######## tri_setup ########
Figure 1. Metal 3 (tri_setup).
The bar under the picture is 100 um long.
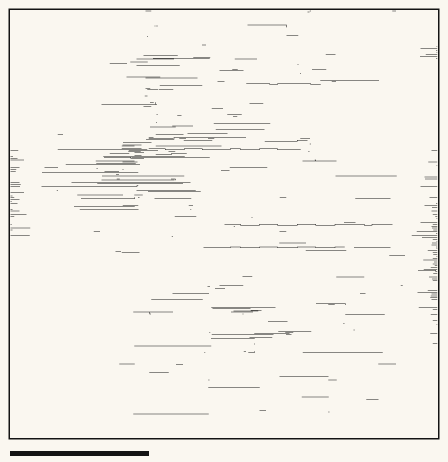

### src/rtl/raster_pkg.sv
// raster_pkg: shared widths, setup FSM state encoding and the edge
// coefficient record used by the triangle setup stage.
//   COORD_W : vertex coordinate width (unsigned pixels)
//   COEF_W  : signed edge x/y coefficient width (coordinate difference)
//   CONST_W : signed edge constant width (difference of two products)
//   AREA_W  : signed doubled-area width (sum of three edge constants)
package raster_pkg;
    localparam int COORD_W = 10;
    localparam int COEF_W  = 11;
    localparam int CONST_W = 21;
    localparam int AREA_W  = 22;
    localparam int PROD_W  = 2 * COORD_W;

    typedef enum logic [1:0] {
        IDLE    = 2'd0,
        MUL     = 2'd1,
        COMBINE = 2'd2,
        AREA    = 2'd3
    } state_t;

    typedef struct packed {
        logic signed [COEF_W-1:0]  a;
        logic signed [COEF_W-1:0]  b;
        logic signed [CONST_W-1:0] c;
    } edge_coef_t;
endpackage

### src/rtl/setup_mul.sv
// setup_mul: the single shared multiplier of the setup stage. Purely
// combinational; k_i selects which of the six cross products is formed,
// the parent registers the result.
// Ports:
//   ax_i..cy_i : latched vertex coordinates
//   k_i        : product index 0..5 (bx*cy, cx*by, cx*ay, ax*cy, ax*by, bx*ay)
//   prod_o     : full-width unsigned product
module setup_mul
    import raster_pkg::*;
(
    input  logic [COORD_W-1:0] ax_i,
    input  logic [COORD_W-1:0] ay_i,
    input  logic [COORD_W-1:0] bx_i,
    input  logic [COORD_W-1:0] by_i,
    input  logic [COORD_W-1:0] cx_i,
    input  logic [COORD_W-1:0] cy_i,
    input  logic [2:0]         k_i,
    output logic [PROD_W-1:0]  prod_o
);
    logic [COORD_W-1:0] op_x;
    logic [COORD_W-1:0] op_y;

    always_comb begin
        op_x = '0;
        op_y = '0;
        case (k_i)
            3'd0: begin op_x = bx_i; op_y = cy_i; end
            3'd1: begin op_x = cx_i; op_y = by_i; end
            3'd2: begin op_x = cx_i; op_y = ay_i; end
            3'd3: begin op_x = ax_i; op_y = cy_i; end
            3'd4: begin op_x = ax_i; op_y = by_i; end
            3'd5: begin op_x = bx_i; op_y = ay_i; end
            default: ;
        endcase
        prod_o = PROD_W'(op_x) * PROD_W'(op_y);
    end
endmodule

### src/rtl/tri_setup.sv
// tri_setup: per-triangle setup. Computes the three edge functions
// E(x,y) = A*x + B*y + C and the doubled signed area with one shared
// multiplier, keeps the result in a shadow set and promotes it to the
// rasterizer-facing outputs only on frame_start.
// Ports:
//   clk_pix, rst          : clock, asynchronous active-high reset
//   start                 : run setup on ax..cy (ignored while busy)
//   frame_start           : promote the pending shadow set
//   ax, ay, bx, by, cx, cy: vertex coordinates, sampled on accepted start
//   busy, done, overrun   : progress / completion pulse / lost-result pulse
//   a0..a2, b0..b2, c0..c2: active edge coefficients (edge0=B->C, 1=C->A, 2=A->B)
//   area, cull, valid     : active doubled area, drop flag, active set valid
//   state_dbg             : current FSM state, for observation only
// Build option: TRI_SETUP_BACKFACE_CULL_EN -> cull = (area <= 0);
//               otherwise cull = (area == 0).
module tri_setup #(
    parameter int COORD_W = 10
) (
    input  logic                    clk_pix,
    input  logic                    rst,
    input  logic                    start,
    input  logic                    frame_start,
    input  logic [COORD_W-1:0]      ax,
    input  logic [COORD_W-1:0]      ay,
    input  logic [COORD_W-1:0]      bx,
    input  logic [COORD_W-1:0]      by,
    input  logic [COORD_W-1:0]      cx,
    input  logic [COORD_W-1:0]      cy,
    output logic                    busy,
    output logic                    done,
    output logic                    overrun,
    output logic signed [COORD_W:0] a0,
    output logic signed [COORD_W:0] a1,
    output logic signed [COORD_W:0] a2,
    output logic signed [COORD_W:0] b0,
    output logic signed [COORD_W:0] b1,
    output logic signed [COORD_W:0] b2,
    output logic signed [2*COORD_W:0]   c0,
    output logic signed [2*COORD_W:0]   c1,
    output logic signed [2*COORD_W:0]   c2,
    output logic signed [2*COORD_W+1:0] area,
    output logic                    cull,
    output logic                    valid,
    output logic [1:0]              state_dbg
);
    import raster_pkg::*;

    state_t              state_q;
    logic [2:0]          k_q;
    logic [COORD_W-1:0]  ax_q, ay_q, bx_q, by_q, cx_q, cy_q;
    logic [PROD_W-1:0]   p_q [6];
    logic [PROD_W-1:0]   mul_prod;

    // stg_q holds the coefficients of the triangle in flight; they join the
    // shadow set together with area/cull in the AREA cycle so a promotion
    // never mixes coefficients of two different triangles.
    edge_coef_t          stg_q [3];
    edge_coef_t          sh_q  [3];
    logic signed [AREA_W-1:0] sh_area_q;
    logic                sh_cull_q;
    logic                pending_q;

    edge_coef_t          act_q [3];
    logic signed [AREA_W-1:0] act_area_q;
    logic                act_cull_q;
    logic                valid_q, busy_q, done_q, overrun_q;

    edge_coef_t          comb_e [3];
    logic signed [AREA_W-1:0] area_sum;
    logic                cull_calc;

    setup_mul u_mul (
        .ax_i(ax_q), .ay_i(ay_q), .bx_i(bx_q), .by_i(by_q),
        .cx_i(cx_q), .cy_i(cy_q), .k_i(k_q), .prod_o(mul_prod)
    );

    always_comb begin
        comb_e[0].a = COEF_W'(by_q) - COEF_W'(cy_q);
        comb_e[0].b = COEF_W'(cx_q) - COEF_W'(bx_q);
        comb_e[0].c = CONST_W'(p_q[0]) - CONST_W'(p_q[1]);
        comb_e[1].a = COEF_W'(cy_q) - COEF_W'(ay_q);
        comb_e[1].b = COEF_W'(ax_q) - COEF_W'(cx_q);
        comb_e[1].c = CONST_W'(p_q[2]) - CONST_W'(p_q[3]);
        comb_e[2].a = COEF_W'(ay_q) - COEF_W'(by_q);
        comb_e[2].b = COEF_W'(bx_q) - COEF_W'(ax_q);
        comb_e[2].c = CONST_W'(p_q[4]) - CONST_W'(p_q[5]);

        area_sum = {stg_q[0].c[CONST_W-1], stg_q[0].c}
                 + {stg_q[1].c[CONST_W-1], stg_q[1].c}
                 + {stg_q[2].c[CONST_W-1], stg_q[2].c};
`ifdef TRI_SETUP_BACKFACE_CULL_EN
        cull_calc = area_sum[AREA_W-1] || (area_sum == '0);
`else
        cull_calc = (area_sum == '0);
`endif
    end

    always_ff @(posedge clk_pix or posedge rst) begin
        if (rst) begin
            state_q    <= IDLE;
            k_q        <= '0;
            ax_q <= '0; ay_q <= '0; bx_q <= '0;
            by_q <= '0; cx_q <= '0; cy_q <= '0;
            for (int i = 0; i < 6; i++) p_q[i] <= '0;
            for (int i = 0; i < 3; i++) begin
                stg_q[i] <= '0;
                sh_q[i]  <= '0;
                act_q[i] <= '0;
            end
            sh_area_q  <= '0;
            sh_cull_q  <= 1'b0;
            pending_q  <= 1'b0;
            act_area_q <= '0;
            act_cull_q <= 1'b0;
            valid_q    <= 1'b0;
            busy_q     <= 1'b0;
            done_q     <= 1'b0;
            overrun_q  <= 1'b0;
        end else begin
            done_q    <= 1'b0;
            overrun_q <= 1'b0;

            case (state_q)
                IDLE: begin
                    if (start) begin
                        ax_q <= ax; ay_q <= ay; bx_q <= bx;
                        by_q <= by; cx_q <= cx; cy_q <= cy;
                        k_q     <= '0;
                        busy_q  <= 1'b1;
                        state_q <= MUL;
                    end
                end
                MUL: begin
                    for (int i = 0; i < 6; i++)
                        if (k_q == 3'(i)) p_q[i] <= mul_prod;
                    if (k_q == 3'd5) state_q <= COMBINE;
                    else             k_q     <= k_q + 3'd1;
                end
                COMBINE: begin
                    for (int i = 0; i < 3; i++) stg_q[i] <= comb_e[i];
                    state_q <= AREA;
                end
                AREA: begin
                    for (int i = 0; i < 3; i++) sh_q[i] <= stg_q[i];
                    sh_area_q <= area_sum;
                    sh_cull_q <= cull_calc;
                    done_q    <= 1'b1;
                    busy_q    <= 1'b0;
                    state_q   <= IDLE;
                end
                default: state_q <= IDLE;
            endcase

            // Promotion copies the pre-edge shadow set, so a result landing
            // in the same cycle stays pending for the following frame.
            if (frame_start && pending_q) begin
                for (int i = 0; i < 3; i++) act_q[i] <= sh_q[i];
                act_area_q <= sh_area_q;
                act_cull_q <= sh_cull_q;
                valid_q    <= 1'b1;
            end

            // An older pending result is only lost if it is not being
            // promoted on this very edge.
            if (state_q == AREA) begin
                pending_q <= 1'b1;
                overrun_q <= pending_q && !frame_start;
            end else if (frame_start) begin
                pending_q <= 1'b0;
            end
        end
    end

    assign busy      = busy_q;
    assign done      = done_q;
    assign overrun   = overrun_q;
    assign a0        = act_q[0].a;
    assign a1        = act_q[1].a;
    assign a2        = act_q[2].a;
    assign b0        = act_q[0].b;
    assign b1        = act_q[1].b;
    assign b2        = act_q[2].b;
    assign c0        = act_q[0].c;
    assign c1        = act_q[1].c;
    assign c2        = act_q[2].c;
    assign area      = act_area_q;
    assign cull      = act_cull_q;
    assign valid     = valid_q;
    assign state_dbg = state_q;
endmodule

### config.mk
export PLATFORM = sky130hd
export DESIGN_NAME = tri_setup
export DESIGN_NICKNAME = d
export VERILOG_FILES = /design/src/rtl/raster_pkg.sv /design/src/rtl/setup_mul.sv /design/src/rtl/tri_setup.sv
export SDC_FILE = /design/constraint.sdc
export NUM_CORES = 2
export LEC_CHECK = 0
export CAP_MARGIN = 10
export CORE_UTILIZATION = 35
export CTS_BUF_LIST = sky130_fd_sc_hd__clkbuf_16
export CTS_CLUSTER_SIZE = 28
export DETAILED_ROUTE_END_ITERATION = 8
export GPL_TIMING_DRIVEN = 1
export PLACE_DENSITY = 0.54
export RECOVER_POWER = 25
export SLEW_MARGIN = 40
export SYNTH_ARGS = -nofsm -noshare
export SYNTH_HDL_FRONTEND = slang
export SYNTH_SLANG_ARGS = --single-unit
### constraint.sdc
create_clock -name clk_pix -period 48.9 [get_ports clk_pix]
set_input_delay 9.78 -clock clk_pix [delete_from_list [all_inputs] [get_ports clk_pix]]
set_output_delay 9.78 -clock clk_pix [all_outputs]
set_load 0.01 [all_outputs]
######## midi_note_pitch_dec ########
[src/rtl/midi_pkg.sv]
// midi_pkg: shared MIDI status types, controller numbers and decoder state encoding
package midi_pkg;
  localparam logic [3:0] ST_NOTE_OFF = 4'h8;
  localparam logic [3:0] ST_NOTE_ON = 4'h9;
  localparam logic [3:0] ST_POLY_AT = 4'hA;
  localparam logic [3:0] ST_CC = 4'hB;
  localparam logic [3:0] ST_PROG = 4'hC;
  localparam logic [3:0] ST_CH_AT = 4'hD;
  localparam logic [3:0] ST_BEND = 4'hE;
  localparam logic [6:0] CC_ALL_NOTES_OFF = 7'd123;
  localparam logic [6:0] CC_RESET_ALL = 7'd121;
  localparam logic [13:0] PITCH_CENTRE = 14'd8192;
  typedef enum logic [1:0] {S_IDLE, S_D1, S_D2} state_t;
endpackage

[src/rtl/midi_note_pitch_dec.sv]
// midi_note_pitch_dec: monophonic last-note-priority MIDI channel-voice decoder
//   CLK/RESET: clock, synchronous active-high reset
//   BYTE_IN/BYTE_VALID: received byte and its one-cycle strobe
//   NOTE/VELOCITY/GATE/NOTE_EVT: current note, its velocity, held flag, change strobe
//   PITCH: 14-bit pitch bend, 8192 = centre
module midi_note_pitch_dec
  import midi_pkg::*;
#(
  parameter logic [3:0] CHANNEL = 4'd0
) (
  input  logic        CLK,
  input  logic        RESET,
  input  logic [7:0]  BYTE_IN,
  input  logic        BYTE_VALID,
  output logic [6:0]  NOTE,
  output logic [13:0] PITCH,
  output logic [6:0]  VELOCITY,
  output logic        GATE,
  output logic        NOTE_EVT
);
  state_t st, st_nx;
  logic [3:0] rs_type, rs_ch;
  logic [6:0] d1, m1;
  logic sys, status, data, one_byte, done, mine;
  logic note_on, note_off, bend, all_off, rst_ctl;
  // Realtime bytes (F8-FF) match none of the classes below, so they fall through untouched.
  always_comb begin
    sys = BYTE_IN[7:3] == 5'b11110;
    status = BYTE_IN[7] && BYTE_IN[7:4] != 4'hF;
    data = !BYTE_IN[7];
    one_byte = rs_type == ST_PROG || rs_type == ST_CH_AT;
    st_nx = st;
    if (BYTE_VALID)
      st_nx = sys ? S_IDLE :
              status ? S_D1 :
              !data ? st :
              st == S_D1 ? (one_byte ? S_D1 : S_D2) :
              st == S_D2 ? S_D1 : st;
    done = BYTE_VALID && data && ((st == S_D1 && one_byte) || st == S_D2);
    // For one-byte messages the completing byte is data1 itself.
    m1 = st == S_D2 ? d1 : BYTE_IN[6:0];
    mine = done && rs_ch == CHANNEL;
    note_on = mine && rs_type == ST_NOTE_ON && BYTE_IN[6:0] != 7'd0;
    note_off = mine && (rs_type == ST_NOTE_OFF || (rs_type == ST_NOTE_ON && BYTE_IN[6:0] == 7'd0))
               && m1 == NOTE && GATE;
    bend = mine && rs_type == ST_BEND;
    all_off = mine && rs_type == ST_CC && m1 == CC_ALL_NOTES_OFF;
    rst_ctl = mine && rs_type == ST_CC && m1 == CC_RESET_ALL;
  end
  always_ff @(posedge CLK) begin
    if (RESET) begin
      st <= S_IDLE;
      rs_type <= 4'd0;
      rs_ch <= 4'd0;
      d1 <= 7'd0;
      NOTE <= 7'd0;
      PITCH <= PITCH_CENTRE;
      VELOCITY <= 7'd0;
      GATE <= 1'b0;
      NOTE_EVT <= 1'b0;
    end else begin
      st <= st_nx;
      if (BYTE_VALID && status) {rs_type, rs_ch} <= BYTE_IN;
      if (BYTE_VALID && data && st == S_D1) d1 <= BYTE_IN[6:0];
      NOTE_EVT <= note_on || note_off || (all_off && GATE);
      if (note_on) begin
        NOTE <= BYTE_IN[6:0] == 7'd0 ? NOTE : m1;
        VELOCITY <= BYTE_IN[6:0];
        GATE <= 1'b1;
      end
      if (note_off || all_off) GATE <= 1'b0;
      if (bend) PITCH <= {BYTE_IN[6:0], m1};
      if (rst_ctl) PITCH <= PITCH_CENTRE;
    end
  end
endmodule

[config.mk]
export PLATFORM = sky130hd
export DESIGN_NAME = midi_note_pitch_dec
export DESIGN_NICKNAME = d
export VERILOG_FILES = /design/src/rtl/midi_pkg.sv /design/src/rtl/midi_note_pitch_dec.sv
export SDC_FILE = /design/constraint.sdc
export NUM_CORES = 1
export LEC_CHECK = 0
export CORE_ASPECT_RATIO = 0.6
export CORE_UTILIZATION = 40
export DETAILED_ROUTE_END_ITERATION = 8
export GPL_TIMING_DRIVEN = 0
export PLACE_DENSITY = 0.71
export SYNTH_ARGS = -nofsm -noshare
export SYNTH_HDL_FRONTEND = slang
export SYNTH_SLANG_ARGS = --single-unit
[constraint.sdc]
create_clock -name CLK -period 2.5 [get_ports CLK]
set_input_delay 0.5 -clock CLK [delete_from_list [all_inputs] [get_ports CLK]]
set_output_delay 0.5 -clock CLK [all_outputs]
set_load 0.02 [all_outputs]
######## branch_resolve_unit ########
## src/rtl/riscv_pkg.sv

```systemverilog
// riscv_pkg -- shared RISC-V definitions for the branch resolve slice.
//   OPC_BRANCH  : conditional branch major opcode (inst[6:0])
//   F3_*        : funct3 encodings of the six conditional branches
//   bru_state_t : branch resolve unit control states
//   branch_imm  : B-type immediate extraction, sign-extended to 32 bits
package riscv_pkg;

    localparam logic [6:0] OPC_BRANCH = 7'b1100011;

    localparam logic [2:0] F3_BEQ  = 3'b000;
    localparam logic [2:0] F3_BNE  = 3'b001;
    localparam logic [2:0] F3_BLT  = 3'b100;
    localparam logic [2:0] F3_BGE  = 3'b101;
    localparam logic [2:0] F3_BLTU = 3'b110;
    localparam logic [2:0] F3_BGEU = 3'b111;

    typedef enum logic {
        ST_RUN   = 1'b0,
        ST_FLUSH = 1'b1
    } bru_state_t;

    // {inst[31], inst[7], inst[30:25], inst[11:8], 0}, sign-extended.
    function automatic logic [31:0] branch_imm(input logic [31:0] inst);
        return {{19{inst[31]}}, inst[31], inst[7], inst[30:25], inst[11:8], 1'b0};
    endfunction

endpackage

```

## src/rtl/branch_cmp.sv

```systemverilog
// branch_cmp -- combinational branch condition evaluator.
//   funct3  : branch comparison selector
//   rs1/rs2 : operands
//   taken   : condition holds (always 0 for reserved encodings)
//   illegal : funct3 is 010 or 011 (no branch defined)
module branch_cmp
    import riscv_pkg::*;
(
    input  logic [2:0]  funct3,
    input  logic [31:0] rs1,
    input  logic [31:0] rs2,
    output logic        taken,
    output logic        illegal
);

    always_comb begin
        taken   = 1'b0;
        illegal = 1'b0;
        case (funct3)
            F3_BEQ:  taken = (rs1 == rs2);
            F3_BNE:  taken = (rs1 != rs2);
            F3_BLT:  taken = ($signed(rs1) <  $signed(rs2));
            F3_BGE:  taken = ($signed(rs1) >= $signed(rs2));
            F3_BLTU: taken = (rs1 <  rs2);
            F3_BGEU: taken = (rs1 >= rs2);
            default: illegal = 1'b1;
        endcase
    end

endmodule

```

## src/rtl/branch_resolve_unit.sv

```systemverilog
// branch_resolve_unit -- resolves conditional branches one per cycle and
// squashes younger instructions for FLUSH_CYCLES cycles after a taken one.
//   clk, rst_n            : clock, asynchronous active-low reset
//   in_valid/in_ready     : upstream handshake (inst, pc, rs1_data, rs2_data)
//   out_valid/out_ready   : downstream handshake to the PC-select stage
//   out_inst              : registered copy of the accepted instruction
//   out_taken/out_target  : branch decision and next PC (pc+imm or pc+4)
//   out_illegal           : branch opcode with reserved funct3
//   out_misalign          : taken branch whose target has bit 1 set
//   flush                 : squash indication to fetch/decode
module branch_resolve_unit
    import riscv_pkg::*;
#(
    parameter int unsigned FLUSH_CYCLES = 2
)
(
    input  logic        clk,
    input  logic        rst_n,
    input  logic        in_valid,
    output logic        in_ready,
    input  logic [31:0] inst,
    input  logic [31:0] pc,
    input  logic [31:0] rs1_data,
    input  logic [31:0] rs2_data,
    output logic        out_valid,
    input  logic        out_ready,
    output logic [31:0] out_inst,
    output logic        out_taken,
    output logic [31:0] out_target,
    output logic        out_illegal,
    output logic        out_misalign,
    output logic        flush
);

    localparam logic [3:0] FLUSH_LOAD = 4'(FLUSH_CYCLES);

    bru_state_t  state, state_nxt;
    logic [3:0]  cnt, cnt_nxt;

    logic        accept;
    logic        is_branch;
    logic        cmp_taken;
    logic        cmp_illegal;
    logic        taken;
    logic        illegal;
    logic [31:0] target;

    branch_cmp u_cmp (
        .funct3  (inst[14:12]),
        .rs1     (rs1_data),
        .rs2     (rs2_data),
        .taken   (cmp_taken),
        .illegal (cmp_illegal)
    );

    assign is_branch = (inst[6:0] == OPC_BRANCH);
    assign taken     = is_branch & cmp_taken;
    assign illegal   = is_branch & cmp_illegal;
    assign target    = taken ? (pc + branch_imm(inst)) : (pc + 32'd4);

    // Gated by rst_n so every output reads 0 while reset is held.
    assign in_ready  = rst_n & (~out_valid | out_ready);
    assign accept    = in_valid & in_ready;
    assign flush     = (state == ST_FLUSH);

    always_ff @(posedge clk or negedge rst_n) begin
        if (!rst_n) begin
            state <= ST_RUN;
            cnt   <= '0;
        end else begin
            state <= state_nxt;
            cnt   <= cnt_nxt;
        end
    end

    // Flush entry depends only on acceptance, so a stalled taken result
    // never postpones it; branches accepted during FLUSH are ignored here.
    always_comb begin
        state_nxt = state;
        cnt_nxt   = cnt;
        case (state)
            ST_RUN: begin
                if (accept && taken) begin
                    state_nxt = ST_FLUSH;
                    cnt_nxt   = FLUSH_LOAD;
                end
            end
            ST_FLUSH: begin
                if (cnt <= 4'd1) begin
                    state_nxt = ST_RUN;
                    cnt_nxt   = '0;
                end else begin
                    cnt_nxt = cnt - 4'd1;
                end
            end
        endcase
    end

    // Accepting implies the slot is empty or being consumed, so a squashed
    // accept simply leaves the register empty.
    always_ff @(posedge clk or negedge rst_n) begin
        if (!rst_n) begin
            out_valid    <= 1'b0;
            out_inst     <= '0;
            out_taken    <= 1'b0;
            out_target   <= '0;
            out_illegal  <= 1'b0;
            out_misalign <= 1'b0;
        end else if (accept && state == ST_RUN) begin
            out_valid    <= 1'b1;
            out_inst     <= inst;
            out_taken    <= taken;
            out_target   <= target;
            out_illegal  <= illegal;
            out_misalign <= taken & target[1];
        end else if (accept || out_ready) begin
            out_valid    <= 1'b0;
        end
    end

endmodule

```

## config.mk

```make
export PLATFORM = sky130hd
export DESIGN_NAME = branch_resolve_unit
export DESIGN_NICKNAME = d
export VERILOG_FILES = /design/src/rtl/riscv_pkg.sv /design/src/rtl/branch_cmp.sv /design/src/rtl/branch_resolve_unit.sv
export SDC_FILE = /design/constraint.sdc
export NUM_CORES = 1
export LEC_CHECK = 0
export ABC_CLOCK_PERIOD_IN_PS = 4200
export CAP_MARGIN = 25
export CORE_MARGIN = 1
export CORE_UTILIZATION = 44
export CTS_CLUSTER_DIAMETER = 30
export DETAILED_ROUTE_END_ITERATION = 6
export PLACE_DENSITY = 0.77
export RECOVER_POWER = 100
export SYNTH_ARGS = -nofsm -noshare
export SYNTH_HDL_FRONTEND = slang
export SYNTH_SLANG_ARGS = --single-unit
```

## constraint.sdc

```tcl
create_clock -name clk -period 4.2 [get_ports clk]
set_clock_uncertainty 0.1 [all_clocks]
set_input_delay 0.84 -clock clk [delete_from_list [all_inputs] [get_ports clk]]
set_output_delay 0.84 -clock clk [all_outputs]
set_load 0.005 [all_outputs]
```

Figure 2. Placed cells, one color a class (tri_setup).
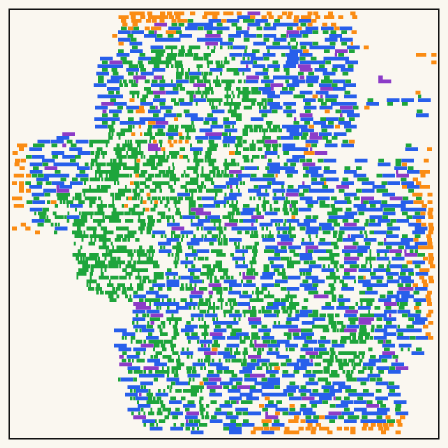
legend:
  orange:
    class: remaining buffers and delay cells
    cells: 261
  green:
    class: remaining logic cells
    cells: 2173
  blue:
    class: registers
    cells: 623
  purple:
    class: clock drivers and dummy loads
    cells: 136
final core utilization: 41.8%
area of all placed cells without fillers: 39000 um2
standard cell core area: 93200 um2
row count: 112

## Picture notes: Figure 1
wire length on this layer: 3980 um
longest straight run: 85.6 um
share of all routed wire: 4.7%
main direction: horizontal
wire length after detailed routing: 85400 um
routed vias: 21800
met3 Use GR: 2.72%

==> run_summary.xml, tri_setup <==
<?xml version="1.0" encoding="UTF-8"?>
<metrics>
  <group name="outcome">
    <metric name="outcome" unit="">finished, violations left</metric>
    <metric name="failing_checks" unit="">capacitance limit, slew limit</metric>
  </group>
  <group name="timing">
    <metric name="timing.setup.tns" unit="ns">0</metric>
    <metric name="fin_crit" unit="ns">12.01</metric>
    <metric name="final.setup.worst_slack" unit="ns">36.89</metric>
    <metric name="fin_max_slew_vios" unit="">364</metric>
  </group>
  <group name="grt">
    <metric name="grt_antenna_before_repair" unit="">3</metric>
  </group>
  <group name="clock_network">
    <metric name="numCtsBuffers" unit="">74</metric>
    <metric name="cts_tree" unit="">done</metric>
  </group>
  <group name="flow_run">
    <metric name="stage_log_warnings" unit="">34</metric>
    <metric name="max_cap_violations" unit="">6</metric>
  </group>
  <group name="final_layout">
    <metric name="clkbuf_count" unit="">75</metric>
    <metric name="seq_cells" unit="">623</metric>
  </group>
  <group name="synthesis">
    <metric name="yosysWarnings" unit="">0</metric>
    <metric name="synthesized_netlist_cell_count" unit="">2910</metric>
    <metric name="async_reset_ff_share" unit="%">100</metric>
  </group>
  <group name="critical_path">
    <metric name="r2r_slack" unit="ns">40.64</metric>
    <metric name="critical_path.slowest_cell" unit="">sky130_fd_sc_hd__buf_6</metric>
    <metric name="start_kind" unit="">input port</metric>
  </group>
  <group name="drt">
    <metric name="avgRoutedWirePerCell" unit="um">19.2</metric>
  </group>
  <group name="die">
    <metric name="die_span_x" unit="um">308</metric>
  </group>
  <group name="placement">
    <metric name="half_perimeter_wire_length_after_detailed_placement" unit="um">63500</metric>
  </group>
</metrics>
tri_setup: metal layers:
layer / GRT usage, % / share of wire [%] / up-vias
li1: - / - / 10500
met1: 28.3 / 51 / 10800
met2: 26.3 / 42 / 410
met3: 2.72 / 4.7 / 94
met4: 4.52 / 1.8 / 0
met5: 0 / 0 / -
tri_setup: final timing paths:
check,start,end,cells after the start
worst max-delay path,rst,p_q[75],5
worst min-delay path,stg_q[70],stg_q[70],1
worst max register to register,k_q[2],p_q[119],25
worst min register to register,stg_q[70],stg_q[70],1
max in group clk_pix,a1[4],a1[4],1
min in group asynchronous,rst,area[9],2
Figure 3. Placed cells, one color a class (midi_note_pitch_dec).
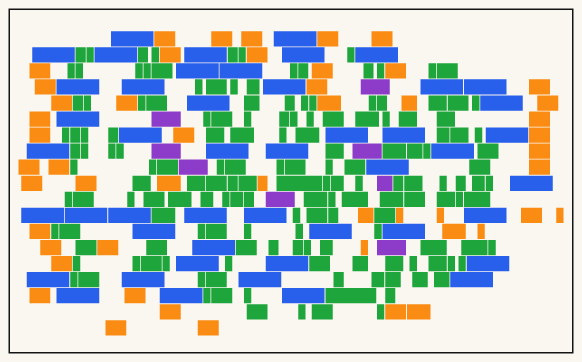
legend:
  blue:
    class: registers
    cells: 47
  orange:
    class: remaining buffers and delay cells
    cells: 50
  green:
    class: remaining logic cells
    cells: 160
  purple:
    class: clock drivers and dummy loads
    cells: 8
standard cell core area: 4780 um2
Seq area share: 35.5%
final core utilization: 55.4%

==> run_summary.xml, midi_note_pitch_dec <==
<?xml version="1.0" encoding="UTF-8"?>
<metrics>
  <group name="clock_network">
    <metric name="numCtsBuffers" unit="">5</metric>
    <metric name="clock-sinks" unit="">47</metric>
  </group>
  <group name="drt">
    <metric name="dr_wl_met3" unit="um">408</metric>
    <metric name="met1_length" unit="um">2640</metric>
  </group>
  <group name="final_layout">
    <metric name="register_with_the_most_flip_flops" unit="">PITCH</metric>
  </group>
  <group name="synthesis">
    <metric name="syn_nets" unit="">232</metric>
    <metric name="yosys.area.top_type" unit="">sky130_fd_sc_hd__dfxtp_1</metric>
    <metric name="yosysWarnings" unit="">0</metric>
    <metric name="main_logic_family_after_synthesis" unit="">simple AND/OR/NAND/NOR gates</metric>
    <metric name="post_synth_mux_area_share" unit="%">17.7</metric>
    <metric name="ys_cells" unit="">219</metric>
    <metric name="top_cells_by_area" unit="">sky130_fd_sc_hd__dfxtp_1, sky130_fd_sc_hd__mux2i_1, sky130_fd_sc_hd__nor2_1</metric>
  </group>
  <group name="placement">
    <metric name="dpl_worst_slack" unit="ns">-0.149</metric>
    <metric name="half_perimeter_wire_length_after_detailed_placement" unit="um">3610</metric>
    <metric name="place_inst" unit="">320</metric>
  </group>
  <group name="critical_path">
    <metric name="timing.critical_path.arrival" unit="ns">2.50</metric>
    <metric name="timing.rr.end" unit="">GATE</metric>
    <metric name="crit_family" unit="">AND-OR/OR-AND gates</metric>
  </group>
  <group name="die">
    <metric name="die_span_x" unit="um">95.2</metric>
  </group>
  <group name="grt">
    <metric name="largest_net_degree_at_the_start_of_global_routing" unit="">15</metric>
    <metric name="gr-total-overflow" unit="">0</metric>
  </group>
  <group name="worst_hold_path">
    <metric name="min_delay_path_depth" unit="">2</metric>
  </group>
  <group name="flow_run">
    <metric name="stage_log_warnings" unit="">27</metric>
  </group>
  <group name="timing">
    <metric name="fin_hold_ws" unit="ns">0.457</metric>
    <metric name="timing.slew.headroom" unit="%">61.2</metric>
  </group>
  <group name="outcome">
    <metric name="outcome" unit="">finished, final reports clean</metric>
  </group>
</metrics>
-- midi_note_pitch_dec: cell type report --
| class | instances | area [um2] | share of cell area [%] |
|---|---|---|---|
| sequential | 47 | 941 | 35.5 |
| clock inverter | 1 | 7.51 | 0.283 |
| timing repair buffer | 38 | 380 | 14.4 |
| buffer | 12 | 83.8 | 3.16 |
| clock buffer | 7 | 96.3 | 3.64 |
| tap | 63 | 78.8 | 2.98 |
| multi-input combinational | 154 | 1040 | 39.2 |
| inverter | 6 | 22.5 | 0.850 |
Figure 4. Register map, names as in the netlist (branch_resolve_unit).
The bar under the picture is 20 um long.
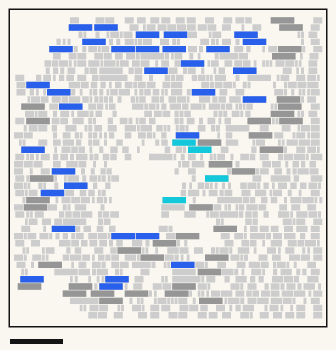
legend:
  cyan:
    name_in_the_netlist: `cnt`
    placed_flops: 4
    where: middle
  blue:
    name_in_the_netlist: `out_target`
    placed_flops: 32
final core utilization: 65.3%

==> run_summary.xml, branch_resolve_unit <==
<?xml version="1.0" encoding="UTF-8"?>
<metrics>
  <group name="outcome">
    <metric name="outcome" unit="">finished, violations left</metric>
    <metric name="failing_checks" unit="">capacitance limit, slew limit</metric>
  </group>
  <group name="placement">
    <metric name="dpl_worst_slack" unit="ns">-0.0307</metric>
  </group>
  <group name="synthesis">
    <metric name="post_synth_mux_area_share" unit="%">4.96</metric>
    <metric name="ys_cells" unit="">736</metric>
    <metric name="synth_seq_share" unit="%">30.1</metric>
    <metric name="async_reset_ff_share" unit="%">100</metric>
    <metric name="top_cells_by_area" unit="">sky130_fd_sc_hd__dfrtp_1, sky130_fd_sc_hd__ha_1, sky130_fd_sc_hd__nand2_1</metric>
  </group>
  <group name="clock_network">
    <metric name="post_cts_resize_count" unit="">0</metric>
    <metric name="clock_insertion_delay_worst_skew" unit="ns">0.34</metric>
    <metric name="clock-sinks" unit="">73</metric>
  </group>
  <group name="final_layout">
    <metric name="final_layout_top_logic_cells" unit="">sky130_fd_sc_hd__nand2_1, sky130_fd_sc_hd__clkdlybuf4s50_1, sky130_fd_sc_hd__dfrtp_1</metric>
    <metric name="non_clock_inverter_count" unit="">49</metric>
  </group>
  <group name="critical_path">
    <metric name="timing.critical_path.from" unit="">rs2_data[19]</metric>
    <metric name="critical_path_required" unit="ns">4.25</metric>
    <metric name="crit_type" unit="">in -&gt; reg</metric>
    <metric name="critPathBufInv" unit="">4</metric>
  </group>
  <group name="timing">
    <metric name="fin_max_slew_vios" unit="">89</metric>
    <metric name="finalSetupViolations" unit="">0</metric>
    <metric name="finalCritPeriodShare" unit="%">93.5</metric>
  </group>
  <group name="grt">
    <metric name="grt_antenna_before_repair" unit="">0</metric>
  </group>
  <group name="drt">
    <metric name="highest_routing_layer_actually_used" unit="">met4</metric>
    <metric name="final_antenna_net_count" unit="">0</metric>
  </group>
  <group name="flow_run">
    <metric name="max_cap_violations" unit="">2</metric>
  </group>
</metrics>
[branch_resolve_unit: state kept, by name, summed over array words and instances (netlist names)]
register,flops
flush,1
out_misalign,1
out_valid,1
out_target,32
out_illegal,1
cnt,4
out_inst,32
out_taken,1

## Gallery

Cell density map.
image #1
The die is cut into 10 by 6 equal tiles; white is low, dark blue is high, 0 to 100% covered.
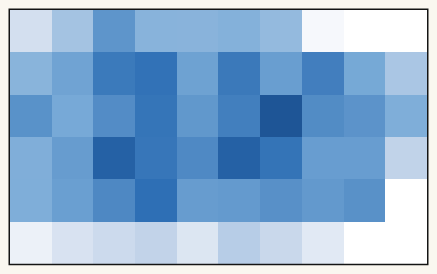
image #2
The die is cut into 31 by 31 equal tiles; white is low, dark blue is high, 0 to 100% covered.
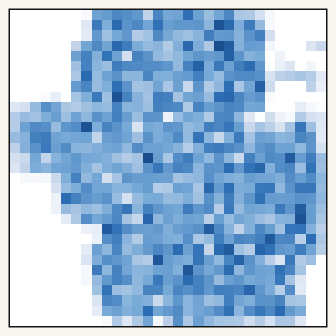
image #3
The die is cut into 12 by 12 equal tiles; white is low, dark blue is high, 0 to 100% covered.
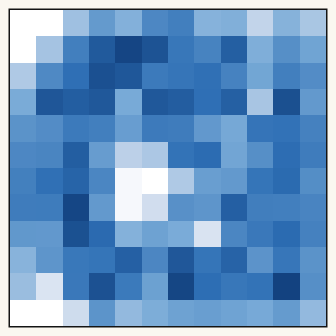
The one with the highest utilization is image #3.
Image #2 comes from tri_setup.
Image #1 comes from midi_note_pitch_dec.
Image #3 comes from branch_resolve_unit.

Key to image #3:
tiles over 75% full: 20%
fullest tile: 93%
emptiest ninth of the die: middle
nearly empty tiles: 4.2%
mean over tiles: 60%


######## id_stage ########
Figure 5. Cell outlines without signal wires (id_stage).
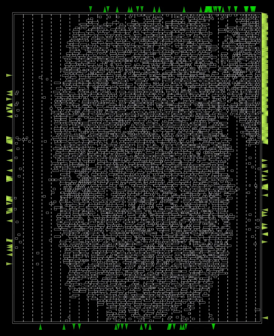

### src/rtl/id_pkg.sv
// Shared decode constants for the ID stage: opcodes, ALU op encoding,
// IF/ID field positions and the ID/EX control bundle.
package id_pkg;

  localparam int REG_AW = 5;

  localparam int IF_ID_PC_HI    = 63;
  localparam int IF_ID_PC_LO    = 32;
  localparam int IF_ID_INSTR_HI = 31;
  localparam int IF_ID_INSTR_LO = 0;

  localparam logic [6:0] OPC_R      = 7'b0110011;
  localparam logic [6:0] OPC_IALU   = 7'b0010011;
  localparam logic [6:0] OPC_LOAD   = 7'b0000011;
  localparam logic [6:0] OPC_STORE  = 7'b0100011;
  localparam logic [6:0] OPC_BRANCH = 7'b1100011;
  localparam logic [6:0] OPC_JAL    = 7'b1101111;
  localparam logic [6:0] OPC_JALR   = 7'b1100111;
  localparam logic [6:0] OPC_LUI    = 7'b0110111;
  localparam logic [6:0] OPC_AUIPC  = 7'b0010111;

  typedef enum logic [3:0] {
    ALU_ADD   = 4'd0,
    ALU_SUB   = 4'd1,
    ALU_SLL   = 4'd2,
    ALU_SLT   = 4'd3,
    ALU_SLTU  = 4'd4,
    ALU_XOR   = 4'd5,
    ALU_SRL   = 4'd6,
    ALU_SRA   = 4'd7,
    ALU_OR    = 4'd8,
    ALU_AND   = 4'd9,
    ALU_PASSB = 4'd10
  } alu_op_e;

  typedef struct packed {
    logic    valid;
    alu_op_e alu_op;
    logic    alu_a_pc;
    logic    alu_b_imm;
    logic    mem_read;
    logic    mem_write;
    logic    reg_write;
    logic    mem_to_reg;
    logic    branch;
    logic    jump;
  } ctrl_t;

  // alt selects SUB over ADD and SRA over SRL; caller decides when it applies
  function automatic alu_op_e alu_from_funct3(input logic [2:0] funct3, input logic alt);
    alu_op_e op;
    op = ALU_ADD;
    case (funct3)
      3'b000: op = alt ? ALU_SUB : ALU_ADD;
      3'b001: op = ALU_SLL;
      3'b010: op = ALU_SLT;
      3'b011: op = ALU_SLTU;
      3'b100: op = ALU_XOR;
      3'b101: op = alt ? ALU_SRA : ALU_SRL;
      3'b110: op = ALU_OR;
      3'b111: op = ALU_AND;
      default: op = ALU_ADD;
    endcase
    return op;
  endfunction

endpackage

### src/rtl/id_stage_reg_file.sv
// Architectural register file: 2 combinational read ports, 1 write port,
// x0 hardwired to zero, same-cycle bypass of the writeback value.
module reg_file
  import id_pkg::*;
#(
  parameter int XLEN = 32,
  parameter int NREG = 32
) (
  input  logic              clk_i,
  input  logic              rst_ni,
  input  logic [REG_AW-1:0] raddr1_i,
  input  logic [REG_AW-1:0] raddr2_i,
  output logic [XLEN-1:0]   rdata1_o,
  output logic [XLEN-1:0]   rdata2_o,
  input  logic              we_i,
  input  logic [REG_AW-1:0] waddr_i,
  input  logic [XLEN-1:0]   wdata_i
);

  logic [XLEN-1:0] rf_q [1:NREG-1];

  always_ff @(posedge clk_i or negedge rst_ni) begin
    if (!rst_ni) begin
      for (int i = 1; i < NREG; i++) rf_q[i] <= '0;
    end else if (we_i && (waddr_i != '0)) begin
      rf_q[waddr_i] <= wdata_i;
    end
  end

  always_comb begin
    rdata1_o = '0;
    rdata2_o = '0;
    if (raddr1_i != '0) rdata1_o = (we_i && (waddr_i == raddr1_i)) ? wdata_i : rf_q[raddr1_i];
    if (raddr2_i != '0) rdata2_o = (we_i && (waddr_i == raddr2_i)) ? wdata_i : rf_q[raddr2_i];
  end

endmodule

### src/rtl/id_stage.sv
// RV32I decode stage: unpacks IF/ID, decodes, reads operands, detects
// load-use hazards and registers the ID/EX bundle.
module id_stage
  import id_pkg::*;
#(
  parameter int XLEN = 32,
  parameter int NREG = 32
) (
  input  logic                clk,
  input  logic                rst,
  input  logic [2*XLEN-1:0]   if_id,
  input  logic                wb_we,
  input  logic [REG_AW-1:0]   wb_rd,
  input  logic [XLEN-1:0]     wb_data,
  input  logic                ex_flush,
  output logic                stall,
  output logic                ex_valid,
  output logic [XLEN-1:0]     ex_pc,
  output logic [XLEN-1:0]     ex_rs1_data,
  output logic [XLEN-1:0]     ex_rs2_data,
  output logic [XLEN-1:0]     ex_imm,
  output logic [REG_AW-1:0]   ex_rs1,
  output logic [REG_AW-1:0]   ex_rs2,
  output logic [REG_AW-1:0]   ex_rd,
  output logic [2:0]          ex_funct3,
  output logic [3:0]          ex_alu_op,
  output logic                ex_alu_a_pc,
  output logic                ex_alu_b_imm,
  output logic                ex_mem_read,
  output logic                ex_mem_write,
  output logic                ex_reg_write,
  output logic                ex_mem_to_reg,
  output logic                ex_branch,
  output logic                ex_jump
);

  logic [XLEN-1:0]   pc, instr;
  logic [6:0]        opcode;
  logic [2:0]        funct3;
  logic [REG_AW-1:0] rs1, rs2, rd;
  logic [XLEN-1:0]   rs1_val, rs2_val;
  logic [XLEN-1:0]   imm_i, imm_s, imm_b, imm_u, imm_j;
  ctrl_t             ctrl_dec;
  logic [XLEN-1:0]   imm_dec;
  logic              uses_rs1, uses_rs2;

  ctrl_t             ctrl_d, ctrl_q;
  logic [XLEN-1:0]   pc_d, pc_q, rs1_data_d, rs1_data_q, rs2_data_d, rs2_data_q, imm_d, imm_q;
  logic [REG_AW-1:0] rs1_d, rs1_q, rs2_d, rs2_q, rd_d, rd_q;
  logic [2:0]        funct3_d, funct3_q;

  assign pc     = if_id[IF_ID_PC_HI:IF_ID_PC_LO];
  assign instr  = if_id[IF_ID_INSTR_HI:IF_ID_INSTR_LO];
  assign opcode = instr[6:0];
  assign funct3 = instr[14:12];
  assign rs1    = instr[19:15];
  assign rs2    = instr[24:20];
  assign rd     = instr[11:7];

  assign imm_i = {{(XLEN-12){instr[31]}}, instr[31:20]};
  assign imm_s = {{(XLEN-12){instr[31]}}, instr[31:25], instr[11:7]};
  assign imm_b = {{(XLEN-12){instr[31]}}, instr[7], instr[30:25], instr[11:8], 1'b0};
  assign imm_u = {instr[31:12], 12'b0};
  assign imm_j = {{(XLEN-20){instr[31]}}, instr[19:12], instr[20], instr[30:21], 1'b0};

  reg_file #(.XLEN(XLEN), .NREG(NREG)) u_reg_file (
    .clk_i    (clk),
    .rst_ni   (rst),
    .raddr1_i (rs1),
    .raddr2_i (rs2),
    .rdata1_o (rs1_val),
    .rdata2_o (rs2_val),
    .we_i     (wb_we),
    .waddr_i  (wb_rd),
    .wdata_i  (wb_data)
  );

  always_comb begin
    ctrl_dec = '0;
    imm_dec  = '0;
    uses_rs1 = 1'b0;
    uses_rs2 = 1'b0;
    case (opcode)
      OPC_R: begin
        ctrl_dec.valid     = 1'b1;
        ctrl_dec.alu_op    = alu_from_funct3(funct3, instr[30]);
        ctrl_dec.reg_write = 1'b1;
        uses_rs1 = 1'b1;
        uses_rs2 = 1'b1;
      end
      OPC_IALU: begin
        ctrl_dec.valid     = 1'b1;
        ctrl_dec.alu_op    = alu_from_funct3(funct3, instr[30] & (funct3 == 3'b101));
        ctrl_dec.alu_b_imm = 1'b1;
        ctrl_dec.reg_write = 1'b1;
        imm_dec  = imm_i;
        uses_rs1 = 1'b1;
      end
      OPC_LOAD: begin
        ctrl_dec.valid      = 1'b1;
        ctrl_dec.alu_b_imm  = 1'b1;
        ctrl_dec.mem_read   = 1'b1;
        ctrl_dec.reg_write  = 1'b1;
        ctrl_dec.mem_to_reg = 1'b1;
        imm_dec  = imm_i;
        uses_rs1 = 1'b1;
      end
      OPC_STORE: begin
        ctrl_dec.valid     = 1'b1;
        ctrl_dec.alu_b_imm = 1'b1;
        ctrl_dec.mem_write = 1'b1;
        imm_dec  = imm_s;
        uses_rs1 = 1'b1;
        uses_rs2 = 1'b1;
      end
      OPC_BRANCH: begin
        ctrl_dec.valid  = 1'b1;
        ctrl_dec.alu_op = ALU_SUB;
        ctrl_dec.branch = 1'b1;
        imm_dec  = imm_b;
        uses_rs1 = 1'b1;
        uses_rs2 = 1'b1;
      end
      OPC_JAL: begin
        ctrl_dec.valid     = 1'b1;
        ctrl_dec.alu_a_pc  = 1'b1;
        ctrl_dec.alu_b_imm = 1'b1;
        ctrl_dec.reg_write = 1'b1;
        ctrl_dec.jump      = 1'b1;
        imm_dec = imm_j;
      end
      OPC_JALR: begin
        ctrl_dec.valid     = 1'b1;
        ctrl_dec.alu_b_imm = 1'b1;
        ctrl_dec.reg_write = 1'b1;
        ctrl_dec.jump      = 1'b1;
        imm_dec  = imm_i;
        uses_rs1 = 1'b1;
      end
      OPC_LUI: begin
        ctrl_dec.valid     = 1'b1;
        ctrl_dec.alu_op    = ALU_PASSB;
        ctrl_dec.alu_b_imm = 1'b1;
        ctrl_dec.reg_write = 1'b1;
        imm_dec = imm_u;
      end
      OPC_AUIPC: begin
        ctrl_dec.valid     = 1'b1;
        ctrl_dec.alu_a_pc  = 1'b1;
        ctrl_dec.alu_b_imm = 1'b1;
        ctrl_dec.reg_write = 1'b1;
        imm_dec = imm_u;
      end
      default: ;
    endcase
    if (rd == '0) ctrl_dec.reg_write = 1'b0;
  end

  // Flush suppresses stall so IF is free to redirect in the same cycle
  assign stall = ~ex_flush & ctrl_q.valid & ctrl_q.mem_read & (rd_q != '0) &
                 ((uses_rs1 & (rd_q == rs1)) | (uses_rs2 & (rd_q == rs2)));

  always_comb begin
    ctrl_d     = ctrl_dec;
    pc_d       = pc;
    rs1_data_d = rs1_val;
    rs2_data_d = rs2_val;
    imm_d      = imm_dec;
    rs1_d      = rs1;
    rs2_d      = rs2;
    rd_d       = rd;
    funct3_d   = funct3;
    if (ex_flush || stall || !ctrl_dec.valid) begin
      ctrl_d     = '0;
      pc_d       = '0;
      rs1_data_d = '0;
      rs2_data_d = '0;
      imm_d      = '0;
      rs1_d      = '0;
      rs2_d      = '0;
      rd_d       = '0;
      funct3_d   = '0;
    end
  end

  always_ff @(posedge clk or negedge rst) begin
    if (!rst) begin
      ctrl_q     <= '0;
      pc_q       <= '0;
      rs1_data_q <= '0;
      rs2_data_q <= '0;
      imm_q      <= '0;
      rs1_q      <= '0;
      rs2_q      <= '0;
      rd_q       <= '0;
      funct3_q   <= '0;
    end else begin
      ctrl_q     <= ctrl_d;
      pc_q       <= pc_d;
      rs1_data_q <= rs1_data_d;
      rs2_data_q <= rs2_data_d;
      imm_q      <= imm_d;
      rs1_q      <= rs1_d;
      rs2_q      <= rs2_d;
      rd_q       <= rd_d;
      funct3_q   <= funct3_d;
    end
  end

  assign ex_valid      = ctrl_q.valid;
  assign ex_pc         = pc_q;
  assign ex_rs1_data   = rs1_data_q;
  assign ex_rs2_data   = rs2_data_q;
  assign ex_imm        = imm_q;
  assign ex_rs1        = rs1_q;
  assign ex_rs2        = rs2_q;
  assign ex_rd         = rd_q;
  assign ex_funct3     = funct3_q;
  assign ex_alu_op     = ctrl_q.alu_op;
  assign ex_alu_a_pc   = ctrl_q.alu_a_pc;
  assign ex_alu_b_imm  = ctrl_q.alu_b_imm;
  assign ex_mem_read   = ctrl_q.mem_read;
  assign ex_mem_write  = ctrl_q.mem_write;
  assign ex_reg_write  = ctrl_q.reg_write;
  assign ex_mem_to_reg = ctrl_q.mem_to_reg;
  assign ex_branch     = ctrl_q.branch;
  assign ex_jump       = ctrl_q.jump;

endmodule

### config.mk
export PLATFORM = sky130hd
export DESIGN_NAME = id_stage
export DESIGN_NICKNAME = d
export VERILOG_FILES = /design/src/rtl/id_pkg.sv /design/src/rtl/id_stage_reg_file.sv /design/src/rtl/id_stage.sv
export SDC_FILE = /design/constraint.sdc
export NUM_CORES = 2
export LEC_CHECK = 0
export CORE_ASPECT_RATIO = 1.25
export CORE_MARGIN = 2
export CORE_UTILIZATION = 35
export CTS_CLUSTER_SIZE = 30
export DETAILED_ROUTE_END_ITERATION = 8
export PLACE_DENSITY = 0.56
export SKIP_LAST_GASP = 1
export SYNTH_ARGS = -nofsm -noshare
export SYNTH_HDL_FRONTEND = slang
export SYNTH_SLANG_ARGS = --single-unit
### constraint.sdc
create_clock -name clk -period 4 [get_ports clk]
set_input_delay 0.8 -clock clk [delete_from_list [all_inputs] [get_ports clk]]
set_output_delay 0.8 -clock clk [all_outputs]
set_load 0.03 [all_outputs]
######## sound_note_sequencer ########
### config.mk
export PLATFORM = sky130hd
export DESIGN_NAME = sound_note_sequencer
export DESIGN_NICKNAME = d
export VERILOG_FILES = /design/src/rtl/sound_pkg.sv /design/src/rtl/sound_tick_gen.sv /design/src/rtl/sound_note_sequencer.sv
export SDC_FILE = /design/constraint.sdc
export NUM_CORES = 1
export LEC_CHECK = 0
export ABC_CLOCK_PERIOD_IN_PS = 1670
export CORE_MARGIN = 2
export CORE_UTILIZATION = 48
export CTS_BUF_LIST = sky130_fd_sc_hd__clkbuf_8
export CTS_CLUSTER_DIAMETER = 200
export DETAILED_ROUTE_END_ITERATION = 16
export GPL_TIMING_DRIVEN = 0
export PLACE_DENSITY = 0.78
export SLEW_MARGIN = 40
export SYNTH_ARGS = -nofsm -noshare
export SYNTH_HDL_FRONTEND = slang
export SYNTH_SLANG_ARGS = --single-unit
### constraint.sdc
create_clock -name clk -period 1.67 [get_ports clk]
set_input_delay 0.2505 -clock clk [delete_from_list [all_inputs] [get_ports clk]]
set_output_delay 0.2505 -clock clk [all_outputs]
set_load 0.02 [all_outputs]
### src/rtl/sound_pkg.sv
// Shared types and default widths for the sound note sequencer family.
// Note table entries are packed {last, rest, dur, div}, MSB first.
package sound_pkg;

   localparam int SND_ADDR_W  = 6;
   localparam int SND_DIV_W   = 18;
   localparam int SND_DUR_W   = 10;
   localparam int SND_ENTRY_W = 2 + SND_DUR_W + SND_DIV_W;

   typedef struct packed {
      logic                 last;
      logic                 rest;
      logic [SND_DUR_W-1:0] dur;
      logic [SND_DIV_W-1:0] div;
   } note_entry_t;

   typedef enum logic [2:0] {
      S_IDLE,
      S_FETCH,
      S_WAIT,
      S_PLAY,
      S_GAP,
      S_DONE
   } seq_state_t;

endpackage

### src/rtl/sound_tick_gen.sv
// Clearable prescaler: counts 0..tc_i and pulses tick_o on the terminal count.
// Shared by the timed sound blocks.
module sound_tick_gen #(
   parameter int W = 4
) (
   input  logic         clk_i,
   input  logic         rstn_i,
   input  logic         clr_i,
   input  logic [W-1:0] tc_i,
   output logic         tick_o
);

   logic [W-1:0] cnt_q;
   logic [W-1:0] cnt_d;

   assign tick_o = !clr_i && (cnt_q == tc_i);

   always_comb begin
      cnt_d = cnt_q + W'(1);
      if (clr_i || (cnt_q == tc_i)) begin
         cnt_d = '0;
      end
   end

   always_ff @(posedge clk_i or negedge rstn_i) begin
      if (!rstn_i) begin
         cnt_q <= '0;
      end else begin
         cnt_q <= cnt_d;
      end
   end

endmodule

### src/rtl/sound_note_sequencer.sv
// Steps a note table in a synchronous ROM, driving tone divider and gate.
// Optional SOUND_SEQ_TEMPO_EN adds tempo_shift (ticks = TPT >> shift).
module sound_note_sequencer
   import sound_pkg::*;
#(
   parameter int CLK_HZ    = 100_000_000,
   parameter int TICK_HZ   = 1000,
   parameter int ADDR_W    = SND_ADDR_W,
   parameter int DIV_W     = SND_DIV_W,
   parameter int DUR_W     = SND_DUR_W,
   parameter int GAP_TICKS = 20
) (
   input  logic                    clk,
   input  logic                    rstn,
   input  logic                    en,
   input  logic                    loop,
`ifdef SOUND_SEQ_TEMPO_EN
   input  logic [1:0]              tempo_shift,
`endif
   output logic [ADDR_W-1:0]       rom_addr,
   output logic                    rom_rd,
   input  logic [2+DUR_W+DIV_W-1:0] rom_data,
   output logic [DIV_W-1:0]        tone_div,
   output logic                    tone_on,
   output logic                    busy,
   output logic                    done
);

   localparam int TPT = CLK_HZ / TICK_HZ;
   localparam int TW  = (TPT > 2) ? $clog2(TPT) : 1;
   localparam int GW  = $clog2(GAP_TICKS + 1);
   localparam int RW  = (GW > DUR_W) ? GW : DUR_W;
   localparam logic [31:0] TPT_W = 32'(TPT);

   generate
      if (TPT < 2) begin : g_tpt_chk
         $error("sound_note_sequencer: CLK_HZ/TICK_HZ must be >= 2");
      end
   endgenerate

   seq_state_t        state_q, state_d;
   logic [ADDR_W-1:0] addr_q, addr_d;
   logic [RW-1:0]     rem_q, rem_d;
   logic [TW-1:0]     tc_q, tc_d;
   logic              rd_q, rd_d;
   logic              on_q, on_d;
   logic [DIV_W-1:0]  div_q, div_d;
   logic              busy_q, busy_d;
   logic              done_q, done_d;

   logic              e_last;
   logic              e_rest;
   logic [DUR_W-1:0]  e_dur;
   logic [DIV_W-1:0]  e_div;

   logic [1:0]        shift;
   logic [31:0]       eff;
   logic [TW-1:0]     tc_eff;
   logic              clr;
   logic              tick;

   assign {e_last, e_rest, e_dur, e_div} = rom_data;

`ifdef SOUND_SEQ_TEMPO_EN
   assign shift = tempo_shift;
`else
   assign shift = 2'd0;
`endif

   // Very short phases degrade to one cycle per tick.
   assign eff    = TPT_W >> shift;
   assign tc_eff = (eff < 32'd2) ? '0 : TW'(eff - 32'd1);

   assign clr = !((state_q == S_PLAY) || (state_q == S_GAP));

   sound_tick_gen #(
      .W (TW)
   ) u_tick (
      .clk_i  (clk),
      .rstn_i (rstn),
      .clr_i  (clr),
      .tc_i   (tc_q),
      .tick_o (tick)
   );

   always_ff @(posedge clk or negedge rstn) begin
      if (!rstn) begin
         state_q <= S_IDLE;
         addr_q  <= '0;
         rem_q   <= '0;
         tc_q    <= '0;
         rd_q    <= 1'b0;
         on_q    <= 1'b0;
         div_q   <= '0;
         busy_q  <= 1'b0;
         done_q  <= 1'b0;
      end else begin
         state_q <= state_d;
         addr_q  <= addr_d;
         rem_q   <= rem_d;
         tc_q    <= tc_d;
         rd_q    <= rd_d;
         on_q    <= on_d;
         div_q   <= div_d;
         busy_q  <= busy_d;
         done_q  <= done_d;
      end
   end

   always_comb begin
      state_d = state_q;
      addr_d  = addr_q;
      rem_d   = rem_q;
      tc_d    = tc_q;
      if (!en) begin
         state_d = S_IDLE;
         addr_d  = '0;
      end else begin
         unique case (state_q)
            S_IDLE: begin
               state_d = S_FETCH;
               addr_d  = '0;
            end
            S_FETCH: state_d = S_WAIT;
            S_WAIT: begin
               if (e_last && loop) begin
                  state_d = S_FETCH;
                  addr_d  = '0;
               end else if (e_last) begin
                  state_d = S_DONE;
               end else if (e_dur == '0) begin
                  state_d = S_FETCH;
                  addr_d  = addr_q + ADDR_W'(1);
               end else begin
                  state_d = S_PLAY;
                  rem_d   = RW'(e_dur);
                  tc_d    = tc_eff;
               end
            end
            S_PLAY: begin
               if (tick) begin
                  if (rem_q != RW'(1)) begin
                     rem_d = rem_q - RW'(1);
                  end else if (GAP_TICKS > 0) begin
                     state_d = S_GAP;
                     rem_d   = RW'(GAP_TICKS);
                     tc_d    = tc_eff;
                  end else begin
                     state_d = S_FETCH;
                     addr_d  = addr_q + ADDR_W'(1);
                  end
               end
            end
            S_GAP: begin
               if (tick) begin
                  if (rem_q != RW'(1)) begin
                     rem_d = rem_q - RW'(1);
                  end else begin
                     state_d = S_FETCH;
                     addr_d  = addr_q + ADDR_W'(1);
                  end
               end
            end
            S_DONE: state_d = S_DONE;
            default: begin
               state_d = S_IDLE;
               addr_d  = '0;
            end
         endcase
      end
   end

   // Registered outputs follow the state being entered.
   always_comb begin
      rd_d   = (state_d == S_FETCH);
      busy_d = !((state_d == S_IDLE) || (state_d == S_DONE));
      done_d = (state_d == S_DONE);
      div_d  = div_q;
      on_d   = 1'b0;
      if (state_d == S_PLAY) begin
         on_d = (state_q == S_WAIT) ? !e_rest : on_q;
      end
      if ((state_q == S_WAIT) && (state_d == S_PLAY)) begin
         div_d = e_div;
      end
   end

   assign rom_addr = addr_q;
   assign rom_rd   = rd_q;
   assign tone_div = div_q;
   assign tone_on  = on_q;
   assign busy     = busy_q;
   assign done     = done_q;

endmodule

######## addac_core_flat ########
## src/rtl/addac_pkg.sv

```systemverilog
// Shared width, word type and operation encoding for the addac add/subtract unit.
package addac_pkg;

  localparam int ADDAC_W = 4;

  typedef logic [ADDAC_W-1:0] addac_word_t;

  typedef enum logic {
    OP_ADD = 1'b0,
    OP_SUB = 1'b1
  } addac_op_t;

endpackage

```

## src/rtl/addac_if.sv

```systemverilog
// Operand/result bundle of addac_core; master drives operands, slave returns results.
interface addac_if;
  import addac_pkg::*;

  logic        a;
  logic        b;
  addac_word_t c;
  addac_word_t d;
  logic        e;
  addac_word_t saida1;
  addac_word_t saida2;

  modport master (
    output a, b, c, d, e,
    input  saida1, saida2
  );

  modport slave (
    input  a, b, c, d, e,
    output saida1, saida2
  );

endinterface

```

## src/rtl/addac_alu.sv

```systemverilog
// Combinational 4-bit add / subtract-with-carry; subtract is c + ~d + e.
module addac_alu
  import addac_pkg::*;
(
  input  addac_op_t   op,
  input  addac_word_t c,
  input  addac_word_t d,
  input  logic        e,
  output addac_word_t r,
  output logic        carry
);

  addac_word_t       d_eff;
  logic [ADDAC_W:0]  sum;

  always_comb begin
    // NOTE: every always_comb output is assigned up front so no path can infer a latch.
    d_eff = d;
    if (op == OP_SUB) begin
      d_eff = ~d;
    end
    sum = {1'b0, c} + {1'b0, d_eff} + {{ADDAC_W{1'b0}}, e};
  end

  assign r     = sum[ADDAC_W-1:0];
  assign carry = sum[ADDAC_W];

endmodule

```

## src/rtl/addac_core.sv

```systemverilog
// Registered add/subtract result plus running accumulator.
// Define ADDAC_SAT_EN to make the accumulator saturate at 15 instead of wrapping.
module addac_core
  import addac_pkg::*;
(
  input logic   clk,
  input logic   reset,
  addac_if.slave bus
);

  addac_word_t      r;
  logic             alu_carry;
  logic [ADDAC_W:0] acc_sum;
  addac_word_t      acc_next;

  addac_alu u_alu (
    .op    (addac_op_t'(bus.a)),
    .c     (bus.c),
    .d     (bus.d),
    .e     (bus.e),
    .r     (r),
    .carry (alu_carry)
  );

  // The accumulator folds in this cycle's r, not the registered saida1.
  assign acc_sum = {1'b0, bus.saida2} + {1'b0, r};

`ifdef ADDAC_SAT_EN
  logic carry_unused;
  assign carry_unused = alu_carry;

  always_comb begin
    acc_next = acc_sum[ADDAC_W-1:0];
    if (acc_sum[ADDAC_W]) begin
      acc_next = {ADDAC_W{1'b1}};
    end
  end
`else
  logic carry_unused;
  assign carry_unused = alu_carry;

  always_comb begin
    acc_next = acc_sum[ADDAC_W-1:0];
  end
`endif

  // NOTE: registers use non-blocking assignments so every flop samples pre-edge values.
  always_ff @(posedge clk) begin
    if (reset) begin
      bus.saida1 <= '0;
      bus.saida2 <= '0;
    end else begin
      bus.saida1 <= r;
      if (bus.b) begin
        bus.saida2 <= acc_next;
      end
    end
  end

endmodule

```

## src/flat_wrapper.sv

```systemverilog
// flat-port wrapper written by rule: the top's interface ports become plain ports
module addac_core_flat import addac_pkg::*;
  (clk, reset, bus_a, bus_b, bus_c, bus_d, bus_e, bus_saida1, bus_saida2);
  addac_if bus_i ();
  input logic clk;
  input logic reset;
  input wire logic [$bits(bus_i.a)-1:0] bus_a;
  input wire logic [$bits(bus_i.b)-1:0] bus_b;
  input wire logic [$bits(bus_i.c)-1:0] bus_c;
  input wire logic [$bits(bus_i.d)-1:0] bus_d;
  input wire logic [$bits(bus_i.e)-1:0] bus_e;
  output wire logic [$bits(bus_i.saida1)-1:0] bus_saida1;
  output wire logic [$bits(bus_i.saida2)-1:0] bus_saida2;
  assign bus_i.a = bus_a;
  assign bus_i.b = bus_b;
  assign bus_i.c = bus_c;
  assign bus_i.d = bus_d;
  assign bus_i.e = bus_e;
  assign bus_saida1 = bus_i.saida1;
  assign bus_saida2 = bus_i.saida2;
  addac_core u_core (.clk(clk), .reset(reset), .bus(bus_i));
endmodule
```

## config.mk

```make
export PLATFORM = sky130hd
export DESIGN_NAME = addac_core_flat
export DESIGN_NICKNAME = d
export VERILOG_FILES = /design/src/rtl/addac_pkg.sv /design/src/rtl/addac_if.sv /design/src/rtl/addac_alu.sv /design/src/rtl/addac_core.sv /design/src/flat_wrapper.sv
export SDC_FILE = /design/constraint.sdc
export NUM_CORES = 1
export LEC_CHECK = 0
export CAP_MARGIN = 20
export CORE_AREA = 8 8 45 47
export DETAILED_ROUTE_END_ITERATION = 12
export DIE_AREA = 0 0 53 55
export DONT_BUFFER_PORTS = 1
export PLACE_DENSITY = 0.6
export SLEW_MARGIN = 0
export SYNTH_ARGS = -nofsm -noshare
export SYNTH_HDL_FRONTEND = slang
export SYNTH_SLANG_ARGS = --single-unit
export TNS_END_PERCENT = 1
```

## constraint.sdc

```tcl
create_clock -name clk -period 3.1 [get_ports clk]
set_input_delay 0.775 -clock clk [delete_from_list [all_inputs] [get_ports clk]]
set_output_delay 0.775 -clock clk [all_outputs]
set_load 0.005 [all_outputs]
```


==> notes/layouts.md <==
Pictures saved along the way, in no particular order.

Metal 3.
(a)
The bar under the picture is 100 um long.
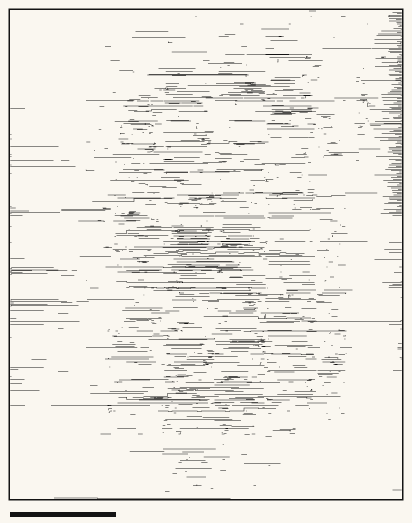
(b)
The bar under the picture is 20 um long.
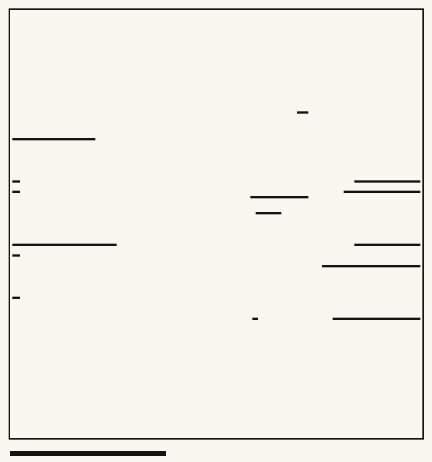
(c)
The bar under the picture is 20 um long.
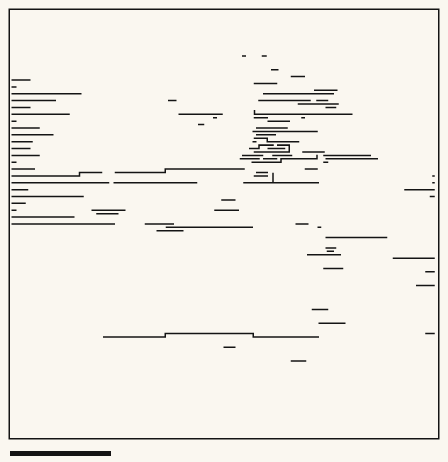
The one with the largest die is (a).
| from | picture |
|---|---|
| sound_note_sequencer | (c) |
| addac_core_flat | (b) |
| id_stage | (a) |

Figure 6. Cell density map (sound_note_sequencer).
The die is cut into 8 by 8 equal tiles; white is low, dark blue is high, 0 to 100% covered.
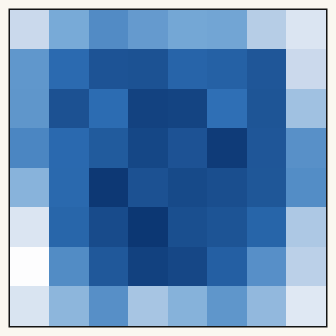
mean over tiles: 65%
densest ninth of the die: middle
fullest tile: 97%
tiles over 75% full: 52%
standard cell core area: 6350 um2
initial standard-cell utilization of the core: 49.6%

==> run_summary.xml, sound_note_sequencer <==
<?xml version="1.0" encoding="UTF-8"?>
<metrics>
  <group name="outcome">
    <metric name="outcome" unit="">finished, violations left</metric>
    <metric name="failing_checks" unit="">setup timing</metric>
  </group>
  <group name="placement">
    <metric name="gp_congestion" unit="">0.938</metric>
    <metric name="dpl_worst_slack" unit="ns">-0.724</metric>
  </group>
  <group name="flow_run">
    <metric name="max_cap_violations" unit="">0</metric>
  </group>
  <group name="grt">
    <metric name="globalRouteMet3Util" unit="%">7.00</metric>
    <metric name="grt_first_pass_wirelength" unit="um">14300</metric>
    <metric name="grt_use_total" unit="%">24.3</metric>
  </group>
  <group name="critical_path">
    <metric name="worstSetupEndpointType" unit="">flop</metric>
    <metric name="timing.critical_path.depth" unit="">7</metric>
    <metric name="critPathMaxStageDelay" unit="ns">0.45</metric>
  </group>
  <group name="synthesis">
    <metric name="xor_xnor_area_share" unit="%">3.90</metric>
    <metric name="synthesis.area" unit="um2">3150</metric>
    <metric name="synth_top_area_share" unit="%">46.9</metric>
    <metric name="yosys.area.top_type" unit="">sky130_fd_sc_hd__dfrtp_1</metric>
    <metric name="yosys.cell_count.top_type" unit="">sky130_fd_sc_hd__nand2_1</metric>
    <metric name="post_synth_mux_area_share" unit="%">0</metric>
    <metric name="ys_cells" unit="">356</metric>
  </group>
  <group name="drt">
    <metric name="dr_total_vias" unit="">3153</metric>
    <metric name="route.met2.wl" unit="um">4470</metric>
    <metric name="avgRoutedWirePerCell" unit="um">16.5</metric>
  </group>
  <group name="power">
    <metric name="clockPowerShare" unit="%">24.5</metric>
  </group>
  <group name="timing">
    <metric name="final.setup.worst_slack" unit="ns">-0.291</metric>
    <metric name="final-hold-violation-count" unit="">0</metric>
    <metric name="finalSetupViolations" unit="">49</metric>
  </group>
  <group name="final_layout">
    <metric name="syn2layout_area_growth" unit="%">52.8</metric>
    <metric name="n_fill_cell" unit="">406</metric>
  </group>
  <group name="clock_network">
    <metric name="clock-sinks" unit="">59</metric>
    <metric name="ctsHtreeMaxLevel" unit="">3</metric>
  </group>
  <group name="die">
    <metric name="fp.dieArea" unit="um2">7220</metric>
  </group>
</metrics>
[sound_note_sequencer: cell type report]
cell class / instances / area share [%]
flip-flops and latches: 59 / 31.0
repair buffers: 103 / 21.2
well taps: 77 / 2.00
multi-input cells: 274 / 39.0
clock buffers: 11 / 3.15
clock inverters: 5 / 0.598
inverters: 10 / 0.780
plain buffers: 12 / 2.37
[sound_note_sequencer: power groups by stage]
stage               clock network [mW]  logic, mW  registers [mW]
floorplan                            0      0.619            2.15
global placement                     0       1.38            1.98
detailed placement                   0       1.41            2.00
CTS                               1.21       1.59            1.99
global route                      1.28       1.85            2.05
finish                            1.21       1.71            2.02
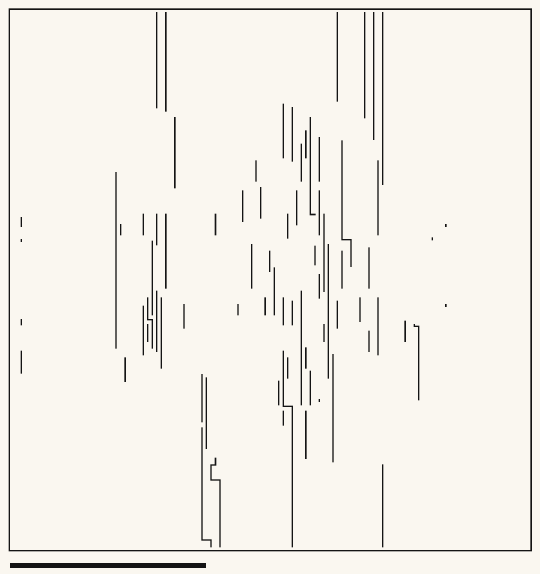
Figure 7: addac_core_flat, the metal 2 layer.
The bar under the picture is 20 um long.
nets with wire on the layer: 67
main direction: vertical
wire length on this layer: 404 um
longest straight run: 17.9 um
share of all routed wire: 48%
wire length after detailed routing: 850 um
routed vias: 327
met2 track utilization from global routing: 8.98%

==> run_summary.xml, addac_core_flat <==
<?xml version="1.0" encoding="UTF-8"?>
<metrics>
  <group name="outcome">
    <metric name="outcome" unit="">finished, final reports clean</metric>
  </group>
  <group name="drt">
    <metric name="dr_wl_met3" unit="um">87</metric>
    <metric name="avgRoutedWirePerCell" unit="um">12.7</metric>
  </group>
  <group name="flow_run">
    <metric name="max_cap_violations" unit="">0</metric>
  </group>
  <group name="clock_network">
    <metric name="clock-sinks" unit="">8</metric>
    <metric name="clock_insertion_delay_worst_skew" unit="ns">0.25</metric>
    <metric name="clock_tree.buffer_depth" unit="">2</metric>
  </group>
  <group name="grt">
    <metric name="grt_first_pass_wirelength" unit="um">1410</metric>
  </group>
  <group name="synthesis">
    <metric name="flop_cell" unit="">sky130_fd_sc_hd__dfxtp_1</metric>
    <metric name="syn_area_per_cell" unit="um2">10.9</metric>
    <metric name="enable_flop_cells" unit="">0</metric>
  </group>
  <group name="critical_path">
    <metric name="cp_max_fo" unit="">4</metric>
    <metric name="timing.rr.end" unit="">u_core.bus.saida2[3]</metric>
  </group>
  <group name="die">
    <metric name="fp.dieArea" unit="um2">2920</metric>
  </group>
  <group name="timing">
    <metric name="timing.slew.headroom" unit="%">84.4</metric>
  </group>
  <group name="worst_hold_path">
    <metric name="whs_endpoint" unit="">u_core.bus.saida2[3]</metric>
  </group>
  <group name="final_layout">
    <metric name="n_antenna_cell" unit="">0</metric>
  </group>
</metrics>
==> addac_core_flat: layout make-up <==
| cell class | count | area (um2) |
|---|---|---|
| Fill cell | 147 | 823 |
| Multi-Input combinational cell | 34 | 332 |
| Inverter | 5 | 18.8 |
| Tap cell | 16 | 20.0 |
| Timing Repair Buffer | 1 | 7.51 |
| Clock buffer | 3 | 22.5 |
| Sequential cell | 8 | 160 |
==> addac_core_flat: power by group <==
group | switching (mW) | total, mW | internal (mW)
Sequential | 0.0172 | 0.141 | 0.124
Combinational | 0.0493 | 0.119 | 0.0700
Clock | 0.0339 | 0.0781 | 0.0442
Total | 0.100 | 0.338 | 0.238
Figure 8. Register map, names as in the netlist (id_stage).
The bar under the picture is 100 um long.
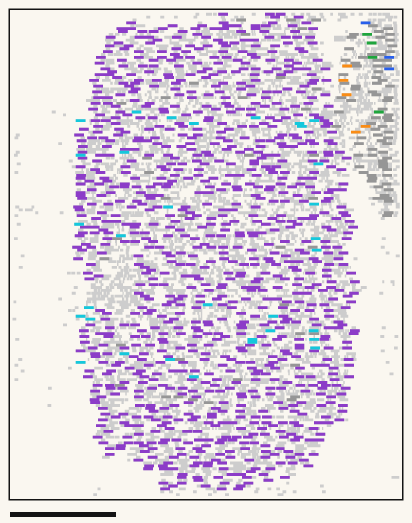
legend:
  green:
    name_in_the_netlist: `ex_alu_op`
    placed_flops: 4
    where: top right
  blue:
    name_in_the_netlist: `ex_funct3`
    placed_flops: 3
  purple:
    name_in_the_netlist: `u_reg_file.rf_q`
    placed_flops: 992
  orange:
    name_in_the_netlist: `ex_rd`
    placed_flops: 5
    where: top right
  cyan:
    name_in_the_netlist: `ex_rs2_data`
    placed_flops: 32
not colored: 114
final core utilization: 41.3%
power in sequential cells: 15.1 mW
register area: 28800 um2
Seq area share: 41.6%

## Picture notes: Figure 5
FILL cells: 15700
tapcells inserted: 2210

==> run_summary.xml, id_stage <==
<?xml version="1.0" encoding="UTF-8"?>
<metrics>
  <group name="outcome">
    <metric name="outcome" unit="">finished, violations left</metric>
    <metric name="failing_checks" unit="">hold timing, capacitance limit, slew limit</metric>
  </group>
  <group name="critical_path">
    <metric name="critical_path.reg2reg.startpoint" unit="">ex_rd[0]</metric>
    <metric name="r2r_slack" unit="ns">1.77</metric>
    <metric name="critical_path.slowest_cell" unit="">sky130_fd_sc_hd__clkdlybuf4s50_1</metric>
    <metric name="critical_path_required" unit="ns">3.20</metric>
    <metric name="critPathBufInv" unit="">2</metric>
  </group>
  <group name="power">
    <metric name="switching_share" unit="%">28.2</metric>
    <metric name="power.leakage" unit="nW">29.8</metric>
  </group>
  <group name="synthesis">
    <metric name="yosys-top-cells-count" unit="">sky130_fd_sc_hd__dfrtp_1, sky130_fd_sc_hd__mux2_2, sky130_fd_sc_hd__mux4_2, sky130_fd_sc_hd__nand2_1, sky130_fd_sc_hd__o21ai_0</metric>
    <metric name="top_cells_by_area" unit="">sky130_fd_sc_hd__dfrtp_1, sky130_fd_sc_hd__mux2_2, sky130_fd_sc_hd__mux4_2</metric>
  </group>
  <group name="final_layout">
    <metric name="final_area" unit="um2">69200</metric>
  </group>
  <group name="timing">
    <metric name="fin_max_slew_vios" unit="">9</metric>
    <metric name="fin_hold_ws" unit="ns">-0.0375</metric>
    <metric name="final-hold-violation-count" unit="">9</metric>
  </group>
  <group name="flow_run">
    <metric name="max_cap_violations" unit="">1</metric>
  </group>
  <group name="clock_network">
    <metric name="post_cts_resize_count" unit="">0</metric>
  </group>
</metrics>
-- id_stage: kinds of logic after synthesis --
| logic type | Yosys count | synth area share (%) |
|---|---|---|
| AND-OR/OR-AND | 716 | 7.67 |
| XOR/XNOR | 20 | 0.298 |
| buffers and inverters | 467 | 4.00 |
| flip-flops | 1150 | 48.9 |
| multiplexers | 1397 | 33.5 |
| AND/OR/NAND/NOR | 733 | 5.65 |
-- id_stage: area by class of cell --
class	instances	area [um2]
multi-input combinational	2866	27900
clock buffer	171	3500
fill	15700	98100
tap	2210	2770
clock inverter	50	632
inverter	30	113
antenna	6	15.0
sequential	1150	28800
timing repair buffer	535	5510

######## alu_exec_unit ########
Figure 9. Metal 3 (alu_exec_unit).
The bar under the picture is 50 um long.
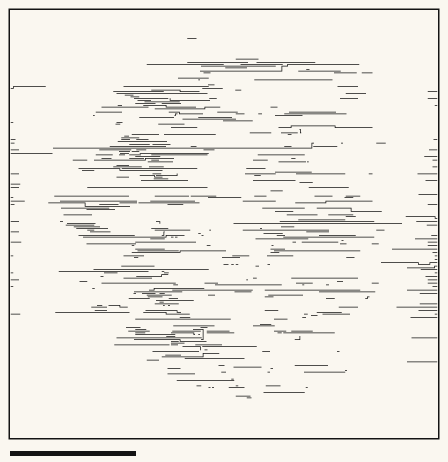

### src/rtl/alu_exec_unit.sv
// alu_exec_unit
// -------------
// Multi-cycle integer execute unit. It accepts one operation per valid/ready
// handshake. Logic, add/sub and set-less-than complete in a single cycle.
// Shifts run through a bit-serial shifter that moves one bit per cycle.
// The result, zero flag and illegal-code flag are registered together.
//
// Ports
//   clk        rising-edge clock
//   rst_n      synchronous, active-low reset
//   in_valid   request valid
//   in_ready   unit can accept (IDLE only)
//   alu_ctrl   5-bit operation code
//   op_a       first operand / value to shift
//   op_b       second operand; the shift amount is op_b[SHW-1:0]
//   out_valid  result valid, held until out_ready
//   out_ready  downstream accepts the result
//   result     registered result
//   zero       result == 0
//   illegal    alu_ctrl was not a supported code
module alu_exec_unit #(
    parameter int WIDTH = 32,
    parameter int SHW   = $clog2(WIDTH)
) (
    input  logic             clk,
    input  logic             rst_n,
    input  logic             in_valid,
    output logic             in_ready,
    input  logic [4:0]       alu_ctrl,
    input  logic [WIDTH-1:0] op_a,
    input  logic [WIDTH-1:0] op_b,
    output logic             out_valid,
    input  logic             out_ready,
    output logic [WIDTH-1:0] result,
    output logic             zero,
    output logic             illegal
);

    localparam logic [4:0] OP_AND = 5'b00000;
    localparam logic [4:0] OP_OR  = 5'b00001;
    localparam logic [4:0] OP_ADD = 5'b00010;
    localparam logic [4:0] OP_SUB = 5'b01010;
    localparam logic [4:0] OP_XOR = 5'b00100;
    localparam logic [4:0] OP_SLT = 5'b01011;
    localparam logic [4:0] OP_SLL = 5'b00110;
    localparam logic [4:0] OP_SRL = 5'b00111;
    localparam logic [4:0] OP_SRA = 5'b00101;

    typedef enum logic [1:0] {
        IDLE  = 2'd0,
        SHIFT = 2'd1,
        DONE  = 2'd2
    } state_t;

    state_t           state_reg, state_next;
    logic [WIDTH-1:0] result_reg, result_next;
    logic             zero_reg, zero_next;
    logic             illegal_reg, illegal_next;
    logic [WIDTH-1:0] shreg_reg, shreg_next;
    logic [SHW-1:0]   count_reg, count_next;
    logic [4:0]       shop_reg, shop_next;

    // Single-cycle datapath, evaluated on the live inputs while IDLE.
    logic [WIDTH-1:0] alu_value;
    logic             alu_illegal;
    logic             is_shift;
    logic [SHW-1:0]   shamt;

    assign shamt = op_b[SHW-1:0];

    always_comb begin
        alu_value   = '0;
        alu_illegal = 1'b0;
        is_shift    = 1'b0;
        case (alu_ctrl)
            OP_AND: alu_value = op_a & op_b;
            OP_OR:  alu_value = op_a | op_b;
            OP_ADD: alu_value = op_a + op_b;
            OP_SUB: alu_value = op_a - op_b;
            OP_XOR: alu_value = op_a ^ op_b;
            OP_SLT: alu_value = {{(WIDTH-1){1'b0}}, ($signed(op_a) < $signed(op_b))};
            OP_SLL, OP_SRL, OP_SRA: is_shift = 1'b1;
            default: alu_illegal = 1'b1;
        endcase
    end

    // One-bit shift step of the serial shifter. Right shifts take their
    // incoming MSB from fill_bit so SRL and SRA share the same wiring.
    logic [WIDTH-1:0] shl_val, shr_val, shift_step;
    logic             fill_bit;

    assign fill_bit = (shop_reg == OP_SRA) ? shreg_reg[WIDTH-1] : 1'b0;

    generate
        for (genvar gi = 0; gi < WIDTH; gi++) begin : g_step
            if (gi == 0) begin : g_lsb
                assign shl_val[gi] = 1'b0;
            end else begin : g_lsh
                assign shl_val[gi] = shreg_reg[gi-1];
            end
            if (gi == WIDTH-1) begin : g_msb
                assign shr_val[gi] = fill_bit;
            end else begin : g_rsh
                assign shr_val[gi] = shreg_reg[gi+1];
            end
        end
    endgenerate

    assign shift_step = (shop_reg == OP_SLL) ? shl_val : shr_val;

    always_comb begin
        state_next   = state_reg;
        result_next  = result_reg;
        zero_next    = zero_reg;
        illegal_next = illegal_reg;
        shreg_next   = shreg_reg;
        count_next   = count_reg;
        shop_next    = shop_reg;
        case (state_reg)
            IDLE: begin
                if (in_valid) begin
                    if (is_shift && (shamt != '0)) begin
                        shreg_next = op_a;
                        count_next = shamt;
                        shop_next  = alu_ctrl;
                        state_next = SHIFT;
                    end else begin
                        // A zero-distance shift simply returns op_a.
                        result_next  = is_shift ? op_a : alu_value;
                        zero_next    = is_shift ? (op_a == '0) : (alu_value == '0);
                        illegal_next = alu_illegal;
                        state_next   = DONE;
                    end
                end
            end
            SHIFT: begin
                shreg_next = shift_step;
                count_next = count_reg - SHW'(1);
                // The final step is written straight into the result so the
                // shift takes exactly shamt cycles in this state.
                if (count_reg == SHW'(1)) begin
                    result_next  = shift_step;
                    zero_next    = (shift_step == '0);
                    illegal_next = 1'b0;
                    state_next   = DONE;
                end
            end
            DONE: begin
                if (out_ready) begin
                    state_next = IDLE;
                end
            end
            default: state_next = IDLE;
        endcase
    end

    always_ff @(posedge clk) begin
        if (!rst_n) begin
            state_reg   <= IDLE;
            result_reg  <= '0;
            zero_reg    <= 1'b0;
            illegal_reg <= 1'b0;
            shreg_reg   <= '0;
            count_reg   <= '0;
            shop_reg    <= '0;
        end else begin
            state_reg   <= state_next;
            result_reg  <= result_next;
            zero_reg    <= zero_next;
            illegal_reg <= illegal_next;
            shreg_reg   <= shreg_next;
            count_reg   <= count_next;
            shop_reg    <= shop_next;
        end
    end

    assign in_ready  = (state_reg == IDLE);
    assign out_valid = (state_reg == DONE);
    assign result    = result_reg;
    assign zero      = zero_reg;
    assign illegal   = illegal_reg;

endmodule

### config.mk
export PLATFORM = sky130hd
export DESIGN_NAME = alu_exec_unit
export DESIGN_NICKNAME = d
export VERILOG_FILES = /design/src/rtl/alu_exec_unit.sv
export SDC_FILE = /design/constraint.sdc
export NUM_CORES = 1
export LEC_CHECK = 0
export CORE_UTILIZATION = 35
export CTS_CLUSTER_SIZE = 24
export DETAILED_ROUTE_END_ITERATION = 7
export SYNTH_ARGS = -nofsm -noshare
export SYNTH_HDL_FRONTEND = slang
export SYNTH_SLANG_ARGS = --single-unit
### constraint.sdc
create_clock -name clk -period 11.4 [get_ports clk]
set_clock_uncertainty 0.1 [all_clocks]
set_input_delay 1.71 -clock clk [delete_from_list [all_inputs] [get_ports clk]]
set_output_delay 1.71 -clock clk [all_outputs]
set_load 0.03 [all_outputs]
######## axi_wburst_master ########
`src/rtl/axi_wburst_master.sv`:
```
// axi_wburst_master: issues one AXI4 INCR write burst per request, streaming beats straight from the DMA producer
`ifndef AXI_LEN_W
`define AXI_LEN_W 8
`endif
module axi_wburst_master #(
  parameter int ADDR_W = 32,
  parameter int DATA_W = 32
) (
  input  logic                  clk,
  input  logic                  rst,
  input  logic                  dma_w_valid,
  input  logic [ADDR_W-1:0]     dma_w_addr,
  input  logic [DATA_W-1:0]     dma_w_wdata,
  input  logic [DATA_W/8-1:0]   dma_w_wstrb,
  input  logic [`AXI_LEN_W-1:0] dma_w_len,
  output logic                  dma_w_ready,
  output logic [ADDR_W-1:0]     m_axi_awaddr,
  output logic [`AXI_LEN_W-1:0] m_axi_awlen,
  output logic [2:0]            m_axi_awsize,
  output logic [1:0]            m_axi_awburst,
  output logic                  m_axi_awvalid,
  input  logic                  m_axi_awready,
  output logic [DATA_W-1:0]     m_axi_wdata,
  output logic [DATA_W/8-1:0]   m_axi_wstrb,
  output logic                  m_axi_wlast,
  output logic                  m_axi_wvalid,
  input  logic                  m_axi_wready,
  input  logic [1:0]            m_axi_bresp,
  input  logic                  m_axi_bvalid,
  output logic                  m_axi_bready,
  output logic                  busy,
  output logic                  done,
  output logic                  error,
  input  logic                  clear
);
  typedef enum logic [1:0] {IDLE, ADDR, DATA, RESP} state_t;
  localparam logic [2:0] SIZE = 3'($clog2(DATA_W/8));
  state_t                state_q, state_d;
  logic [ADDR_W-1:0]     awaddr_q, awaddr_d;
  logic [`AXI_LEN_W-1:0] len_q, len_d, cnt_q, cnt_d;
  logic                  error_q, error_d;
  logic                  w_hs;
  // state and burst-context registers
  always_ff @(posedge clk) begin
    if (rst) begin
      state_q  <= IDLE;
      awaddr_q <= '0;
      len_q    <= '0;
      cnt_q    <= '0;
      error_q  <= 1'b0;
    end else begin
      state_q  <= state_d;
      awaddr_q <= awaddr_d;
      len_q    <= len_d;
      cnt_q    <= cnt_d;
      error_q  <= error_d;
    end
  end
  // next state: request -> address phase -> data beats -> write response
  always_comb begin
    state_d = state_q;
    case (state_q)
      IDLE:    state_d = dma_w_valid ? ADDR : IDLE;
      ADDR:    state_d = m_axi_awready ? DATA : ADDR;
      DATA:    state_d = (w_hs && m_axi_wlast) ? RESP : DATA;
      RESP:    state_d = m_axi_bvalid ? IDLE : RESP;
      default: state_d = IDLE;
    endcase
  end
  // burst context capture, beat counter and sticky error (a new error beats clear)
  always_comb begin
    awaddr_d = (state_q == IDLE && dma_w_valid) ? dma_w_addr : awaddr_q;
    len_d    = (state_q == IDLE && dma_w_valid) ? dma_w_len : len_q;
    cnt_d    = (state_q == ADDR && m_axi_awready) ? '0 : w_hs ? cnt_q + `AXI_LEN_W'(1) : cnt_q;
    error_d  = (state_q == RESP && m_axi_bvalid && (m_axi_bresp inside {2'b10, 2'b11})) || (error_q && !clear);
  end
  // handshake and status outputs decoded from the current state
  always_comb begin
    busy          = state_q != IDLE;
    m_axi_awvalid = state_q == ADDR;
    m_axi_wvalid  = state_q == DATA && dma_w_valid;
    dma_w_ready   = state_q == DATA && m_axi_wready;
    m_axi_wlast   = state_q == DATA && cnt_q == len_q;
    m_axi_bready  = state_q == RESP;
    done          = state_q == RESP && m_axi_bvalid;
    w_hs          = m_axi_wvalid && m_axi_wready;
  end
  assign m_axi_awaddr  = awaddr_q;
  assign m_axi_awlen   = len_q;
  assign m_axi_awsize  = SIZE;
  assign m_axi_awburst = 2'b01;
  assign m_axi_wdata   = dma_w_wdata;
  assign m_axi_wstrb   = dma_w_wstrb;
  assign error         = error_q;
endmodule

```
`config.mk`:
```
export PLATFORM = sky130hd
export DESIGN_NAME = axi_wburst_master
export DESIGN_NICKNAME = d
export VERILOG_FILES = /design/src/rtl/axi_wburst_master.sv
export SDC_FILE = /design/constraint.sdc
export NUM_CORES = 1
export LEC_CHECK = 0
export CORE_MARGIN = 2
export CORE_UTILIZATION = 32
export CTS_BUF_LIST = sky130_fd_sc_hd__clkbuf_4 sky130_fd_sc_hd__clkbuf_8
export CTS_CLUSTER_SIZE = 28
export DETAILED_ROUTE_END_ITERATION = 10
export PLACE_DENSITY = 0.81
export SYNTH_ARGS = -nofsm -noshare
export SYNTH_HDL_FRONTEND = slang
export SYNTH_SLANG_ARGS = --single-unit
```
`constraint.sdc`:
```
create_clock -name clk -period 1.5 [get_ports clk]
set_input_delay 0.375 -clock clk [delete_from_list [all_inputs] [get_ports clk]]
set_output_delay 0.375 -clock clk [all_outputs]
set_load 0.01 [all_outputs]
```
######## collatz_host_flat ########
[config.mk]
export PLATFORM = sky130hd
export DESIGN_NAME = collatz_host_flat
export DESIGN_NICKNAME = d
export VERILOG_FILES = /design/src/rtl/collatz_host_if.sv /design/src/rtl/collatz_host.sv /design/src/flat_wrapper.sv
export SDC_FILE = /design/constraint.sdc
export NUM_CORES = 1
export LEC_CHECK = 0
export CAP_MARGIN = 20
export CORE_MARGIN = 4
export CORE_UTILIZATION = 35
export DETAILED_ROUTE_END_ITERATION = 8
export PLACE_DENSITY = 0.59
export SYNTH_ARGS = -nofsm -noshare
export SYNTH_HDL_FRONTEND = slang
export SYNTH_SLANG_ARGS = --single-unit
[constraint.sdc]
create_clock -name clk -period 5.7 [get_ports clk]
set_input_delay 1.425 -clock clk [delete_from_list [all_inputs] [get_ports clk]]
set_output_delay 1.425 -clock clk [all_outputs]
set_load 0.1 [all_outputs]
[src/rtl/collatz_host_if.sv]
// Requester- and tile-side signal bundle for collatz_host.
// The master modport is the requester/tile environment and the slave modport is the host.
interface collatz_host_if #(
    parameter int unsigned BITS = 32
);
    logic            start;
    logic [BITS-1:0] number;
    logic            ready;
    logic            done;
    logic            error;
    logic [BITS-1:0] orbit_len;
    logic [BITS-1:0] path_record;
    logic [7:0]      dev_data;
    logic [7:0]      dev_rdata;
    logic [7:0]      dev_ctrl;
    logic [7:0]      dev_ctrl_oe;
    logic            dev_busy;

    modport master (
        output start, number, dev_rdata, dev_busy,
        input  ready, done, error, orbit_len, path_record,
        input  dev_data, dev_ctrl, dev_ctrl_oe
    );

    modport slave (
        input  start, number, dev_rdata, dev_busy,
        output ready, done, error, orbit_len, path_record,
        output dev_data, dev_ctrl, dev_ctrl_oe
    );
endinterface

[src/rtl/collatz_host.sv]
// Host-side initiator for the Collatz tile: writes the start value byte-wise, triggers
// COMPUTE, waits out the busy pulse, then reads back orbit length and path record.
module collatz_host #(
    parameter int unsigned BITS    = 32,
    parameter int unsigned TIMEOUT = 1048576
) (
    input logic           clk,
    input logic           reset,
    collatz_host_if.slave bus
);
    localparam int unsigned NB = BITS / 8;
    localparam int unsigned KW = (NB > 1) ? $clog2(NB) : 1;
    localparam int unsigned IW = $clog2(2 * NB + 1);
    localparam int unsigned CW = $clog2(TIMEOUT + 1);

    localparam logic [KW-1:0] K_LAST       = KW'(NB - 1);
    localparam logic [IW-1:0] R_NB         = IW'(NB);
    localparam logic [IW-1:0] R_LAST_ISSUE = IW'(2 * NB - 1);
    localparam logic [IW-1:0] R_END        = IW'(2 * NB);
    localparam logic [CW-1:0] C_LIMIT      = CW'(TIMEOUT - 1);

    typedef enum logic [2:0] {
        S_IDLE,
        S_WRITE,
        S_GO,
        S_WAIT_HI,
        S_WAIT_LO,
        S_READ,
        S_DONE
    } state_t;

    state_t                state;
    logic [NB-1:0][7:0]    num_q;
    logic [NB-1:0][7:0]    orbit_q;
    logic [NB-1:0][7:0]    rec_q;
    logic [KW-1:0]         wr_k;
    logic [IW-1:0]         rd_n;
    logic [CW-1:0]         cnt;

    logic [IW-1:0]         cap_n;
    logic [IW-1:0]         nxt_n;
    logic                  cap_sel;
    logic                  nxt_sel;
    logic [KW-1:0]         cap_k;
    logic [KW-1:0]         nxt_k;

    assign bus.orbit_len   = orbit_q;
    assign bus.path_record = rec_q;

    // rd_n counts READ cycles; the byte captured now was issued one cycle earlier.
    always_comb begin
        cap_n   = rd_n - IW'(1);
        nxt_n   = rd_n + IW'(1);
        cap_sel = (cap_n >= R_NB);
        nxt_sel = (nxt_n >= R_NB);
        cap_k   = KW'(cap_sel ? cap_n - R_NB : cap_n);
        nxt_k   = KW'(nxt_sel ? nxt_n - R_NB : nxt_n);
    end

    always_ff @(posedge clk or posedge reset) begin
        if (reset) begin
            state           <= S_IDLE;
            bus.ready       <= 1'b1;
            bus.done        <= 1'b0;
            bus.error       <= 1'b0;
            bus.dev_data    <= '0;
            bus.dev_ctrl    <= 8'h80;
            bus.dev_ctrl_oe <= '1;
            num_q           <= '0;
            orbit_q         <= '0;
            rec_q           <= '0;
            wr_k            <= '0;
            rd_n            <= '0;
            cnt             <= '0;
        end else begin
            bus.done <= 1'b0;
            case (state)
                S_IDLE: begin
                    if (bus.start) begin
                        num_q        <= bus.number;
                        bus.error    <= 1'b0;
                        bus.ready    <= 1'b0;
                        bus.dev_data <= bus.number[7:0];
                        bus.dev_ctrl <= 8'h00;
                        wr_k         <= '0;
                        state        <= S_WRITE;
                    end
                end

                S_WRITE: begin
                    if (wr_k == K_LAST) begin
                        bus.dev_ctrl <= 8'h40;
                        state        <= S_GO;
                    end else begin
                        wr_k         <= wr_k + KW'(1);
                        bus.dev_ctrl <= {4'h0, 4'(wr_k + KW'(1))};
                        bus.dev_data <= num_q[wr_k + KW'(1)];
                    end
                end

                S_GO: begin
                    bus.dev_ctrl    <= 8'h80;
                    bus.dev_ctrl_oe <= 8'h7F;
                    cnt             <= '0;
                    state           <= S_WAIT_HI;
                end

                S_WAIT_HI: begin
                    if (bus.dev_busy) begin
                        cnt   <= '0;
                        state <= S_WAIT_LO;
                    end else if (cnt == C_LIMIT) begin
                        bus.error       <= 1'b1;
                        bus.done        <= 1'b1;
                        bus.dev_ctrl_oe <= '1;
                        state           <= S_DONE;
                    end else begin
                        cnt <= cnt + CW'(1);
                    end
                end

                S_WAIT_LO: begin
                    if (!bus.dev_busy) begin
                        bus.dev_ctrl_oe <= '1;
                        bus.dev_ctrl    <= 8'h80;
                        rd_n            <= '0;
                        state           <= S_READ;
                    end else if (cnt == C_LIMIT) begin
                        bus.error       <= 1'b1;
                        bus.done        <= 1'b1;
                        bus.dev_ctrl_oe <= '1;
                        state           <= S_DONE;
                    end else begin
                        cnt <= cnt + CW'(1);
                    end
                end

                S_READ: begin
                    if (rd_n != '0) begin
                        if (cap_sel) rec_q[cap_k] <= bus.dev_rdata;
                        else         orbit_q[cap_k] <= bus.dev_rdata;
                    end
                    if (rd_n == R_END) begin
                        bus.done <= 1'b1;
                        state    <= S_DONE;
                    end else if (rd_n == R_LAST_ISSUE) begin
                        bus.dev_ctrl <= 8'h80;
                    end else begin
                        bus.dev_ctrl <= {1'b1, 2'b00, nxt_sel, 4'(nxt_k)};
                    end
                    rd_n <= nxt_n;
                end

                S_DONE: begin
                    bus.ready <= 1'b1;
                    state     <= S_IDLE;
                end

                default: state <= S_IDLE;
            endcase
        end
    end
endmodule

[src/flat_wrapper.sv]
// flat-port wrapper written by rule: the top's interface ports become plain ports
module collatz_host_flat 
#(
    parameter int unsigned BITS    = 32,
    parameter int unsigned TIMEOUT = 1048576
)
  (clk, reset, bus_start, bus_number, bus_dev_rdata, bus_dev_busy, bus_ready, bus_done, bus_error, bus_orbit_len, bus_path_record, bus_dev_data, bus_dev_ctrl, bus_dev_ctrl_oe);
  collatz_host_if #(.BITS(BITS)) bus_i ();
  input logic clk;
  input logic reset;
  input wire logic [$bits(bus_i.start)-1:0] bus_start;
  input wire logic [$bits(bus_i.number)-1:0] bus_number;
  input wire logic [$bits(bus_i.dev_rdata)-1:0] bus_dev_rdata;
  input wire logic [$bits(bus_i.dev_busy)-1:0] bus_dev_busy;
  output wire logic [$bits(bus_i.ready)-1:0] bus_ready;
  output wire logic [$bits(bus_i.done)-1:0] bus_done;
  output wire logic [$bits(bus_i.error)-1:0] bus_error;
  output wire logic [$bits(bus_i.orbit_len)-1:0] bus_orbit_len;
  output wire logic [$bits(bus_i.path_record)-1:0] bus_path_record;
  output wire logic [$bits(bus_i.dev_data)-1:0] bus_dev_data;
  output wire logic [$bits(bus_i.dev_ctrl)-1:0] bus_dev_ctrl;
  output wire logic [$bits(bus_i.dev_ctrl_oe)-1:0] bus_dev_ctrl_oe;
  assign bus_i.start = bus_start;
  assign bus_i.number = bus_number;
  assign bus_i.dev_rdata = bus_dev_rdata;
  assign bus_i.dev_busy = bus_dev_busy;
  assign bus_ready = bus_i.ready;
  assign bus_done = bus_i.done;
  assign bus_error = bus_i.error;
  assign bus_orbit_len = bus_i.orbit_len;
  assign bus_path_record = bus_i.path_record;
  assign bus_dev_data = bus_i.dev_data;
  assign bus_dev_ctrl = bus_i.dev_ctrl;
  assign bus_dev_ctrl_oe = bus_i.dev_ctrl_oe;
  collatz_host #(.BITS(BITS), .TIMEOUT(TIMEOUT)) u_core (.clk(clk), .reset(reset), .bus(bus_i));
endmodule
######## rca2_bist_tpg ########
File: config.mk
export PLATFORM = sky130hd
export DESIGN_NAME = rca2_bist_tpg
export DESIGN_NICKNAME = d
export VERILOG_FILES = /design/src/rtl/rca2_bist_pkg.sv /design/src/rtl/rca2_bist_vec_rom.sv /design/src/rtl/rca2_bist_tpg.sv
export SDC_FILE = /design/constraint.sdc
export NUM_CORES = 1
export LEC_CHECK = 0
export ABC_AREA = 1
export CAP_MARGIN = 20
export CORE_MARGIN = 4
export CORE_UTILIZATION = 40
export DETAILED_ROUTE_END_ITERATION = 12
export GPL_TIMING_DRIVEN = 0
export PLACE_DENSITY = 0.74
export SYNTH_ARGS = -nofsm -noshare
export SYNTH_HDL_FRONTEND = slang
export SYNTH_HIERARCHICAL = 1
export SYNTH_SLANG_ARGS = --single-unit
File: constraint.sdc
create_clock -name i_clk -period 1.6 [get_ports i_clk]
set_clock_uncertainty 0.1 [all_clocks]
set_input_delay 0.32 -clock i_clk [delete_from_list [all_inputs] [get_ports i_clk]]
set_output_delay 0.32 -clock i_clk [all_outputs]
set_load 0.01 [all_outputs]
File: src/rtl/rca2_bist_pkg.sv
// Shared constants for the 2-bit ripple-carry adder BIST pattern generator:
// vector table, widths and controller state encoding.
package rca2_bist_pkg;

   localparam int NUM_VEC = 8;
   localparam int VEC_W   = 5;
   localparam int IDX_W   = 3;
   localparam int TMR_W   = 4;

   typedef enum logic [1:0] {
      ST_IDLE   = 2'd0,
      ST_APPLY  = 2'd1,
      ST_SAMPLE = 2'd2,
      ST_FINISH = 2'd3
   } state_t;

   // Each entry packs {a[1], a[0], b[1], b[0], cin}.
   localparam logic [VEC_W-1:0] VEC [NUM_VEC] = '{
      5'h1C, 5'h06, 5'h11, 5'h0A,
      5'h00, 5'h19, 5'h07, 5'h1F
   };

endpackage

File: src/rtl/rca2_bist_vec_rom.sv
// Combinational lookup from vector index to the packed operand vector.
module rca2_bist_vec_rom
   import rca2_bist_pkg::*;
(
   input  logic [IDX_W-1:0] i_idx,
   output logic [VEC_W-1:0] o_vec
);

   assign o_vec = VEC[i_idx];

endmodule

File: src/rtl/rca2_bist_tpg.sv
// BIST sequencer: sweeps all adder test vectors, waits SETTLE cycles per
// vector, then folds the comparator mismatch into the sweep result registers.
module rca2_bist_tpg
   import rca2_bist_pkg::*;
#(
   parameter int SETTLE = 2
)
(
   input  logic               i_clk,
   input  logic               i_rst_n,
   input  logic               i_start,
   input  logic               i_abort,
   input  logic [7:0]         i_comp,
   output logic [IDX_W-1:0]   o_count,
   output logic [1:0]         o_a,
   output logic [1:0]         o_b,
   output logic               o_cin,
   output logic               o_busy,
   output logic               o_done,
   output logic               o_pass,
   output logic [NUM_VEC-1:0] o_fail_mask,
   output logic [IDX_W-1:0]   o_first_fail,
   output logic               o_first_fail_vld
);

   localparam logic [TMR_W-1:0] TMR_LAST = TMR_W'(SETTLE - 1);
   localparam logic [IDX_W-1:0] IDX_LAST = IDX_W'(NUM_VEC - 1);

   state_t             r_state;
   logic [IDX_W-1:0]   r_count;
   logic [TMR_W-1:0]   r_timer;
   logic [NUM_VEC-1:0] r_fail_mask;
   logic [IDX_W-1:0]   r_first_fail;
   logic               r_first_fail_vld;
   logic               r_pass;

   logic [VEC_W-1:0]   w_vec;
   logic               w_fail;

   assign w_fail = |i_comp;

   always_ff @(posedge i_clk) begin
      if (!i_rst_n) begin
         r_state          <= ST_IDLE;
         r_count          <= '0;
         r_timer          <= '0;
         r_fail_mask      <= '0;
         r_first_fail     <= '0;
         r_first_fail_vld <= 1'b0;
         r_pass           <= 1'b0;
      end else begin
         case (r_state)
            ST_IDLE: begin
               if (i_start) begin
                  r_state          <= ST_APPLY;
                  r_count          <= '0;
                  r_timer          <= '0;
                  r_fail_mask      <= '0;
                  r_first_fail     <= '0;
                  r_first_fail_vld <= 1'b0;
                  r_pass           <= 1'b0;
               end
            end

            ST_APPLY: begin
               if (i_abort) begin
                  r_state <= ST_IDLE;
               end else if (r_timer == TMR_LAST) begin
                  r_state <= ST_SAMPLE;
               end else begin
                  r_timer <= r_timer + 1'b1;
               end
            end

            // An abort here discards the current vector's comparator result.
            ST_SAMPLE: begin
               if (i_abort) begin
                  r_state <= ST_IDLE;
               end else begin
                  if (w_fail) begin
                     r_fail_mask[r_count] <= 1'b1;
                     if (!r_first_fail_vld) begin
                        r_first_fail     <= r_count;
                        r_first_fail_vld <= 1'b1;
                     end
                  end
                  if (r_count == IDX_LAST) begin
                     // Pass is resolved here so it is already valid while done is high.
                     r_state <= ST_FINISH;
                     r_pass  <= (r_fail_mask == '0) && !w_fail;
                  end else begin
                     r_count <= r_count + 1'b1;
                     r_timer <= '0;
                     r_state <= ST_APPLY;
                  end
               end
            end

            ST_FINISH: begin
               r_state <= ST_IDLE;
            end

            default: begin
               r_state <= ST_IDLE;
            end
         endcase
      end
   end

   rca2_bist_vec_rom u_vec_rom (
      .i_idx (r_count),
      .o_vec (w_vec)
   );

   assign o_a              = w_vec[4:3];
   assign o_b              = w_vec[2:1];
   assign o_cin            = w_vec[0];
   assign o_count          = r_count;
   assign o_busy           = (r_state == ST_APPLY) || (r_state == ST_SAMPLE);
   assign o_done           = (r_state == ST_FINISH);
   assign o_pass           = r_pass;
   assign o_fail_mask      = r_fail_mask;
   assign o_first_fail     = r_first_fail;
   assign o_first_fail_vld = r_first_fail_vld;

endmodule


==> screenshots <==
Cell outlines without signal wires.
picture 1
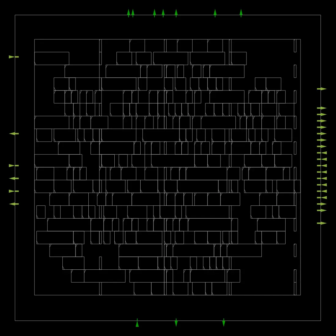
picture 2
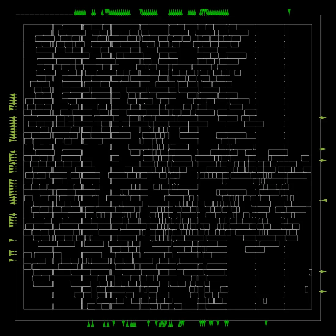
picture 3
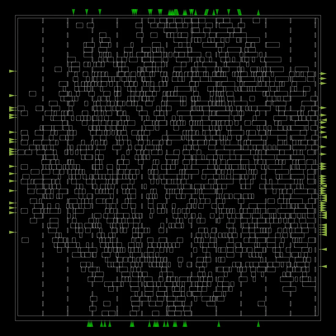
picture 4
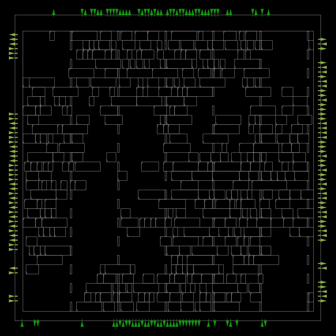
Of these, most sequential cells: picture 2
Of these, fewest cells: picture 1
picture 1 -> rca2_bist_tpg
picture 4 -> axi_wburst_master
picture 3 -> alu_exec_unit
picture 2 -> collatz_host_flat

Figure 10. Placed cells, one color a class (rca2_bist_tpg).
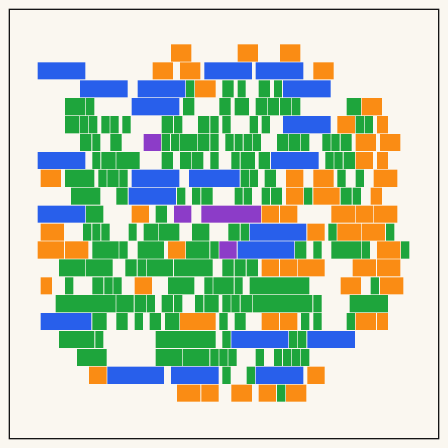
legend:
  purple:
    class: clock drivers and dummy loads
    cells: 4
  orange:
    class: remaining buffers and delay cells
    cells: 56
  green:
    class: remaining logic cells
    cells: 168
  blue:
    class: registers
    cells: 22
Seq area share: 22.9%
row count: 20

==> run_summary.xml, rca2_bist_tpg <==
<?xml version="1.0" encoding="UTF-8"?>
<metrics>
  <group name="synthesis">
    <metric name="top_cells_by_area" unit="">sky130_fd_sc_hd__dfxtp_1, sky130_fd_sc_hd__nand2_1, sky130_fd_sc_hd__inv_1</metric>
    <metric name="main_logic_family_after_synthesis" unit="">simple AND/OR/NAND/NOR gates</metric>
  </group>
  <group name="timing">
    <metric name="finalSetupViolations" unit="">3</metric>
    <metric name="final.setup.worst_slack" unit="ns">-0.0602</metric>
  </group>
  <group name="final_layout">
    <metric name="n_fill_cell" unit="">279</metric>
    <metric name="design.final.nets" unit="">271</metric>
    <metric name="final_layout_top_logic_cells" unit="">sky130_fd_sc_hd__nand2_1, sky130_fd_sc_hd__inv_1, sky130_fd_sc_hd__nor2_1</metric>
    <metric name="buffers_excl_clock" unit="">56</metric>
    <metric name="comb_cells" unit="">133</metric>
  </group>
  <group name="placement">
    <metric name="detailed_place.area" unit="um2">1700</metric>
  </group>
  <group name="critical_path">
    <metric name="r2r_slack" unit="ns">-0.06</metric>
    <metric name="worstSetupEndpointType" unit="">flop</metric>
    <metric name="timing.critical_path.cells" unit="">buf_6 -&gt; ha_4 -&gt; ha_4 -&gt; nand2_4 -&gt; nand2_4 -&gt; nor2_4 -&gt; nand2_4 -&gt; or2_1 -&gt; a21oi_2</metric>
    <metric name="critPathBufInv" unit="">1</metric>
    <metric name="timing.critical_path.from" unit="">o_count[1]</metric>
  </group>
  <group name="drt">
    <metric name="drcViolationCount" unit="">0</metric>
    <metric name="dr_wl_met3" unit="um">283</metric>
  </group>
  <group name="grt">
    <metric name="globalRouteMet3Util" unit="%">3.29</metric>
    <metric name="grt_antenna_before_repair" unit="">0</metric>
  </group>
  <group name="outcome">
    <metric name="failing_checks" unit="">setup timing</metric>
    <metric name="outcome" unit="">finished, violations left</metric>
  </group>
  <group name="die">
    <metric name="count_of_pins_on_the_block_boundary" unit="">35</metric>
  </group>
</metrics>
[rca2_bist_tpg: what timing repair did]
action | in CTS | in global routing
setup endpoints to repair | 40 | 27
setup buffers | 14 | 7
gates resized | 57 | 24
hold buffers | 0 | 0
pin swaps | 7 | 9
[rca2_bist_tpg: registers in the layout, indices dropped and copies added (netlist names)]
name	count
o_fail_mask	8
o_first_fail	3
o_first_fail_vld	1
r_timer	4
r_state	2
o_pass	1
o_count	3
Figure 11. Metal 3 (collatz_host_flat).
The bar under the picture is 50 um long.
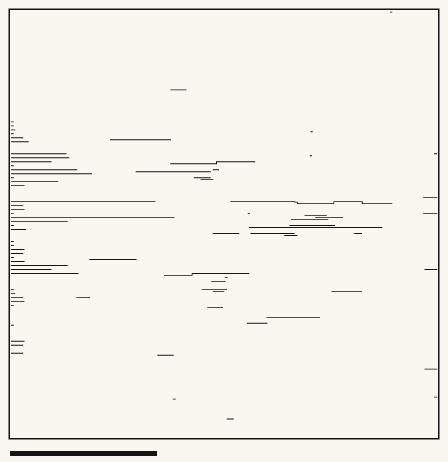
share of all routed wire: 4.8%
longest straight run: 55.4 um
wire length after detailed routing: 16000 um
met3 Use GR: 4.64%
routed vias: 4594

==> run_summary.xml, collatz_host_flat <==
<?xml version="1.0" encoding="UTF-8"?>
<metrics>
  <group name="die">
    <metric name="tap-cell-count" unit="">234</metric>
    <metric name="die_span_x" unit="um">146</metric>
    <metric name="fp.dieArea" unit="um2">21300</metric>
  </group>
  <group name="drt">
    <metric name="route.met2.wl" unit="um">8320</metric>
    <metric name="drcViolationCount" unit="">0</metric>
  </group>
  <group name="outcome">
    <metric name="outcome" unit="">finished, final reports clean</metric>
  </group>
  <group name="timing">
    <metric name="fin_crit" unit="ns">3.53</metric>
  </group>
  <group name="final_layout">
    <metric name="n_fill_cell" unit="">1654</metric>
    <metric name="final-seq-area" unit="um2">3770</metric>
  </group>
  <group name="critical_path">
    <metric name="cp-endpoint" unit="">bus_dev_ctrl[7]</metric>
  </group>
  <group name="synthesis">
    <metric name="async_reset_ff_share" unit="%">100</metric>
    <metric name="compound_area_share" unit="%">7.69</metric>
    <metric name="yosys.area.top_type" unit="">sky130_fd_sc_hd__dfrtp_1</metric>
  </group>
  <group name="flow_run">
    <metric name="max_cap_violations" unit="">0</metric>
    <metric name="stage_log_warnings" unit="">29</metric>
  </group>
</metrics>
-- collatz_host_flat: through the flow --
stage	hold WS, ns	util (%)	instance area (um2)
global route	0.515	47.0	8790
global placement	0.470	43.8	8190
detailed placement	0.479	43.8	8190
floorplan	0.454	-	6660
CTS	0.490	47.0	8790
finish	0.487	47.0	8790
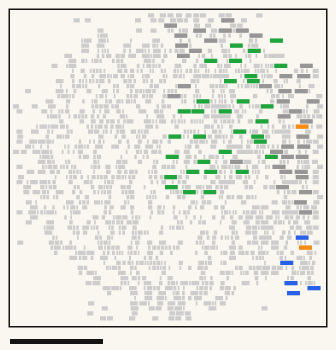
Figure 12: alu_exec_unit, register map, names as in the netlist.
The bar under the picture is 50 um long.
legend:
  blue:
    name_in_the_netlist: `count_reg`
    placed_flops: 5
    where: bottom right
  green:
    name_in_the_netlist: `shreg_reg`
    placed_flops: 32
  orange:
    name_in_the_netlist: `state_reg`
    placed_flops: 2
Seq area share: 13.5%
final core utilization: 41.5%
register area: 1560 um2

Notes on Figure 9 above:
longest straight run: 103 um
nets with wire on the layer: 270
met3 Use GR: 3.56%
routed vias: 11600
wire length after detailed routing: 42500 um

==> run_summary.xml, alu_exec_unit <==
<?xml version="1.0" encoding="UTF-8"?>
<metrics>
  <group name="synthesis">
    <metric name="post_synth_mux_area_share" unit="%">4.33</metric>
    <metric name="synth_seq_share" unit="%">15.8</metric>
    <metric name="ys_cells" unit="">1449</metric>
  </group>
  <group name="clock_network">
    <metric name="clock_insertion_delay_worst_skew" unit="ns">0.34</metric>
  </group>
  <group name="final_layout">
    <metric name="final_layout_size_suffix_gt1_share" unit="%">4.42</metric>
    <metric name="final_layout_top_logic_cell" unit="">sky130_fd_sc_hd__nand2_1</metric>
  </group>
  <group name="drt">
    <metric name="avgViaCountPerCell" unit="">6.20</metric>
    <metric name="firstDrtPassIters" unit="">6</metric>
    <metric name="first_iter_violations" unit="">1437</metric>
    <metric name="avgRoutedWirePerCell" unit="um">22.7</metric>
  </group>
  <group name="critical_path">
    <metric name="critPathMaxStageDelay" unit="ns">0.95</metric>
    <metric name="worstSetupEndpointType" unit="">flop</metric>
    <metric name="crit_type" unit="">in -&gt; reg</metric>
  </group>
  <group name="placement">
    <metric name="detailed_place.area" unit="um2">11200</metric>
    <metric name="half_perimeter_wire_length_after_detailed_placement" unit="um">32500</metric>
  </group>
  <group name="outcome">
    <metric name="outcome" unit="">finished, final reports clean</metric>
  </group>
  <group name="worst_hold_path">
    <metric name="holdCritPathClass" unit="">reg -&gt; reg</metric>
    <metric name="whs_endpoint" unit="">result[28]</metric>
  </group>
  <group name="die">
    <metric name="row_count" unit="">61</metric>
  </group>
</metrics>
## alu_exec_unit: area by class of cell
cell class | count | area, um2
Clock buffer | 10 | 229
Clock inverter | 6 | 68.8
Fill cell | 3013 | 16300
Inverter | 96 | 360
Multi-Input combinational cell | 1178 | 7630
Sequential cell | 78 | 1560
Tap cell | 378 | 473
Timing Repair Buffer | 125 | 1210
Figure 13. Metal 3 (axi_wburst_master).
The bar under the picture is 20 um long.
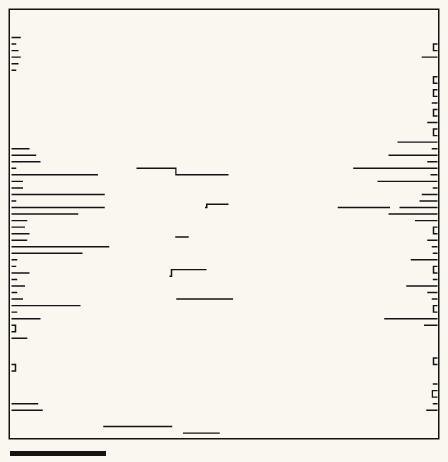
share of all routed wire: 7.2%
wire length on this layer: 424 um
nets with wire on the layer: 72
routed vias: 2090
met3 Use GR: 4.25%

==> run_summary.xml, axi_wburst_master <==
<?xml version="1.0" encoding="UTF-8"?>
<metrics>
  <group name="die">
    <metric name="die_span_x" unit="um">89.0</metric>
    <metric name="tap-cell-count" unit="">96</metric>
    <metric name="fp.dieArea" unit="um2">7930</metric>
  </group>
  <group name="critical_path">
    <metric name="critical_path.slowest_cell" unit="">sky130_fd_sc_hd__or4_4</metric>
    <metric name="worstSetupEndpointType" unit="">output port</metric>
    <metric name="timing.critical_path.from" unit="">state_q[0]</metric>
    <metric name="timing.rr.end" unit="">state_q[0]</metric>
  </group>
  <group name="timing">
    <metric name="finalSetupViolations" unit="">4</metric>
    <metric name="finalCritPeriodShare" unit="%">129</metric>
    <metric name="final.setup.worst_slack" unit="ns">-0.430</metric>
  </group>
  <group name="synthesis">
    <metric name="xor_xnor_area_share" unit="%">5.30</metric>
    <metric name="synth_cell_type_count" unit="">32</metric>
    <metric name="yosys-top-cells-count" unit="">sky130_fd_sc_hd__nand2_1, sky130_fd_sc_hd__dfxtp_1, sky130_fd_sc_hd__a21oi_1, sky130_fd_sc_hd__buf_4</metric>
    <metric name="flop_cell" unit="">sky130_fd_sc_hd__dfxtp_1</metric>
  </group>
  <group name="placement">
    <metric name="half_perimeter_wire_length_after_detailed_placement" unit="um">4490</metric>
    <metric name="port_buffers" unit="">95</metric>
  </group>
  <group name="outcome">
    <metric name="failing_checks" unit="">setup timing</metric>
    <metric name="outcome" unit="">finished, violations left</metric>
  </group>
  <group name="worst_hold_path">
    <metric name="min_delay_path_depth" unit="">2</metric>
  </group>
  <group name="clock_network">
    <metric name="clock_tree.buffer_depth" unit="">2</metric>
  </group>
  <group name="drt">
    <metric name="route.final.wire_length" unit="um">5890</metric>
  </group>
</metrics>
[axi_wburst_master: stage by stage]
stage | setup TNS [ns] | utilization, % | cells | setup WS [ns]
global placement | -8.68 | 48.4 | 467 | -0.560
floorplan | -0.0542 | - | 296 | -0.0542
finish | -0.648 | 50.1 | 475 | -0.430
detailed placement | -10.20 | 48.4 | 467 | -0.566
CTS | -1.08 | 49.6 | 476 | -0.568
global route | -0.949 | 50.1 | 475 | -0.507

######## led_pattern_scheduler ########
Figure 14. Cell density map (led_pattern_scheduler).
The die is cut into 8 by 8 equal tiles; white is low, dark blue is high, 0 to 100% covered.
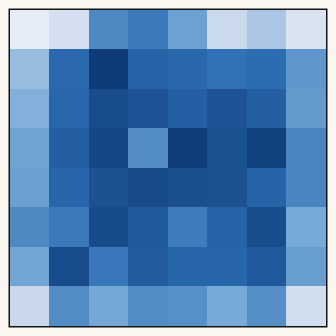

**src/rtl/led_pattern_scheduler.sv**
```systemverilog
// led_pattern_scheduler: prescaled six-phase LED show sequencer with phase mask and single-step
// clk25 tile clock, rst_n async active-low reset
// speed_sel step period 2^(3+speed_sel) clocks, phase_en per-phase enable mask
// hold ignore ticks and advance on step rising edges only, step single-step request
// led registered pattern, phase current phase code (6/7 idle), frame_done one-cycle end-of-frame pulse
module led_pattern_scheduler #(
  parameter int PRESCALE_W = 19
) (
  input  logic       clk25,
  input  logic       rst_n,
  input  logic [3:0] speed_sel,
  input  logic [5:0] phase_en,
  input  logic       hold,
  input  logic       step,
  output logic [7:0] led,
  output logic [2:0] phase,
  output logic       frame_done
);
  logic [PRESCALE_W-1:0] cnt, mask;
  logic step_q, tick, adv, wrap, found_lo, found_hi;
  logic [4:0] k, k_nxt, len;
  logic [2:0] phase_nxt, lo, hi, lot;
  logic [7:0] led_nxt;
  assign mask = ~({PRESCALE_W{1'b1}} << (5'(speed_sel) + 5'd3));
  assign tick = &(cnt | ~mask);
  assign adv = hold ? step & ~step_q : tick;
  assign len = phase == 3'd0 || phase == 3'd1 ? 5'd8 : phase == 3'd3 ? 5'd20 : phase == 3'd5 ? 5'd10 : 5'd16;
  always_ff @(posedge clk25 or negedge rst_n)
    if (!rst_n) begin
      cnt <= '0;
      step_q <= 1'b0;
      phase <= 3'd7;
      k <= 5'd0;
      led <= 8'h00;
      frame_done <= 1'b0;
    end else begin
      cnt <= cnt + 1'b1;
      step_q <= step;
      phase <= phase_nxt;
      k <= k_nxt;
      led <= led_nxt;
      frame_done <= wrap & ~frame_done;
    end
  // descending scan leaves the lowest enabled code (lo) and the lowest enabled code above phase (hi)
  always_comb begin
    found_lo = 1'b0;
    found_hi = 1'b0;
    lo = 3'd0;
    hi = 3'd0;
    for (int i = 5; i >= 0; i--)
      if (phase_en[i]) begin
        lo = 3'(i);
        found_lo = 1'b1;
        if (3'(i) > phase) begin
          hi = 3'(i);
          found_hi = 1'b1;
        end
      end
    phase_nxt = phase;
    k_nxt = k;
    wrap = 1'b0;
    if (adv) begin
      if (phase > 3'd5) begin
        phase_nxt = found_lo ? lo : 3'd7;
        k_nxt = 5'd0;
      end else if (k != len - 5'd1)
        k_nxt = k + 5'd1;
      else begin
        k_nxt = 5'd0;
        phase_nxt = found_hi ? hi : found_lo ? lo : 3'd7;
        wrap = ~found_hi;
      end
    end
  end
  // pattern is computed from the next state so led changes on the same edge as phase/k
  always_comb begin
    lot = k_nxt[3:1] == 3'd0 ? 3'd2 : k_nxt[3:1] == 3'd1 ? 3'd6 : k_nxt[3:1] == 3'd2 ? 3'd0 :
          k_nxt[3:1] == 3'd3 ? 3'd3 : 3'd5;
    led_nxt = phase_nxt == 3'd0 ? 8'hFF << (5'd7 - k_nxt) :
              phase_nxt == 3'd1 ? 8'hFF << (k_nxt + 5'd1) :
              phase_nxt == 3'd2 ? (k_nxt[3] ? 8'h01 << k_nxt[2:0] : 8'h80 >> k_nxt[2:0]) :
              phase_nxt == 3'd3 ? (k_nxt[0] ? 8'h00 : 8'hFF) :
              phase_nxt == 3'd4 ? (k_nxt[0] ? 8'hF0 : 8'h0F) :
              phase_nxt == 3'd5 ? (k_nxt[0] ? 8'h00 : 8'h80 >> lot) : 8'h00;
  end
endmodule

```
**config.mk**
```make
export PLATFORM = sky130hd
export DESIGN_NAME = led_pattern_scheduler
export DESIGN_NICKNAME = d
export VERILOG_FILES = /design/src/rtl/led_pattern_scheduler.sv
export SDC_FILE = /design/constraint.sdc
export NUM_CORES = 1
export LEC_CHECK = 0
export CORE_UTILIZATION = 53
export DETAILED_ROUTE_END_ITERATION = 8
export HOLD_SLACK_MARGIN = 0.12
export PLACE_DENSITY = 0.74
export SYNTH_ARGS = -nofsm -noshare
export SYNTH_HDL_FRONTEND = slang
export SYNTH_SLANG_ARGS = --single-unit
```
**constraint.sdc**
```tcl
create_clock -name clk25 -period 3.45 [get_ports clk25]
set_input_delay 0.345 -clock clk25 [delete_from_list [all_inputs] [get_ports clk25]]
set_output_delay 0.345 -clock clk25 [all_outputs]
set_load 0.02 [all_outputs]
```
######## rect_plot_scheduler ########
<file path="config.mk">
export PLATFORM = sky130hd
export DESIGN_NAME = rect_plot_scheduler
export DESIGN_NICKNAME = d
export VERILOG_FILES = /design/src/rtl/rect_plot_scheduler.sv
export SDC_FILE = /design/constraint.sdc
export NUM_CORES = 1
export LEC_CHECK = 0
export CORE_UTILIZATION = 45
export DETAILED_ROUTE_END_ITERATION = 8
export HOLD_SLACK_MARGIN = 0.05
export PLACE_DENSITY = 0.83
export SYNTH_ARGS = -nofsm -noshare
export SYNTH_HDL_FRONTEND = slang
export SYNTH_SLANG_ARGS = --single-unit
</file>
<file path="constraint.sdc">
create_clock -name iClock -period 2.35 [get_ports iClock]
set_input_delay 0.705 -clock iClock [delete_from_list [all_inputs] [get_ports iClock]]
set_output_delay 0.705 -clock iClock [all_outputs]
set_load 0.01 [all_outputs]
</file>
<file path="src/rtl/rect_plot_scheduler.sv">
// Shares the single VGA pixel-write port between two rectangle requesters,
// rasterising one solid rectangle per grant at one pixel per clock.
module rect_plot_scheduler #(
  parameter int X_SCREEN_PIXELS = 160,
  parameter int Y_SCREEN_PIXELS = 120
) (
  input  logic       iClock,
  input  logic       iResetn,
  input  logic       iReqA,
  input  logic [7:0] iXA,
  input  logic [6:0] iYA,
  input  logic [3:0] iWA,
  input  logic [3:0] iHA,
  input  logic [2:0] iColA,
  output logic       oAckA,
  input  logic       iReqB,
  input  logic [7:0] iXB,
  input  logic [6:0] iYB,
  input  logic [3:0] iWB,
  input  logic [3:0] iHB,
  input  logic [2:0] iColB,
  output logic       oAckB,
  output logic [7:0] oX,
  output logic [6:0] oY,
  output logic [2:0] oColour,
  output logic       oPlot,
  output logic       oBusy
);

  typedef enum logic [1:0] {IDLE, LOAD, PLOT, ACK} state_t;

  localparam logic [8:0] X_LIM = 9'(X_SCREEN_PIXELS);
  localparam logic [7:0] Y_LIM = 8'(Y_SCREEN_PIXELS);

  state_t     state;
  logic [7:0] x0;
  logic [6:0] y0;
  logic [3:0] w;
  logic [3:0] h;
  logic [3:0] col;
  logic [3:0] row;
  logic [2:0] colour;
  logic       chan_b;
  logic       last_b;
  logic       grant_b;
  logic [8:0] sum_x;
  logic [7:0] sum_y;

  // Sums are one bit wider than the port so off-screen pixels can be detected.
  assign sum_x = {1'b0, x0} + {5'd0, col};
  assign sum_y = {1'b0, y0} + {4'd0, row};
  assign oBusy = (state != IDLE);

  always_comb begin
    grant_b = iReqB && (!iReqA || !last_b);
  end

  always_ff @(posedge iClock or negedge iResetn) begin
    if (!iResetn) begin
      state   <= IDLE;
      x0      <= '0;
      y0      <= '0;
      w       <= '0;
      h       <= '0;
      col     <= '0;
      row     <= '0;
      colour  <= '0;
      chan_b  <= 1'b0;
      last_b  <= 1'b1;
      oX      <= '0;
      oY      <= '0;
      oColour <= '0;
      oPlot   <= 1'b0;
      oAckA   <= 1'b0;
      oAckB   <= 1'b0;
    end else begin
      case (state)
        IDLE: begin
          oAckA <= 1'b0;
          oAckB <= 1'b0;
          oPlot <= 1'b0;
          if (iReqA || iReqB) begin
            chan_b <= grant_b;
            x0     <= grant_b ? iXB   : iXA;
            y0     <= grant_b ? iYB   : iYA;
            w      <= grant_b ? iWB   : iWA;
            h      <= grant_b ? iHB   : iHA;
            colour <= grant_b ? iColB : iColA;
            state  <= LOAD;
          end
        end
        LOAD: begin
          col   <= '0;
          row   <= '0;
          oPlot <= 1'b0;
          state <= (w == 4'd0 || h == 4'd0) ? ACK : PLOT;
        end
        PLOT: begin
          oX      <= sum_x[7:0];
          oY      <= sum_y[6:0];
          oColour <= colour;
          oPlot   <= (sum_x < X_LIM) && (sum_y < Y_LIM);
          if (col == w - 4'd1) begin
            col <= '0;
            if (row == h - 4'd1) begin
              state <= ACK;
            end else begin
              row <= row + 4'd1;
            end
          end else begin
            col <= col + 4'd1;
          end
        end
        ACK: begin
          oPlot  <= 1'b0;
          oAckA  <= !chan_b;
          oAckB  <= chan_b;
          last_b <= chan_b;
          state  <= IDLE;
        end
        default: state <= IDLE;
      endcase
    end
  end

endmodule
</file>
Figure 15. Cell outlines without signal wires (led_pattern_scheduler).
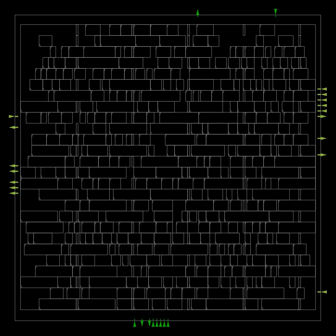
final core utilization: 76.5%
row count: 26
tapcells inserted: 70
Cell Count, Final, Fillers Out: 467
standard cell core area: 5170 um2

About Figure 14:
tiles over 75% full: 48%
mean over tiles: 67%
densest ninth of the die: middle
fullest tile: 96%
initial standard-cell utilization of the core: 55.8%

==> run_summary.xml, led_pattern_scheduler <==
<?xml version="1.0" encoding="UTF-8"?>
<metrics>
  <group name="outcome">
    <metric name="outcome" unit="">finished, violations left</metric>
    <metric name="failing_checks" unit="">setup timing</metric>
  </group>
  <group name="synthesis">
    <metric name="yosys.cell_count.top_type" unit="">sky130_fd_sc_hd__nand2_1</metric>
    <metric name="synth_seq_share" unit="%">32.2</metric>
    <metric name="compound_area_share" unit="%">20.9</metric>
  </group>
  <group name="timing">
    <metric name="final.setup.worst_slack" unit="ns">-0.0446</metric>
    <metric name="finalSetupViolations" unit="">5</metric>
    <metric name="final.setup_skew" unit="ns">0.0106</metric>
  </group>
  <group name="final_layout">
    <metric name="non_clock_inverter_count" unit="">19</metric>
    <metric name="comb_area_share" unit="%">51.2</metric>
    <metric name="final_layout_top_logic_cell" unit="">sky130_fd_sc_hd__buf_4</metric>
  </group>
  <group name="clock_network">
    <metric name="postCtsSetupRepairBufs" unit="">3</metric>
    <metric name="clock_insertion_delay_worst_skew" unit="ns">0.30</metric>
  </group>
  <group name="grt">
    <metric name="grt_most_used_layer" unit="">met2</metric>
  </group>
  <group name="power">
    <metric name="power_clock" unit="mW">0.383</metric>
  </group>
  <group name="critical_path">
    <metric name="r2r_slack" unit="ns">-0.04</metric>
  </group>
  <group name="drt">
    <metric name="dr_wl_met3" unit="um">351</metric>
  </group>
</metrics>
==> led_pattern_scheduler: sequential cells by signal, summed over array words and instances, names as in the netlist <==
name,count
phase,3
step_q,1
k,5
frame_done,1
cnt,19
led,8
==> led_pattern_scheduler: worst max path at each step <==
stage	startpoint	end	slack, ns
3_5_place_dp	speed_sel[1]	led[7]	-0.48
6_report	phase[2]	led[1]	-0.04
4_1_cts	phase[2]	led[4]	0.01
2_1_floorplan	speed_sel[1]	led[7]	-0.02
3_3_place_gp	speed_sel[1]	led[4]	-0.40
5_1_grt	phase[2]	led[1]	-0.16
Figure 16. Metal 3 (rect_plot_scheduler).
The bar under the picture is 20 um long.
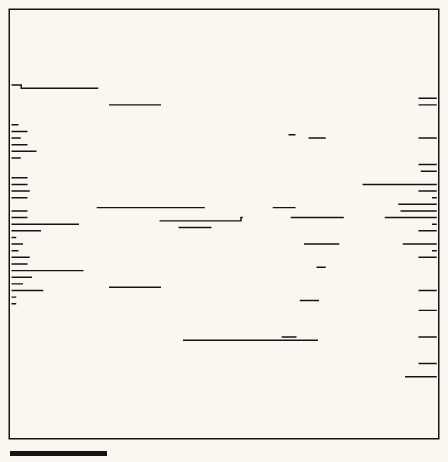
nets with wire on the layer: 55
share of all routed wire: 4.8%
longest straight run: 27.4 um
met3 Use GR: 5.28%
routed vias: 2618
wire length after detailed routing: 6950 um

==> run_summary.xml, rect_plot_scheduler <==
<?xml version="1.0" encoding="UTF-8"?>
<metrics>
  <group name="critical_path">
    <metric name="cp-endpoint" unit="">oPlot</metric>
    <metric name="worstSetupEndpointType" unit="">flop</metric>
    <metric name="critical_path.slowest_cell" unit="">sky130_fd_sc_hd__dfrtp_1</metric>
    <metric name="timing.critical_path.from" unit="">col[0]</metric>
  </group>
  <group name="die">
    <metric name="fp.dieArea" unit="um2">7710</metric>
  </group>
  <group name="grt">
    <metric name="grt_use_met2" unit="%">33.5</metric>
  </group>
  <group name="synthesis">
    <metric name="post_synth_mux_area_share" unit="%">14.2</metric>
    <metric name="synthSimpleGateAreaFrac" unit="%">10.9</metric>
    <metric name="yosysWarnings" unit="">0</metric>
  </group>
  <group name="placement">
    <metric name="port_buffers" unit="">77</metric>
  </group>
  <group name="outcome">
    <metric name="outcome" unit="">finished, final reports clean</metric>
  </group>
  <group name="final_layout">
    <metric name="clock_cell_area_share" unit="%">4.36</metric>
    <metric name="comb_cells" unit="">233</metric>
    <metric name="seq_cells" unit="">59</metric>
  </group>
  <group name="timing">
    <metric name="timing.setup.tns" unit="ns">0</metric>
    <metric name="timing.fmax" unit="MHz">452</metric>
  </group>
  <group name="power">
    <metric name="pwr_density_cell" unit="nW/um2">1200</metric>
    <metric name="post-layout-total-power" unit="mW">5.32</metric>
  </group>
  <group name="clock_network">
    <metric name="post_cts_resize_count" unit="">2</metric>
  </group>
  <group name="flow_run">
    <metric name="max_cap_violations" unit="">0</metric>
  </group>
  <group name="worst_hold_path">
    <metric name="holdCritPathClass" unit="">in -&gt; async</metric>
  </group>
</metrics>
## rect_plot_scheduler: metrics by stage
step,setup WS (ns),hold WS [ns]
after detailed placement,0.0975,0.487
final,0.137,0.357
after global routing,0.0532,0.383
after floorplan,0.431,0.409
after global placement,0.185,0.461
after CTS,0.111,0.373
## rect_plot_scheduler: power by group
group	internal (mW)	total, mW	leakage, nW	switching, mW
sequential	1.49	1.89	0.736	0.399
combinational	1.32	2.52	1.18	1.20
clock	0.541	0.915	0.0995	0.374
total	3.35	5.32	2.01	1.97

######## serial_sub ########
Figure 17. Metal 3 (serial_sub).
The bar under the picture is 20 um long.
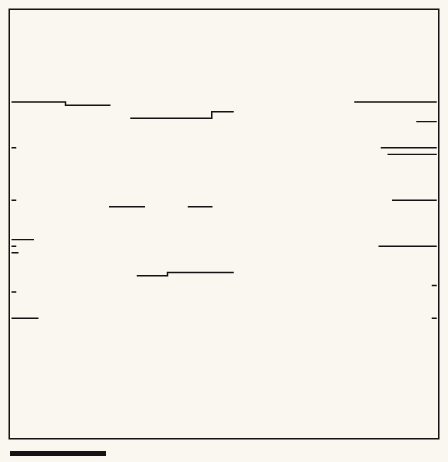

**config.mk**
```make
export PLATFORM = sky130hd
export DESIGN_NAME = serial_sub
export DESIGN_NICKNAME = d
export VERILOG_FILES = /design/src/rtl/serial_sub_pkg.sv /design/src/rtl/serial_sub_fs.sv /design/src/rtl/serial_sub.sv
export SDC_FILE = /design/constraint.sdc
export NUM_CORES = 1
export LEC_CHECK = 0
export ABC_CLOCK_PERIOD_IN_PS = 2900
export CORE_MARGIN = 4
export CORE_UTILIZATION = 30
export CTS_CLUSTER_DIAMETER = 60
export DETAILED_ROUTE_END_ITERATION = 12
export MAX_ROUTING_LAYER = met4
export SLEW_MARGIN = 20
export SYNTH_ARGS = -nofsm -noshare
export SYNTH_HDL_FRONTEND = slang
export SYNTH_SLANG_ARGS = --single-unit
export TNS_END_PERCENT = 1
```
**constraint.sdc**
```tcl
create_clock -name clk -period 2.9 [get_ports clk]
set_input_delay 0.58 -clock clk [delete_from_list [all_inputs] [get_ports clk]]
set_output_delay 0.58 -clock clk [all_outputs]
set_load 0.02 [all_outputs]
```
**src/rtl/serial_sub_pkg.sv**
```systemverilog
// Shared definitions for the bit-serial subtractor: state encoding, default width
// and the counter-width helper.
package serial_sub_pkg;

  typedef enum logic [1:0] {
    S_IDLE = 2'd0,
    S_RUN  = 2'd1,
    S_DONE = 2'd2
  } state_t;

  localparam int SUB_WIDTH_DEF = 8;

  // Bits needed to count 0..value-1; never less than one bit.
  function automatic int clog2(input int value);
    int n;
    n = 1;
    while ((1 << n) < value) n++;
    return n;
  endfunction

endpackage

```
**src/rtl/serial_sub_fs.sv**
```systemverilog
// One-bit full subtractor: d = a - b - bin, with borrow out.
module sub_fs (
  input  logic a,
  input  logic b,
  input  logic bin,
  output logic d,
  output logic bout
);

  assign d    = a ^ b ^ bin;
  assign bout = (~a & b) | (~(a ^ b) & bin);

endmodule

```
**src/rtl/serial_sub.sv**
```systemverilog
// Bit-serial WIDTH-bit subtractor D = A - B, LSB first, with start/busy/done handshake.
// Optional signed saturation of D on overflow when SERIAL_SUB_SAT_EN is defined.
module serial_sub
  import serial_sub_pkg::*;
#(
  parameter int WIDTH = SUB_WIDTH_DEF
) (
  input  logic             clk,
  input  logic             rst_n,
  input  logic             start,
  input  logic [WIDTH-1:0] A,
  input  logic [WIDTH-1:0] B,
  output logic             busy,
  output logic             done,
  output logic [WIDTH-1:0] D,
  output logic             borrow,
  output logic             zero,
  output logic             ovf
);

  localparam int            CW   = clog2(WIDTH);
  localparam logic [CW-1:0] LAST = CW'(WIDTH - 1);

  // Handshake: start is accepted at a rising edge only in IDLE or DONE (busy=0);
  // done is high for exactly the one cycle after the final bit, when D/flags update.
  state_t           r_state;
  logic [CW-1:0]    r_cnt;
  logic [WIDTH-1:0] r_a;
  logic [WIDTH-1:0] r_b;
  logic [WIDTH-2:0] r_acc;
  logic             r_br;
  logic             r_a_sgn;
  logic             r_b_sgn;
  logic             r_busy;
  logic             r_done;
  logic [WIDTH-1:0] r_d;
  logic             r_borrow;
  logic             r_zero;
  logic             r_ovf;

  logic             w_d;
  logic             w_bout;
  logic [WIDTH-1:0] w_res;
  logic             w_ovf;
  logic [WIDTH-1:0] w_final;
  logic             w_accept;

  sub_fs u_fs (
    .a    (r_a[0]),
    .b    (r_b[0]),
    .bin  (r_br),
    .d    (w_d),
    .bout (w_bout)
  );

  // The new bit enters at the top; after the last bit the word is LSB-aligned.
  assign w_res    = {w_d, r_acc};
  assign w_ovf    = (r_a_sgn != r_b_sgn) && (w_res[WIDTH-1] != r_a_sgn);
  assign w_accept = start && ((r_state == S_IDLE) || (r_state == S_DONE));

`ifdef SERIAL_SUB_SAT_EN
  assign w_final = !w_ovf  ? w_res :
                   r_a_sgn ? {1'b1, {(WIDTH-1){1'b0}}} :
                             {1'b0, {(WIDTH-1){1'b1}}};
`else
  assign w_final = w_res;
`endif

  always_ff @(posedge clk) begin
    if (!rst_n) begin
      r_state  <= S_IDLE;
      r_cnt    <= '0;
      r_a      <= '0;
      r_b      <= '0;
      r_acc    <= '0;
      r_br     <= 1'b0;
      r_a_sgn  <= 1'b0;
      r_b_sgn  <= 1'b0;
      r_busy   <= 1'b0;
      r_done   <= 1'b0;
      r_d      <= '0;
      r_borrow <= 1'b0;
      r_zero   <= 1'b0;
      r_ovf    <= 1'b0;
    end else begin
      case (r_state)
        S_IDLE, S_DONE: begin
          r_done <= 1'b0;
          if (w_accept) begin
            r_state <= S_RUN;
            r_busy  <= 1'b1;
            r_cnt   <= '0;
            r_a     <= A;
            r_b     <= B;
            r_acc   <= '0;
            r_br    <= 1'b0;
            r_a_sgn <= A[WIDTH-1];
            r_b_sgn <= B[WIDTH-1];
          end else begin
            r_state <= S_IDLE;
            r_busy  <= 1'b0;
          end
        end
        S_RUN: begin
          r_a   <= r_a >> 1;
          r_b   <= r_b >> 1;
          r_br  <= w_bout;
          r_acc <= w_res[WIDTH-1:1];
          if (r_cnt == LAST) begin
            r_state  <= S_DONE;
            r_busy   <= 1'b0;
            r_done   <= 1'b1;
            r_d      <= w_final;
            r_borrow <= w_bout;
            r_zero   <= (w_final == '0);
            r_ovf    <= w_ovf;
          end else begin
            r_cnt <= r_cnt + CW'(1);
          end
        end
        default: begin
          r_state <= S_IDLE;
          r_busy  <= 1'b0;
          r_done  <= 1'b0;
        end
      endcase
    end
  end

  assign busy   = r_busy;
  assign done   = r_done;
  assign D      = r_d;
  assign borrow = r_borrow;
  assign zero   = r_zero;
  assign ovf    = r_ovf;

endmodule

```
######## uart_rx ########
--- src/rtl/uart_pkg.sv ---
// Shared types and constants for the uart_rx receiver.
// Optional parity support is enabled with UART_RX_PARITY_EN.
package uart_pkg;

  typedef enum logic [2:0] {
    IDLE,
    START,
    DATA,
    PARITY,
    STOP,
    BREAK
  } state_t;

  localparam int DATA_BITS      = 8;
  localparam int WORD_VALID_BIT = 15;

  function automatic int half_div(input int div);
    return div / 2;
  endfunction

endpackage

--- src/rtl/sync2.sv ---
// Two-flop synchroniser; resets to 1 so an idle-high
// line does not look like a start edge.
module sync2 (
  input  logic clk,
  input  logic rst,
  input  logic d,
  output logic q
);

  logic s1;

  always_ff @(posedge clk or posedge rst) begin
    if (rst) begin
      s1 <= 1'b1;
      q  <= 1'b1;
    end else begin
      s1 <= d;
      q  <= s1;
    end
  end

endmodule

--- src/rtl/uart_rx.sv ---
// 8N1 UART receiver, mid-bit sampled, start-validated.
// Define UART_RX_PARITY_EN to add an even-parity bit and parity_err.
module uart_rx
  import uart_pkg::*;
#(
  parameter int CLK_DIV = 5208
) (
  input  logic        sysclk,
  input  logic        reset,
  input  logic        en,
  input  logic        serialIn,
  output logic [7:0]  data,
  output logic [15:0] word,
  output logic        valid,
  output logic        frame_err,
`ifdef UART_RX_PARITY_EN
  output logic        parity_err,
`endif
  output logic        busy
);

  localparam int HALF_DIV = half_div(CLK_DIV);
  localparam int CW       = $clog2(CLK_DIV);

  localparam logic [CW-1:0] LAST  = CW'(CLK_DIV - 1);
  localparam logic [CW-1:0] HLAST = CW'(HALF_DIV - 1);

  if (CLK_DIV < 4) begin : g_div_chk
    $error("uart_rx: CLK_DIV must be at least 4");
  end

  state_t               state;
  logic [CW-1:0]        cnt;
  logic [2:0]           idx;
  logic [DATA_BITS-1:0] shreg;
  logic                 rx_s;
`ifdef UART_RX_PARITY_EN
  logic                 par_bit;
`endif

  sync2 u_sync (
    .clk (sysclk),
    .rst (reset),
    .d   (serialIn),
    .q   (rx_s)
  );

  always_ff @(posedge sysclk or posedge reset) begin
    if (reset) begin
      state     <= IDLE;
      cnt       <= '0;
      idx       <= '0;
      shreg     <= '0;
      data      <= '0;
      word      <= '0;
      valid     <= 1'b0;
      frame_err <= 1'b0;
      busy      <= 1'b0;
`ifdef UART_RX_PARITY_EN
      par_bit    <= 1'b0;
      parity_err <= 1'b0;
`endif
    end else begin
      valid     <= 1'b0;
      frame_err <= 1'b0;
`ifdef UART_RX_PARITY_EN
      parity_err <= 1'b0;
`endif
      if (!en) begin
        state <= IDLE;
        cnt   <= '0;
        idx   <= '0;
        busy  <= 1'b0;
      end else begin
        unique case (state)
          IDLE: begin
            if (!rx_s) begin
              state <= START;
              cnt   <= '0;
              busy  <= 1'b1;
            end
          end
          START: begin
            if (cnt == HLAST) begin
              cnt <= '0;
              idx <= '0;
              // line back high at mid-start: a glitch
              if (rx_s) begin
                state <= IDLE;
                busy  <= 1'b0;
              end else begin
                state <= DATA;
              end
            end else begin
              cnt <= cnt + 1'b1;
            end
          end
          DATA: begin
            if (cnt == LAST) begin
              cnt        <= '0;
              shreg[idx] <= rx_s;
              if (idx == 3'd7) begin
`ifdef UART_RX_PARITY_EN
                state <= PARITY;
`else
                state <= STOP;
`endif
              end else begin
                idx <= idx + 1'b1;
              end
            end else begin
              cnt <= cnt + 1'b1;
            end
          end
`ifdef UART_RX_PARITY_EN
          PARITY: begin
            if (cnt == LAST) begin
              cnt     <= '0;
              par_bit <= rx_s;
              state   <= STOP;
            end else begin
              cnt <= cnt + 1'b1;
            end
          end
`endif
          STOP: begin
            if (cnt == LAST) begin
              cnt  <= '0;
              data <= shreg;
              word <= {1'b1, 7'b0, shreg};
              if (rx_s) begin
                state <= IDLE;
                busy  <= 1'b0;
`ifdef UART_RX_PARITY_EN
                if (^{shreg, par_bit}) parity_err <= 1'b1;
                else                   valid      <= 1'b1;
`else
                valid <= 1'b1;
`endif
              end else begin
                frame_err <= 1'b1;
                state     <= BREAK;
              end
            end else begin
              cnt <= cnt + 1'b1;
            end
          end
          BREAK: begin
            if (rx_s) begin
              state <= IDLE;
              busy  <= 1'b0;
            end
          end
          default: begin
            state <= IDLE;
            busy  <= 1'b0;
          end
        endcase
      end
    end
  end

endmodule

--- config.mk ---
export PLATFORM = sky130hd
export DESIGN_NAME = uart_rx
export DESIGN_NICKNAME = d
export VERILOG_FILES = /design/src/rtl/uart_pkg.sv /design/src/rtl/sync2.sv /design/src/rtl/uart_rx.sv
export SDC_FILE = /design/constraint.sdc
export NUM_CORES = 1
export LEC_CHECK = 0
export CAP_MARGIN = 10
export CORE_ASPECT_RATIO = 1.2
export CORE_MARGIN = 2
export CORE_UTILIZATION = 54
export DETAILED_ROUTE_END_ITERATION = 10
export GPL_TIMING_DRIVEN = 0
export PLACE_DENSITY = 0.79
export SYNTH_ARGS = -nofsm -noshare
export SYNTH_HDL_FRONTEND = slang
export SYNTH_SLANG_ARGS = --single-unit
--- constraint.sdc ---
create_clock -name sysclk -period 3.2 [get_ports sysclk]
set_clock_uncertainty 0.1 [all_clocks]
set_input_delay 0.48 -clock sysclk [delete_from_list [all_inputs] [get_ports sysclk]]
set_output_delay 0.48 -clock sysclk [all_outputs]
set_load 0.02 [all_outputs]
######## rv_lsu_flat ########
==> config.mk <==
export PLATFORM = sky130hd
export DESIGN_NAME = rv_lsu_flat
export DESIGN_NICKNAME = d
export VERILOG_FILES = /design/src/rtl/rv_lsu_if.sv /design/src/rtl/rv_lsu.sv /design/src/flat_wrapper.sv
export SDC_FILE = /design/constraint.sdc
export NUM_CORES = 1
export LEC_CHECK = 0
export CORE_MARGIN = 4
export CORE_UTILIZATION = 50
export CTS_BUF_LIST = sky130_fd_sc_hd__clkbuf_8
export CTS_CLUSTER_DIAMETER = 30
export DETAILED_ROUTE_END_ITERATION = 6
export GPL_ROUTABILITY_DRIVEN = 0
export HOLD_SLACK_MARGIN = 0.08
export PLACE_DENSITY_LB_ADDON = 0.2
export SYNTH_ARGS = -nofsm -noshare
export SYNTH_HDL_FRONTEND = slang
export SYNTH_SLANG_ARGS = --single-unit
==> constraint.sdc <==
create_clock -name clk -period 4.2 [get_ports clk]
set_input_delay 1.05 -clock clk [delete_from_list [all_inputs] [get_ports clk]]
set_output_delay 1.05 -clock clk [all_outputs]
set_load 0.1 [all_outputs]
==> src/rtl/rv_lsu_if.sv <==
// rtl/rv_lsu_if.sv - EX-stage request/response and DTCM port bundle for rv_lsu
`ifndef MXLEN
`define MXLEN 32
`endif

interface rv_lsu_if #(parameter int DADDR_WID = 30) ();
    logic                   req_valid_i;
    logic                   req_ready_o;
    logic                   req_we_i;
    logic [2:0]             req_funct3_i;
    logic [`MXLEN-1:0]      req_addr_i;
    logic [`MXLEN-1:0]      req_wdata_i;
    logic [4:0]             req_rd_i;
    logic                   resp_valid_o;
    logic [4:0]             resp_rd_o;
    logic [`MXLEN-1:0]      resp_data_o;
    logic                   misalign_o;
    logic [DADDR_WID-1:0]   dtcm_addr_o;
    logic                   dtcm_wr_en_o;
    logic [`MXLEN/8-1:0]    dtcm_wr_strobe_o;
    logic [`MXLEN-1:0]      dtcm_wr_data_o;
    logic                   dtcm_rd_en_o;
    logic [`MXLEN-1:0]      dtcm_rd_data_i;

    modport slave (
        input  req_valid_i, req_we_i, req_funct3_i, req_addr_i, req_wdata_i, req_rd_i,
        input  dtcm_rd_data_i,
        output req_ready_o, resp_valid_o, resp_rd_o, resp_data_o, misalign_o,
        output dtcm_addr_o, dtcm_wr_en_o, dtcm_wr_strobe_o, dtcm_wr_data_o, dtcm_rd_en_o
    );

    modport master (
        output req_valid_i, req_we_i, req_funct3_i, req_addr_i, req_wdata_i, req_rd_i,
        output dtcm_rd_data_i,
        input  req_ready_o, resp_valid_o, resp_rd_o, resp_data_o, misalign_o,
        input  dtcm_addr_o, dtcm_wr_en_o, dtcm_wr_strobe_o, dtcm_wr_data_o, dtcm_rd_en_o
    );
endinterface

==> src/rtl/rv_lsu.sv <==
// rtl/rv_lsu.sv - RV32I load/store unit over a 1-cycle DTCM
// RV_LSU_MISALIGN_EN: split word-crossing accesses in two; otherwise raise misalign_o.
`ifndef MXLEN
`define MXLEN 32
`endif

module rv_lsu #(parameter int DADDR_WID = 30) (
    input  logic     clk,
    input  logic     rst_n,
    rv_lsu_if.slave  bus
);
    typedef enum logic [1:0] {IDLE, LD_HI, LD_FIN, ST_HI} state_t;
    state_t state, state_nx;

    logic [1:0]           off;
    logic [2:0]           f3;
    logic                 f3_ok, is_h, is_w, mis, accept, go, resp_valid;
    logic [DADDR_WID-1:0] word;
    logic [3:0]           mask;
    logic [7:0]           strb_wide;
    logic [63:0]          wdata_wide, rdata_wide;
    logic [31:0]          rdata_sh, ext;
    logic                 ld_pend;
    logic [4:0]           rd_q;
    logic [2:0]           f3_q;
    logic [1:0]           off_q;
    logic [DADDR_WID-1:0] waddr_q;
    logic [3:0]           st_strb_q;
    logic [31:0]          st_data_q, hold_q;

    assign off    = bus.req_addr_i[1:0];
    assign f3     = bus.req_funct3_i;
    assign word   = bus.req_addr_i[DADDR_WID+1:2];
    assign f3_ok  = (f3 == 3'b000) || (f3 == 3'b001) || (f3 == 3'b010) ||
                    (f3 == 3'b100) || (f3 == 3'b101);
    assign is_h   = (f3[1:0] == 2'b01);
    assign is_w   = (f3[1:0] == 2'b10);
    assign mis    = (is_h && off == 2'b11) || (is_w && off != 2'b00);
    assign accept = bus.req_valid_i && (state == IDLE);
    assign mask   = is_w ? 4'hF : (is_h ? 4'h3 : 4'h1);
    // Upper halves of the widened lane vectors are the second word of a split store
    assign strb_wide  = {4'b0000, mask} << off;
    assign wdata_wide = {32'b0, bus.req_wdata_i} << {off, 3'b000};

`ifdef RV_LSU_MISALIGN_EN
    localparam bit SPLIT = 1'b1;
    assign bus.misalign_o = 1'b0;
`else
    localparam bit SPLIT = 1'b0;
    logic mis_q;
    always_ff @(posedge clk or negedge rst_n) begin
        if (!rst_n) mis_q <= 1'b0;
        else        mis_q <= accept && f3_ok && mis;
    end
    assign bus.misalign_o = mis_q;
`endif

    assign go = accept && f3_ok && (!mis || SPLIT);

    always_ff @(posedge clk or negedge rst_n) begin
        if (!rst_n) state <= IDLE;
        else        state <= state_nx;
    end

    always_comb begin
        state_nx = state;
        case (state)
            IDLE:    if (go && mis) state_nx = bus.req_we_i ? ST_HI : LD_HI;
            LD_HI:   state_nx = LD_FIN;
            default: state_nx = IDLE;
        endcase
    end

    always_comb begin
        bus.req_ready_o      = (state == IDLE);
        bus.dtcm_addr_o      = '0;
        bus.dtcm_wr_en_o     = 1'b0;
        bus.dtcm_wr_strobe_o = 4'b0000;
        bus.dtcm_wr_data_o   = '0;
        bus.dtcm_rd_en_o     = 1'b0;
        case (state)
            IDLE: if (go) begin
                bus.dtcm_addr_o  = word;
                bus.dtcm_wr_en_o = bus.req_we_i;
                bus.dtcm_rd_en_o = !bus.req_we_i;
                if (bus.req_we_i) begin
                    bus.dtcm_wr_strobe_o = strb_wide[3:0];
                    bus.dtcm_wr_data_o   = wdata_wide[31:0];
                end
            end
            LD_HI: begin
                bus.dtcm_addr_o  = waddr_q;
                bus.dtcm_rd_en_o = 1'b1;
            end
            ST_HI: begin
                bus.dtcm_addr_o      = waddr_q;
                bus.dtcm_wr_en_o     = 1'b1;
                bus.dtcm_wr_strobe_o = st_strb_q;
                bus.dtcm_wr_data_o   = st_data_q;
            end
            default: ;
        endcase
    end

    always_ff @(posedge clk or negedge rst_n) begin
        if (!rst_n) begin
            ld_pend   <= 1'b0;
            rd_q      <= '0;
            f3_q      <= '0;
            off_q     <= '0;
            waddr_q   <= '0;
            st_strb_q <= '0;
            st_data_q <= '0;
            hold_q    <= '0;
        end else begin
            ld_pend <= go && !mis && !bus.req_we_i;
            if (go) begin
                rd_q      <= bus.req_rd_i;
                f3_q      <= f3;
                off_q     <= off;
                waddr_q   <= word + {{(DADDR_WID-1){1'b0}}, 1'b1};
                st_strb_q <= strb_wide[7:4];
                st_data_q <= wdata_wide[63:32];
            end
            if (state == LD_HI) hold_q <= bus.dtcm_rd_data_i;
        end
    end

    // A split load sees {second word, first word} as one 8-byte window
    assign resp_valid = ld_pend || (state == LD_FIN);
    assign rdata_wide = (state == LD_FIN) ? {bus.dtcm_rd_data_i, hold_q} : {32'b0, bus.dtcm_rd_data_i};
    assign rdata_sh   = 32'(rdata_wide >> {off_q, 3'b000});

    always_comb begin
        case (f3_q)
            3'b000:  ext = {{24{rdata_sh[7]}}, rdata_sh[7:0]};
            3'b001:  ext = {{16{rdata_sh[15]}}, rdata_sh[15:0]};
            3'b100:  ext = {24'b0, rdata_sh[7:0]};
            3'b101:  ext = {16'b0, rdata_sh[15:0]};
            default: ext = rdata_sh;
        endcase
    end

    assign bus.resp_valid_o = resp_valid;
    assign bus.resp_rd_o    = resp_valid ? rd_q : 5'd0;
    assign bus.resp_data_o  = resp_valid ? ext : '0;
endmodule
==> src/flat_wrapper.sv <==
// flat-port wrapper written by rule: the top's interface ports become plain ports
module rv_lsu_flat 
#(parameter int DADDR_WID = 30)
  (clk, rst_n, bus_req_valid_i, bus_req_we_i, bus_req_funct3_i, bus_req_addr_i, bus_req_wdata_i, bus_req_rd_i, bus_dtcm_rd_data_i, bus_req_ready_o, bus_resp_valid_o, bus_resp_rd_o, bus_resp_data_o, bus_misalign_o, bus_dtcm_addr_o, bus_dtcm_wr_en_o, bus_dtcm_wr_strobe_o, bus_dtcm_wr_data_o, bus_dtcm_rd_en_o);
  rv_lsu_if #(.DADDR_WID(DADDR_WID)) bus_i ();
  input  logic clk;
  input  logic rst_n;
  input wire logic [$bits(bus_i.req_valid_i)-1:0] bus_req_valid_i;
  input wire logic [$bits(bus_i.req_we_i)-1:0] bus_req_we_i;
  input wire logic [$bits(bus_i.req_funct3_i)-1:0] bus_req_funct3_i;
  input wire logic [$bits(bus_i.req_addr_i)-1:0] bus_req_addr_i;
  input wire logic [$bits(bus_i.req_wdata_i)-1:0] bus_req_wdata_i;
  input wire logic [$bits(bus_i.req_rd_i)-1:0] bus_req_rd_i;
  input wire logic [$bits(bus_i.dtcm_rd_data_i)-1:0] bus_dtcm_rd_data_i;
  output wire logic [$bits(bus_i.req_ready_o)-1:0] bus_req_ready_o;
  output wire logic [$bits(bus_i.resp_valid_o)-1:0] bus_resp_valid_o;
  output wire logic [$bits(bus_i.resp_rd_o)-1:0] bus_resp_rd_o;
  output wire logic [$bits(bus_i.resp_data_o)-1:0] bus_resp_data_o;
  output wire logic [$bits(bus_i.misalign_o)-1:0] bus_misalign_o;
  output wire logic [$bits(bus_i.dtcm_addr_o)-1:0] bus_dtcm_addr_o;
  output wire logic [$bits(bus_i.dtcm_wr_en_o)-1:0] bus_dtcm_wr_en_o;
  output wire logic [$bits(bus_i.dtcm_wr_strobe_o)-1:0] bus_dtcm_wr_strobe_o;
  output wire logic [$bits(bus_i.dtcm_wr_data_o)-1:0] bus_dtcm_wr_data_o;
  output wire logic [$bits(bus_i.dtcm_rd_en_o)-1:0] bus_dtcm_rd_en_o;
  assign bus_i.req_valid_i = bus_req_valid_i;
  assign bus_i.req_we_i = bus_req_we_i;
  assign bus_i.req_funct3_i = bus_req_funct3_i;
  assign bus_i.req_addr_i = bus_req_addr_i;
  assign bus_i.req_wdata_i = bus_req_wdata_i;
  assign bus_i.req_rd_i = bus_req_rd_i;
  assign bus_i.dtcm_rd_data_i = bus_dtcm_rd_data_i;
  assign bus_req_ready_o = bus_i.req_ready_o;
  assign bus_resp_valid_o = bus_i.resp_valid_o;
  assign bus_resp_rd_o = bus_i.resp_rd_o;
  assign bus_resp_data_o = bus_i.resp_data_o;
  assign bus_misalign_o = bus_i.misalign_o;
  assign bus_dtcm_addr_o = bus_i.dtcm_addr_o;
  assign bus_dtcm_wr_en_o = bus_i.dtcm_wr_en_o;
  assign bus_dtcm_wr_strobe_o = bus_i.dtcm_wr_strobe_o;
  assign bus_dtcm_wr_data_o = bus_i.dtcm_wr_data_o;
  assign bus_dtcm_rd_en_o = bus_i.dtcm_rd_en_o;
  rv_lsu #(.DADDR_WID(DADDR_WID)) u_core (.clk(clk), .rst_n(rst_n), .bus(bus_i));
endmodule
Figure 18. Cell outlines without signal wires (rv_lsu_flat).
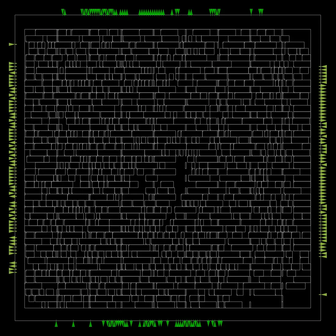
Seq area share: 22.0%
tapcells inserted: 184

==> run_summary.xml, rv_lsu_flat <==
<?xml version="1.0" encoding="UTF-8"?>
<metrics>
  <group name="outcome">
    <metric name="outcome" unit="">finished, final reports clean</metric>
  </group>
  <group name="worst_hold_path">
    <metric name="holdCritPathClass" unit="">reg -&gt; reg</metric>
    <metric name="min_delay_path_depth" unit="">2</metric>
  </group>
  <group name="synthesis">
    <metric name="synthSimpleGateAreaFrac" unit="%">21.6</metric>
    <metric name="compound_area_share" unit="%">18.2</metric>
    <metric name="synthesis.area" unit="um2">7600</metric>
  </group>
  <group name="critical_path">
    <metric name="worst-r2r-cell-count" unit="">9</metric>
    <metric name="critical_path.reg2reg.startpoint" unit="">u_core.state[1]</metric>
  </group>
  <group name="drt">
    <metric name="highest_routing_layer_actually_used" unit="">met4</metric>
    <metric name="drcViolationCount" unit="">0</metric>
    <metric name="dr_wl_met3" unit="um">2150</metric>
    <metric name="dr_total_vias" unit="">7833</metric>
  </group>
  <group name="placement">
    <metric name="dpl_worst_slack" unit="ns">-0.232</metric>
    <metric name="half_perimeter_wire_length_after_detailed_placement" unit="um">18300</metric>
  </group>
  <group name="power">
    <metric name="pwr.group.sequential" unit="mW">1.19</metric>
    <metric name="power.largest_group" unit="">combinational cells</metric>
    <metric name="combinationalPower" unit="mW">1.30</metric>
  </group>
  <group name="grt">
    <metric name="grt_antenna_before_repair" unit="">0</metric>
    <metric name="grt_first_pass_wirelength" unit="um">41000</metric>
    <metric name="gr_layer_usage_met1" unit="%">37.5</metric>
  </group>
  <group name="clock_network">
    <metric name="clock_insertion_delay_worst_skew" unit="ns">0.37</metric>
  </group>
  <group name="die">
    <metric name="row_count" unit="">44</metric>
  </group>
  <group name="final_layout">
    <metric name="final_layout_top_logic_cell" unit="">sky130_fd_sc_hd__nand2_1</metric>
    <metric name="final_area" unit="um2">11700</metric>
  </group>
</metrics>
==> rv_lsu_flat: final cells by class <==
class / instances / area, um2
Clock buffer: 9 / 124
Clock inverter: 7 / 96.3
Fill cell: 957 / 2960
Inverter: 10 / 51.3
Multi-Input combinational cell: 675 / 5010
Sequential cell: 103 / 2580
Tap cell: 184 / 230
Timing Repair Buffer: 262 / 3650
==> rv_lsu_flat: worst max-delay path: cells and delay by family <==
kind / cells / cell delay, ns
AOI/OAI and AO/OA: 2 / 0.67
buffers and inverters: 4 / 1.04
and+or+nand+nor: 2 / 0.31
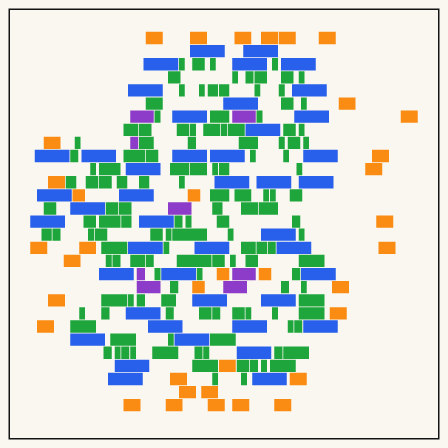
Figure 19: serial_sub, placed cells, one color a class.
legend:
  purple:
    class: clock drivers and dummy loads
    cells: 8
  green:
    class: remaining logic cells
    cells: 139
  blue:
    class: registers
    cells: 44
  orange:
    class: remaining buffers and delay cells
    cells: 36
Seq area share: 37.0%
standard cell core area: 6350 um2
area of all placed cells without fillers: 2380 um2

Figure 20. Cell outlines without signal wires (serial_sub).
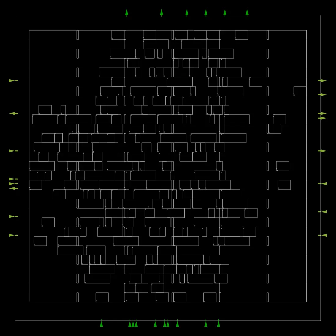
sequential cell count: 44
FILL cells: 645

## Picture notes: Figure 17
longest straight run: 16.8 um
wire length on this layer: 154 um
nets with wire on the layer: 17
share of all routed wire: 3.9%
main direction: horizontal
met3 Use GR: 3.17%
wire length after detailed routing: 3950 um
routed vias: 1490

==> run_summary.xml, serial_sub <==
<?xml version="1.0" encoding="UTF-8"?>
<metrics>
  <group name="outcome">
    <metric name="outcome" unit="">finished, final reports clean</metric>
  </group>
  <group name="clock_network">
    <metric name="post_cts_resize_count" unit="">0</metric>
    <metric name="ctsHtreeMaxLevel" unit="">2</metric>
  </group>
  <group name="critical_path">
    <metric name="start_kind" unit="">flop</metric>
    <metric name="timing.rr.end" unit="">ovf</metric>
  </group>
  <group name="power">
    <metric name="switching_share" unit="%">25.9</metric>
  </group>
  <group name="timing">
    <metric name="finalCritPeriodShare" unit="%">63.5</metric>
    <metric name="timing.setup.tns" unit="ns">0</metric>
  </group>
  <group name="grt">
    <metric name="gr-total-overflow" unit="">0</metric>
    <metric name="grt_first_pass_wirelength" unit="um">6810</metric>
    <metric name="grt_most_used_layer" unit="">met2</metric>
  </group>
  <group name="final_layout">
    <metric name="comb_area_share" unit="%">40.0</metric>
    <metric name="final_layout_top_logic_cell" unit="">sky130_fd_sc_hd__dfxtp_1</metric>
  </group>
  <group name="synthesis">
    <metric name="top_cells_by_area" unit="">sky130_fd_sc_hd__dfxtp_1, sky130_fd_sc_hd__o221ai_2, sky130_fd_sc_hd__a21boi_1</metric>
    <metric name="syn_nets" unit="">223</metric>
  </group>
  <group name="placement">
    <metric name="port_buffers" unit="">31</metric>
  </group>
  <group name="die">
    <metric name="fp.dieArea" unit="um2">7880</metric>
    <metric name="die_span_x" unit="um">88.8</metric>
  </group>
</metrics>
-- serial_sub: power by group through the flow --
stage	Combinational [mW]	Sequential, mW	Clock, mW
2_1_floorplan	0.123	0.664	0
3_3_place_gp	0.167	0.667	0
3_5_place_dp	0.169	0.668	0
4_1_cts	0.170	0.654	0.411
5_1_grt	0.187	0.658	0.435
6_report	0.167	0.654	0.396
-- serial_sub: kinds of logic after synthesis --
logic type	count (synthesis)	share of synthesized area, %
AND-OR/OR-AND	45	22.4
AND/OR/NAND/NOR	87	22.8
adder cells (fa/ha/maj)	4	3.32
buffers and inverters	20	6.52
flip-flops	44	45.0
Figure 21. Placed cells, one color a class (uart_rx).
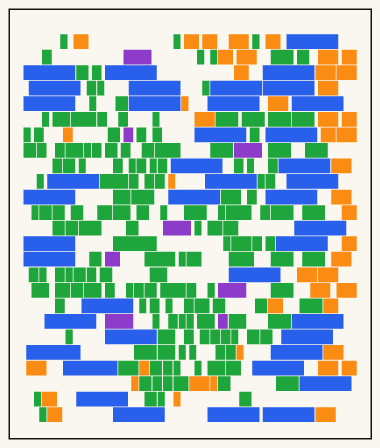
legend:
  blue:
    class: registers
    cells: 41
  purple:
    class: clock drivers and dummy loads
    cells: 8
  orange:
    class: remaining buffers and delay cells
    cells: 46
  green:
    class: remaining logic cells
    cells: 168
area of all placed cells without fillers: 2660 um2
final core utilization: 66.9%
Seq area share: 38.7%

==> run_summary.xml, uart_rx <==
<?xml version="1.0" encoding="UTF-8"?>
<metrics>
  <group name="worst_hold_path">
    <metric name="min_delay_path_depth" unit="">0</metric>
    <metric name="whs_endpoint" unit="">u_sync.q</metric>
  </group>
  <group name="clock_network">
    <metric name="clock_tree.buffer_depth" unit="">2</metric>
  </group>
  <group name="timing">
    <metric name="finalSetupViolations" unit="">0</metric>
    <metric name="fin_max_slew_vios" unit="">0</metric>
    <metric name="final-hold-violation-count" unit="">0</metric>
    <metric name="unrepaired_setup_endpoints_after_global_routing" unit="">no</metric>
  </group>
  <group name="synthesis">
    <metric name="yosysWarnings" unit="">0</metric>
    <metric name="synth_cell_type_count" unit="">46</metric>
    <metric name="enable_flop_cells" unit="">0</metric>
    <metric name="yosys-top-cells-count" unit="">sky130_fd_sc_hd__dfrtp_1, sky130_fd_sc_hd__nand2_1, sky130_fd_sc_hd__buf_4, sky130_fd_sc_hd__nand3_1, sky130_fd_sc_hd__mux2_2</metric>
  </group>
  <group name="final_layout">
    <metric name="n_antenna_cell" unit="">0</metric>
    <metric name="n_fill_cell" unit="">342</metric>
    <metric name="largest_reg_flops" unit="">13</metric>
    <metric name="layout_top_registers" unit="">cnt: 13 flops, shreg: 8 flops, data: 7 flops</metric>
  </group>
  <group name="power">
    <metric name="internal_power" unit="mW">0.887</metric>
    <metric name="power_switching" unit="mW">0.502</metric>
    <metric name="power_clock" unit="mW">0.336</metric>
  </group>
  <group name="placement">
    <metric name="half_perimeter_wire_length_after_detailed_placement" unit="um">3120</metric>
    <metric name="port_buffers" unit="">22</metric>
  </group>
  <group name="outcome">
    <metric name="outcome" unit="">finished, final reports clean</metric>
  </group>
  <group name="critical_path">
    <metric name="cp-endpoint" unit="">word[7]</metric>
  </group>
  <group name="drt">
    <metric name="first_iter_violations" unit="">94</metric>
  </group>
  <group name="flow_run">
    <metric name="max_cap_violations" unit="">0</metric>
  </group>
</metrics>
-- uart_rx: routing by layer --
metal	global-route usage, %	part of all wire [%]
met2	35.5	50
met1	24.2	44
met4	8.64	1.7
met3	4.78	4.6
met5	0	0
-- uart_rx: area by class of cell --
type / count / area (um2) / area share [%]
inverters: 11 / 41.3 / 1.55
plain buffers: 24 / 153 / 5.74
well taps: 54 / 67.6 / 2.54
repair buffers: 22 / 220 / 8.29
multi-input cells: 157 / 1060 / 39.9
flip-flops and latches: 41 / 1030 / 38.7
clock buffers: 5 / 68.8 / 2.59
clock inverters: 3 / 17.5 / 0.659

######## led_toggle_multi ########
Figure 22. Cell density map (led_toggle_multi).
The die is cut into 12 by 11 equal tiles; white is low, dark blue is high, 0 to 100% covered.
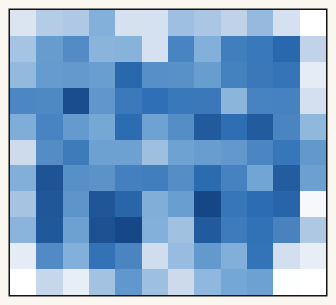

==> src/rtl/led_toggle_multi.sv <==
`timescale 1ns/1ps
// led_toggle_multi
//
// Drives NUM_CHANNELS LEDs from the same number of active-low push buttons.
// Each button is synchronized, then debounced. A debounced press (a 1->0 change)
// produces a one-cycle strobe and flips a per-channel toggle bit. A global
// 2-bit mode selects how each LED is driven:
//   0 toggle    : LED shows the toggle bit
//   1 momentary : LED is lit while the debounced button is held
//   2 blink     : toggle bit gated by a shared blink phase
//   3 off       : all LEDs dark; presses still flip the toggle bits
//
// Ports
//   clock        system clock; all logic runs on its rising edge
//   reset_n      asynchronous active-low reset; its release is synchronized internally
//   buttons_n    raw active-low buttons, one per channel
//   mode         raw global mode select, synchronized like the buttons
//   leds         registered LED drive, 1 = lit
//   press_pulse  one-cycle strobe per accepted press, one per channel
module led_toggle_multi #(
  parameter int unsigned NUM_CHANNELS      = 4,
  parameter int unsigned SYNC_STAGES       = 2,
  parameter int unsigned DEBOUNCE_CYCLES   = 500000,
  parameter int unsigned BLINK_HALF_PERIOD = 12500000
) (
  input  logic                    clock,
  input  logic                    reset_n,
  input  logic [NUM_CHANNELS-1:0] buttons_n,
  input  logic [1:0]              mode,
  output logic [NUM_CHANNELS-1:0] leds,
  output logic [NUM_CHANNELS-1:0] press_pulse
);

  localparam int unsigned CntW   = $clog2(DEBOUNCE_CYCLES + 1);
  localparam int unsigned BlinkW = (BLINK_HALF_PERIOD > 1) ? $clog2(BLINK_HALF_PERIOD) : 1;

  // Counter value at which a differing sample is accepted as the new level.
  localparam logic [CntW-1:0]   CntAccept = CntW'(DEBOUNCE_CYCLES);
  localparam logic [BlinkW-1:0] BlinkLast = BlinkW'(BLINK_HALF_PERIOD - 1);

  typedef enum logic [1:0] {
    ModeToggle    = 2'd0,
    ModeMomentary = 2'd1,
    ModeBlink     = 2'd2,
    ModeOff       = 2'd3
  } mode_e;

  // ---------------------------------------------------------------------------
  // Reset synchronizer: asserts asynchronously, releases two clocks after
  // reset_n rises. Everything else is reset from rst_n.
  // ---------------------------------------------------------------------------
  logic [1:0] rst_sync_q;
  logic       rst_n;

  always_ff @(posedge clock or negedge reset_n) begin
    if (!reset_n) begin
      rst_sync_q <= 2'b00;
    end else begin
      rst_sync_q <= {rst_sync_q[0], 1'b1};
    end
  end

  assign rst_n = rst_sync_q[1];

  // ---------------------------------------------------------------------------
  // Input synchronizers. Buttons idle high (released), mode idles at toggle.
  // ---------------------------------------------------------------------------
  logic [NUM_CHANNELS-1:0] btn_sync_q  [SYNC_STAGES];
  logic [1:0]              mode_sync_q [SYNC_STAGES];
  logic [NUM_CHANNELS-1:0] btn_s;
  mode_e                   mode_s;

  always_ff @(posedge clock or negedge rst_n) begin
    if (!rst_n) begin
      for (int s = 0; s < SYNC_STAGES; s++) begin
        btn_sync_q[s]  <= '1;
        mode_sync_q[s] <= 2'b00;
      end
    end else begin
      btn_sync_q[0]  <= buttons_n;
      mode_sync_q[0] <= mode;
      for (int s = 1; s < SYNC_STAGES; s++) begin
        btn_sync_q[s]  <= btn_sync_q[s-1];
        mode_sync_q[s] <= mode_sync_q[s-1];
      end
    end
  end

  assign btn_s  = btn_sync_q[SYNC_STAGES-1];
  assign mode_s = mode_e'(mode_sync_q[SYNC_STAGES-1]);

  // ---------------------------------------------------------------------------
  // Per-channel debounce. A channel's level only moves after DEBOUNCE_CYCLES
  // consecutive samples disagree with it; any agreeing sample restarts the run.
  // ---------------------------------------------------------------------------
  logic [NUM_CHANNELS-1:0] level_q, level_d;
  logic [CntW-1:0]         cnt_q [NUM_CHANNELS];
  logic [CntW-1:0]         cnt_d [NUM_CHANNELS];

  always_comb begin
    level_d = level_q;
    for (int i = 0; i < NUM_CHANNELS; i++) begin
      cnt_d[i] = '0;
      if (btn_s[i] != level_q[i]) begin
        if ((cnt_q[i] + CntW'(1)) == CntAccept) begin
          level_d[i] = btn_s[i];
        end else begin
          cnt_d[i] = cnt_q[i] + CntW'(1);
        end
      end
    end
  end

  // ---------------------------------------------------------------------------
  // Press strobe and toggle state. The strobe is high in the cycle the
  // debounced level is newly low; the toggle bit flips on the following edge.
  // ---------------------------------------------------------------------------
  logic [NUM_CHANNELS-1:0] press_q, press_d;
  logic [NUM_CHANNELS-1:0] toggle_q, toggle_d;

  always_comb begin
    press_d  = level_q & ~level_d;
    toggle_d = toggle_q ^ press_q;
  end

  // ---------------------------------------------------------------------------
  // Shared free-running blink timer; phase flips each time the counter wraps.
  // ---------------------------------------------------------------------------
  logic [BlinkW-1:0] blink_cnt_q, blink_cnt_d;
  logic              phase_q, phase_d;

  always_comb begin
    blink_cnt_d = blink_cnt_q + BlinkW'(1);
    phase_d     = phase_q;
    if (blink_cnt_q == BlinkLast) begin
      blink_cnt_d = '0;
      phase_d     = ~phase_q;
    end
  end

  // ---------------------------------------------------------------------------
  // LED mapping, registered from the current state and synchronized mode.
  // ---------------------------------------------------------------------------
  logic [NUM_CHANNELS-1:0] leds_q, leds_d;

  always_comb begin
    leds_d = '0;
    case (mode_s)
      ModeToggle:    leds_d = toggle_q;
      ModeMomentary: leds_d = ~level_q;
      ModeBlink:     leds_d = toggle_q & {NUM_CHANNELS{phase_q}};
      ModeOff:       leds_d = '0;
      default:       leds_d = '0;
    endcase
  end

  // ---------------------------------------------------------------------------
  // State registers
  // ---------------------------------------------------------------------------
  always_ff @(posedge clock or negedge rst_n) begin
    if (!rst_n) begin
      level_q     <= '1;
      press_q     <= '0;
      toggle_q    <= '0;
      blink_cnt_q <= '0;
      phase_q     <= 1'b0;
      leds_q      <= '0;
      for (int i = 0; i < NUM_CHANNELS; i++) begin
        cnt_q[i] <= '0;
      end
    end else begin
      level_q     <= level_d;
      press_q     <= press_d;
      toggle_q    <= toggle_d;
      blink_cnt_q <= blink_cnt_d;
      phase_q     <= phase_d;
      leds_q      <= leds_d;
      for (int i = 0; i < NUM_CHANNELS; i++) begin
        cnt_q[i] <= cnt_d[i];
      end
    end
  end

  assign leds        = leds_q;
  assign press_pulse = press_q;

endmodule

==> config.mk <==
export PLATFORM = sky130hd
export DESIGN_NAME = led_toggle_multi
export DESIGN_NICKNAME = d
export VERILOG_FILES = /design/src/rtl/led_toggle_multi.sv
export SDC_FILE = /design/constraint.sdc
export NUM_CORES = 1
export LEC_CHECK = 0
export CAP_MARGIN = 40
export CORE_ASPECT_RATIO = 0.9
export CORE_UTILIZATION = 50
export CTS_CLUSTER_DIAMETER = 150
export DETAILED_ROUTE_END_ITERATION = 6
export PLACE_DENSITY_LB_ADDON = 0.1
export SYNTH_ARGS = -nofsm -noshare
export SYNTH_HDL_FRONTEND = slang
export SYNTH_SLANG_ARGS = --single-unit
==> constraint.sdc <==
create_clock -name clock -period 7.6 [get_ports clock]
set_input_delay 1.9 -clock clock [delete_from_list [all_inputs] [get_ports clock]]
set_output_delay 1.9 -clock clock [all_outputs]
set_load 0.02 [all_outputs]
######## deadtime_gate_driver ########
<file path="src/rtl/deadtime_gate_driver.sv">
// Half-bridge gate driver: resynchronises the hybrid-control leg request,
// enforces a minimum on-time per leg and inserts dead time between legs.
module deadtime_gate_driver #(
  parameter int DEADTIME  = 16,
  parameter int MIN_DWELL = 50
) (
  input  logic i_CLK,
  input  logic i_RESET,
  input  logic i_sigma_req,
  input  logic i_enable,
  output logic o_gate_hi,
  output logic o_gate_lo,
  output logic o_sigma,
  output logic o_busy,
  output logic o_blocked
);

  typedef enum logic [2:0] {
    OFF      = 3'd0,
    DT_TO_HI = 3'd1,
    HI_ON    = 3'd2,
    DT_TO_LO = 3'd3,
    LO_ON    = 3'd4
  } state_t;

  localparam logic [15:0] DT_LAST   = 16'(DEADTIME - 1);
  localparam logic [15:0] DWELL_MAX = 16'(MIN_DWELL);

  state_t      r_state;
  state_t      w_stateNext;
  logic        r_s1;
  logic        r_s2;
  logic [15:0] r_dtCnt;
  logic [15:0] r_dwell;
  logic        r_gateHi;
  logic        r_gateLo;
  logic        r_sigma;
  logic        r_busy;
  logic        r_blocked;
  logic        w_sigmaNext;
  logic        w_blockedNext;
  logic        w_dtDone;
  logic [15:0] w_dwellInc;
  logic        w_dwellDone;
  logic        w_legChange;

  // Two-flop synchronizer for the asynchronous leg request
  always_ff @(posedge i_CLK or negedge i_RESET) begin
    if (!i_RESET) begin
      r_s1 <= 1'b0;
      r_s2 <= 1'b0;
    end else begin
      r_s1 <= i_sigma_req;
      r_s2 <= r_s1;
    end
  end

  // Dwell counts the current ON cycle too, so an ON state entered at edge e
  // may be left at edge e+MIN_DWELL at the earliest.
  assign w_dtDone    = (r_dtCnt == DT_LAST);
  assign w_dwellInc  = (r_dwell == DWELL_MAX) ? r_dwell : r_dwell + 16'd1;
  assign w_dwellDone = (w_dwellInc == DWELL_MAX);
  assign w_legChange = (r_s2 != r_sigma);

  always_comb begin
    w_stateNext   = r_state;
    w_sigmaNext   = r_sigma;
    w_blockedNext = 1'b0;
    if (!i_enable) begin
      w_stateNext = OFF;
    end else begin
      unique case (r_state)
        OFF: begin
          w_stateNext = r_s2 ? DT_TO_HI : DT_TO_LO;
          w_sigmaNext = r_s2;
        end
        DT_TO_HI: if (w_dtDone) w_stateNext = HI_ON;
        DT_TO_LO: if (w_dtDone) w_stateNext = LO_ON;
        HI_ON, LO_ON: begin
          if (w_legChange) begin
            if (w_dwellDone) begin
              w_stateNext = (r_state == HI_ON) ? DT_TO_LO : DT_TO_HI;
              w_sigmaNext = ~r_sigma;
            end else begin
              w_blockedNext = 1'b1;
            end
          end
        end
        default: w_stateNext = OFF;
      endcase
    end
  end

  always_ff @(posedge i_CLK or negedge i_RESET) begin
    if (!i_RESET) r_state <= OFF;
    else          r_state <= w_stateNext;
  end

  // Counters restart whenever the state changes and stop at their limits
  always_ff @(posedge i_CLK or negedge i_RESET) begin
    if (!i_RESET) begin
      r_dtCnt <= 16'd0;
      r_dwell <= 16'd0;
    end else begin
      if ((r_state == DT_TO_HI || r_state == DT_TO_LO) && w_stateNext == r_state && !w_dtDone)
        r_dtCnt <= r_dtCnt + 16'd1;
      else
        r_dtCnt <= 16'd0;
      if ((r_state == HI_ON || r_state == LO_ON) && w_stateNext == r_state)
        r_dwell <= w_dwellInc;
      else
        r_dwell <= 16'd0;
    end
  end

  // Outputs are decoded from the next state so gates move on the same edge as the FSM
  always_ff @(posedge i_CLK or negedge i_RESET) begin
    if (!i_RESET) begin
      r_gateHi  <= 1'b0;
      r_gateLo  <= 1'b0;
      r_sigma   <= 1'b0;
      r_busy    <= 1'b0;
      r_blocked <= 1'b0;
    end else begin
      r_gateHi  <= (w_stateNext == HI_ON);
      r_gateLo  <= (w_stateNext == LO_ON);
      r_sigma   <= w_sigmaNext;
      r_busy    <= (w_stateNext == DT_TO_HI) || (w_stateNext == DT_TO_LO);
      r_blocked <= w_blockedNext;
    end
  end

  assign o_gate_hi = r_gateHi;
  assign o_gate_lo = r_gateLo;
  assign o_sigma   = r_sigma;
  assign o_busy    = r_busy;
  assign o_blocked = r_blocked;

endmodule

</file>
<file path="config.mk">
export PLATFORM = sky130hd
export DESIGN_NAME = deadtime_gate_driver
export DESIGN_NICKNAME = d
export VERILOG_FILES = /design/src/rtl/deadtime_gate_driver.sv
export SDC_FILE = /design/constraint.sdc
export NUM_CORES = 1
export LEC_CHECK = 0
export ABC_AREA = 1
export ABC_CLOCK_PERIOD_IN_PS = 2400
export CORE_ASPECT_RATIO = 0.9
export CORE_UTILIZATION = 30
export CTS_CLUSTER_DIAMETER = 50
export DETAILED_ROUTE_END_ITERATION = 8
export GPL_ROUTABILITY_DRIVEN = 1
export RECOVER_POWER = 25
export SLEW_MARGIN = 30
export SYNTH_ARGS = -nofsm -noshare
export SYNTH_HDL_FRONTEND = slang
export SYNTH_SLANG_ARGS = --single-unit
</file>
<file path="constraint.sdc">
create_clock -name i_CLK -period 2.4 [get_ports i_CLK]
set_clock_uncertainty 0.15 [all_clocks]
set_input_delay 0.48 -clock i_CLK [delete_from_list [all_inputs] [get_ports i_CLK]]
set_output_delay 0.48 -clock i_CLK [all_outputs]
set_load 0.005 [all_outputs]
</file>
######## i2s_transmitter ########
==> config.mk <==
export PLATFORM = sky130hd
export DESIGN_NAME = i2s_transmitter
export DESIGN_NICKNAME = d
export VERILOG_FILES = /design/src/rtl/i2s_transmitter_pkg.sv /design/src/rtl/i2s_bclk_gen.sv /design/src/rtl/i2s_transmitter.sv
export SDC_FILE = /design/constraint.sdc
export NUM_CORES = 1
export LEC_CHECK = 0
export ABC_AREA = 0
export CAP_MARGIN = 20
export CORE_AREA = 2 2 78 99
export CTS_CLUSTER_DIAMETER = 120
export DETAILED_ROUTE_END_ITERATION = 7
export DIE_AREA = 0 0 80 101
export GPL_ROUTABILITY_DRIVEN = 0
export PLACE_DENSITY = 0.58
export SETUP_SLACK_MARGIN = 0.1
export SYNTH_ARGS = -nofsm -noshare
export SYNTH_HDL_FRONTEND = slang
export SYNTH_SLANG_ARGS = --single-unit
==> constraint.sdc <==
create_clock -name clock -period 4.88 [get_ports clock]
set_input_delay 1.22 -clock clock [delete_from_list [all_inputs] [get_ports clock]]
set_output_delay 1.22 -clock clock [all_outputs]
set_load 0.02 [all_outputs]
==> src/rtl/i2s_transmitter_pkg.sv <==
// -----------------------------------------------------------------------------
// i2s_transmitter_pkg
// Constants and types shared by the I2S transmitter and its bit-clock generator.
//   I2S_SAMPLE_WIDTH      : mixed sample width in bits (two's complement)
//   I2S_SLOTS_PER_CHANNEL : bclk periods per channel (half of one stereo frame)
//   sample_t              : signed mixed-sample type
// -----------------------------------------------------------------------------
package i2s_transmitter_pkg;

    localparam int I2S_SAMPLE_WIDTH      = 24;
    localparam int I2S_SLOTS_PER_CHANNEL = 32;

    typedef logic signed [I2S_SAMPLE_WIDTH-1:0] sample_t;

endpackage

==> src/rtl/i2s_bclk_gen.sv <==
// -----------------------------------------------------------------------------
// i2s_bclk_gen
// Divides the system clock down to the I2S bit clock.
//   clk_i        : system clock
//   rst_i        : synchronous active-high reset
//   bclk_o       : bit clock, toggles every BCLK_DIV system clocks
//   fall_event_o : one-cycle pulse on the system-clock edge where bclk falls
// -----------------------------------------------------------------------------
module i2s_bclk_gen
    import i2s_transmitter_pkg::*;
#(
    parameter int BCLK_DIV = 8
) (
    input  logic clk_i,
    input  logic rst_i,
    output logic bclk_o,
    output logic fall_event_o
);

    localparam int DW = (BCLK_DIV > 1) ? $clog2(BCLK_DIV) : 1;

    logic [DW-1:0] div_q, div_d;
    logic          bclk_q, bclk_d;
    logic          wrap;

    always_comb begin
        wrap   = (div_q == DW'(BCLK_DIV - 1));
        div_d  = wrap ? '0 : div_q + 1'b1;
        bclk_d = wrap ? ~bclk_q : bclk_q;
    end

    always_ff @(posedge clk_i) begin
        if (rst_i) begin
            div_q  <= '0;
            bclk_q <= 1'b0;
        end else begin
            div_q  <= div_d;
            bclk_q <= bclk_d;
        end
    end

    assign bclk_o       = bclk_q;
    // Combinational so that the consumer's registers change on the same
    // edge that takes bclk low.
    assign fall_event_o = wrap & bclk_q;

endmodule

==> src/rtl/i2s_transmitter.sv <==
// -----------------------------------------------------------------------------
// i2s_transmitter
// Accepts mono mixed samples over valid/ready and sends each one as a stereo
// I2S frame (same sample on left and right), acting as bclk/lrclk master.
//   clock        : system clock
//   reset        : synchronous active-high reset
//   sample_in    : mixed sample, two's complement
//   sample_valid : sample_in is valid
//   sample_ready : holding register empty (combinational)
//   bclk         : I2S bit clock
//   lrclk        : I2S word select, 0 = left, 1 = right
//   sdata        : I2S serial data, MSB first, one-bclk delay after lrclk
// Build option: define I2S_UNDERRUN_MUTE_EN to send silence on underrun
// instead of repeating the previous sample.
// -----------------------------------------------------------------------------
module i2s_transmitter
    import i2s_transmitter_pkg::*;
#(
    parameter int SAMPLE_WIDTH = I2S_SAMPLE_WIDTH,
    parameter int BCLK_DIV     = 8
) (
    input  logic                           clock,
    input  logic                           reset,
    input  logic signed [SAMPLE_WIDTH-1:0] sample_in,
    input  logic                           sample_valid,
    output logic                           sample_ready,
    output logic                           bclk,
    output logic                           lrclk,
    output logic                           sdata
);

    localparam int CW = $clog2(2 * I2S_SLOTS_PER_CHANNEL);
    localparam int SW = $clog2(I2S_SLOTS_PER_CHANNEL);
    localparam int IW = $clog2(SAMPLE_WIDTH);

    logic                    fall_event;
    logic [SAMPLE_WIDTH-1:0] hold_q, hold_d;
    logic                    hold_full_q, hold_full_d;
    logic [SAMPLE_WIDTH-1:0] latch_q, latch_d;
    logic [CW-1:0]           bit_count_q, bit_count_d;
    logic                    lrclk_q, lrclk_d;
    logic                    sdata_q, sdata_d;

    logic                    accept;
    logic                    frame_start;
    logic [CW-1:0]           count_inc;
    logic [SW-1:0]           slot;
    logic [IW-1:0]           bit_idx;

    i2s_bclk_gen #(
        .BCLK_DIV (BCLK_DIV)
    ) u_bclk_gen (
        .clk_i        (clock),
        .rst_i        (reset),
        .bclk_o       (bclk),
        .fall_event_o (fall_event)
    );

    always_comb begin
        accept      = sample_valid && !hold_full_q;
        frame_start = fall_event && (bit_count_q == '1);
        count_inc   = bit_count_q + 1'b1;
        slot        = count_inc[SW-1:0];
        bit_idx     = IW'(SAMPLE_WIDTH - int'(slot));

        hold_d      = hold_q;
        hold_full_d = hold_full_q;
        latch_d     = latch_q;
        bit_count_d = bit_count_q;
        lrclk_d     = lrclk_q;
        sdata_d     = sdata_q;

        if (accept) begin
            hold_d = sample_in;
        end

        // Frame start looks at hold_full before this edge: an accept on the
        // same edge can only happen when empty, and it waits a frame.
        if (frame_start && hold_full_q) begin
            hold_full_d = 1'b0;
        end else if (accept) begin
            hold_full_d = 1'b1;
        end

        if (frame_start) begin
            if (hold_full_q) begin
                latch_d = hold_q;
            end else begin
`ifdef I2S_UNDERRUN_MUTE_EN
                latch_d = '0;
`else
                latch_d = latch_q;
`endif
            end
        end

        if (fall_event) begin
            bit_count_d = count_inc;
            lrclk_d     = count_inc[CW-1];
            sdata_d     = 1'b0;
            // Slot 0 is the I2S delay bit; the latch only changes at slot 0,
            // so reading latch_q here never sees a half-updated frame.
            if ((slot != '0) && (int'(slot) <= SAMPLE_WIDTH)) begin
                sdata_d = latch_q[bit_idx];
            end
        end
    end

    always_ff @(posedge clock) begin
        if (reset) begin
            hold_q      <= '0;
            hold_full_q <= 1'b0;
            latch_q     <= '0;
            bit_count_q <= '0;
            lrclk_q     <= 1'b0;
            sdata_q     <= 1'b0;
        end else begin
            hold_q      <= hold_d;
            hold_full_q <= hold_full_d;
            latch_q     <= latch_d;
            bit_count_q <= bit_count_d;
            lrclk_q     <= lrclk_d;
            sdata_q     <= sdata_d;
        end
    end

    assign sample_ready = !hold_full_q;
    assign lrclk        = lrclk_q;
    assign sdata        = sdata_q;

endmodule

######## mem_arbiter ########
`config.mk`:
```
export PLATFORM = sky130hd
export DESIGN_NAME = mem_arbiter
export DESIGN_NICKNAME = d
export VERILOG_FILES = /design/src/rtl/mem_arbiter.sv
export SDC_FILE = /design/constraint.sdc
export NUM_CORES = 1
export LEC_CHECK = 0
export ABC_AREA = 1
export CORE_UTILIZATION = 47
export CTS_CLUSTER_DIAMETER = 50
export DETAILED_ROUTE_END_ITERATION = 16
export PLACE_DENSITY = 0.94
export SLEW_MARGIN = 20
export SYNTH_ARGS = -nofsm -noshare
export SYNTH_HDL_FRONTEND = slang
export SYNTH_SLANG_ARGS = --single-unit
```
`constraint.sdc`:
```
create_clock -name clk -period 6.9 [get_ports clk]
set_input_delay 1.38 -clock clk [delete_from_list [all_inputs] [get_ports clk]]
set_output_delay 1.38 -clock clk [all_outputs]
set_load 0.005 [all_outputs]
```
`src/rtl/mem_arbiter.sv`:
```
// mem_arbiter: single-port main-memory arbiter for the write buffer, dcache and icache.
// Fixed priority (wb > primary read > secondary read) with a write-run limit so a
// pending read cannot be starved, plus a watchdog that rescues a hung memory.
module mem_arbiter #(
  parameter int WBMAXRUN = 4,
  parameter int TIMEOUT  = 255
) (
  input  logic        clk,
  input  logic        reset,
  input  logic        swc,
  input  logic [29:0] wbadr,
  input  logic [31:0] wbdata,
  input  logic [3:0]  wbbyteen,
  input  logic        wben,
  output logic        wbdone,
  input  logic [29:0] dadr,
  input  logic        den,
  output logic        ddone,
  input  logic [29:0] iadr,
  input  logic        ien,
  output logic        idone,
  output logic [31:0] rdata,
  output logic [29:0] memadr,
  output logic [31:0] memwdata,
  output logic [3:0]  membyteen,
  output logic        memrwb,
  output logic        memen,
  input  logic [31:0] memrdata,
  input  logic        memdone,
  output logic        memerr
);

  typedef enum logic [1:0] {IDLE, ISSUE, WAIT, RESP} state_t;
  typedef enum logic [1:0] {OWN_WB, OWN_D, OWN_I} owner_t;

  state_t      state, state_next;
  owner_t      owner, owner_next;
  logic [3:0]  runcnt, runcnt_next;
  logic [7:0]  waitcnt, waitcnt_next;

  logic [29:0] memadr_next;
  logic [31:0] memwdata_next;
  logic [3:0]  membyteen_next;
  logic        memrwb_next;
  logic        memen_next;
  logic [31:0] rdata_next;
  logic        memerr_next;
  logic        wbdone_next;
  logic        ddone_next;
  logic        idone_next;

  logic        read_pend;
  logic        wb_wins;
  owner_t      rd_owner;
  logic [29:0] rd_adr;

  // Request decode: which read would win, and whether the write buffer keeps the bus
  always_comb begin
    read_pend = den | ien;
    wb_wins   = wben && !(read_pend && (runcnt == 4'(WBMAXRUN)));
    if (swc) begin
      rd_owner = ien ? OWN_I : OWN_D;
    end else begin
      rd_owner = den ? OWN_D : OWN_I;
    end
    rd_adr = (rd_owner == OWN_I) ? iadr : dadr;
  end

  // Next-state and next-output logic for the IDLE/ISSUE/WAIT/RESP transfer sequence
  always_comb begin
    state_next     = state;
    owner_next     = owner;
    runcnt_next    = runcnt;
    waitcnt_next   = waitcnt;
    memadr_next    = memadr;
    memwdata_next  = memwdata;
    membyteen_next = membyteen;
    memrwb_next    = memrwb;
    memen_next     = memen;
    rdata_next     = rdata;
    memerr_next    = memerr;
    wbdone_next    = 1'b0;
    ddone_next     = 1'b0;
    idone_next     = 1'b0;

    case (state)
      IDLE: begin
        waitcnt_next = 8'd0;
        if (wb_wins) begin
          owner_next     = OWN_WB;
          memadr_next    = wbadr;
          memwdata_next  = wbdata;
          membyteen_next = wbbyteen;
          memrwb_next    = 1'b0;
          memen_next     = 1'b1;
          runcnt_next    = read_pend ? runcnt + 4'd1 : 4'd0;
          state_next     = ISSUE;
        end else if (read_pend) begin
          owner_next     = rd_owner;
          memadr_next    = rd_adr;
          membyteen_next = 4'b1111;
          memrwb_next    = 1'b1;
          memen_next     = 1'b1;
          runcnt_next    = 4'd0;
          state_next     = ISSUE;
        end else begin
          runcnt_next = 4'd0;
        end
      end

      ISSUE: begin
        state_next = WAIT;
      end

      WAIT: begin
        if (memdone) begin
          memen_next = 1'b0;
          if (owner != OWN_WB) begin
            rdata_next = memrdata;
          end
          wbdone_next = (owner == OWN_WB);
          ddone_next  = (owner == OWN_D);
          idone_next  = (owner == OWN_I);
          state_next  = RESP;
        end else if (waitcnt == 8'(TIMEOUT - 1)) begin
          memerr_next = 1'b1;
          memen_next  = 1'b0;
          if (owner != OWN_WB) begin
            rdata_next = 32'hDEADBEEF;
          end
          wbdone_next = (owner == OWN_WB);
          ddone_next  = (owner == OWN_D);
          idone_next  = (owner == OWN_I);
          state_next  = RESP;
        end else begin
          waitcnt_next = waitcnt + 8'd1;
        end
      end

      RESP: begin
        state_next = IDLE;
      end

      default: begin
        state_next = IDLE;
      end
    endcase
  end

  // State and registered outputs; reset drops the bus immediately, even mid-transfer
  always_ff @(posedge clk or posedge reset) begin
    if (reset) begin
      state     <= IDLE;
      owner     <= OWN_WB;
      runcnt    <= 4'd0;
      waitcnt   <= 8'd0;
      memadr    <= 30'd0;
      memwdata  <= 32'd0;
      membyteen <= 4'd0;
      memrwb    <= 1'b1;
      memen     <= 1'b0;
      rdata     <= 32'd0;
      memerr    <= 1'b0;
      wbdone    <= 1'b0;
      ddone     <= 1'b0;
      idone     <= 1'b0;
    end else begin
      state     <= state_next;
      owner     <= owner_next;
      runcnt    <= runcnt_next;
      waitcnt   <= waitcnt_next;
      memadr    <= memadr_next;
      memwdata  <= memwdata_next;
      membyteen <= membyteen_next;
      memrwb    <= memrwb_next;
      memen     <= memen_next;
      rdata     <= rdata_next;
      memerr    <= memerr_next;
      wbdone    <= wbdone_next;
      ddone     <= ddone_next;
      idone     <= idone_next;
    end
  end

endmodule

```

==> screenshots <==
Register map, names as in the netlist.
The bar under the picture is 20 um long.
Plate I
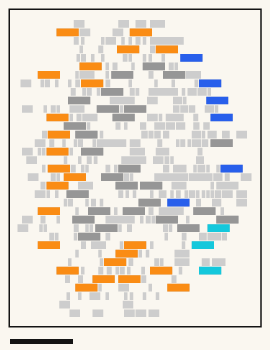
Plate II
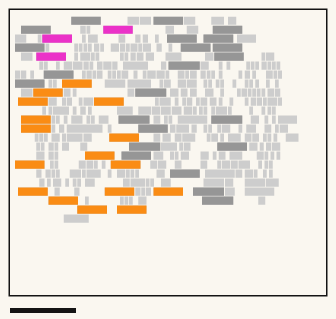
Plate III
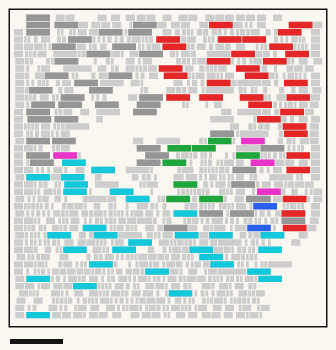
Plate IV
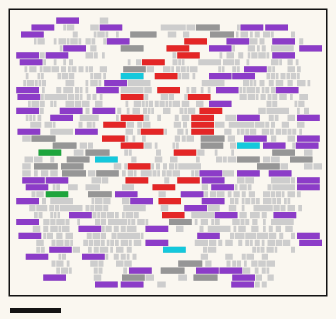
| from | picture |
|---|---|
| i2s_transmitter | Plate I |
| mem_arbiter | Plate III |
| deadtime_gate_driver | Plate II |
| led_toggle_multi | Plate IV |
Of these, most cells: Plate III
Of these, fewest sequential cells: Plate II

Key to Plate II:
legend:
  orange:
    name_in_the_netlist: `r_dtCnt`
    placed_flops: 16
    where: left middle
  magenta:
    name_in_the_netlist: `r_state`
    placed_flops: 3

Figure 23. Placed cells, one color a class (led_toggle_multi).
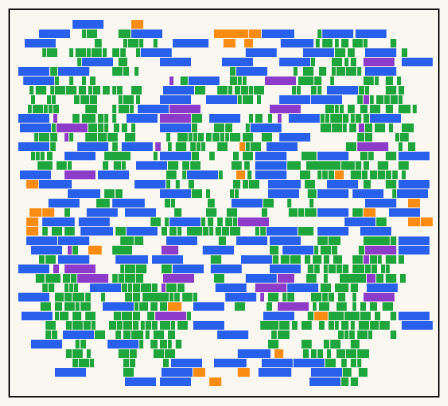
legend:
  green:
    class: remaining logic cells
    cells: 513
  blue:
    class: registers
    cells: 131
  orange:
    class: remaining buffers and delay cells
    cells: 24
  purple:
    class: clock drivers and dummy loads
    cells: 32
row count: 39
Seq area share: 43.8%
area of all placed cells without fillers: 7530 um2

Figure 24. Cell outlines without signal wires (led_toggle_multi).
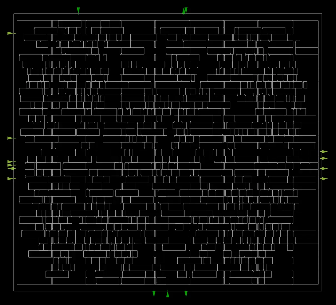
standard cell core area: 12800 um2
Cell Count, Final, Fillers Out: 864
tapcells inserted: 164

## Picture notes: Figure 22
nearly empty tiles: 3.0%
tiles over 75% full: 14%
mean over tiles: 53%
final core utilization: 58.6%
initial standard-cell utilization of the core: 52.0%

==> run_summary.xml, led_toggle_multi <==
<?xml version="1.0" encoding="UTF-8"?>
<metrics>
  <group name="outcome">
    <metric name="outcome" unit="">finished, final reports clean</metric>
  </group>
  <group name="critical_path">
    <metric name="start_kind" unit="">flop</metric>
    <metric name="timing.rr.end" unit="">cnt_q[13]</metric>
    <metric name="cp-endpoint" unit="">press_pulse[1]</metric>
  </group>
  <group name="final_layout">
    <metric name="comb_cells" unit="">496</metric>
    <metric name="clkbuf_count" unit="">26</metric>
    <metric name="final-seq-area" unit="um2">3300</metric>
    <metric name="largest_reg_flops" unit="">76</metric>
    <metric name="n_antenna_cell" unit="">0</metric>
    <metric name="final_layout_top_logic_cells" unit="">sky130_fd_sc_hd__dfrtp_1, sky130_fd_sc_hd__nor2_1, sky130_fd_sc_hd__nor3_1</metric>
  </group>
  <group name="synthesis">
    <metric name="yosysWarnings" unit="">0</metric>
    <metric name="yosys-top-cells-count" unit="">sky130_fd_sc_hd__dfrtp_1, sky130_fd_sc_hd__nor2_1, sky130_fd_sc_hd__nor3_1, sky130_fd_sc_hd__nand2_1, sky130_fd_sc_hd__xor2_1</metric>
    <metric name="synthSimpleGateAreaFrac" unit="%">26.2</metric>
  </group>
  <group name="timing">
    <metric name="timing.fmax" unit="MHz">300</metric>
    <metric name="tightestPinTransition" unit="ns">0.927</metric>
    <metric name="finalCritPeriodShare" unit="%">43.9</metric>
  </group>
  <group name="clock_network">
    <metric name="clkSlewWorstSetupHoldPaths" unit="ns">0.05</metric>
    <metric name="post_cts_hold_buffer_count" unit="">0</metric>
    <metric name="numCtsBuffers" unit="">17</metric>
  </group>
  <group name="worst_hold_path">
    <metric name="whs_endpoint" unit="">mode_s[0]</metric>
    <metric name="min_delay_path_depth" unit="">0</metric>
  </group>
  <group name="flow_run">
    <metric name="stage_log_warnings" unit="">26</metric>
  </group>
  <group name="drt">
    <metric name="route.final.wire_length" unit="um">13100</metric>
    <metric name="avgRoutedWirePerCell" unit="um">15.1</metric>
  </group>
  <group name="grt">
    <metric name="grt_most_used_layer" unit="">met2</metric>
    <metric name="grt_antenna_before_repair" unit="">0</metric>
  </group>
  <group name="placement">
    <metric name="port_buffers" unit="">15</metric>
    <metric name="detailed_place.area" unit="um2">7010</metric>
  </group>
</metrics>
led_toggle_multi: logic make-up after synthesis:
group           after synthesis
simple gates                327
other cells                   1
xor+xnor                     94
mux                           9
compound gates               60
flops                       131
buf+inv                      45
fa+ha+maj                     5
led_toggle_multi: where the power goes:
part	switching, mW	internal, mW	leakage [nW]
clock	0.281	0.430	0.252
sequential	0.0143	0.710	1.75
combinational	0.0232	0.0166	0.999
total	0.318	1.16	3.00
Figure 25. Cell outlines without signal wires (deadtime_gate_driver).
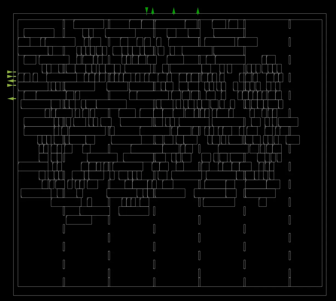
standard cell core area: 7580 um2
Seq area share: 33.7%
FILL cells: 759
tapcells inserted: 96
Cell Count, Final, Fillers Out: 460

Figure 26. Cell density map (deadtime_gate_driver).
The die is cut into 10 by 9 equal tiles; white is low, dark blue is high, 0 to 100% covered.
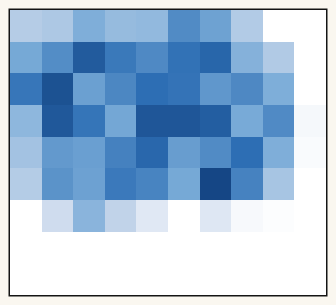
densest ninth of the die: middle
mean over tiles: 37%
fullest tile: 91%
tiles over 75% full: 12%
emptiest ninth of the die: bottom right
initial standard-cell utilization of the core: 31.2%
final core utilization: 41.5%

==> run_summary.xml, deadtime_gate_driver <==
<?xml version="1.0" encoding="UTF-8"?>
<metrics>
  <group name="synthesis">
    <metric name="yosys-top-cells-count" unit="">sky130_fd_sc_hd__nand2_1, sky130_fd_sc_hd__nor2_1, sky130_fd_sc_hd__inv_1, sky130_fd_sc_hd__dfrtp_1, sky130_fd_sc_hd__nand3_1</metric>
    <metric name="synth_seq_share" unit="%">44.5</metric>
    <metric name="yosys.cell_count.top_type" unit="">sky130_fd_sc_hd__nand2_1</metric>
    <metric name="synthSimpleGateAreaFrac" unit="%">35.7</metric>
  </group>
  <group name="clock_network">
    <metric name="clock_insertion_delay_worst_skew" unit="ns">0.29</metric>
    <metric name="ctsHtreeMaxLevel" unit="">2</metric>
  </group>
  <group name="placement">
    <metric name="dpl_worst_slack" unit="ns">-0.124</metric>
  </group>
  <group name="critical_path">
    <metric name="r2r_slack" unit="ns">-0.17</metric>
    <metric name="timing.critical_path.depth" unit="">20</metric>
    <metric name="cpMostUsedCell" unit="">sky130_fd_sc_hd__nand2_1</metric>
  </group>
  <group name="outcome">
    <metric name="failing_checks" unit="">setup timing</metric>
    <metric name="outcome" unit="">finished, violations left</metric>
  </group>
  <group name="timing">
    <metric name="final.setup.worst_slack" unit="ns">-0.165</metric>
    <metric name="finalSetupViolations" unit="">26</metric>
  </group>
  <group name="final_layout">
    <metric name="clkbuf_count" unit="">7</metric>
  </group>
</metrics>
==> deadtime_gate_driver: timing repair <==
item                                    CTS  global route
gates cloned                              0             1
pin swaps                                 1            17
buffers inserted                          4             6
endpoints found under the setup margin   20            36
resized                                   4            52
==> deadtime_gate_driver: power groups by stage <==
stage | clock network (mW) | logic [mW] | registers (mW)
2_1_floorplan | 0 | 0.0876 | 0.760
3_5_place_dp | 0 | 0.165 | 0.761
5_1_grt | 0.589 | 0.209 | 0.752
3_3_place_gp | 0 | 0.164 | 0.760
4_1_cts | 0.563 | 0.172 | 0.747
6_report | 0.541 | 0.188 | 0.749
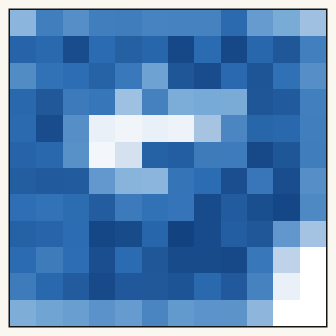
Figure 27: mem_arbiter, cell density map.
The die is cut into 12 by 12 equal tiles; white is low, dark blue is high, 0 to 100% covered.
emptiest ninth of the die: bottom right
fullest tile: 93%
nearly empty tiles: 2.8%
mean over tiles: 67%
tiles over 75% full: 49%
initial standard-cell utilization of the core: 48.2%
standard cell core area: 13200 um2
final core utilization: 72.9%

==> run_summary.xml, mem_arbiter <==
<?xml version="1.0" encoding="UTF-8"?>
<metrics>
  <group name="outcome">
    <metric name="outcome" unit="">finished, final reports clean</metric>
  </group>
  <group name="synthesis">
    <metric name="yosysWarnings" unit="">0</metric>
    <metric name="post_synthesis_adder_cell_area_fraction" unit="%">1.37</metric>
    <metric name="yosys.cell_count.top_type" unit="">sky130_fd_sc_hd__nand2_1</metric>
  </group>
  <group name="timing">
    <metric name="final.setup_skew" unit="ns">0.00764</metric>
    <metric name="timing.fmax" unit="MHz">268</metric>
    <metric name="final.setup.worst_slack" unit="ns">3.17</metric>
    <metric name="finalCritPeriodShare" unit="%">54.1</metric>
  </group>
  <group name="final_layout">
    <metric name="syn2layout_area_growth" unit="%">51.3</metric>
    <metric name="design.final.nets" unit="">1247</metric>
  </group>
  <group name="clock_network">
    <metric name="numCtsBuffers" unit="">17</metric>
    <metric name="post_cts_resize_count" unit="">0</metric>
    <metric name="root_buffer" unit="">sky130_fd_sc_hd__clkbuf_16</metric>
  </group>
  <group name="critical_path">
    <metric name="timing.critical_path.depth" unit="">6</metric>
    <metric name="critical_path.slowest_cell" unit="">sky130_fd_sc_hd__clkdlybuf4s50_1</metric>
  </group>
  <group name="grt">
    <metric name="grt_antenna_before_repair" unit="">0</metric>
    <metric name="grt_first_pass_wirelength" unit="um">30400</metric>
    <metric name="gr-total-overflow" unit="">0</metric>
  </group>
</metrics>
## mem_arbiter: cell type report
type,instances,area [um2]
fillers,1002,3590
clock buffers,17,425
multi-input cells,580,2770
clock inverters,15,203
repair buffers,273,2720
flip-flops and latches,120,3000
inverters,83,314
well taps,176,220
## mem_arbiter: report_power, final
group          switching, mW  internal (mW)
Clock                  0.335          0.605
Sequential             0.182           1.02
Combinational          0.716          0.780
## mem_arbiter: cells by family after synthesis
family          count (synthesis)
fa+ha+maj                       7
simple gates                  518
compound gates                 51
flops                         120
buf+inv                       133
xor+xnor                        4
Figure 28. Metal 3 (i2s_transmitter).
The bar under the picture is 20 um long.
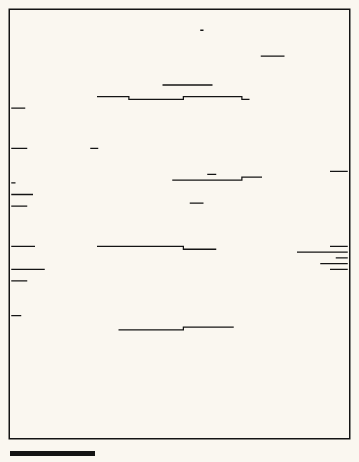
longest straight run: 20.2 um
share of all routed wire: 4.1%
nets with wire on the layer: 19
main direction: horizontal
wire length on this layer: 205 um
routed vias: 1999
wire length after detailed routing: 4950 um
met3 Use GR: 5.02%

==> run_summary.xml, i2s_transmitter <==
<?xml version="1.0" encoding="UTF-8"?>
<metrics>
  <group name="critical_path">
    <metric name="timing.critical_path.from" unit="">bit_count_q[0]</metric>
    <metric name="timing.critical_path.depth" unit="">6</metric>
    <metric name="worstSetupEndpointType" unit="">flop</metric>
    <metric name="crit_family" unit="">multiplexers</metric>
  </group>
  <group name="synthesis">
    <metric name="syn_area_per_cell" unit="um2">8.31</metric>
    <metric name="post_synth_mux_area_share" unit="%">7.83</metric>
    <metric name="ys_seq_elements" unit="">60</metric>
  </group>
  <group name="outcome">
    <metric name="outcome" unit="">finished, final reports clean</metric>
  </group>
  <group name="placement">
    <metric name="half_perimeter_wire_length_after_detailed_placement" unit="um">3200</metric>
  </group>
  <group name="power">
    <metric name="pwr-share-comb" unit="%">5.4</metric>
  </group>
  <group name="drt">
    <metric name="final_antenna_net_count" unit="">0</metric>
  </group>
  <group name="die">
    <metric name="die_span_x" unit="um">80</metric>
  </group>
  <group name="timing">
    <metric name="final.setup_skew" unit="ns">0.00539</metric>
  </group>
  <group name="worst_hold_path">
    <metric name="min_delay_path_depth" unit="">1</metric>
  </group>
  <group name="final_layout">
    <metric name="final_layout_top_logic_cells" unit="">sky130_fd_sc_hd__nand2_1, sky130_fd_sc_hd__dfxtp_1, sky130_fd_sc_hd__a21oi_1</metric>
  </group>
</metrics>
[i2s_transmitter: cell type report]
| class | instances | area share [%] |
|---|---|---|
| clock buffer | 11 | 4.91 |
| clock inverter | 4 | 2.36 |
| inverter | 2 | 0.244 |
| multi-input combinational | 216 | 39.0 |
| sequential | 60 | 39.0 |
| tap | 92 | 3.74 |
| timing repair buffer | 33 | 10.7 |
[i2s_transmitter: flip-flops by register name, summed over array words and instances (netlist names)]
name	count
bit_count_q	6
hold_full_q	1
hold_q	24
latch_q	24
sdata	1
u_bclk_gen.bclk_o	1
u_bclk_gen.div_q	3


==> screenshots <==
Cell density map.
shot_01.png
The die is cut into 9 by 9 equal tiles; white is low, dark blue is high, 0 to 100% covered.
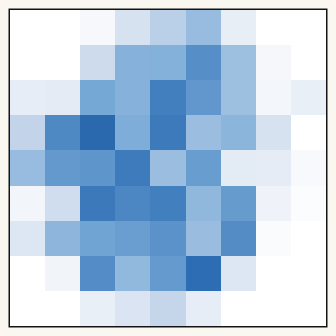
shot_02.png
The die is cut into 19 by 23 equal tiles; white is low, dark blue is high, 0 to 100% covered.
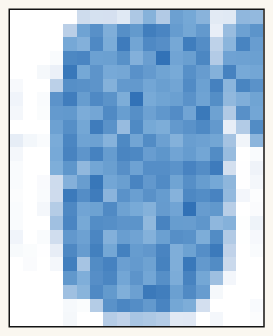
shot_03.png
The die is cut into 9 by 9 equal tiles; white is low, dark blue is high, 0 to 100% covered.
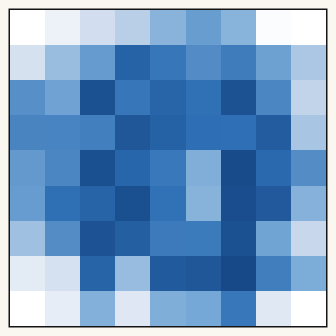
shot_04.png
The die is cut into 6 by 7 equal tiles; white is low, dark blue is high, 0 to 100% covered.
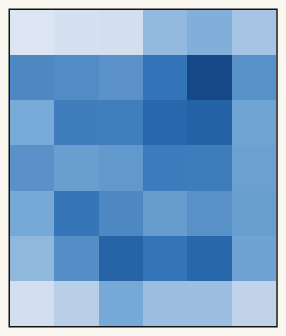
shot_05.png
The die is cut into 11 by 11 equal tiles; white is low, dark blue is high, 0 to 100% covered.
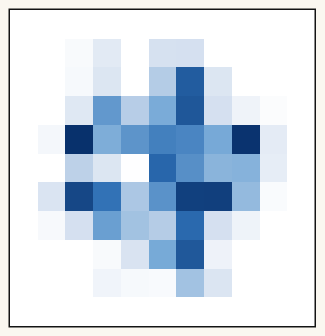
shot_06.png
The die is cut into 17 by 17 equal tiles; white is low, dark blue is high, 0 to 100% covered.
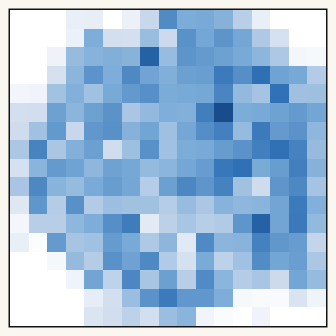
- shot_05.png = addac_core_flat
- shot_03.png = rect_plot_scheduler
- shot_04.png = uart_rx
- shot_06.png = alu_exec_unit
- shot_02.png = id_stage
- shot_01.png = serial_sub


==> notes/layouts.md <==
Pictures saved along the way, in no particular order.

Metal 3.
panel A
The bar under the picture is 20 um long.
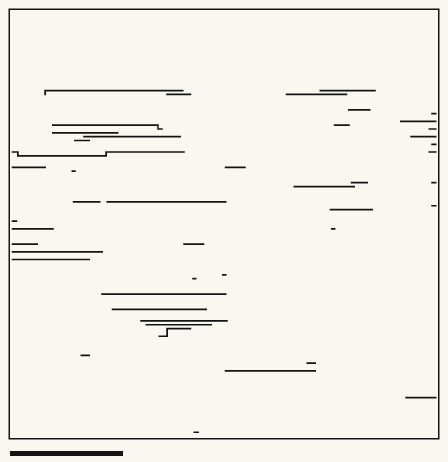
panel B
The bar under the picture is 20 um long.
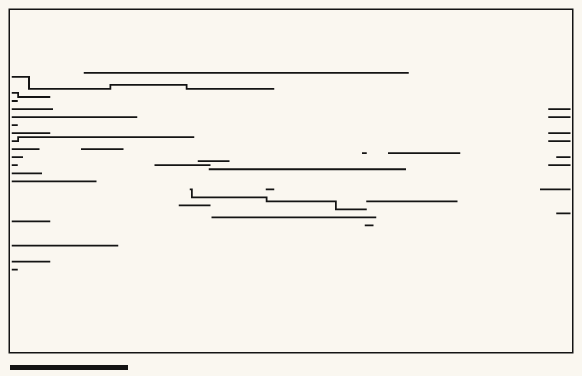
panel C
The bar under the picture is 20 um long.
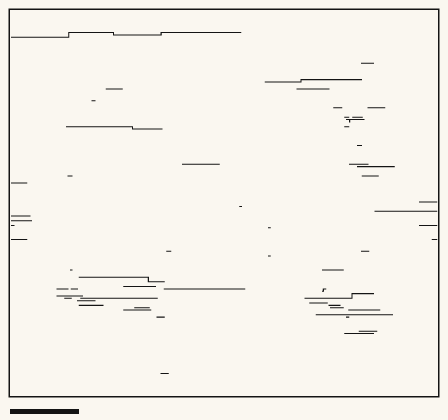
panel D
The bar under the picture is 50 um long.
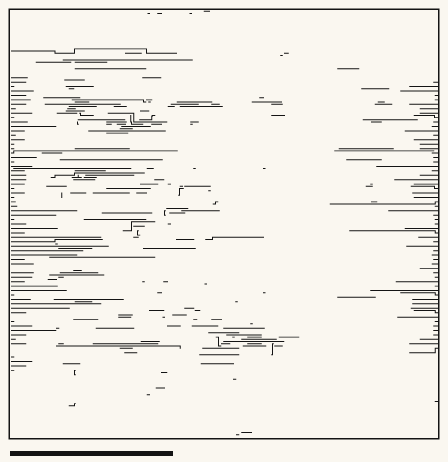
panel E
The bar under the picture is 20 um long.
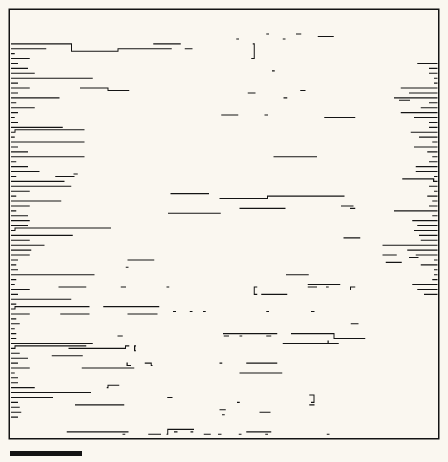
panel F
The bar under the picture is 20 um long.
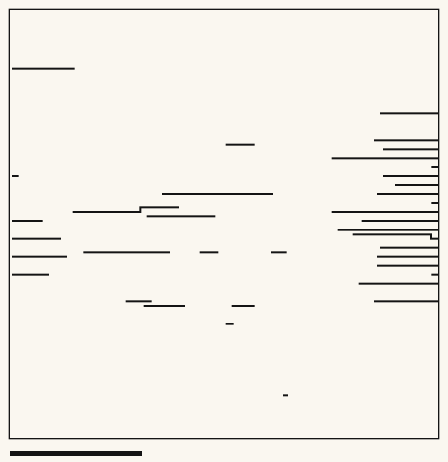
Panel A is led_pattern_scheduler.
Panel F is rca2_bist_tpg.
Panel B is midi_note_pitch_dec.
Panel E is mem_arbiter.
Panel D is rv_lsu_flat.
Panel C is led_toggle_multi.

Key to panel B:
longest straight run: 54.7 um
main direction: horizontal
wire length on this layer: 408 um
nets with wire on the layer: 34
share of all routed wire: 8.2%

No activity file was given, so power comes from the tool's default toggle rates.
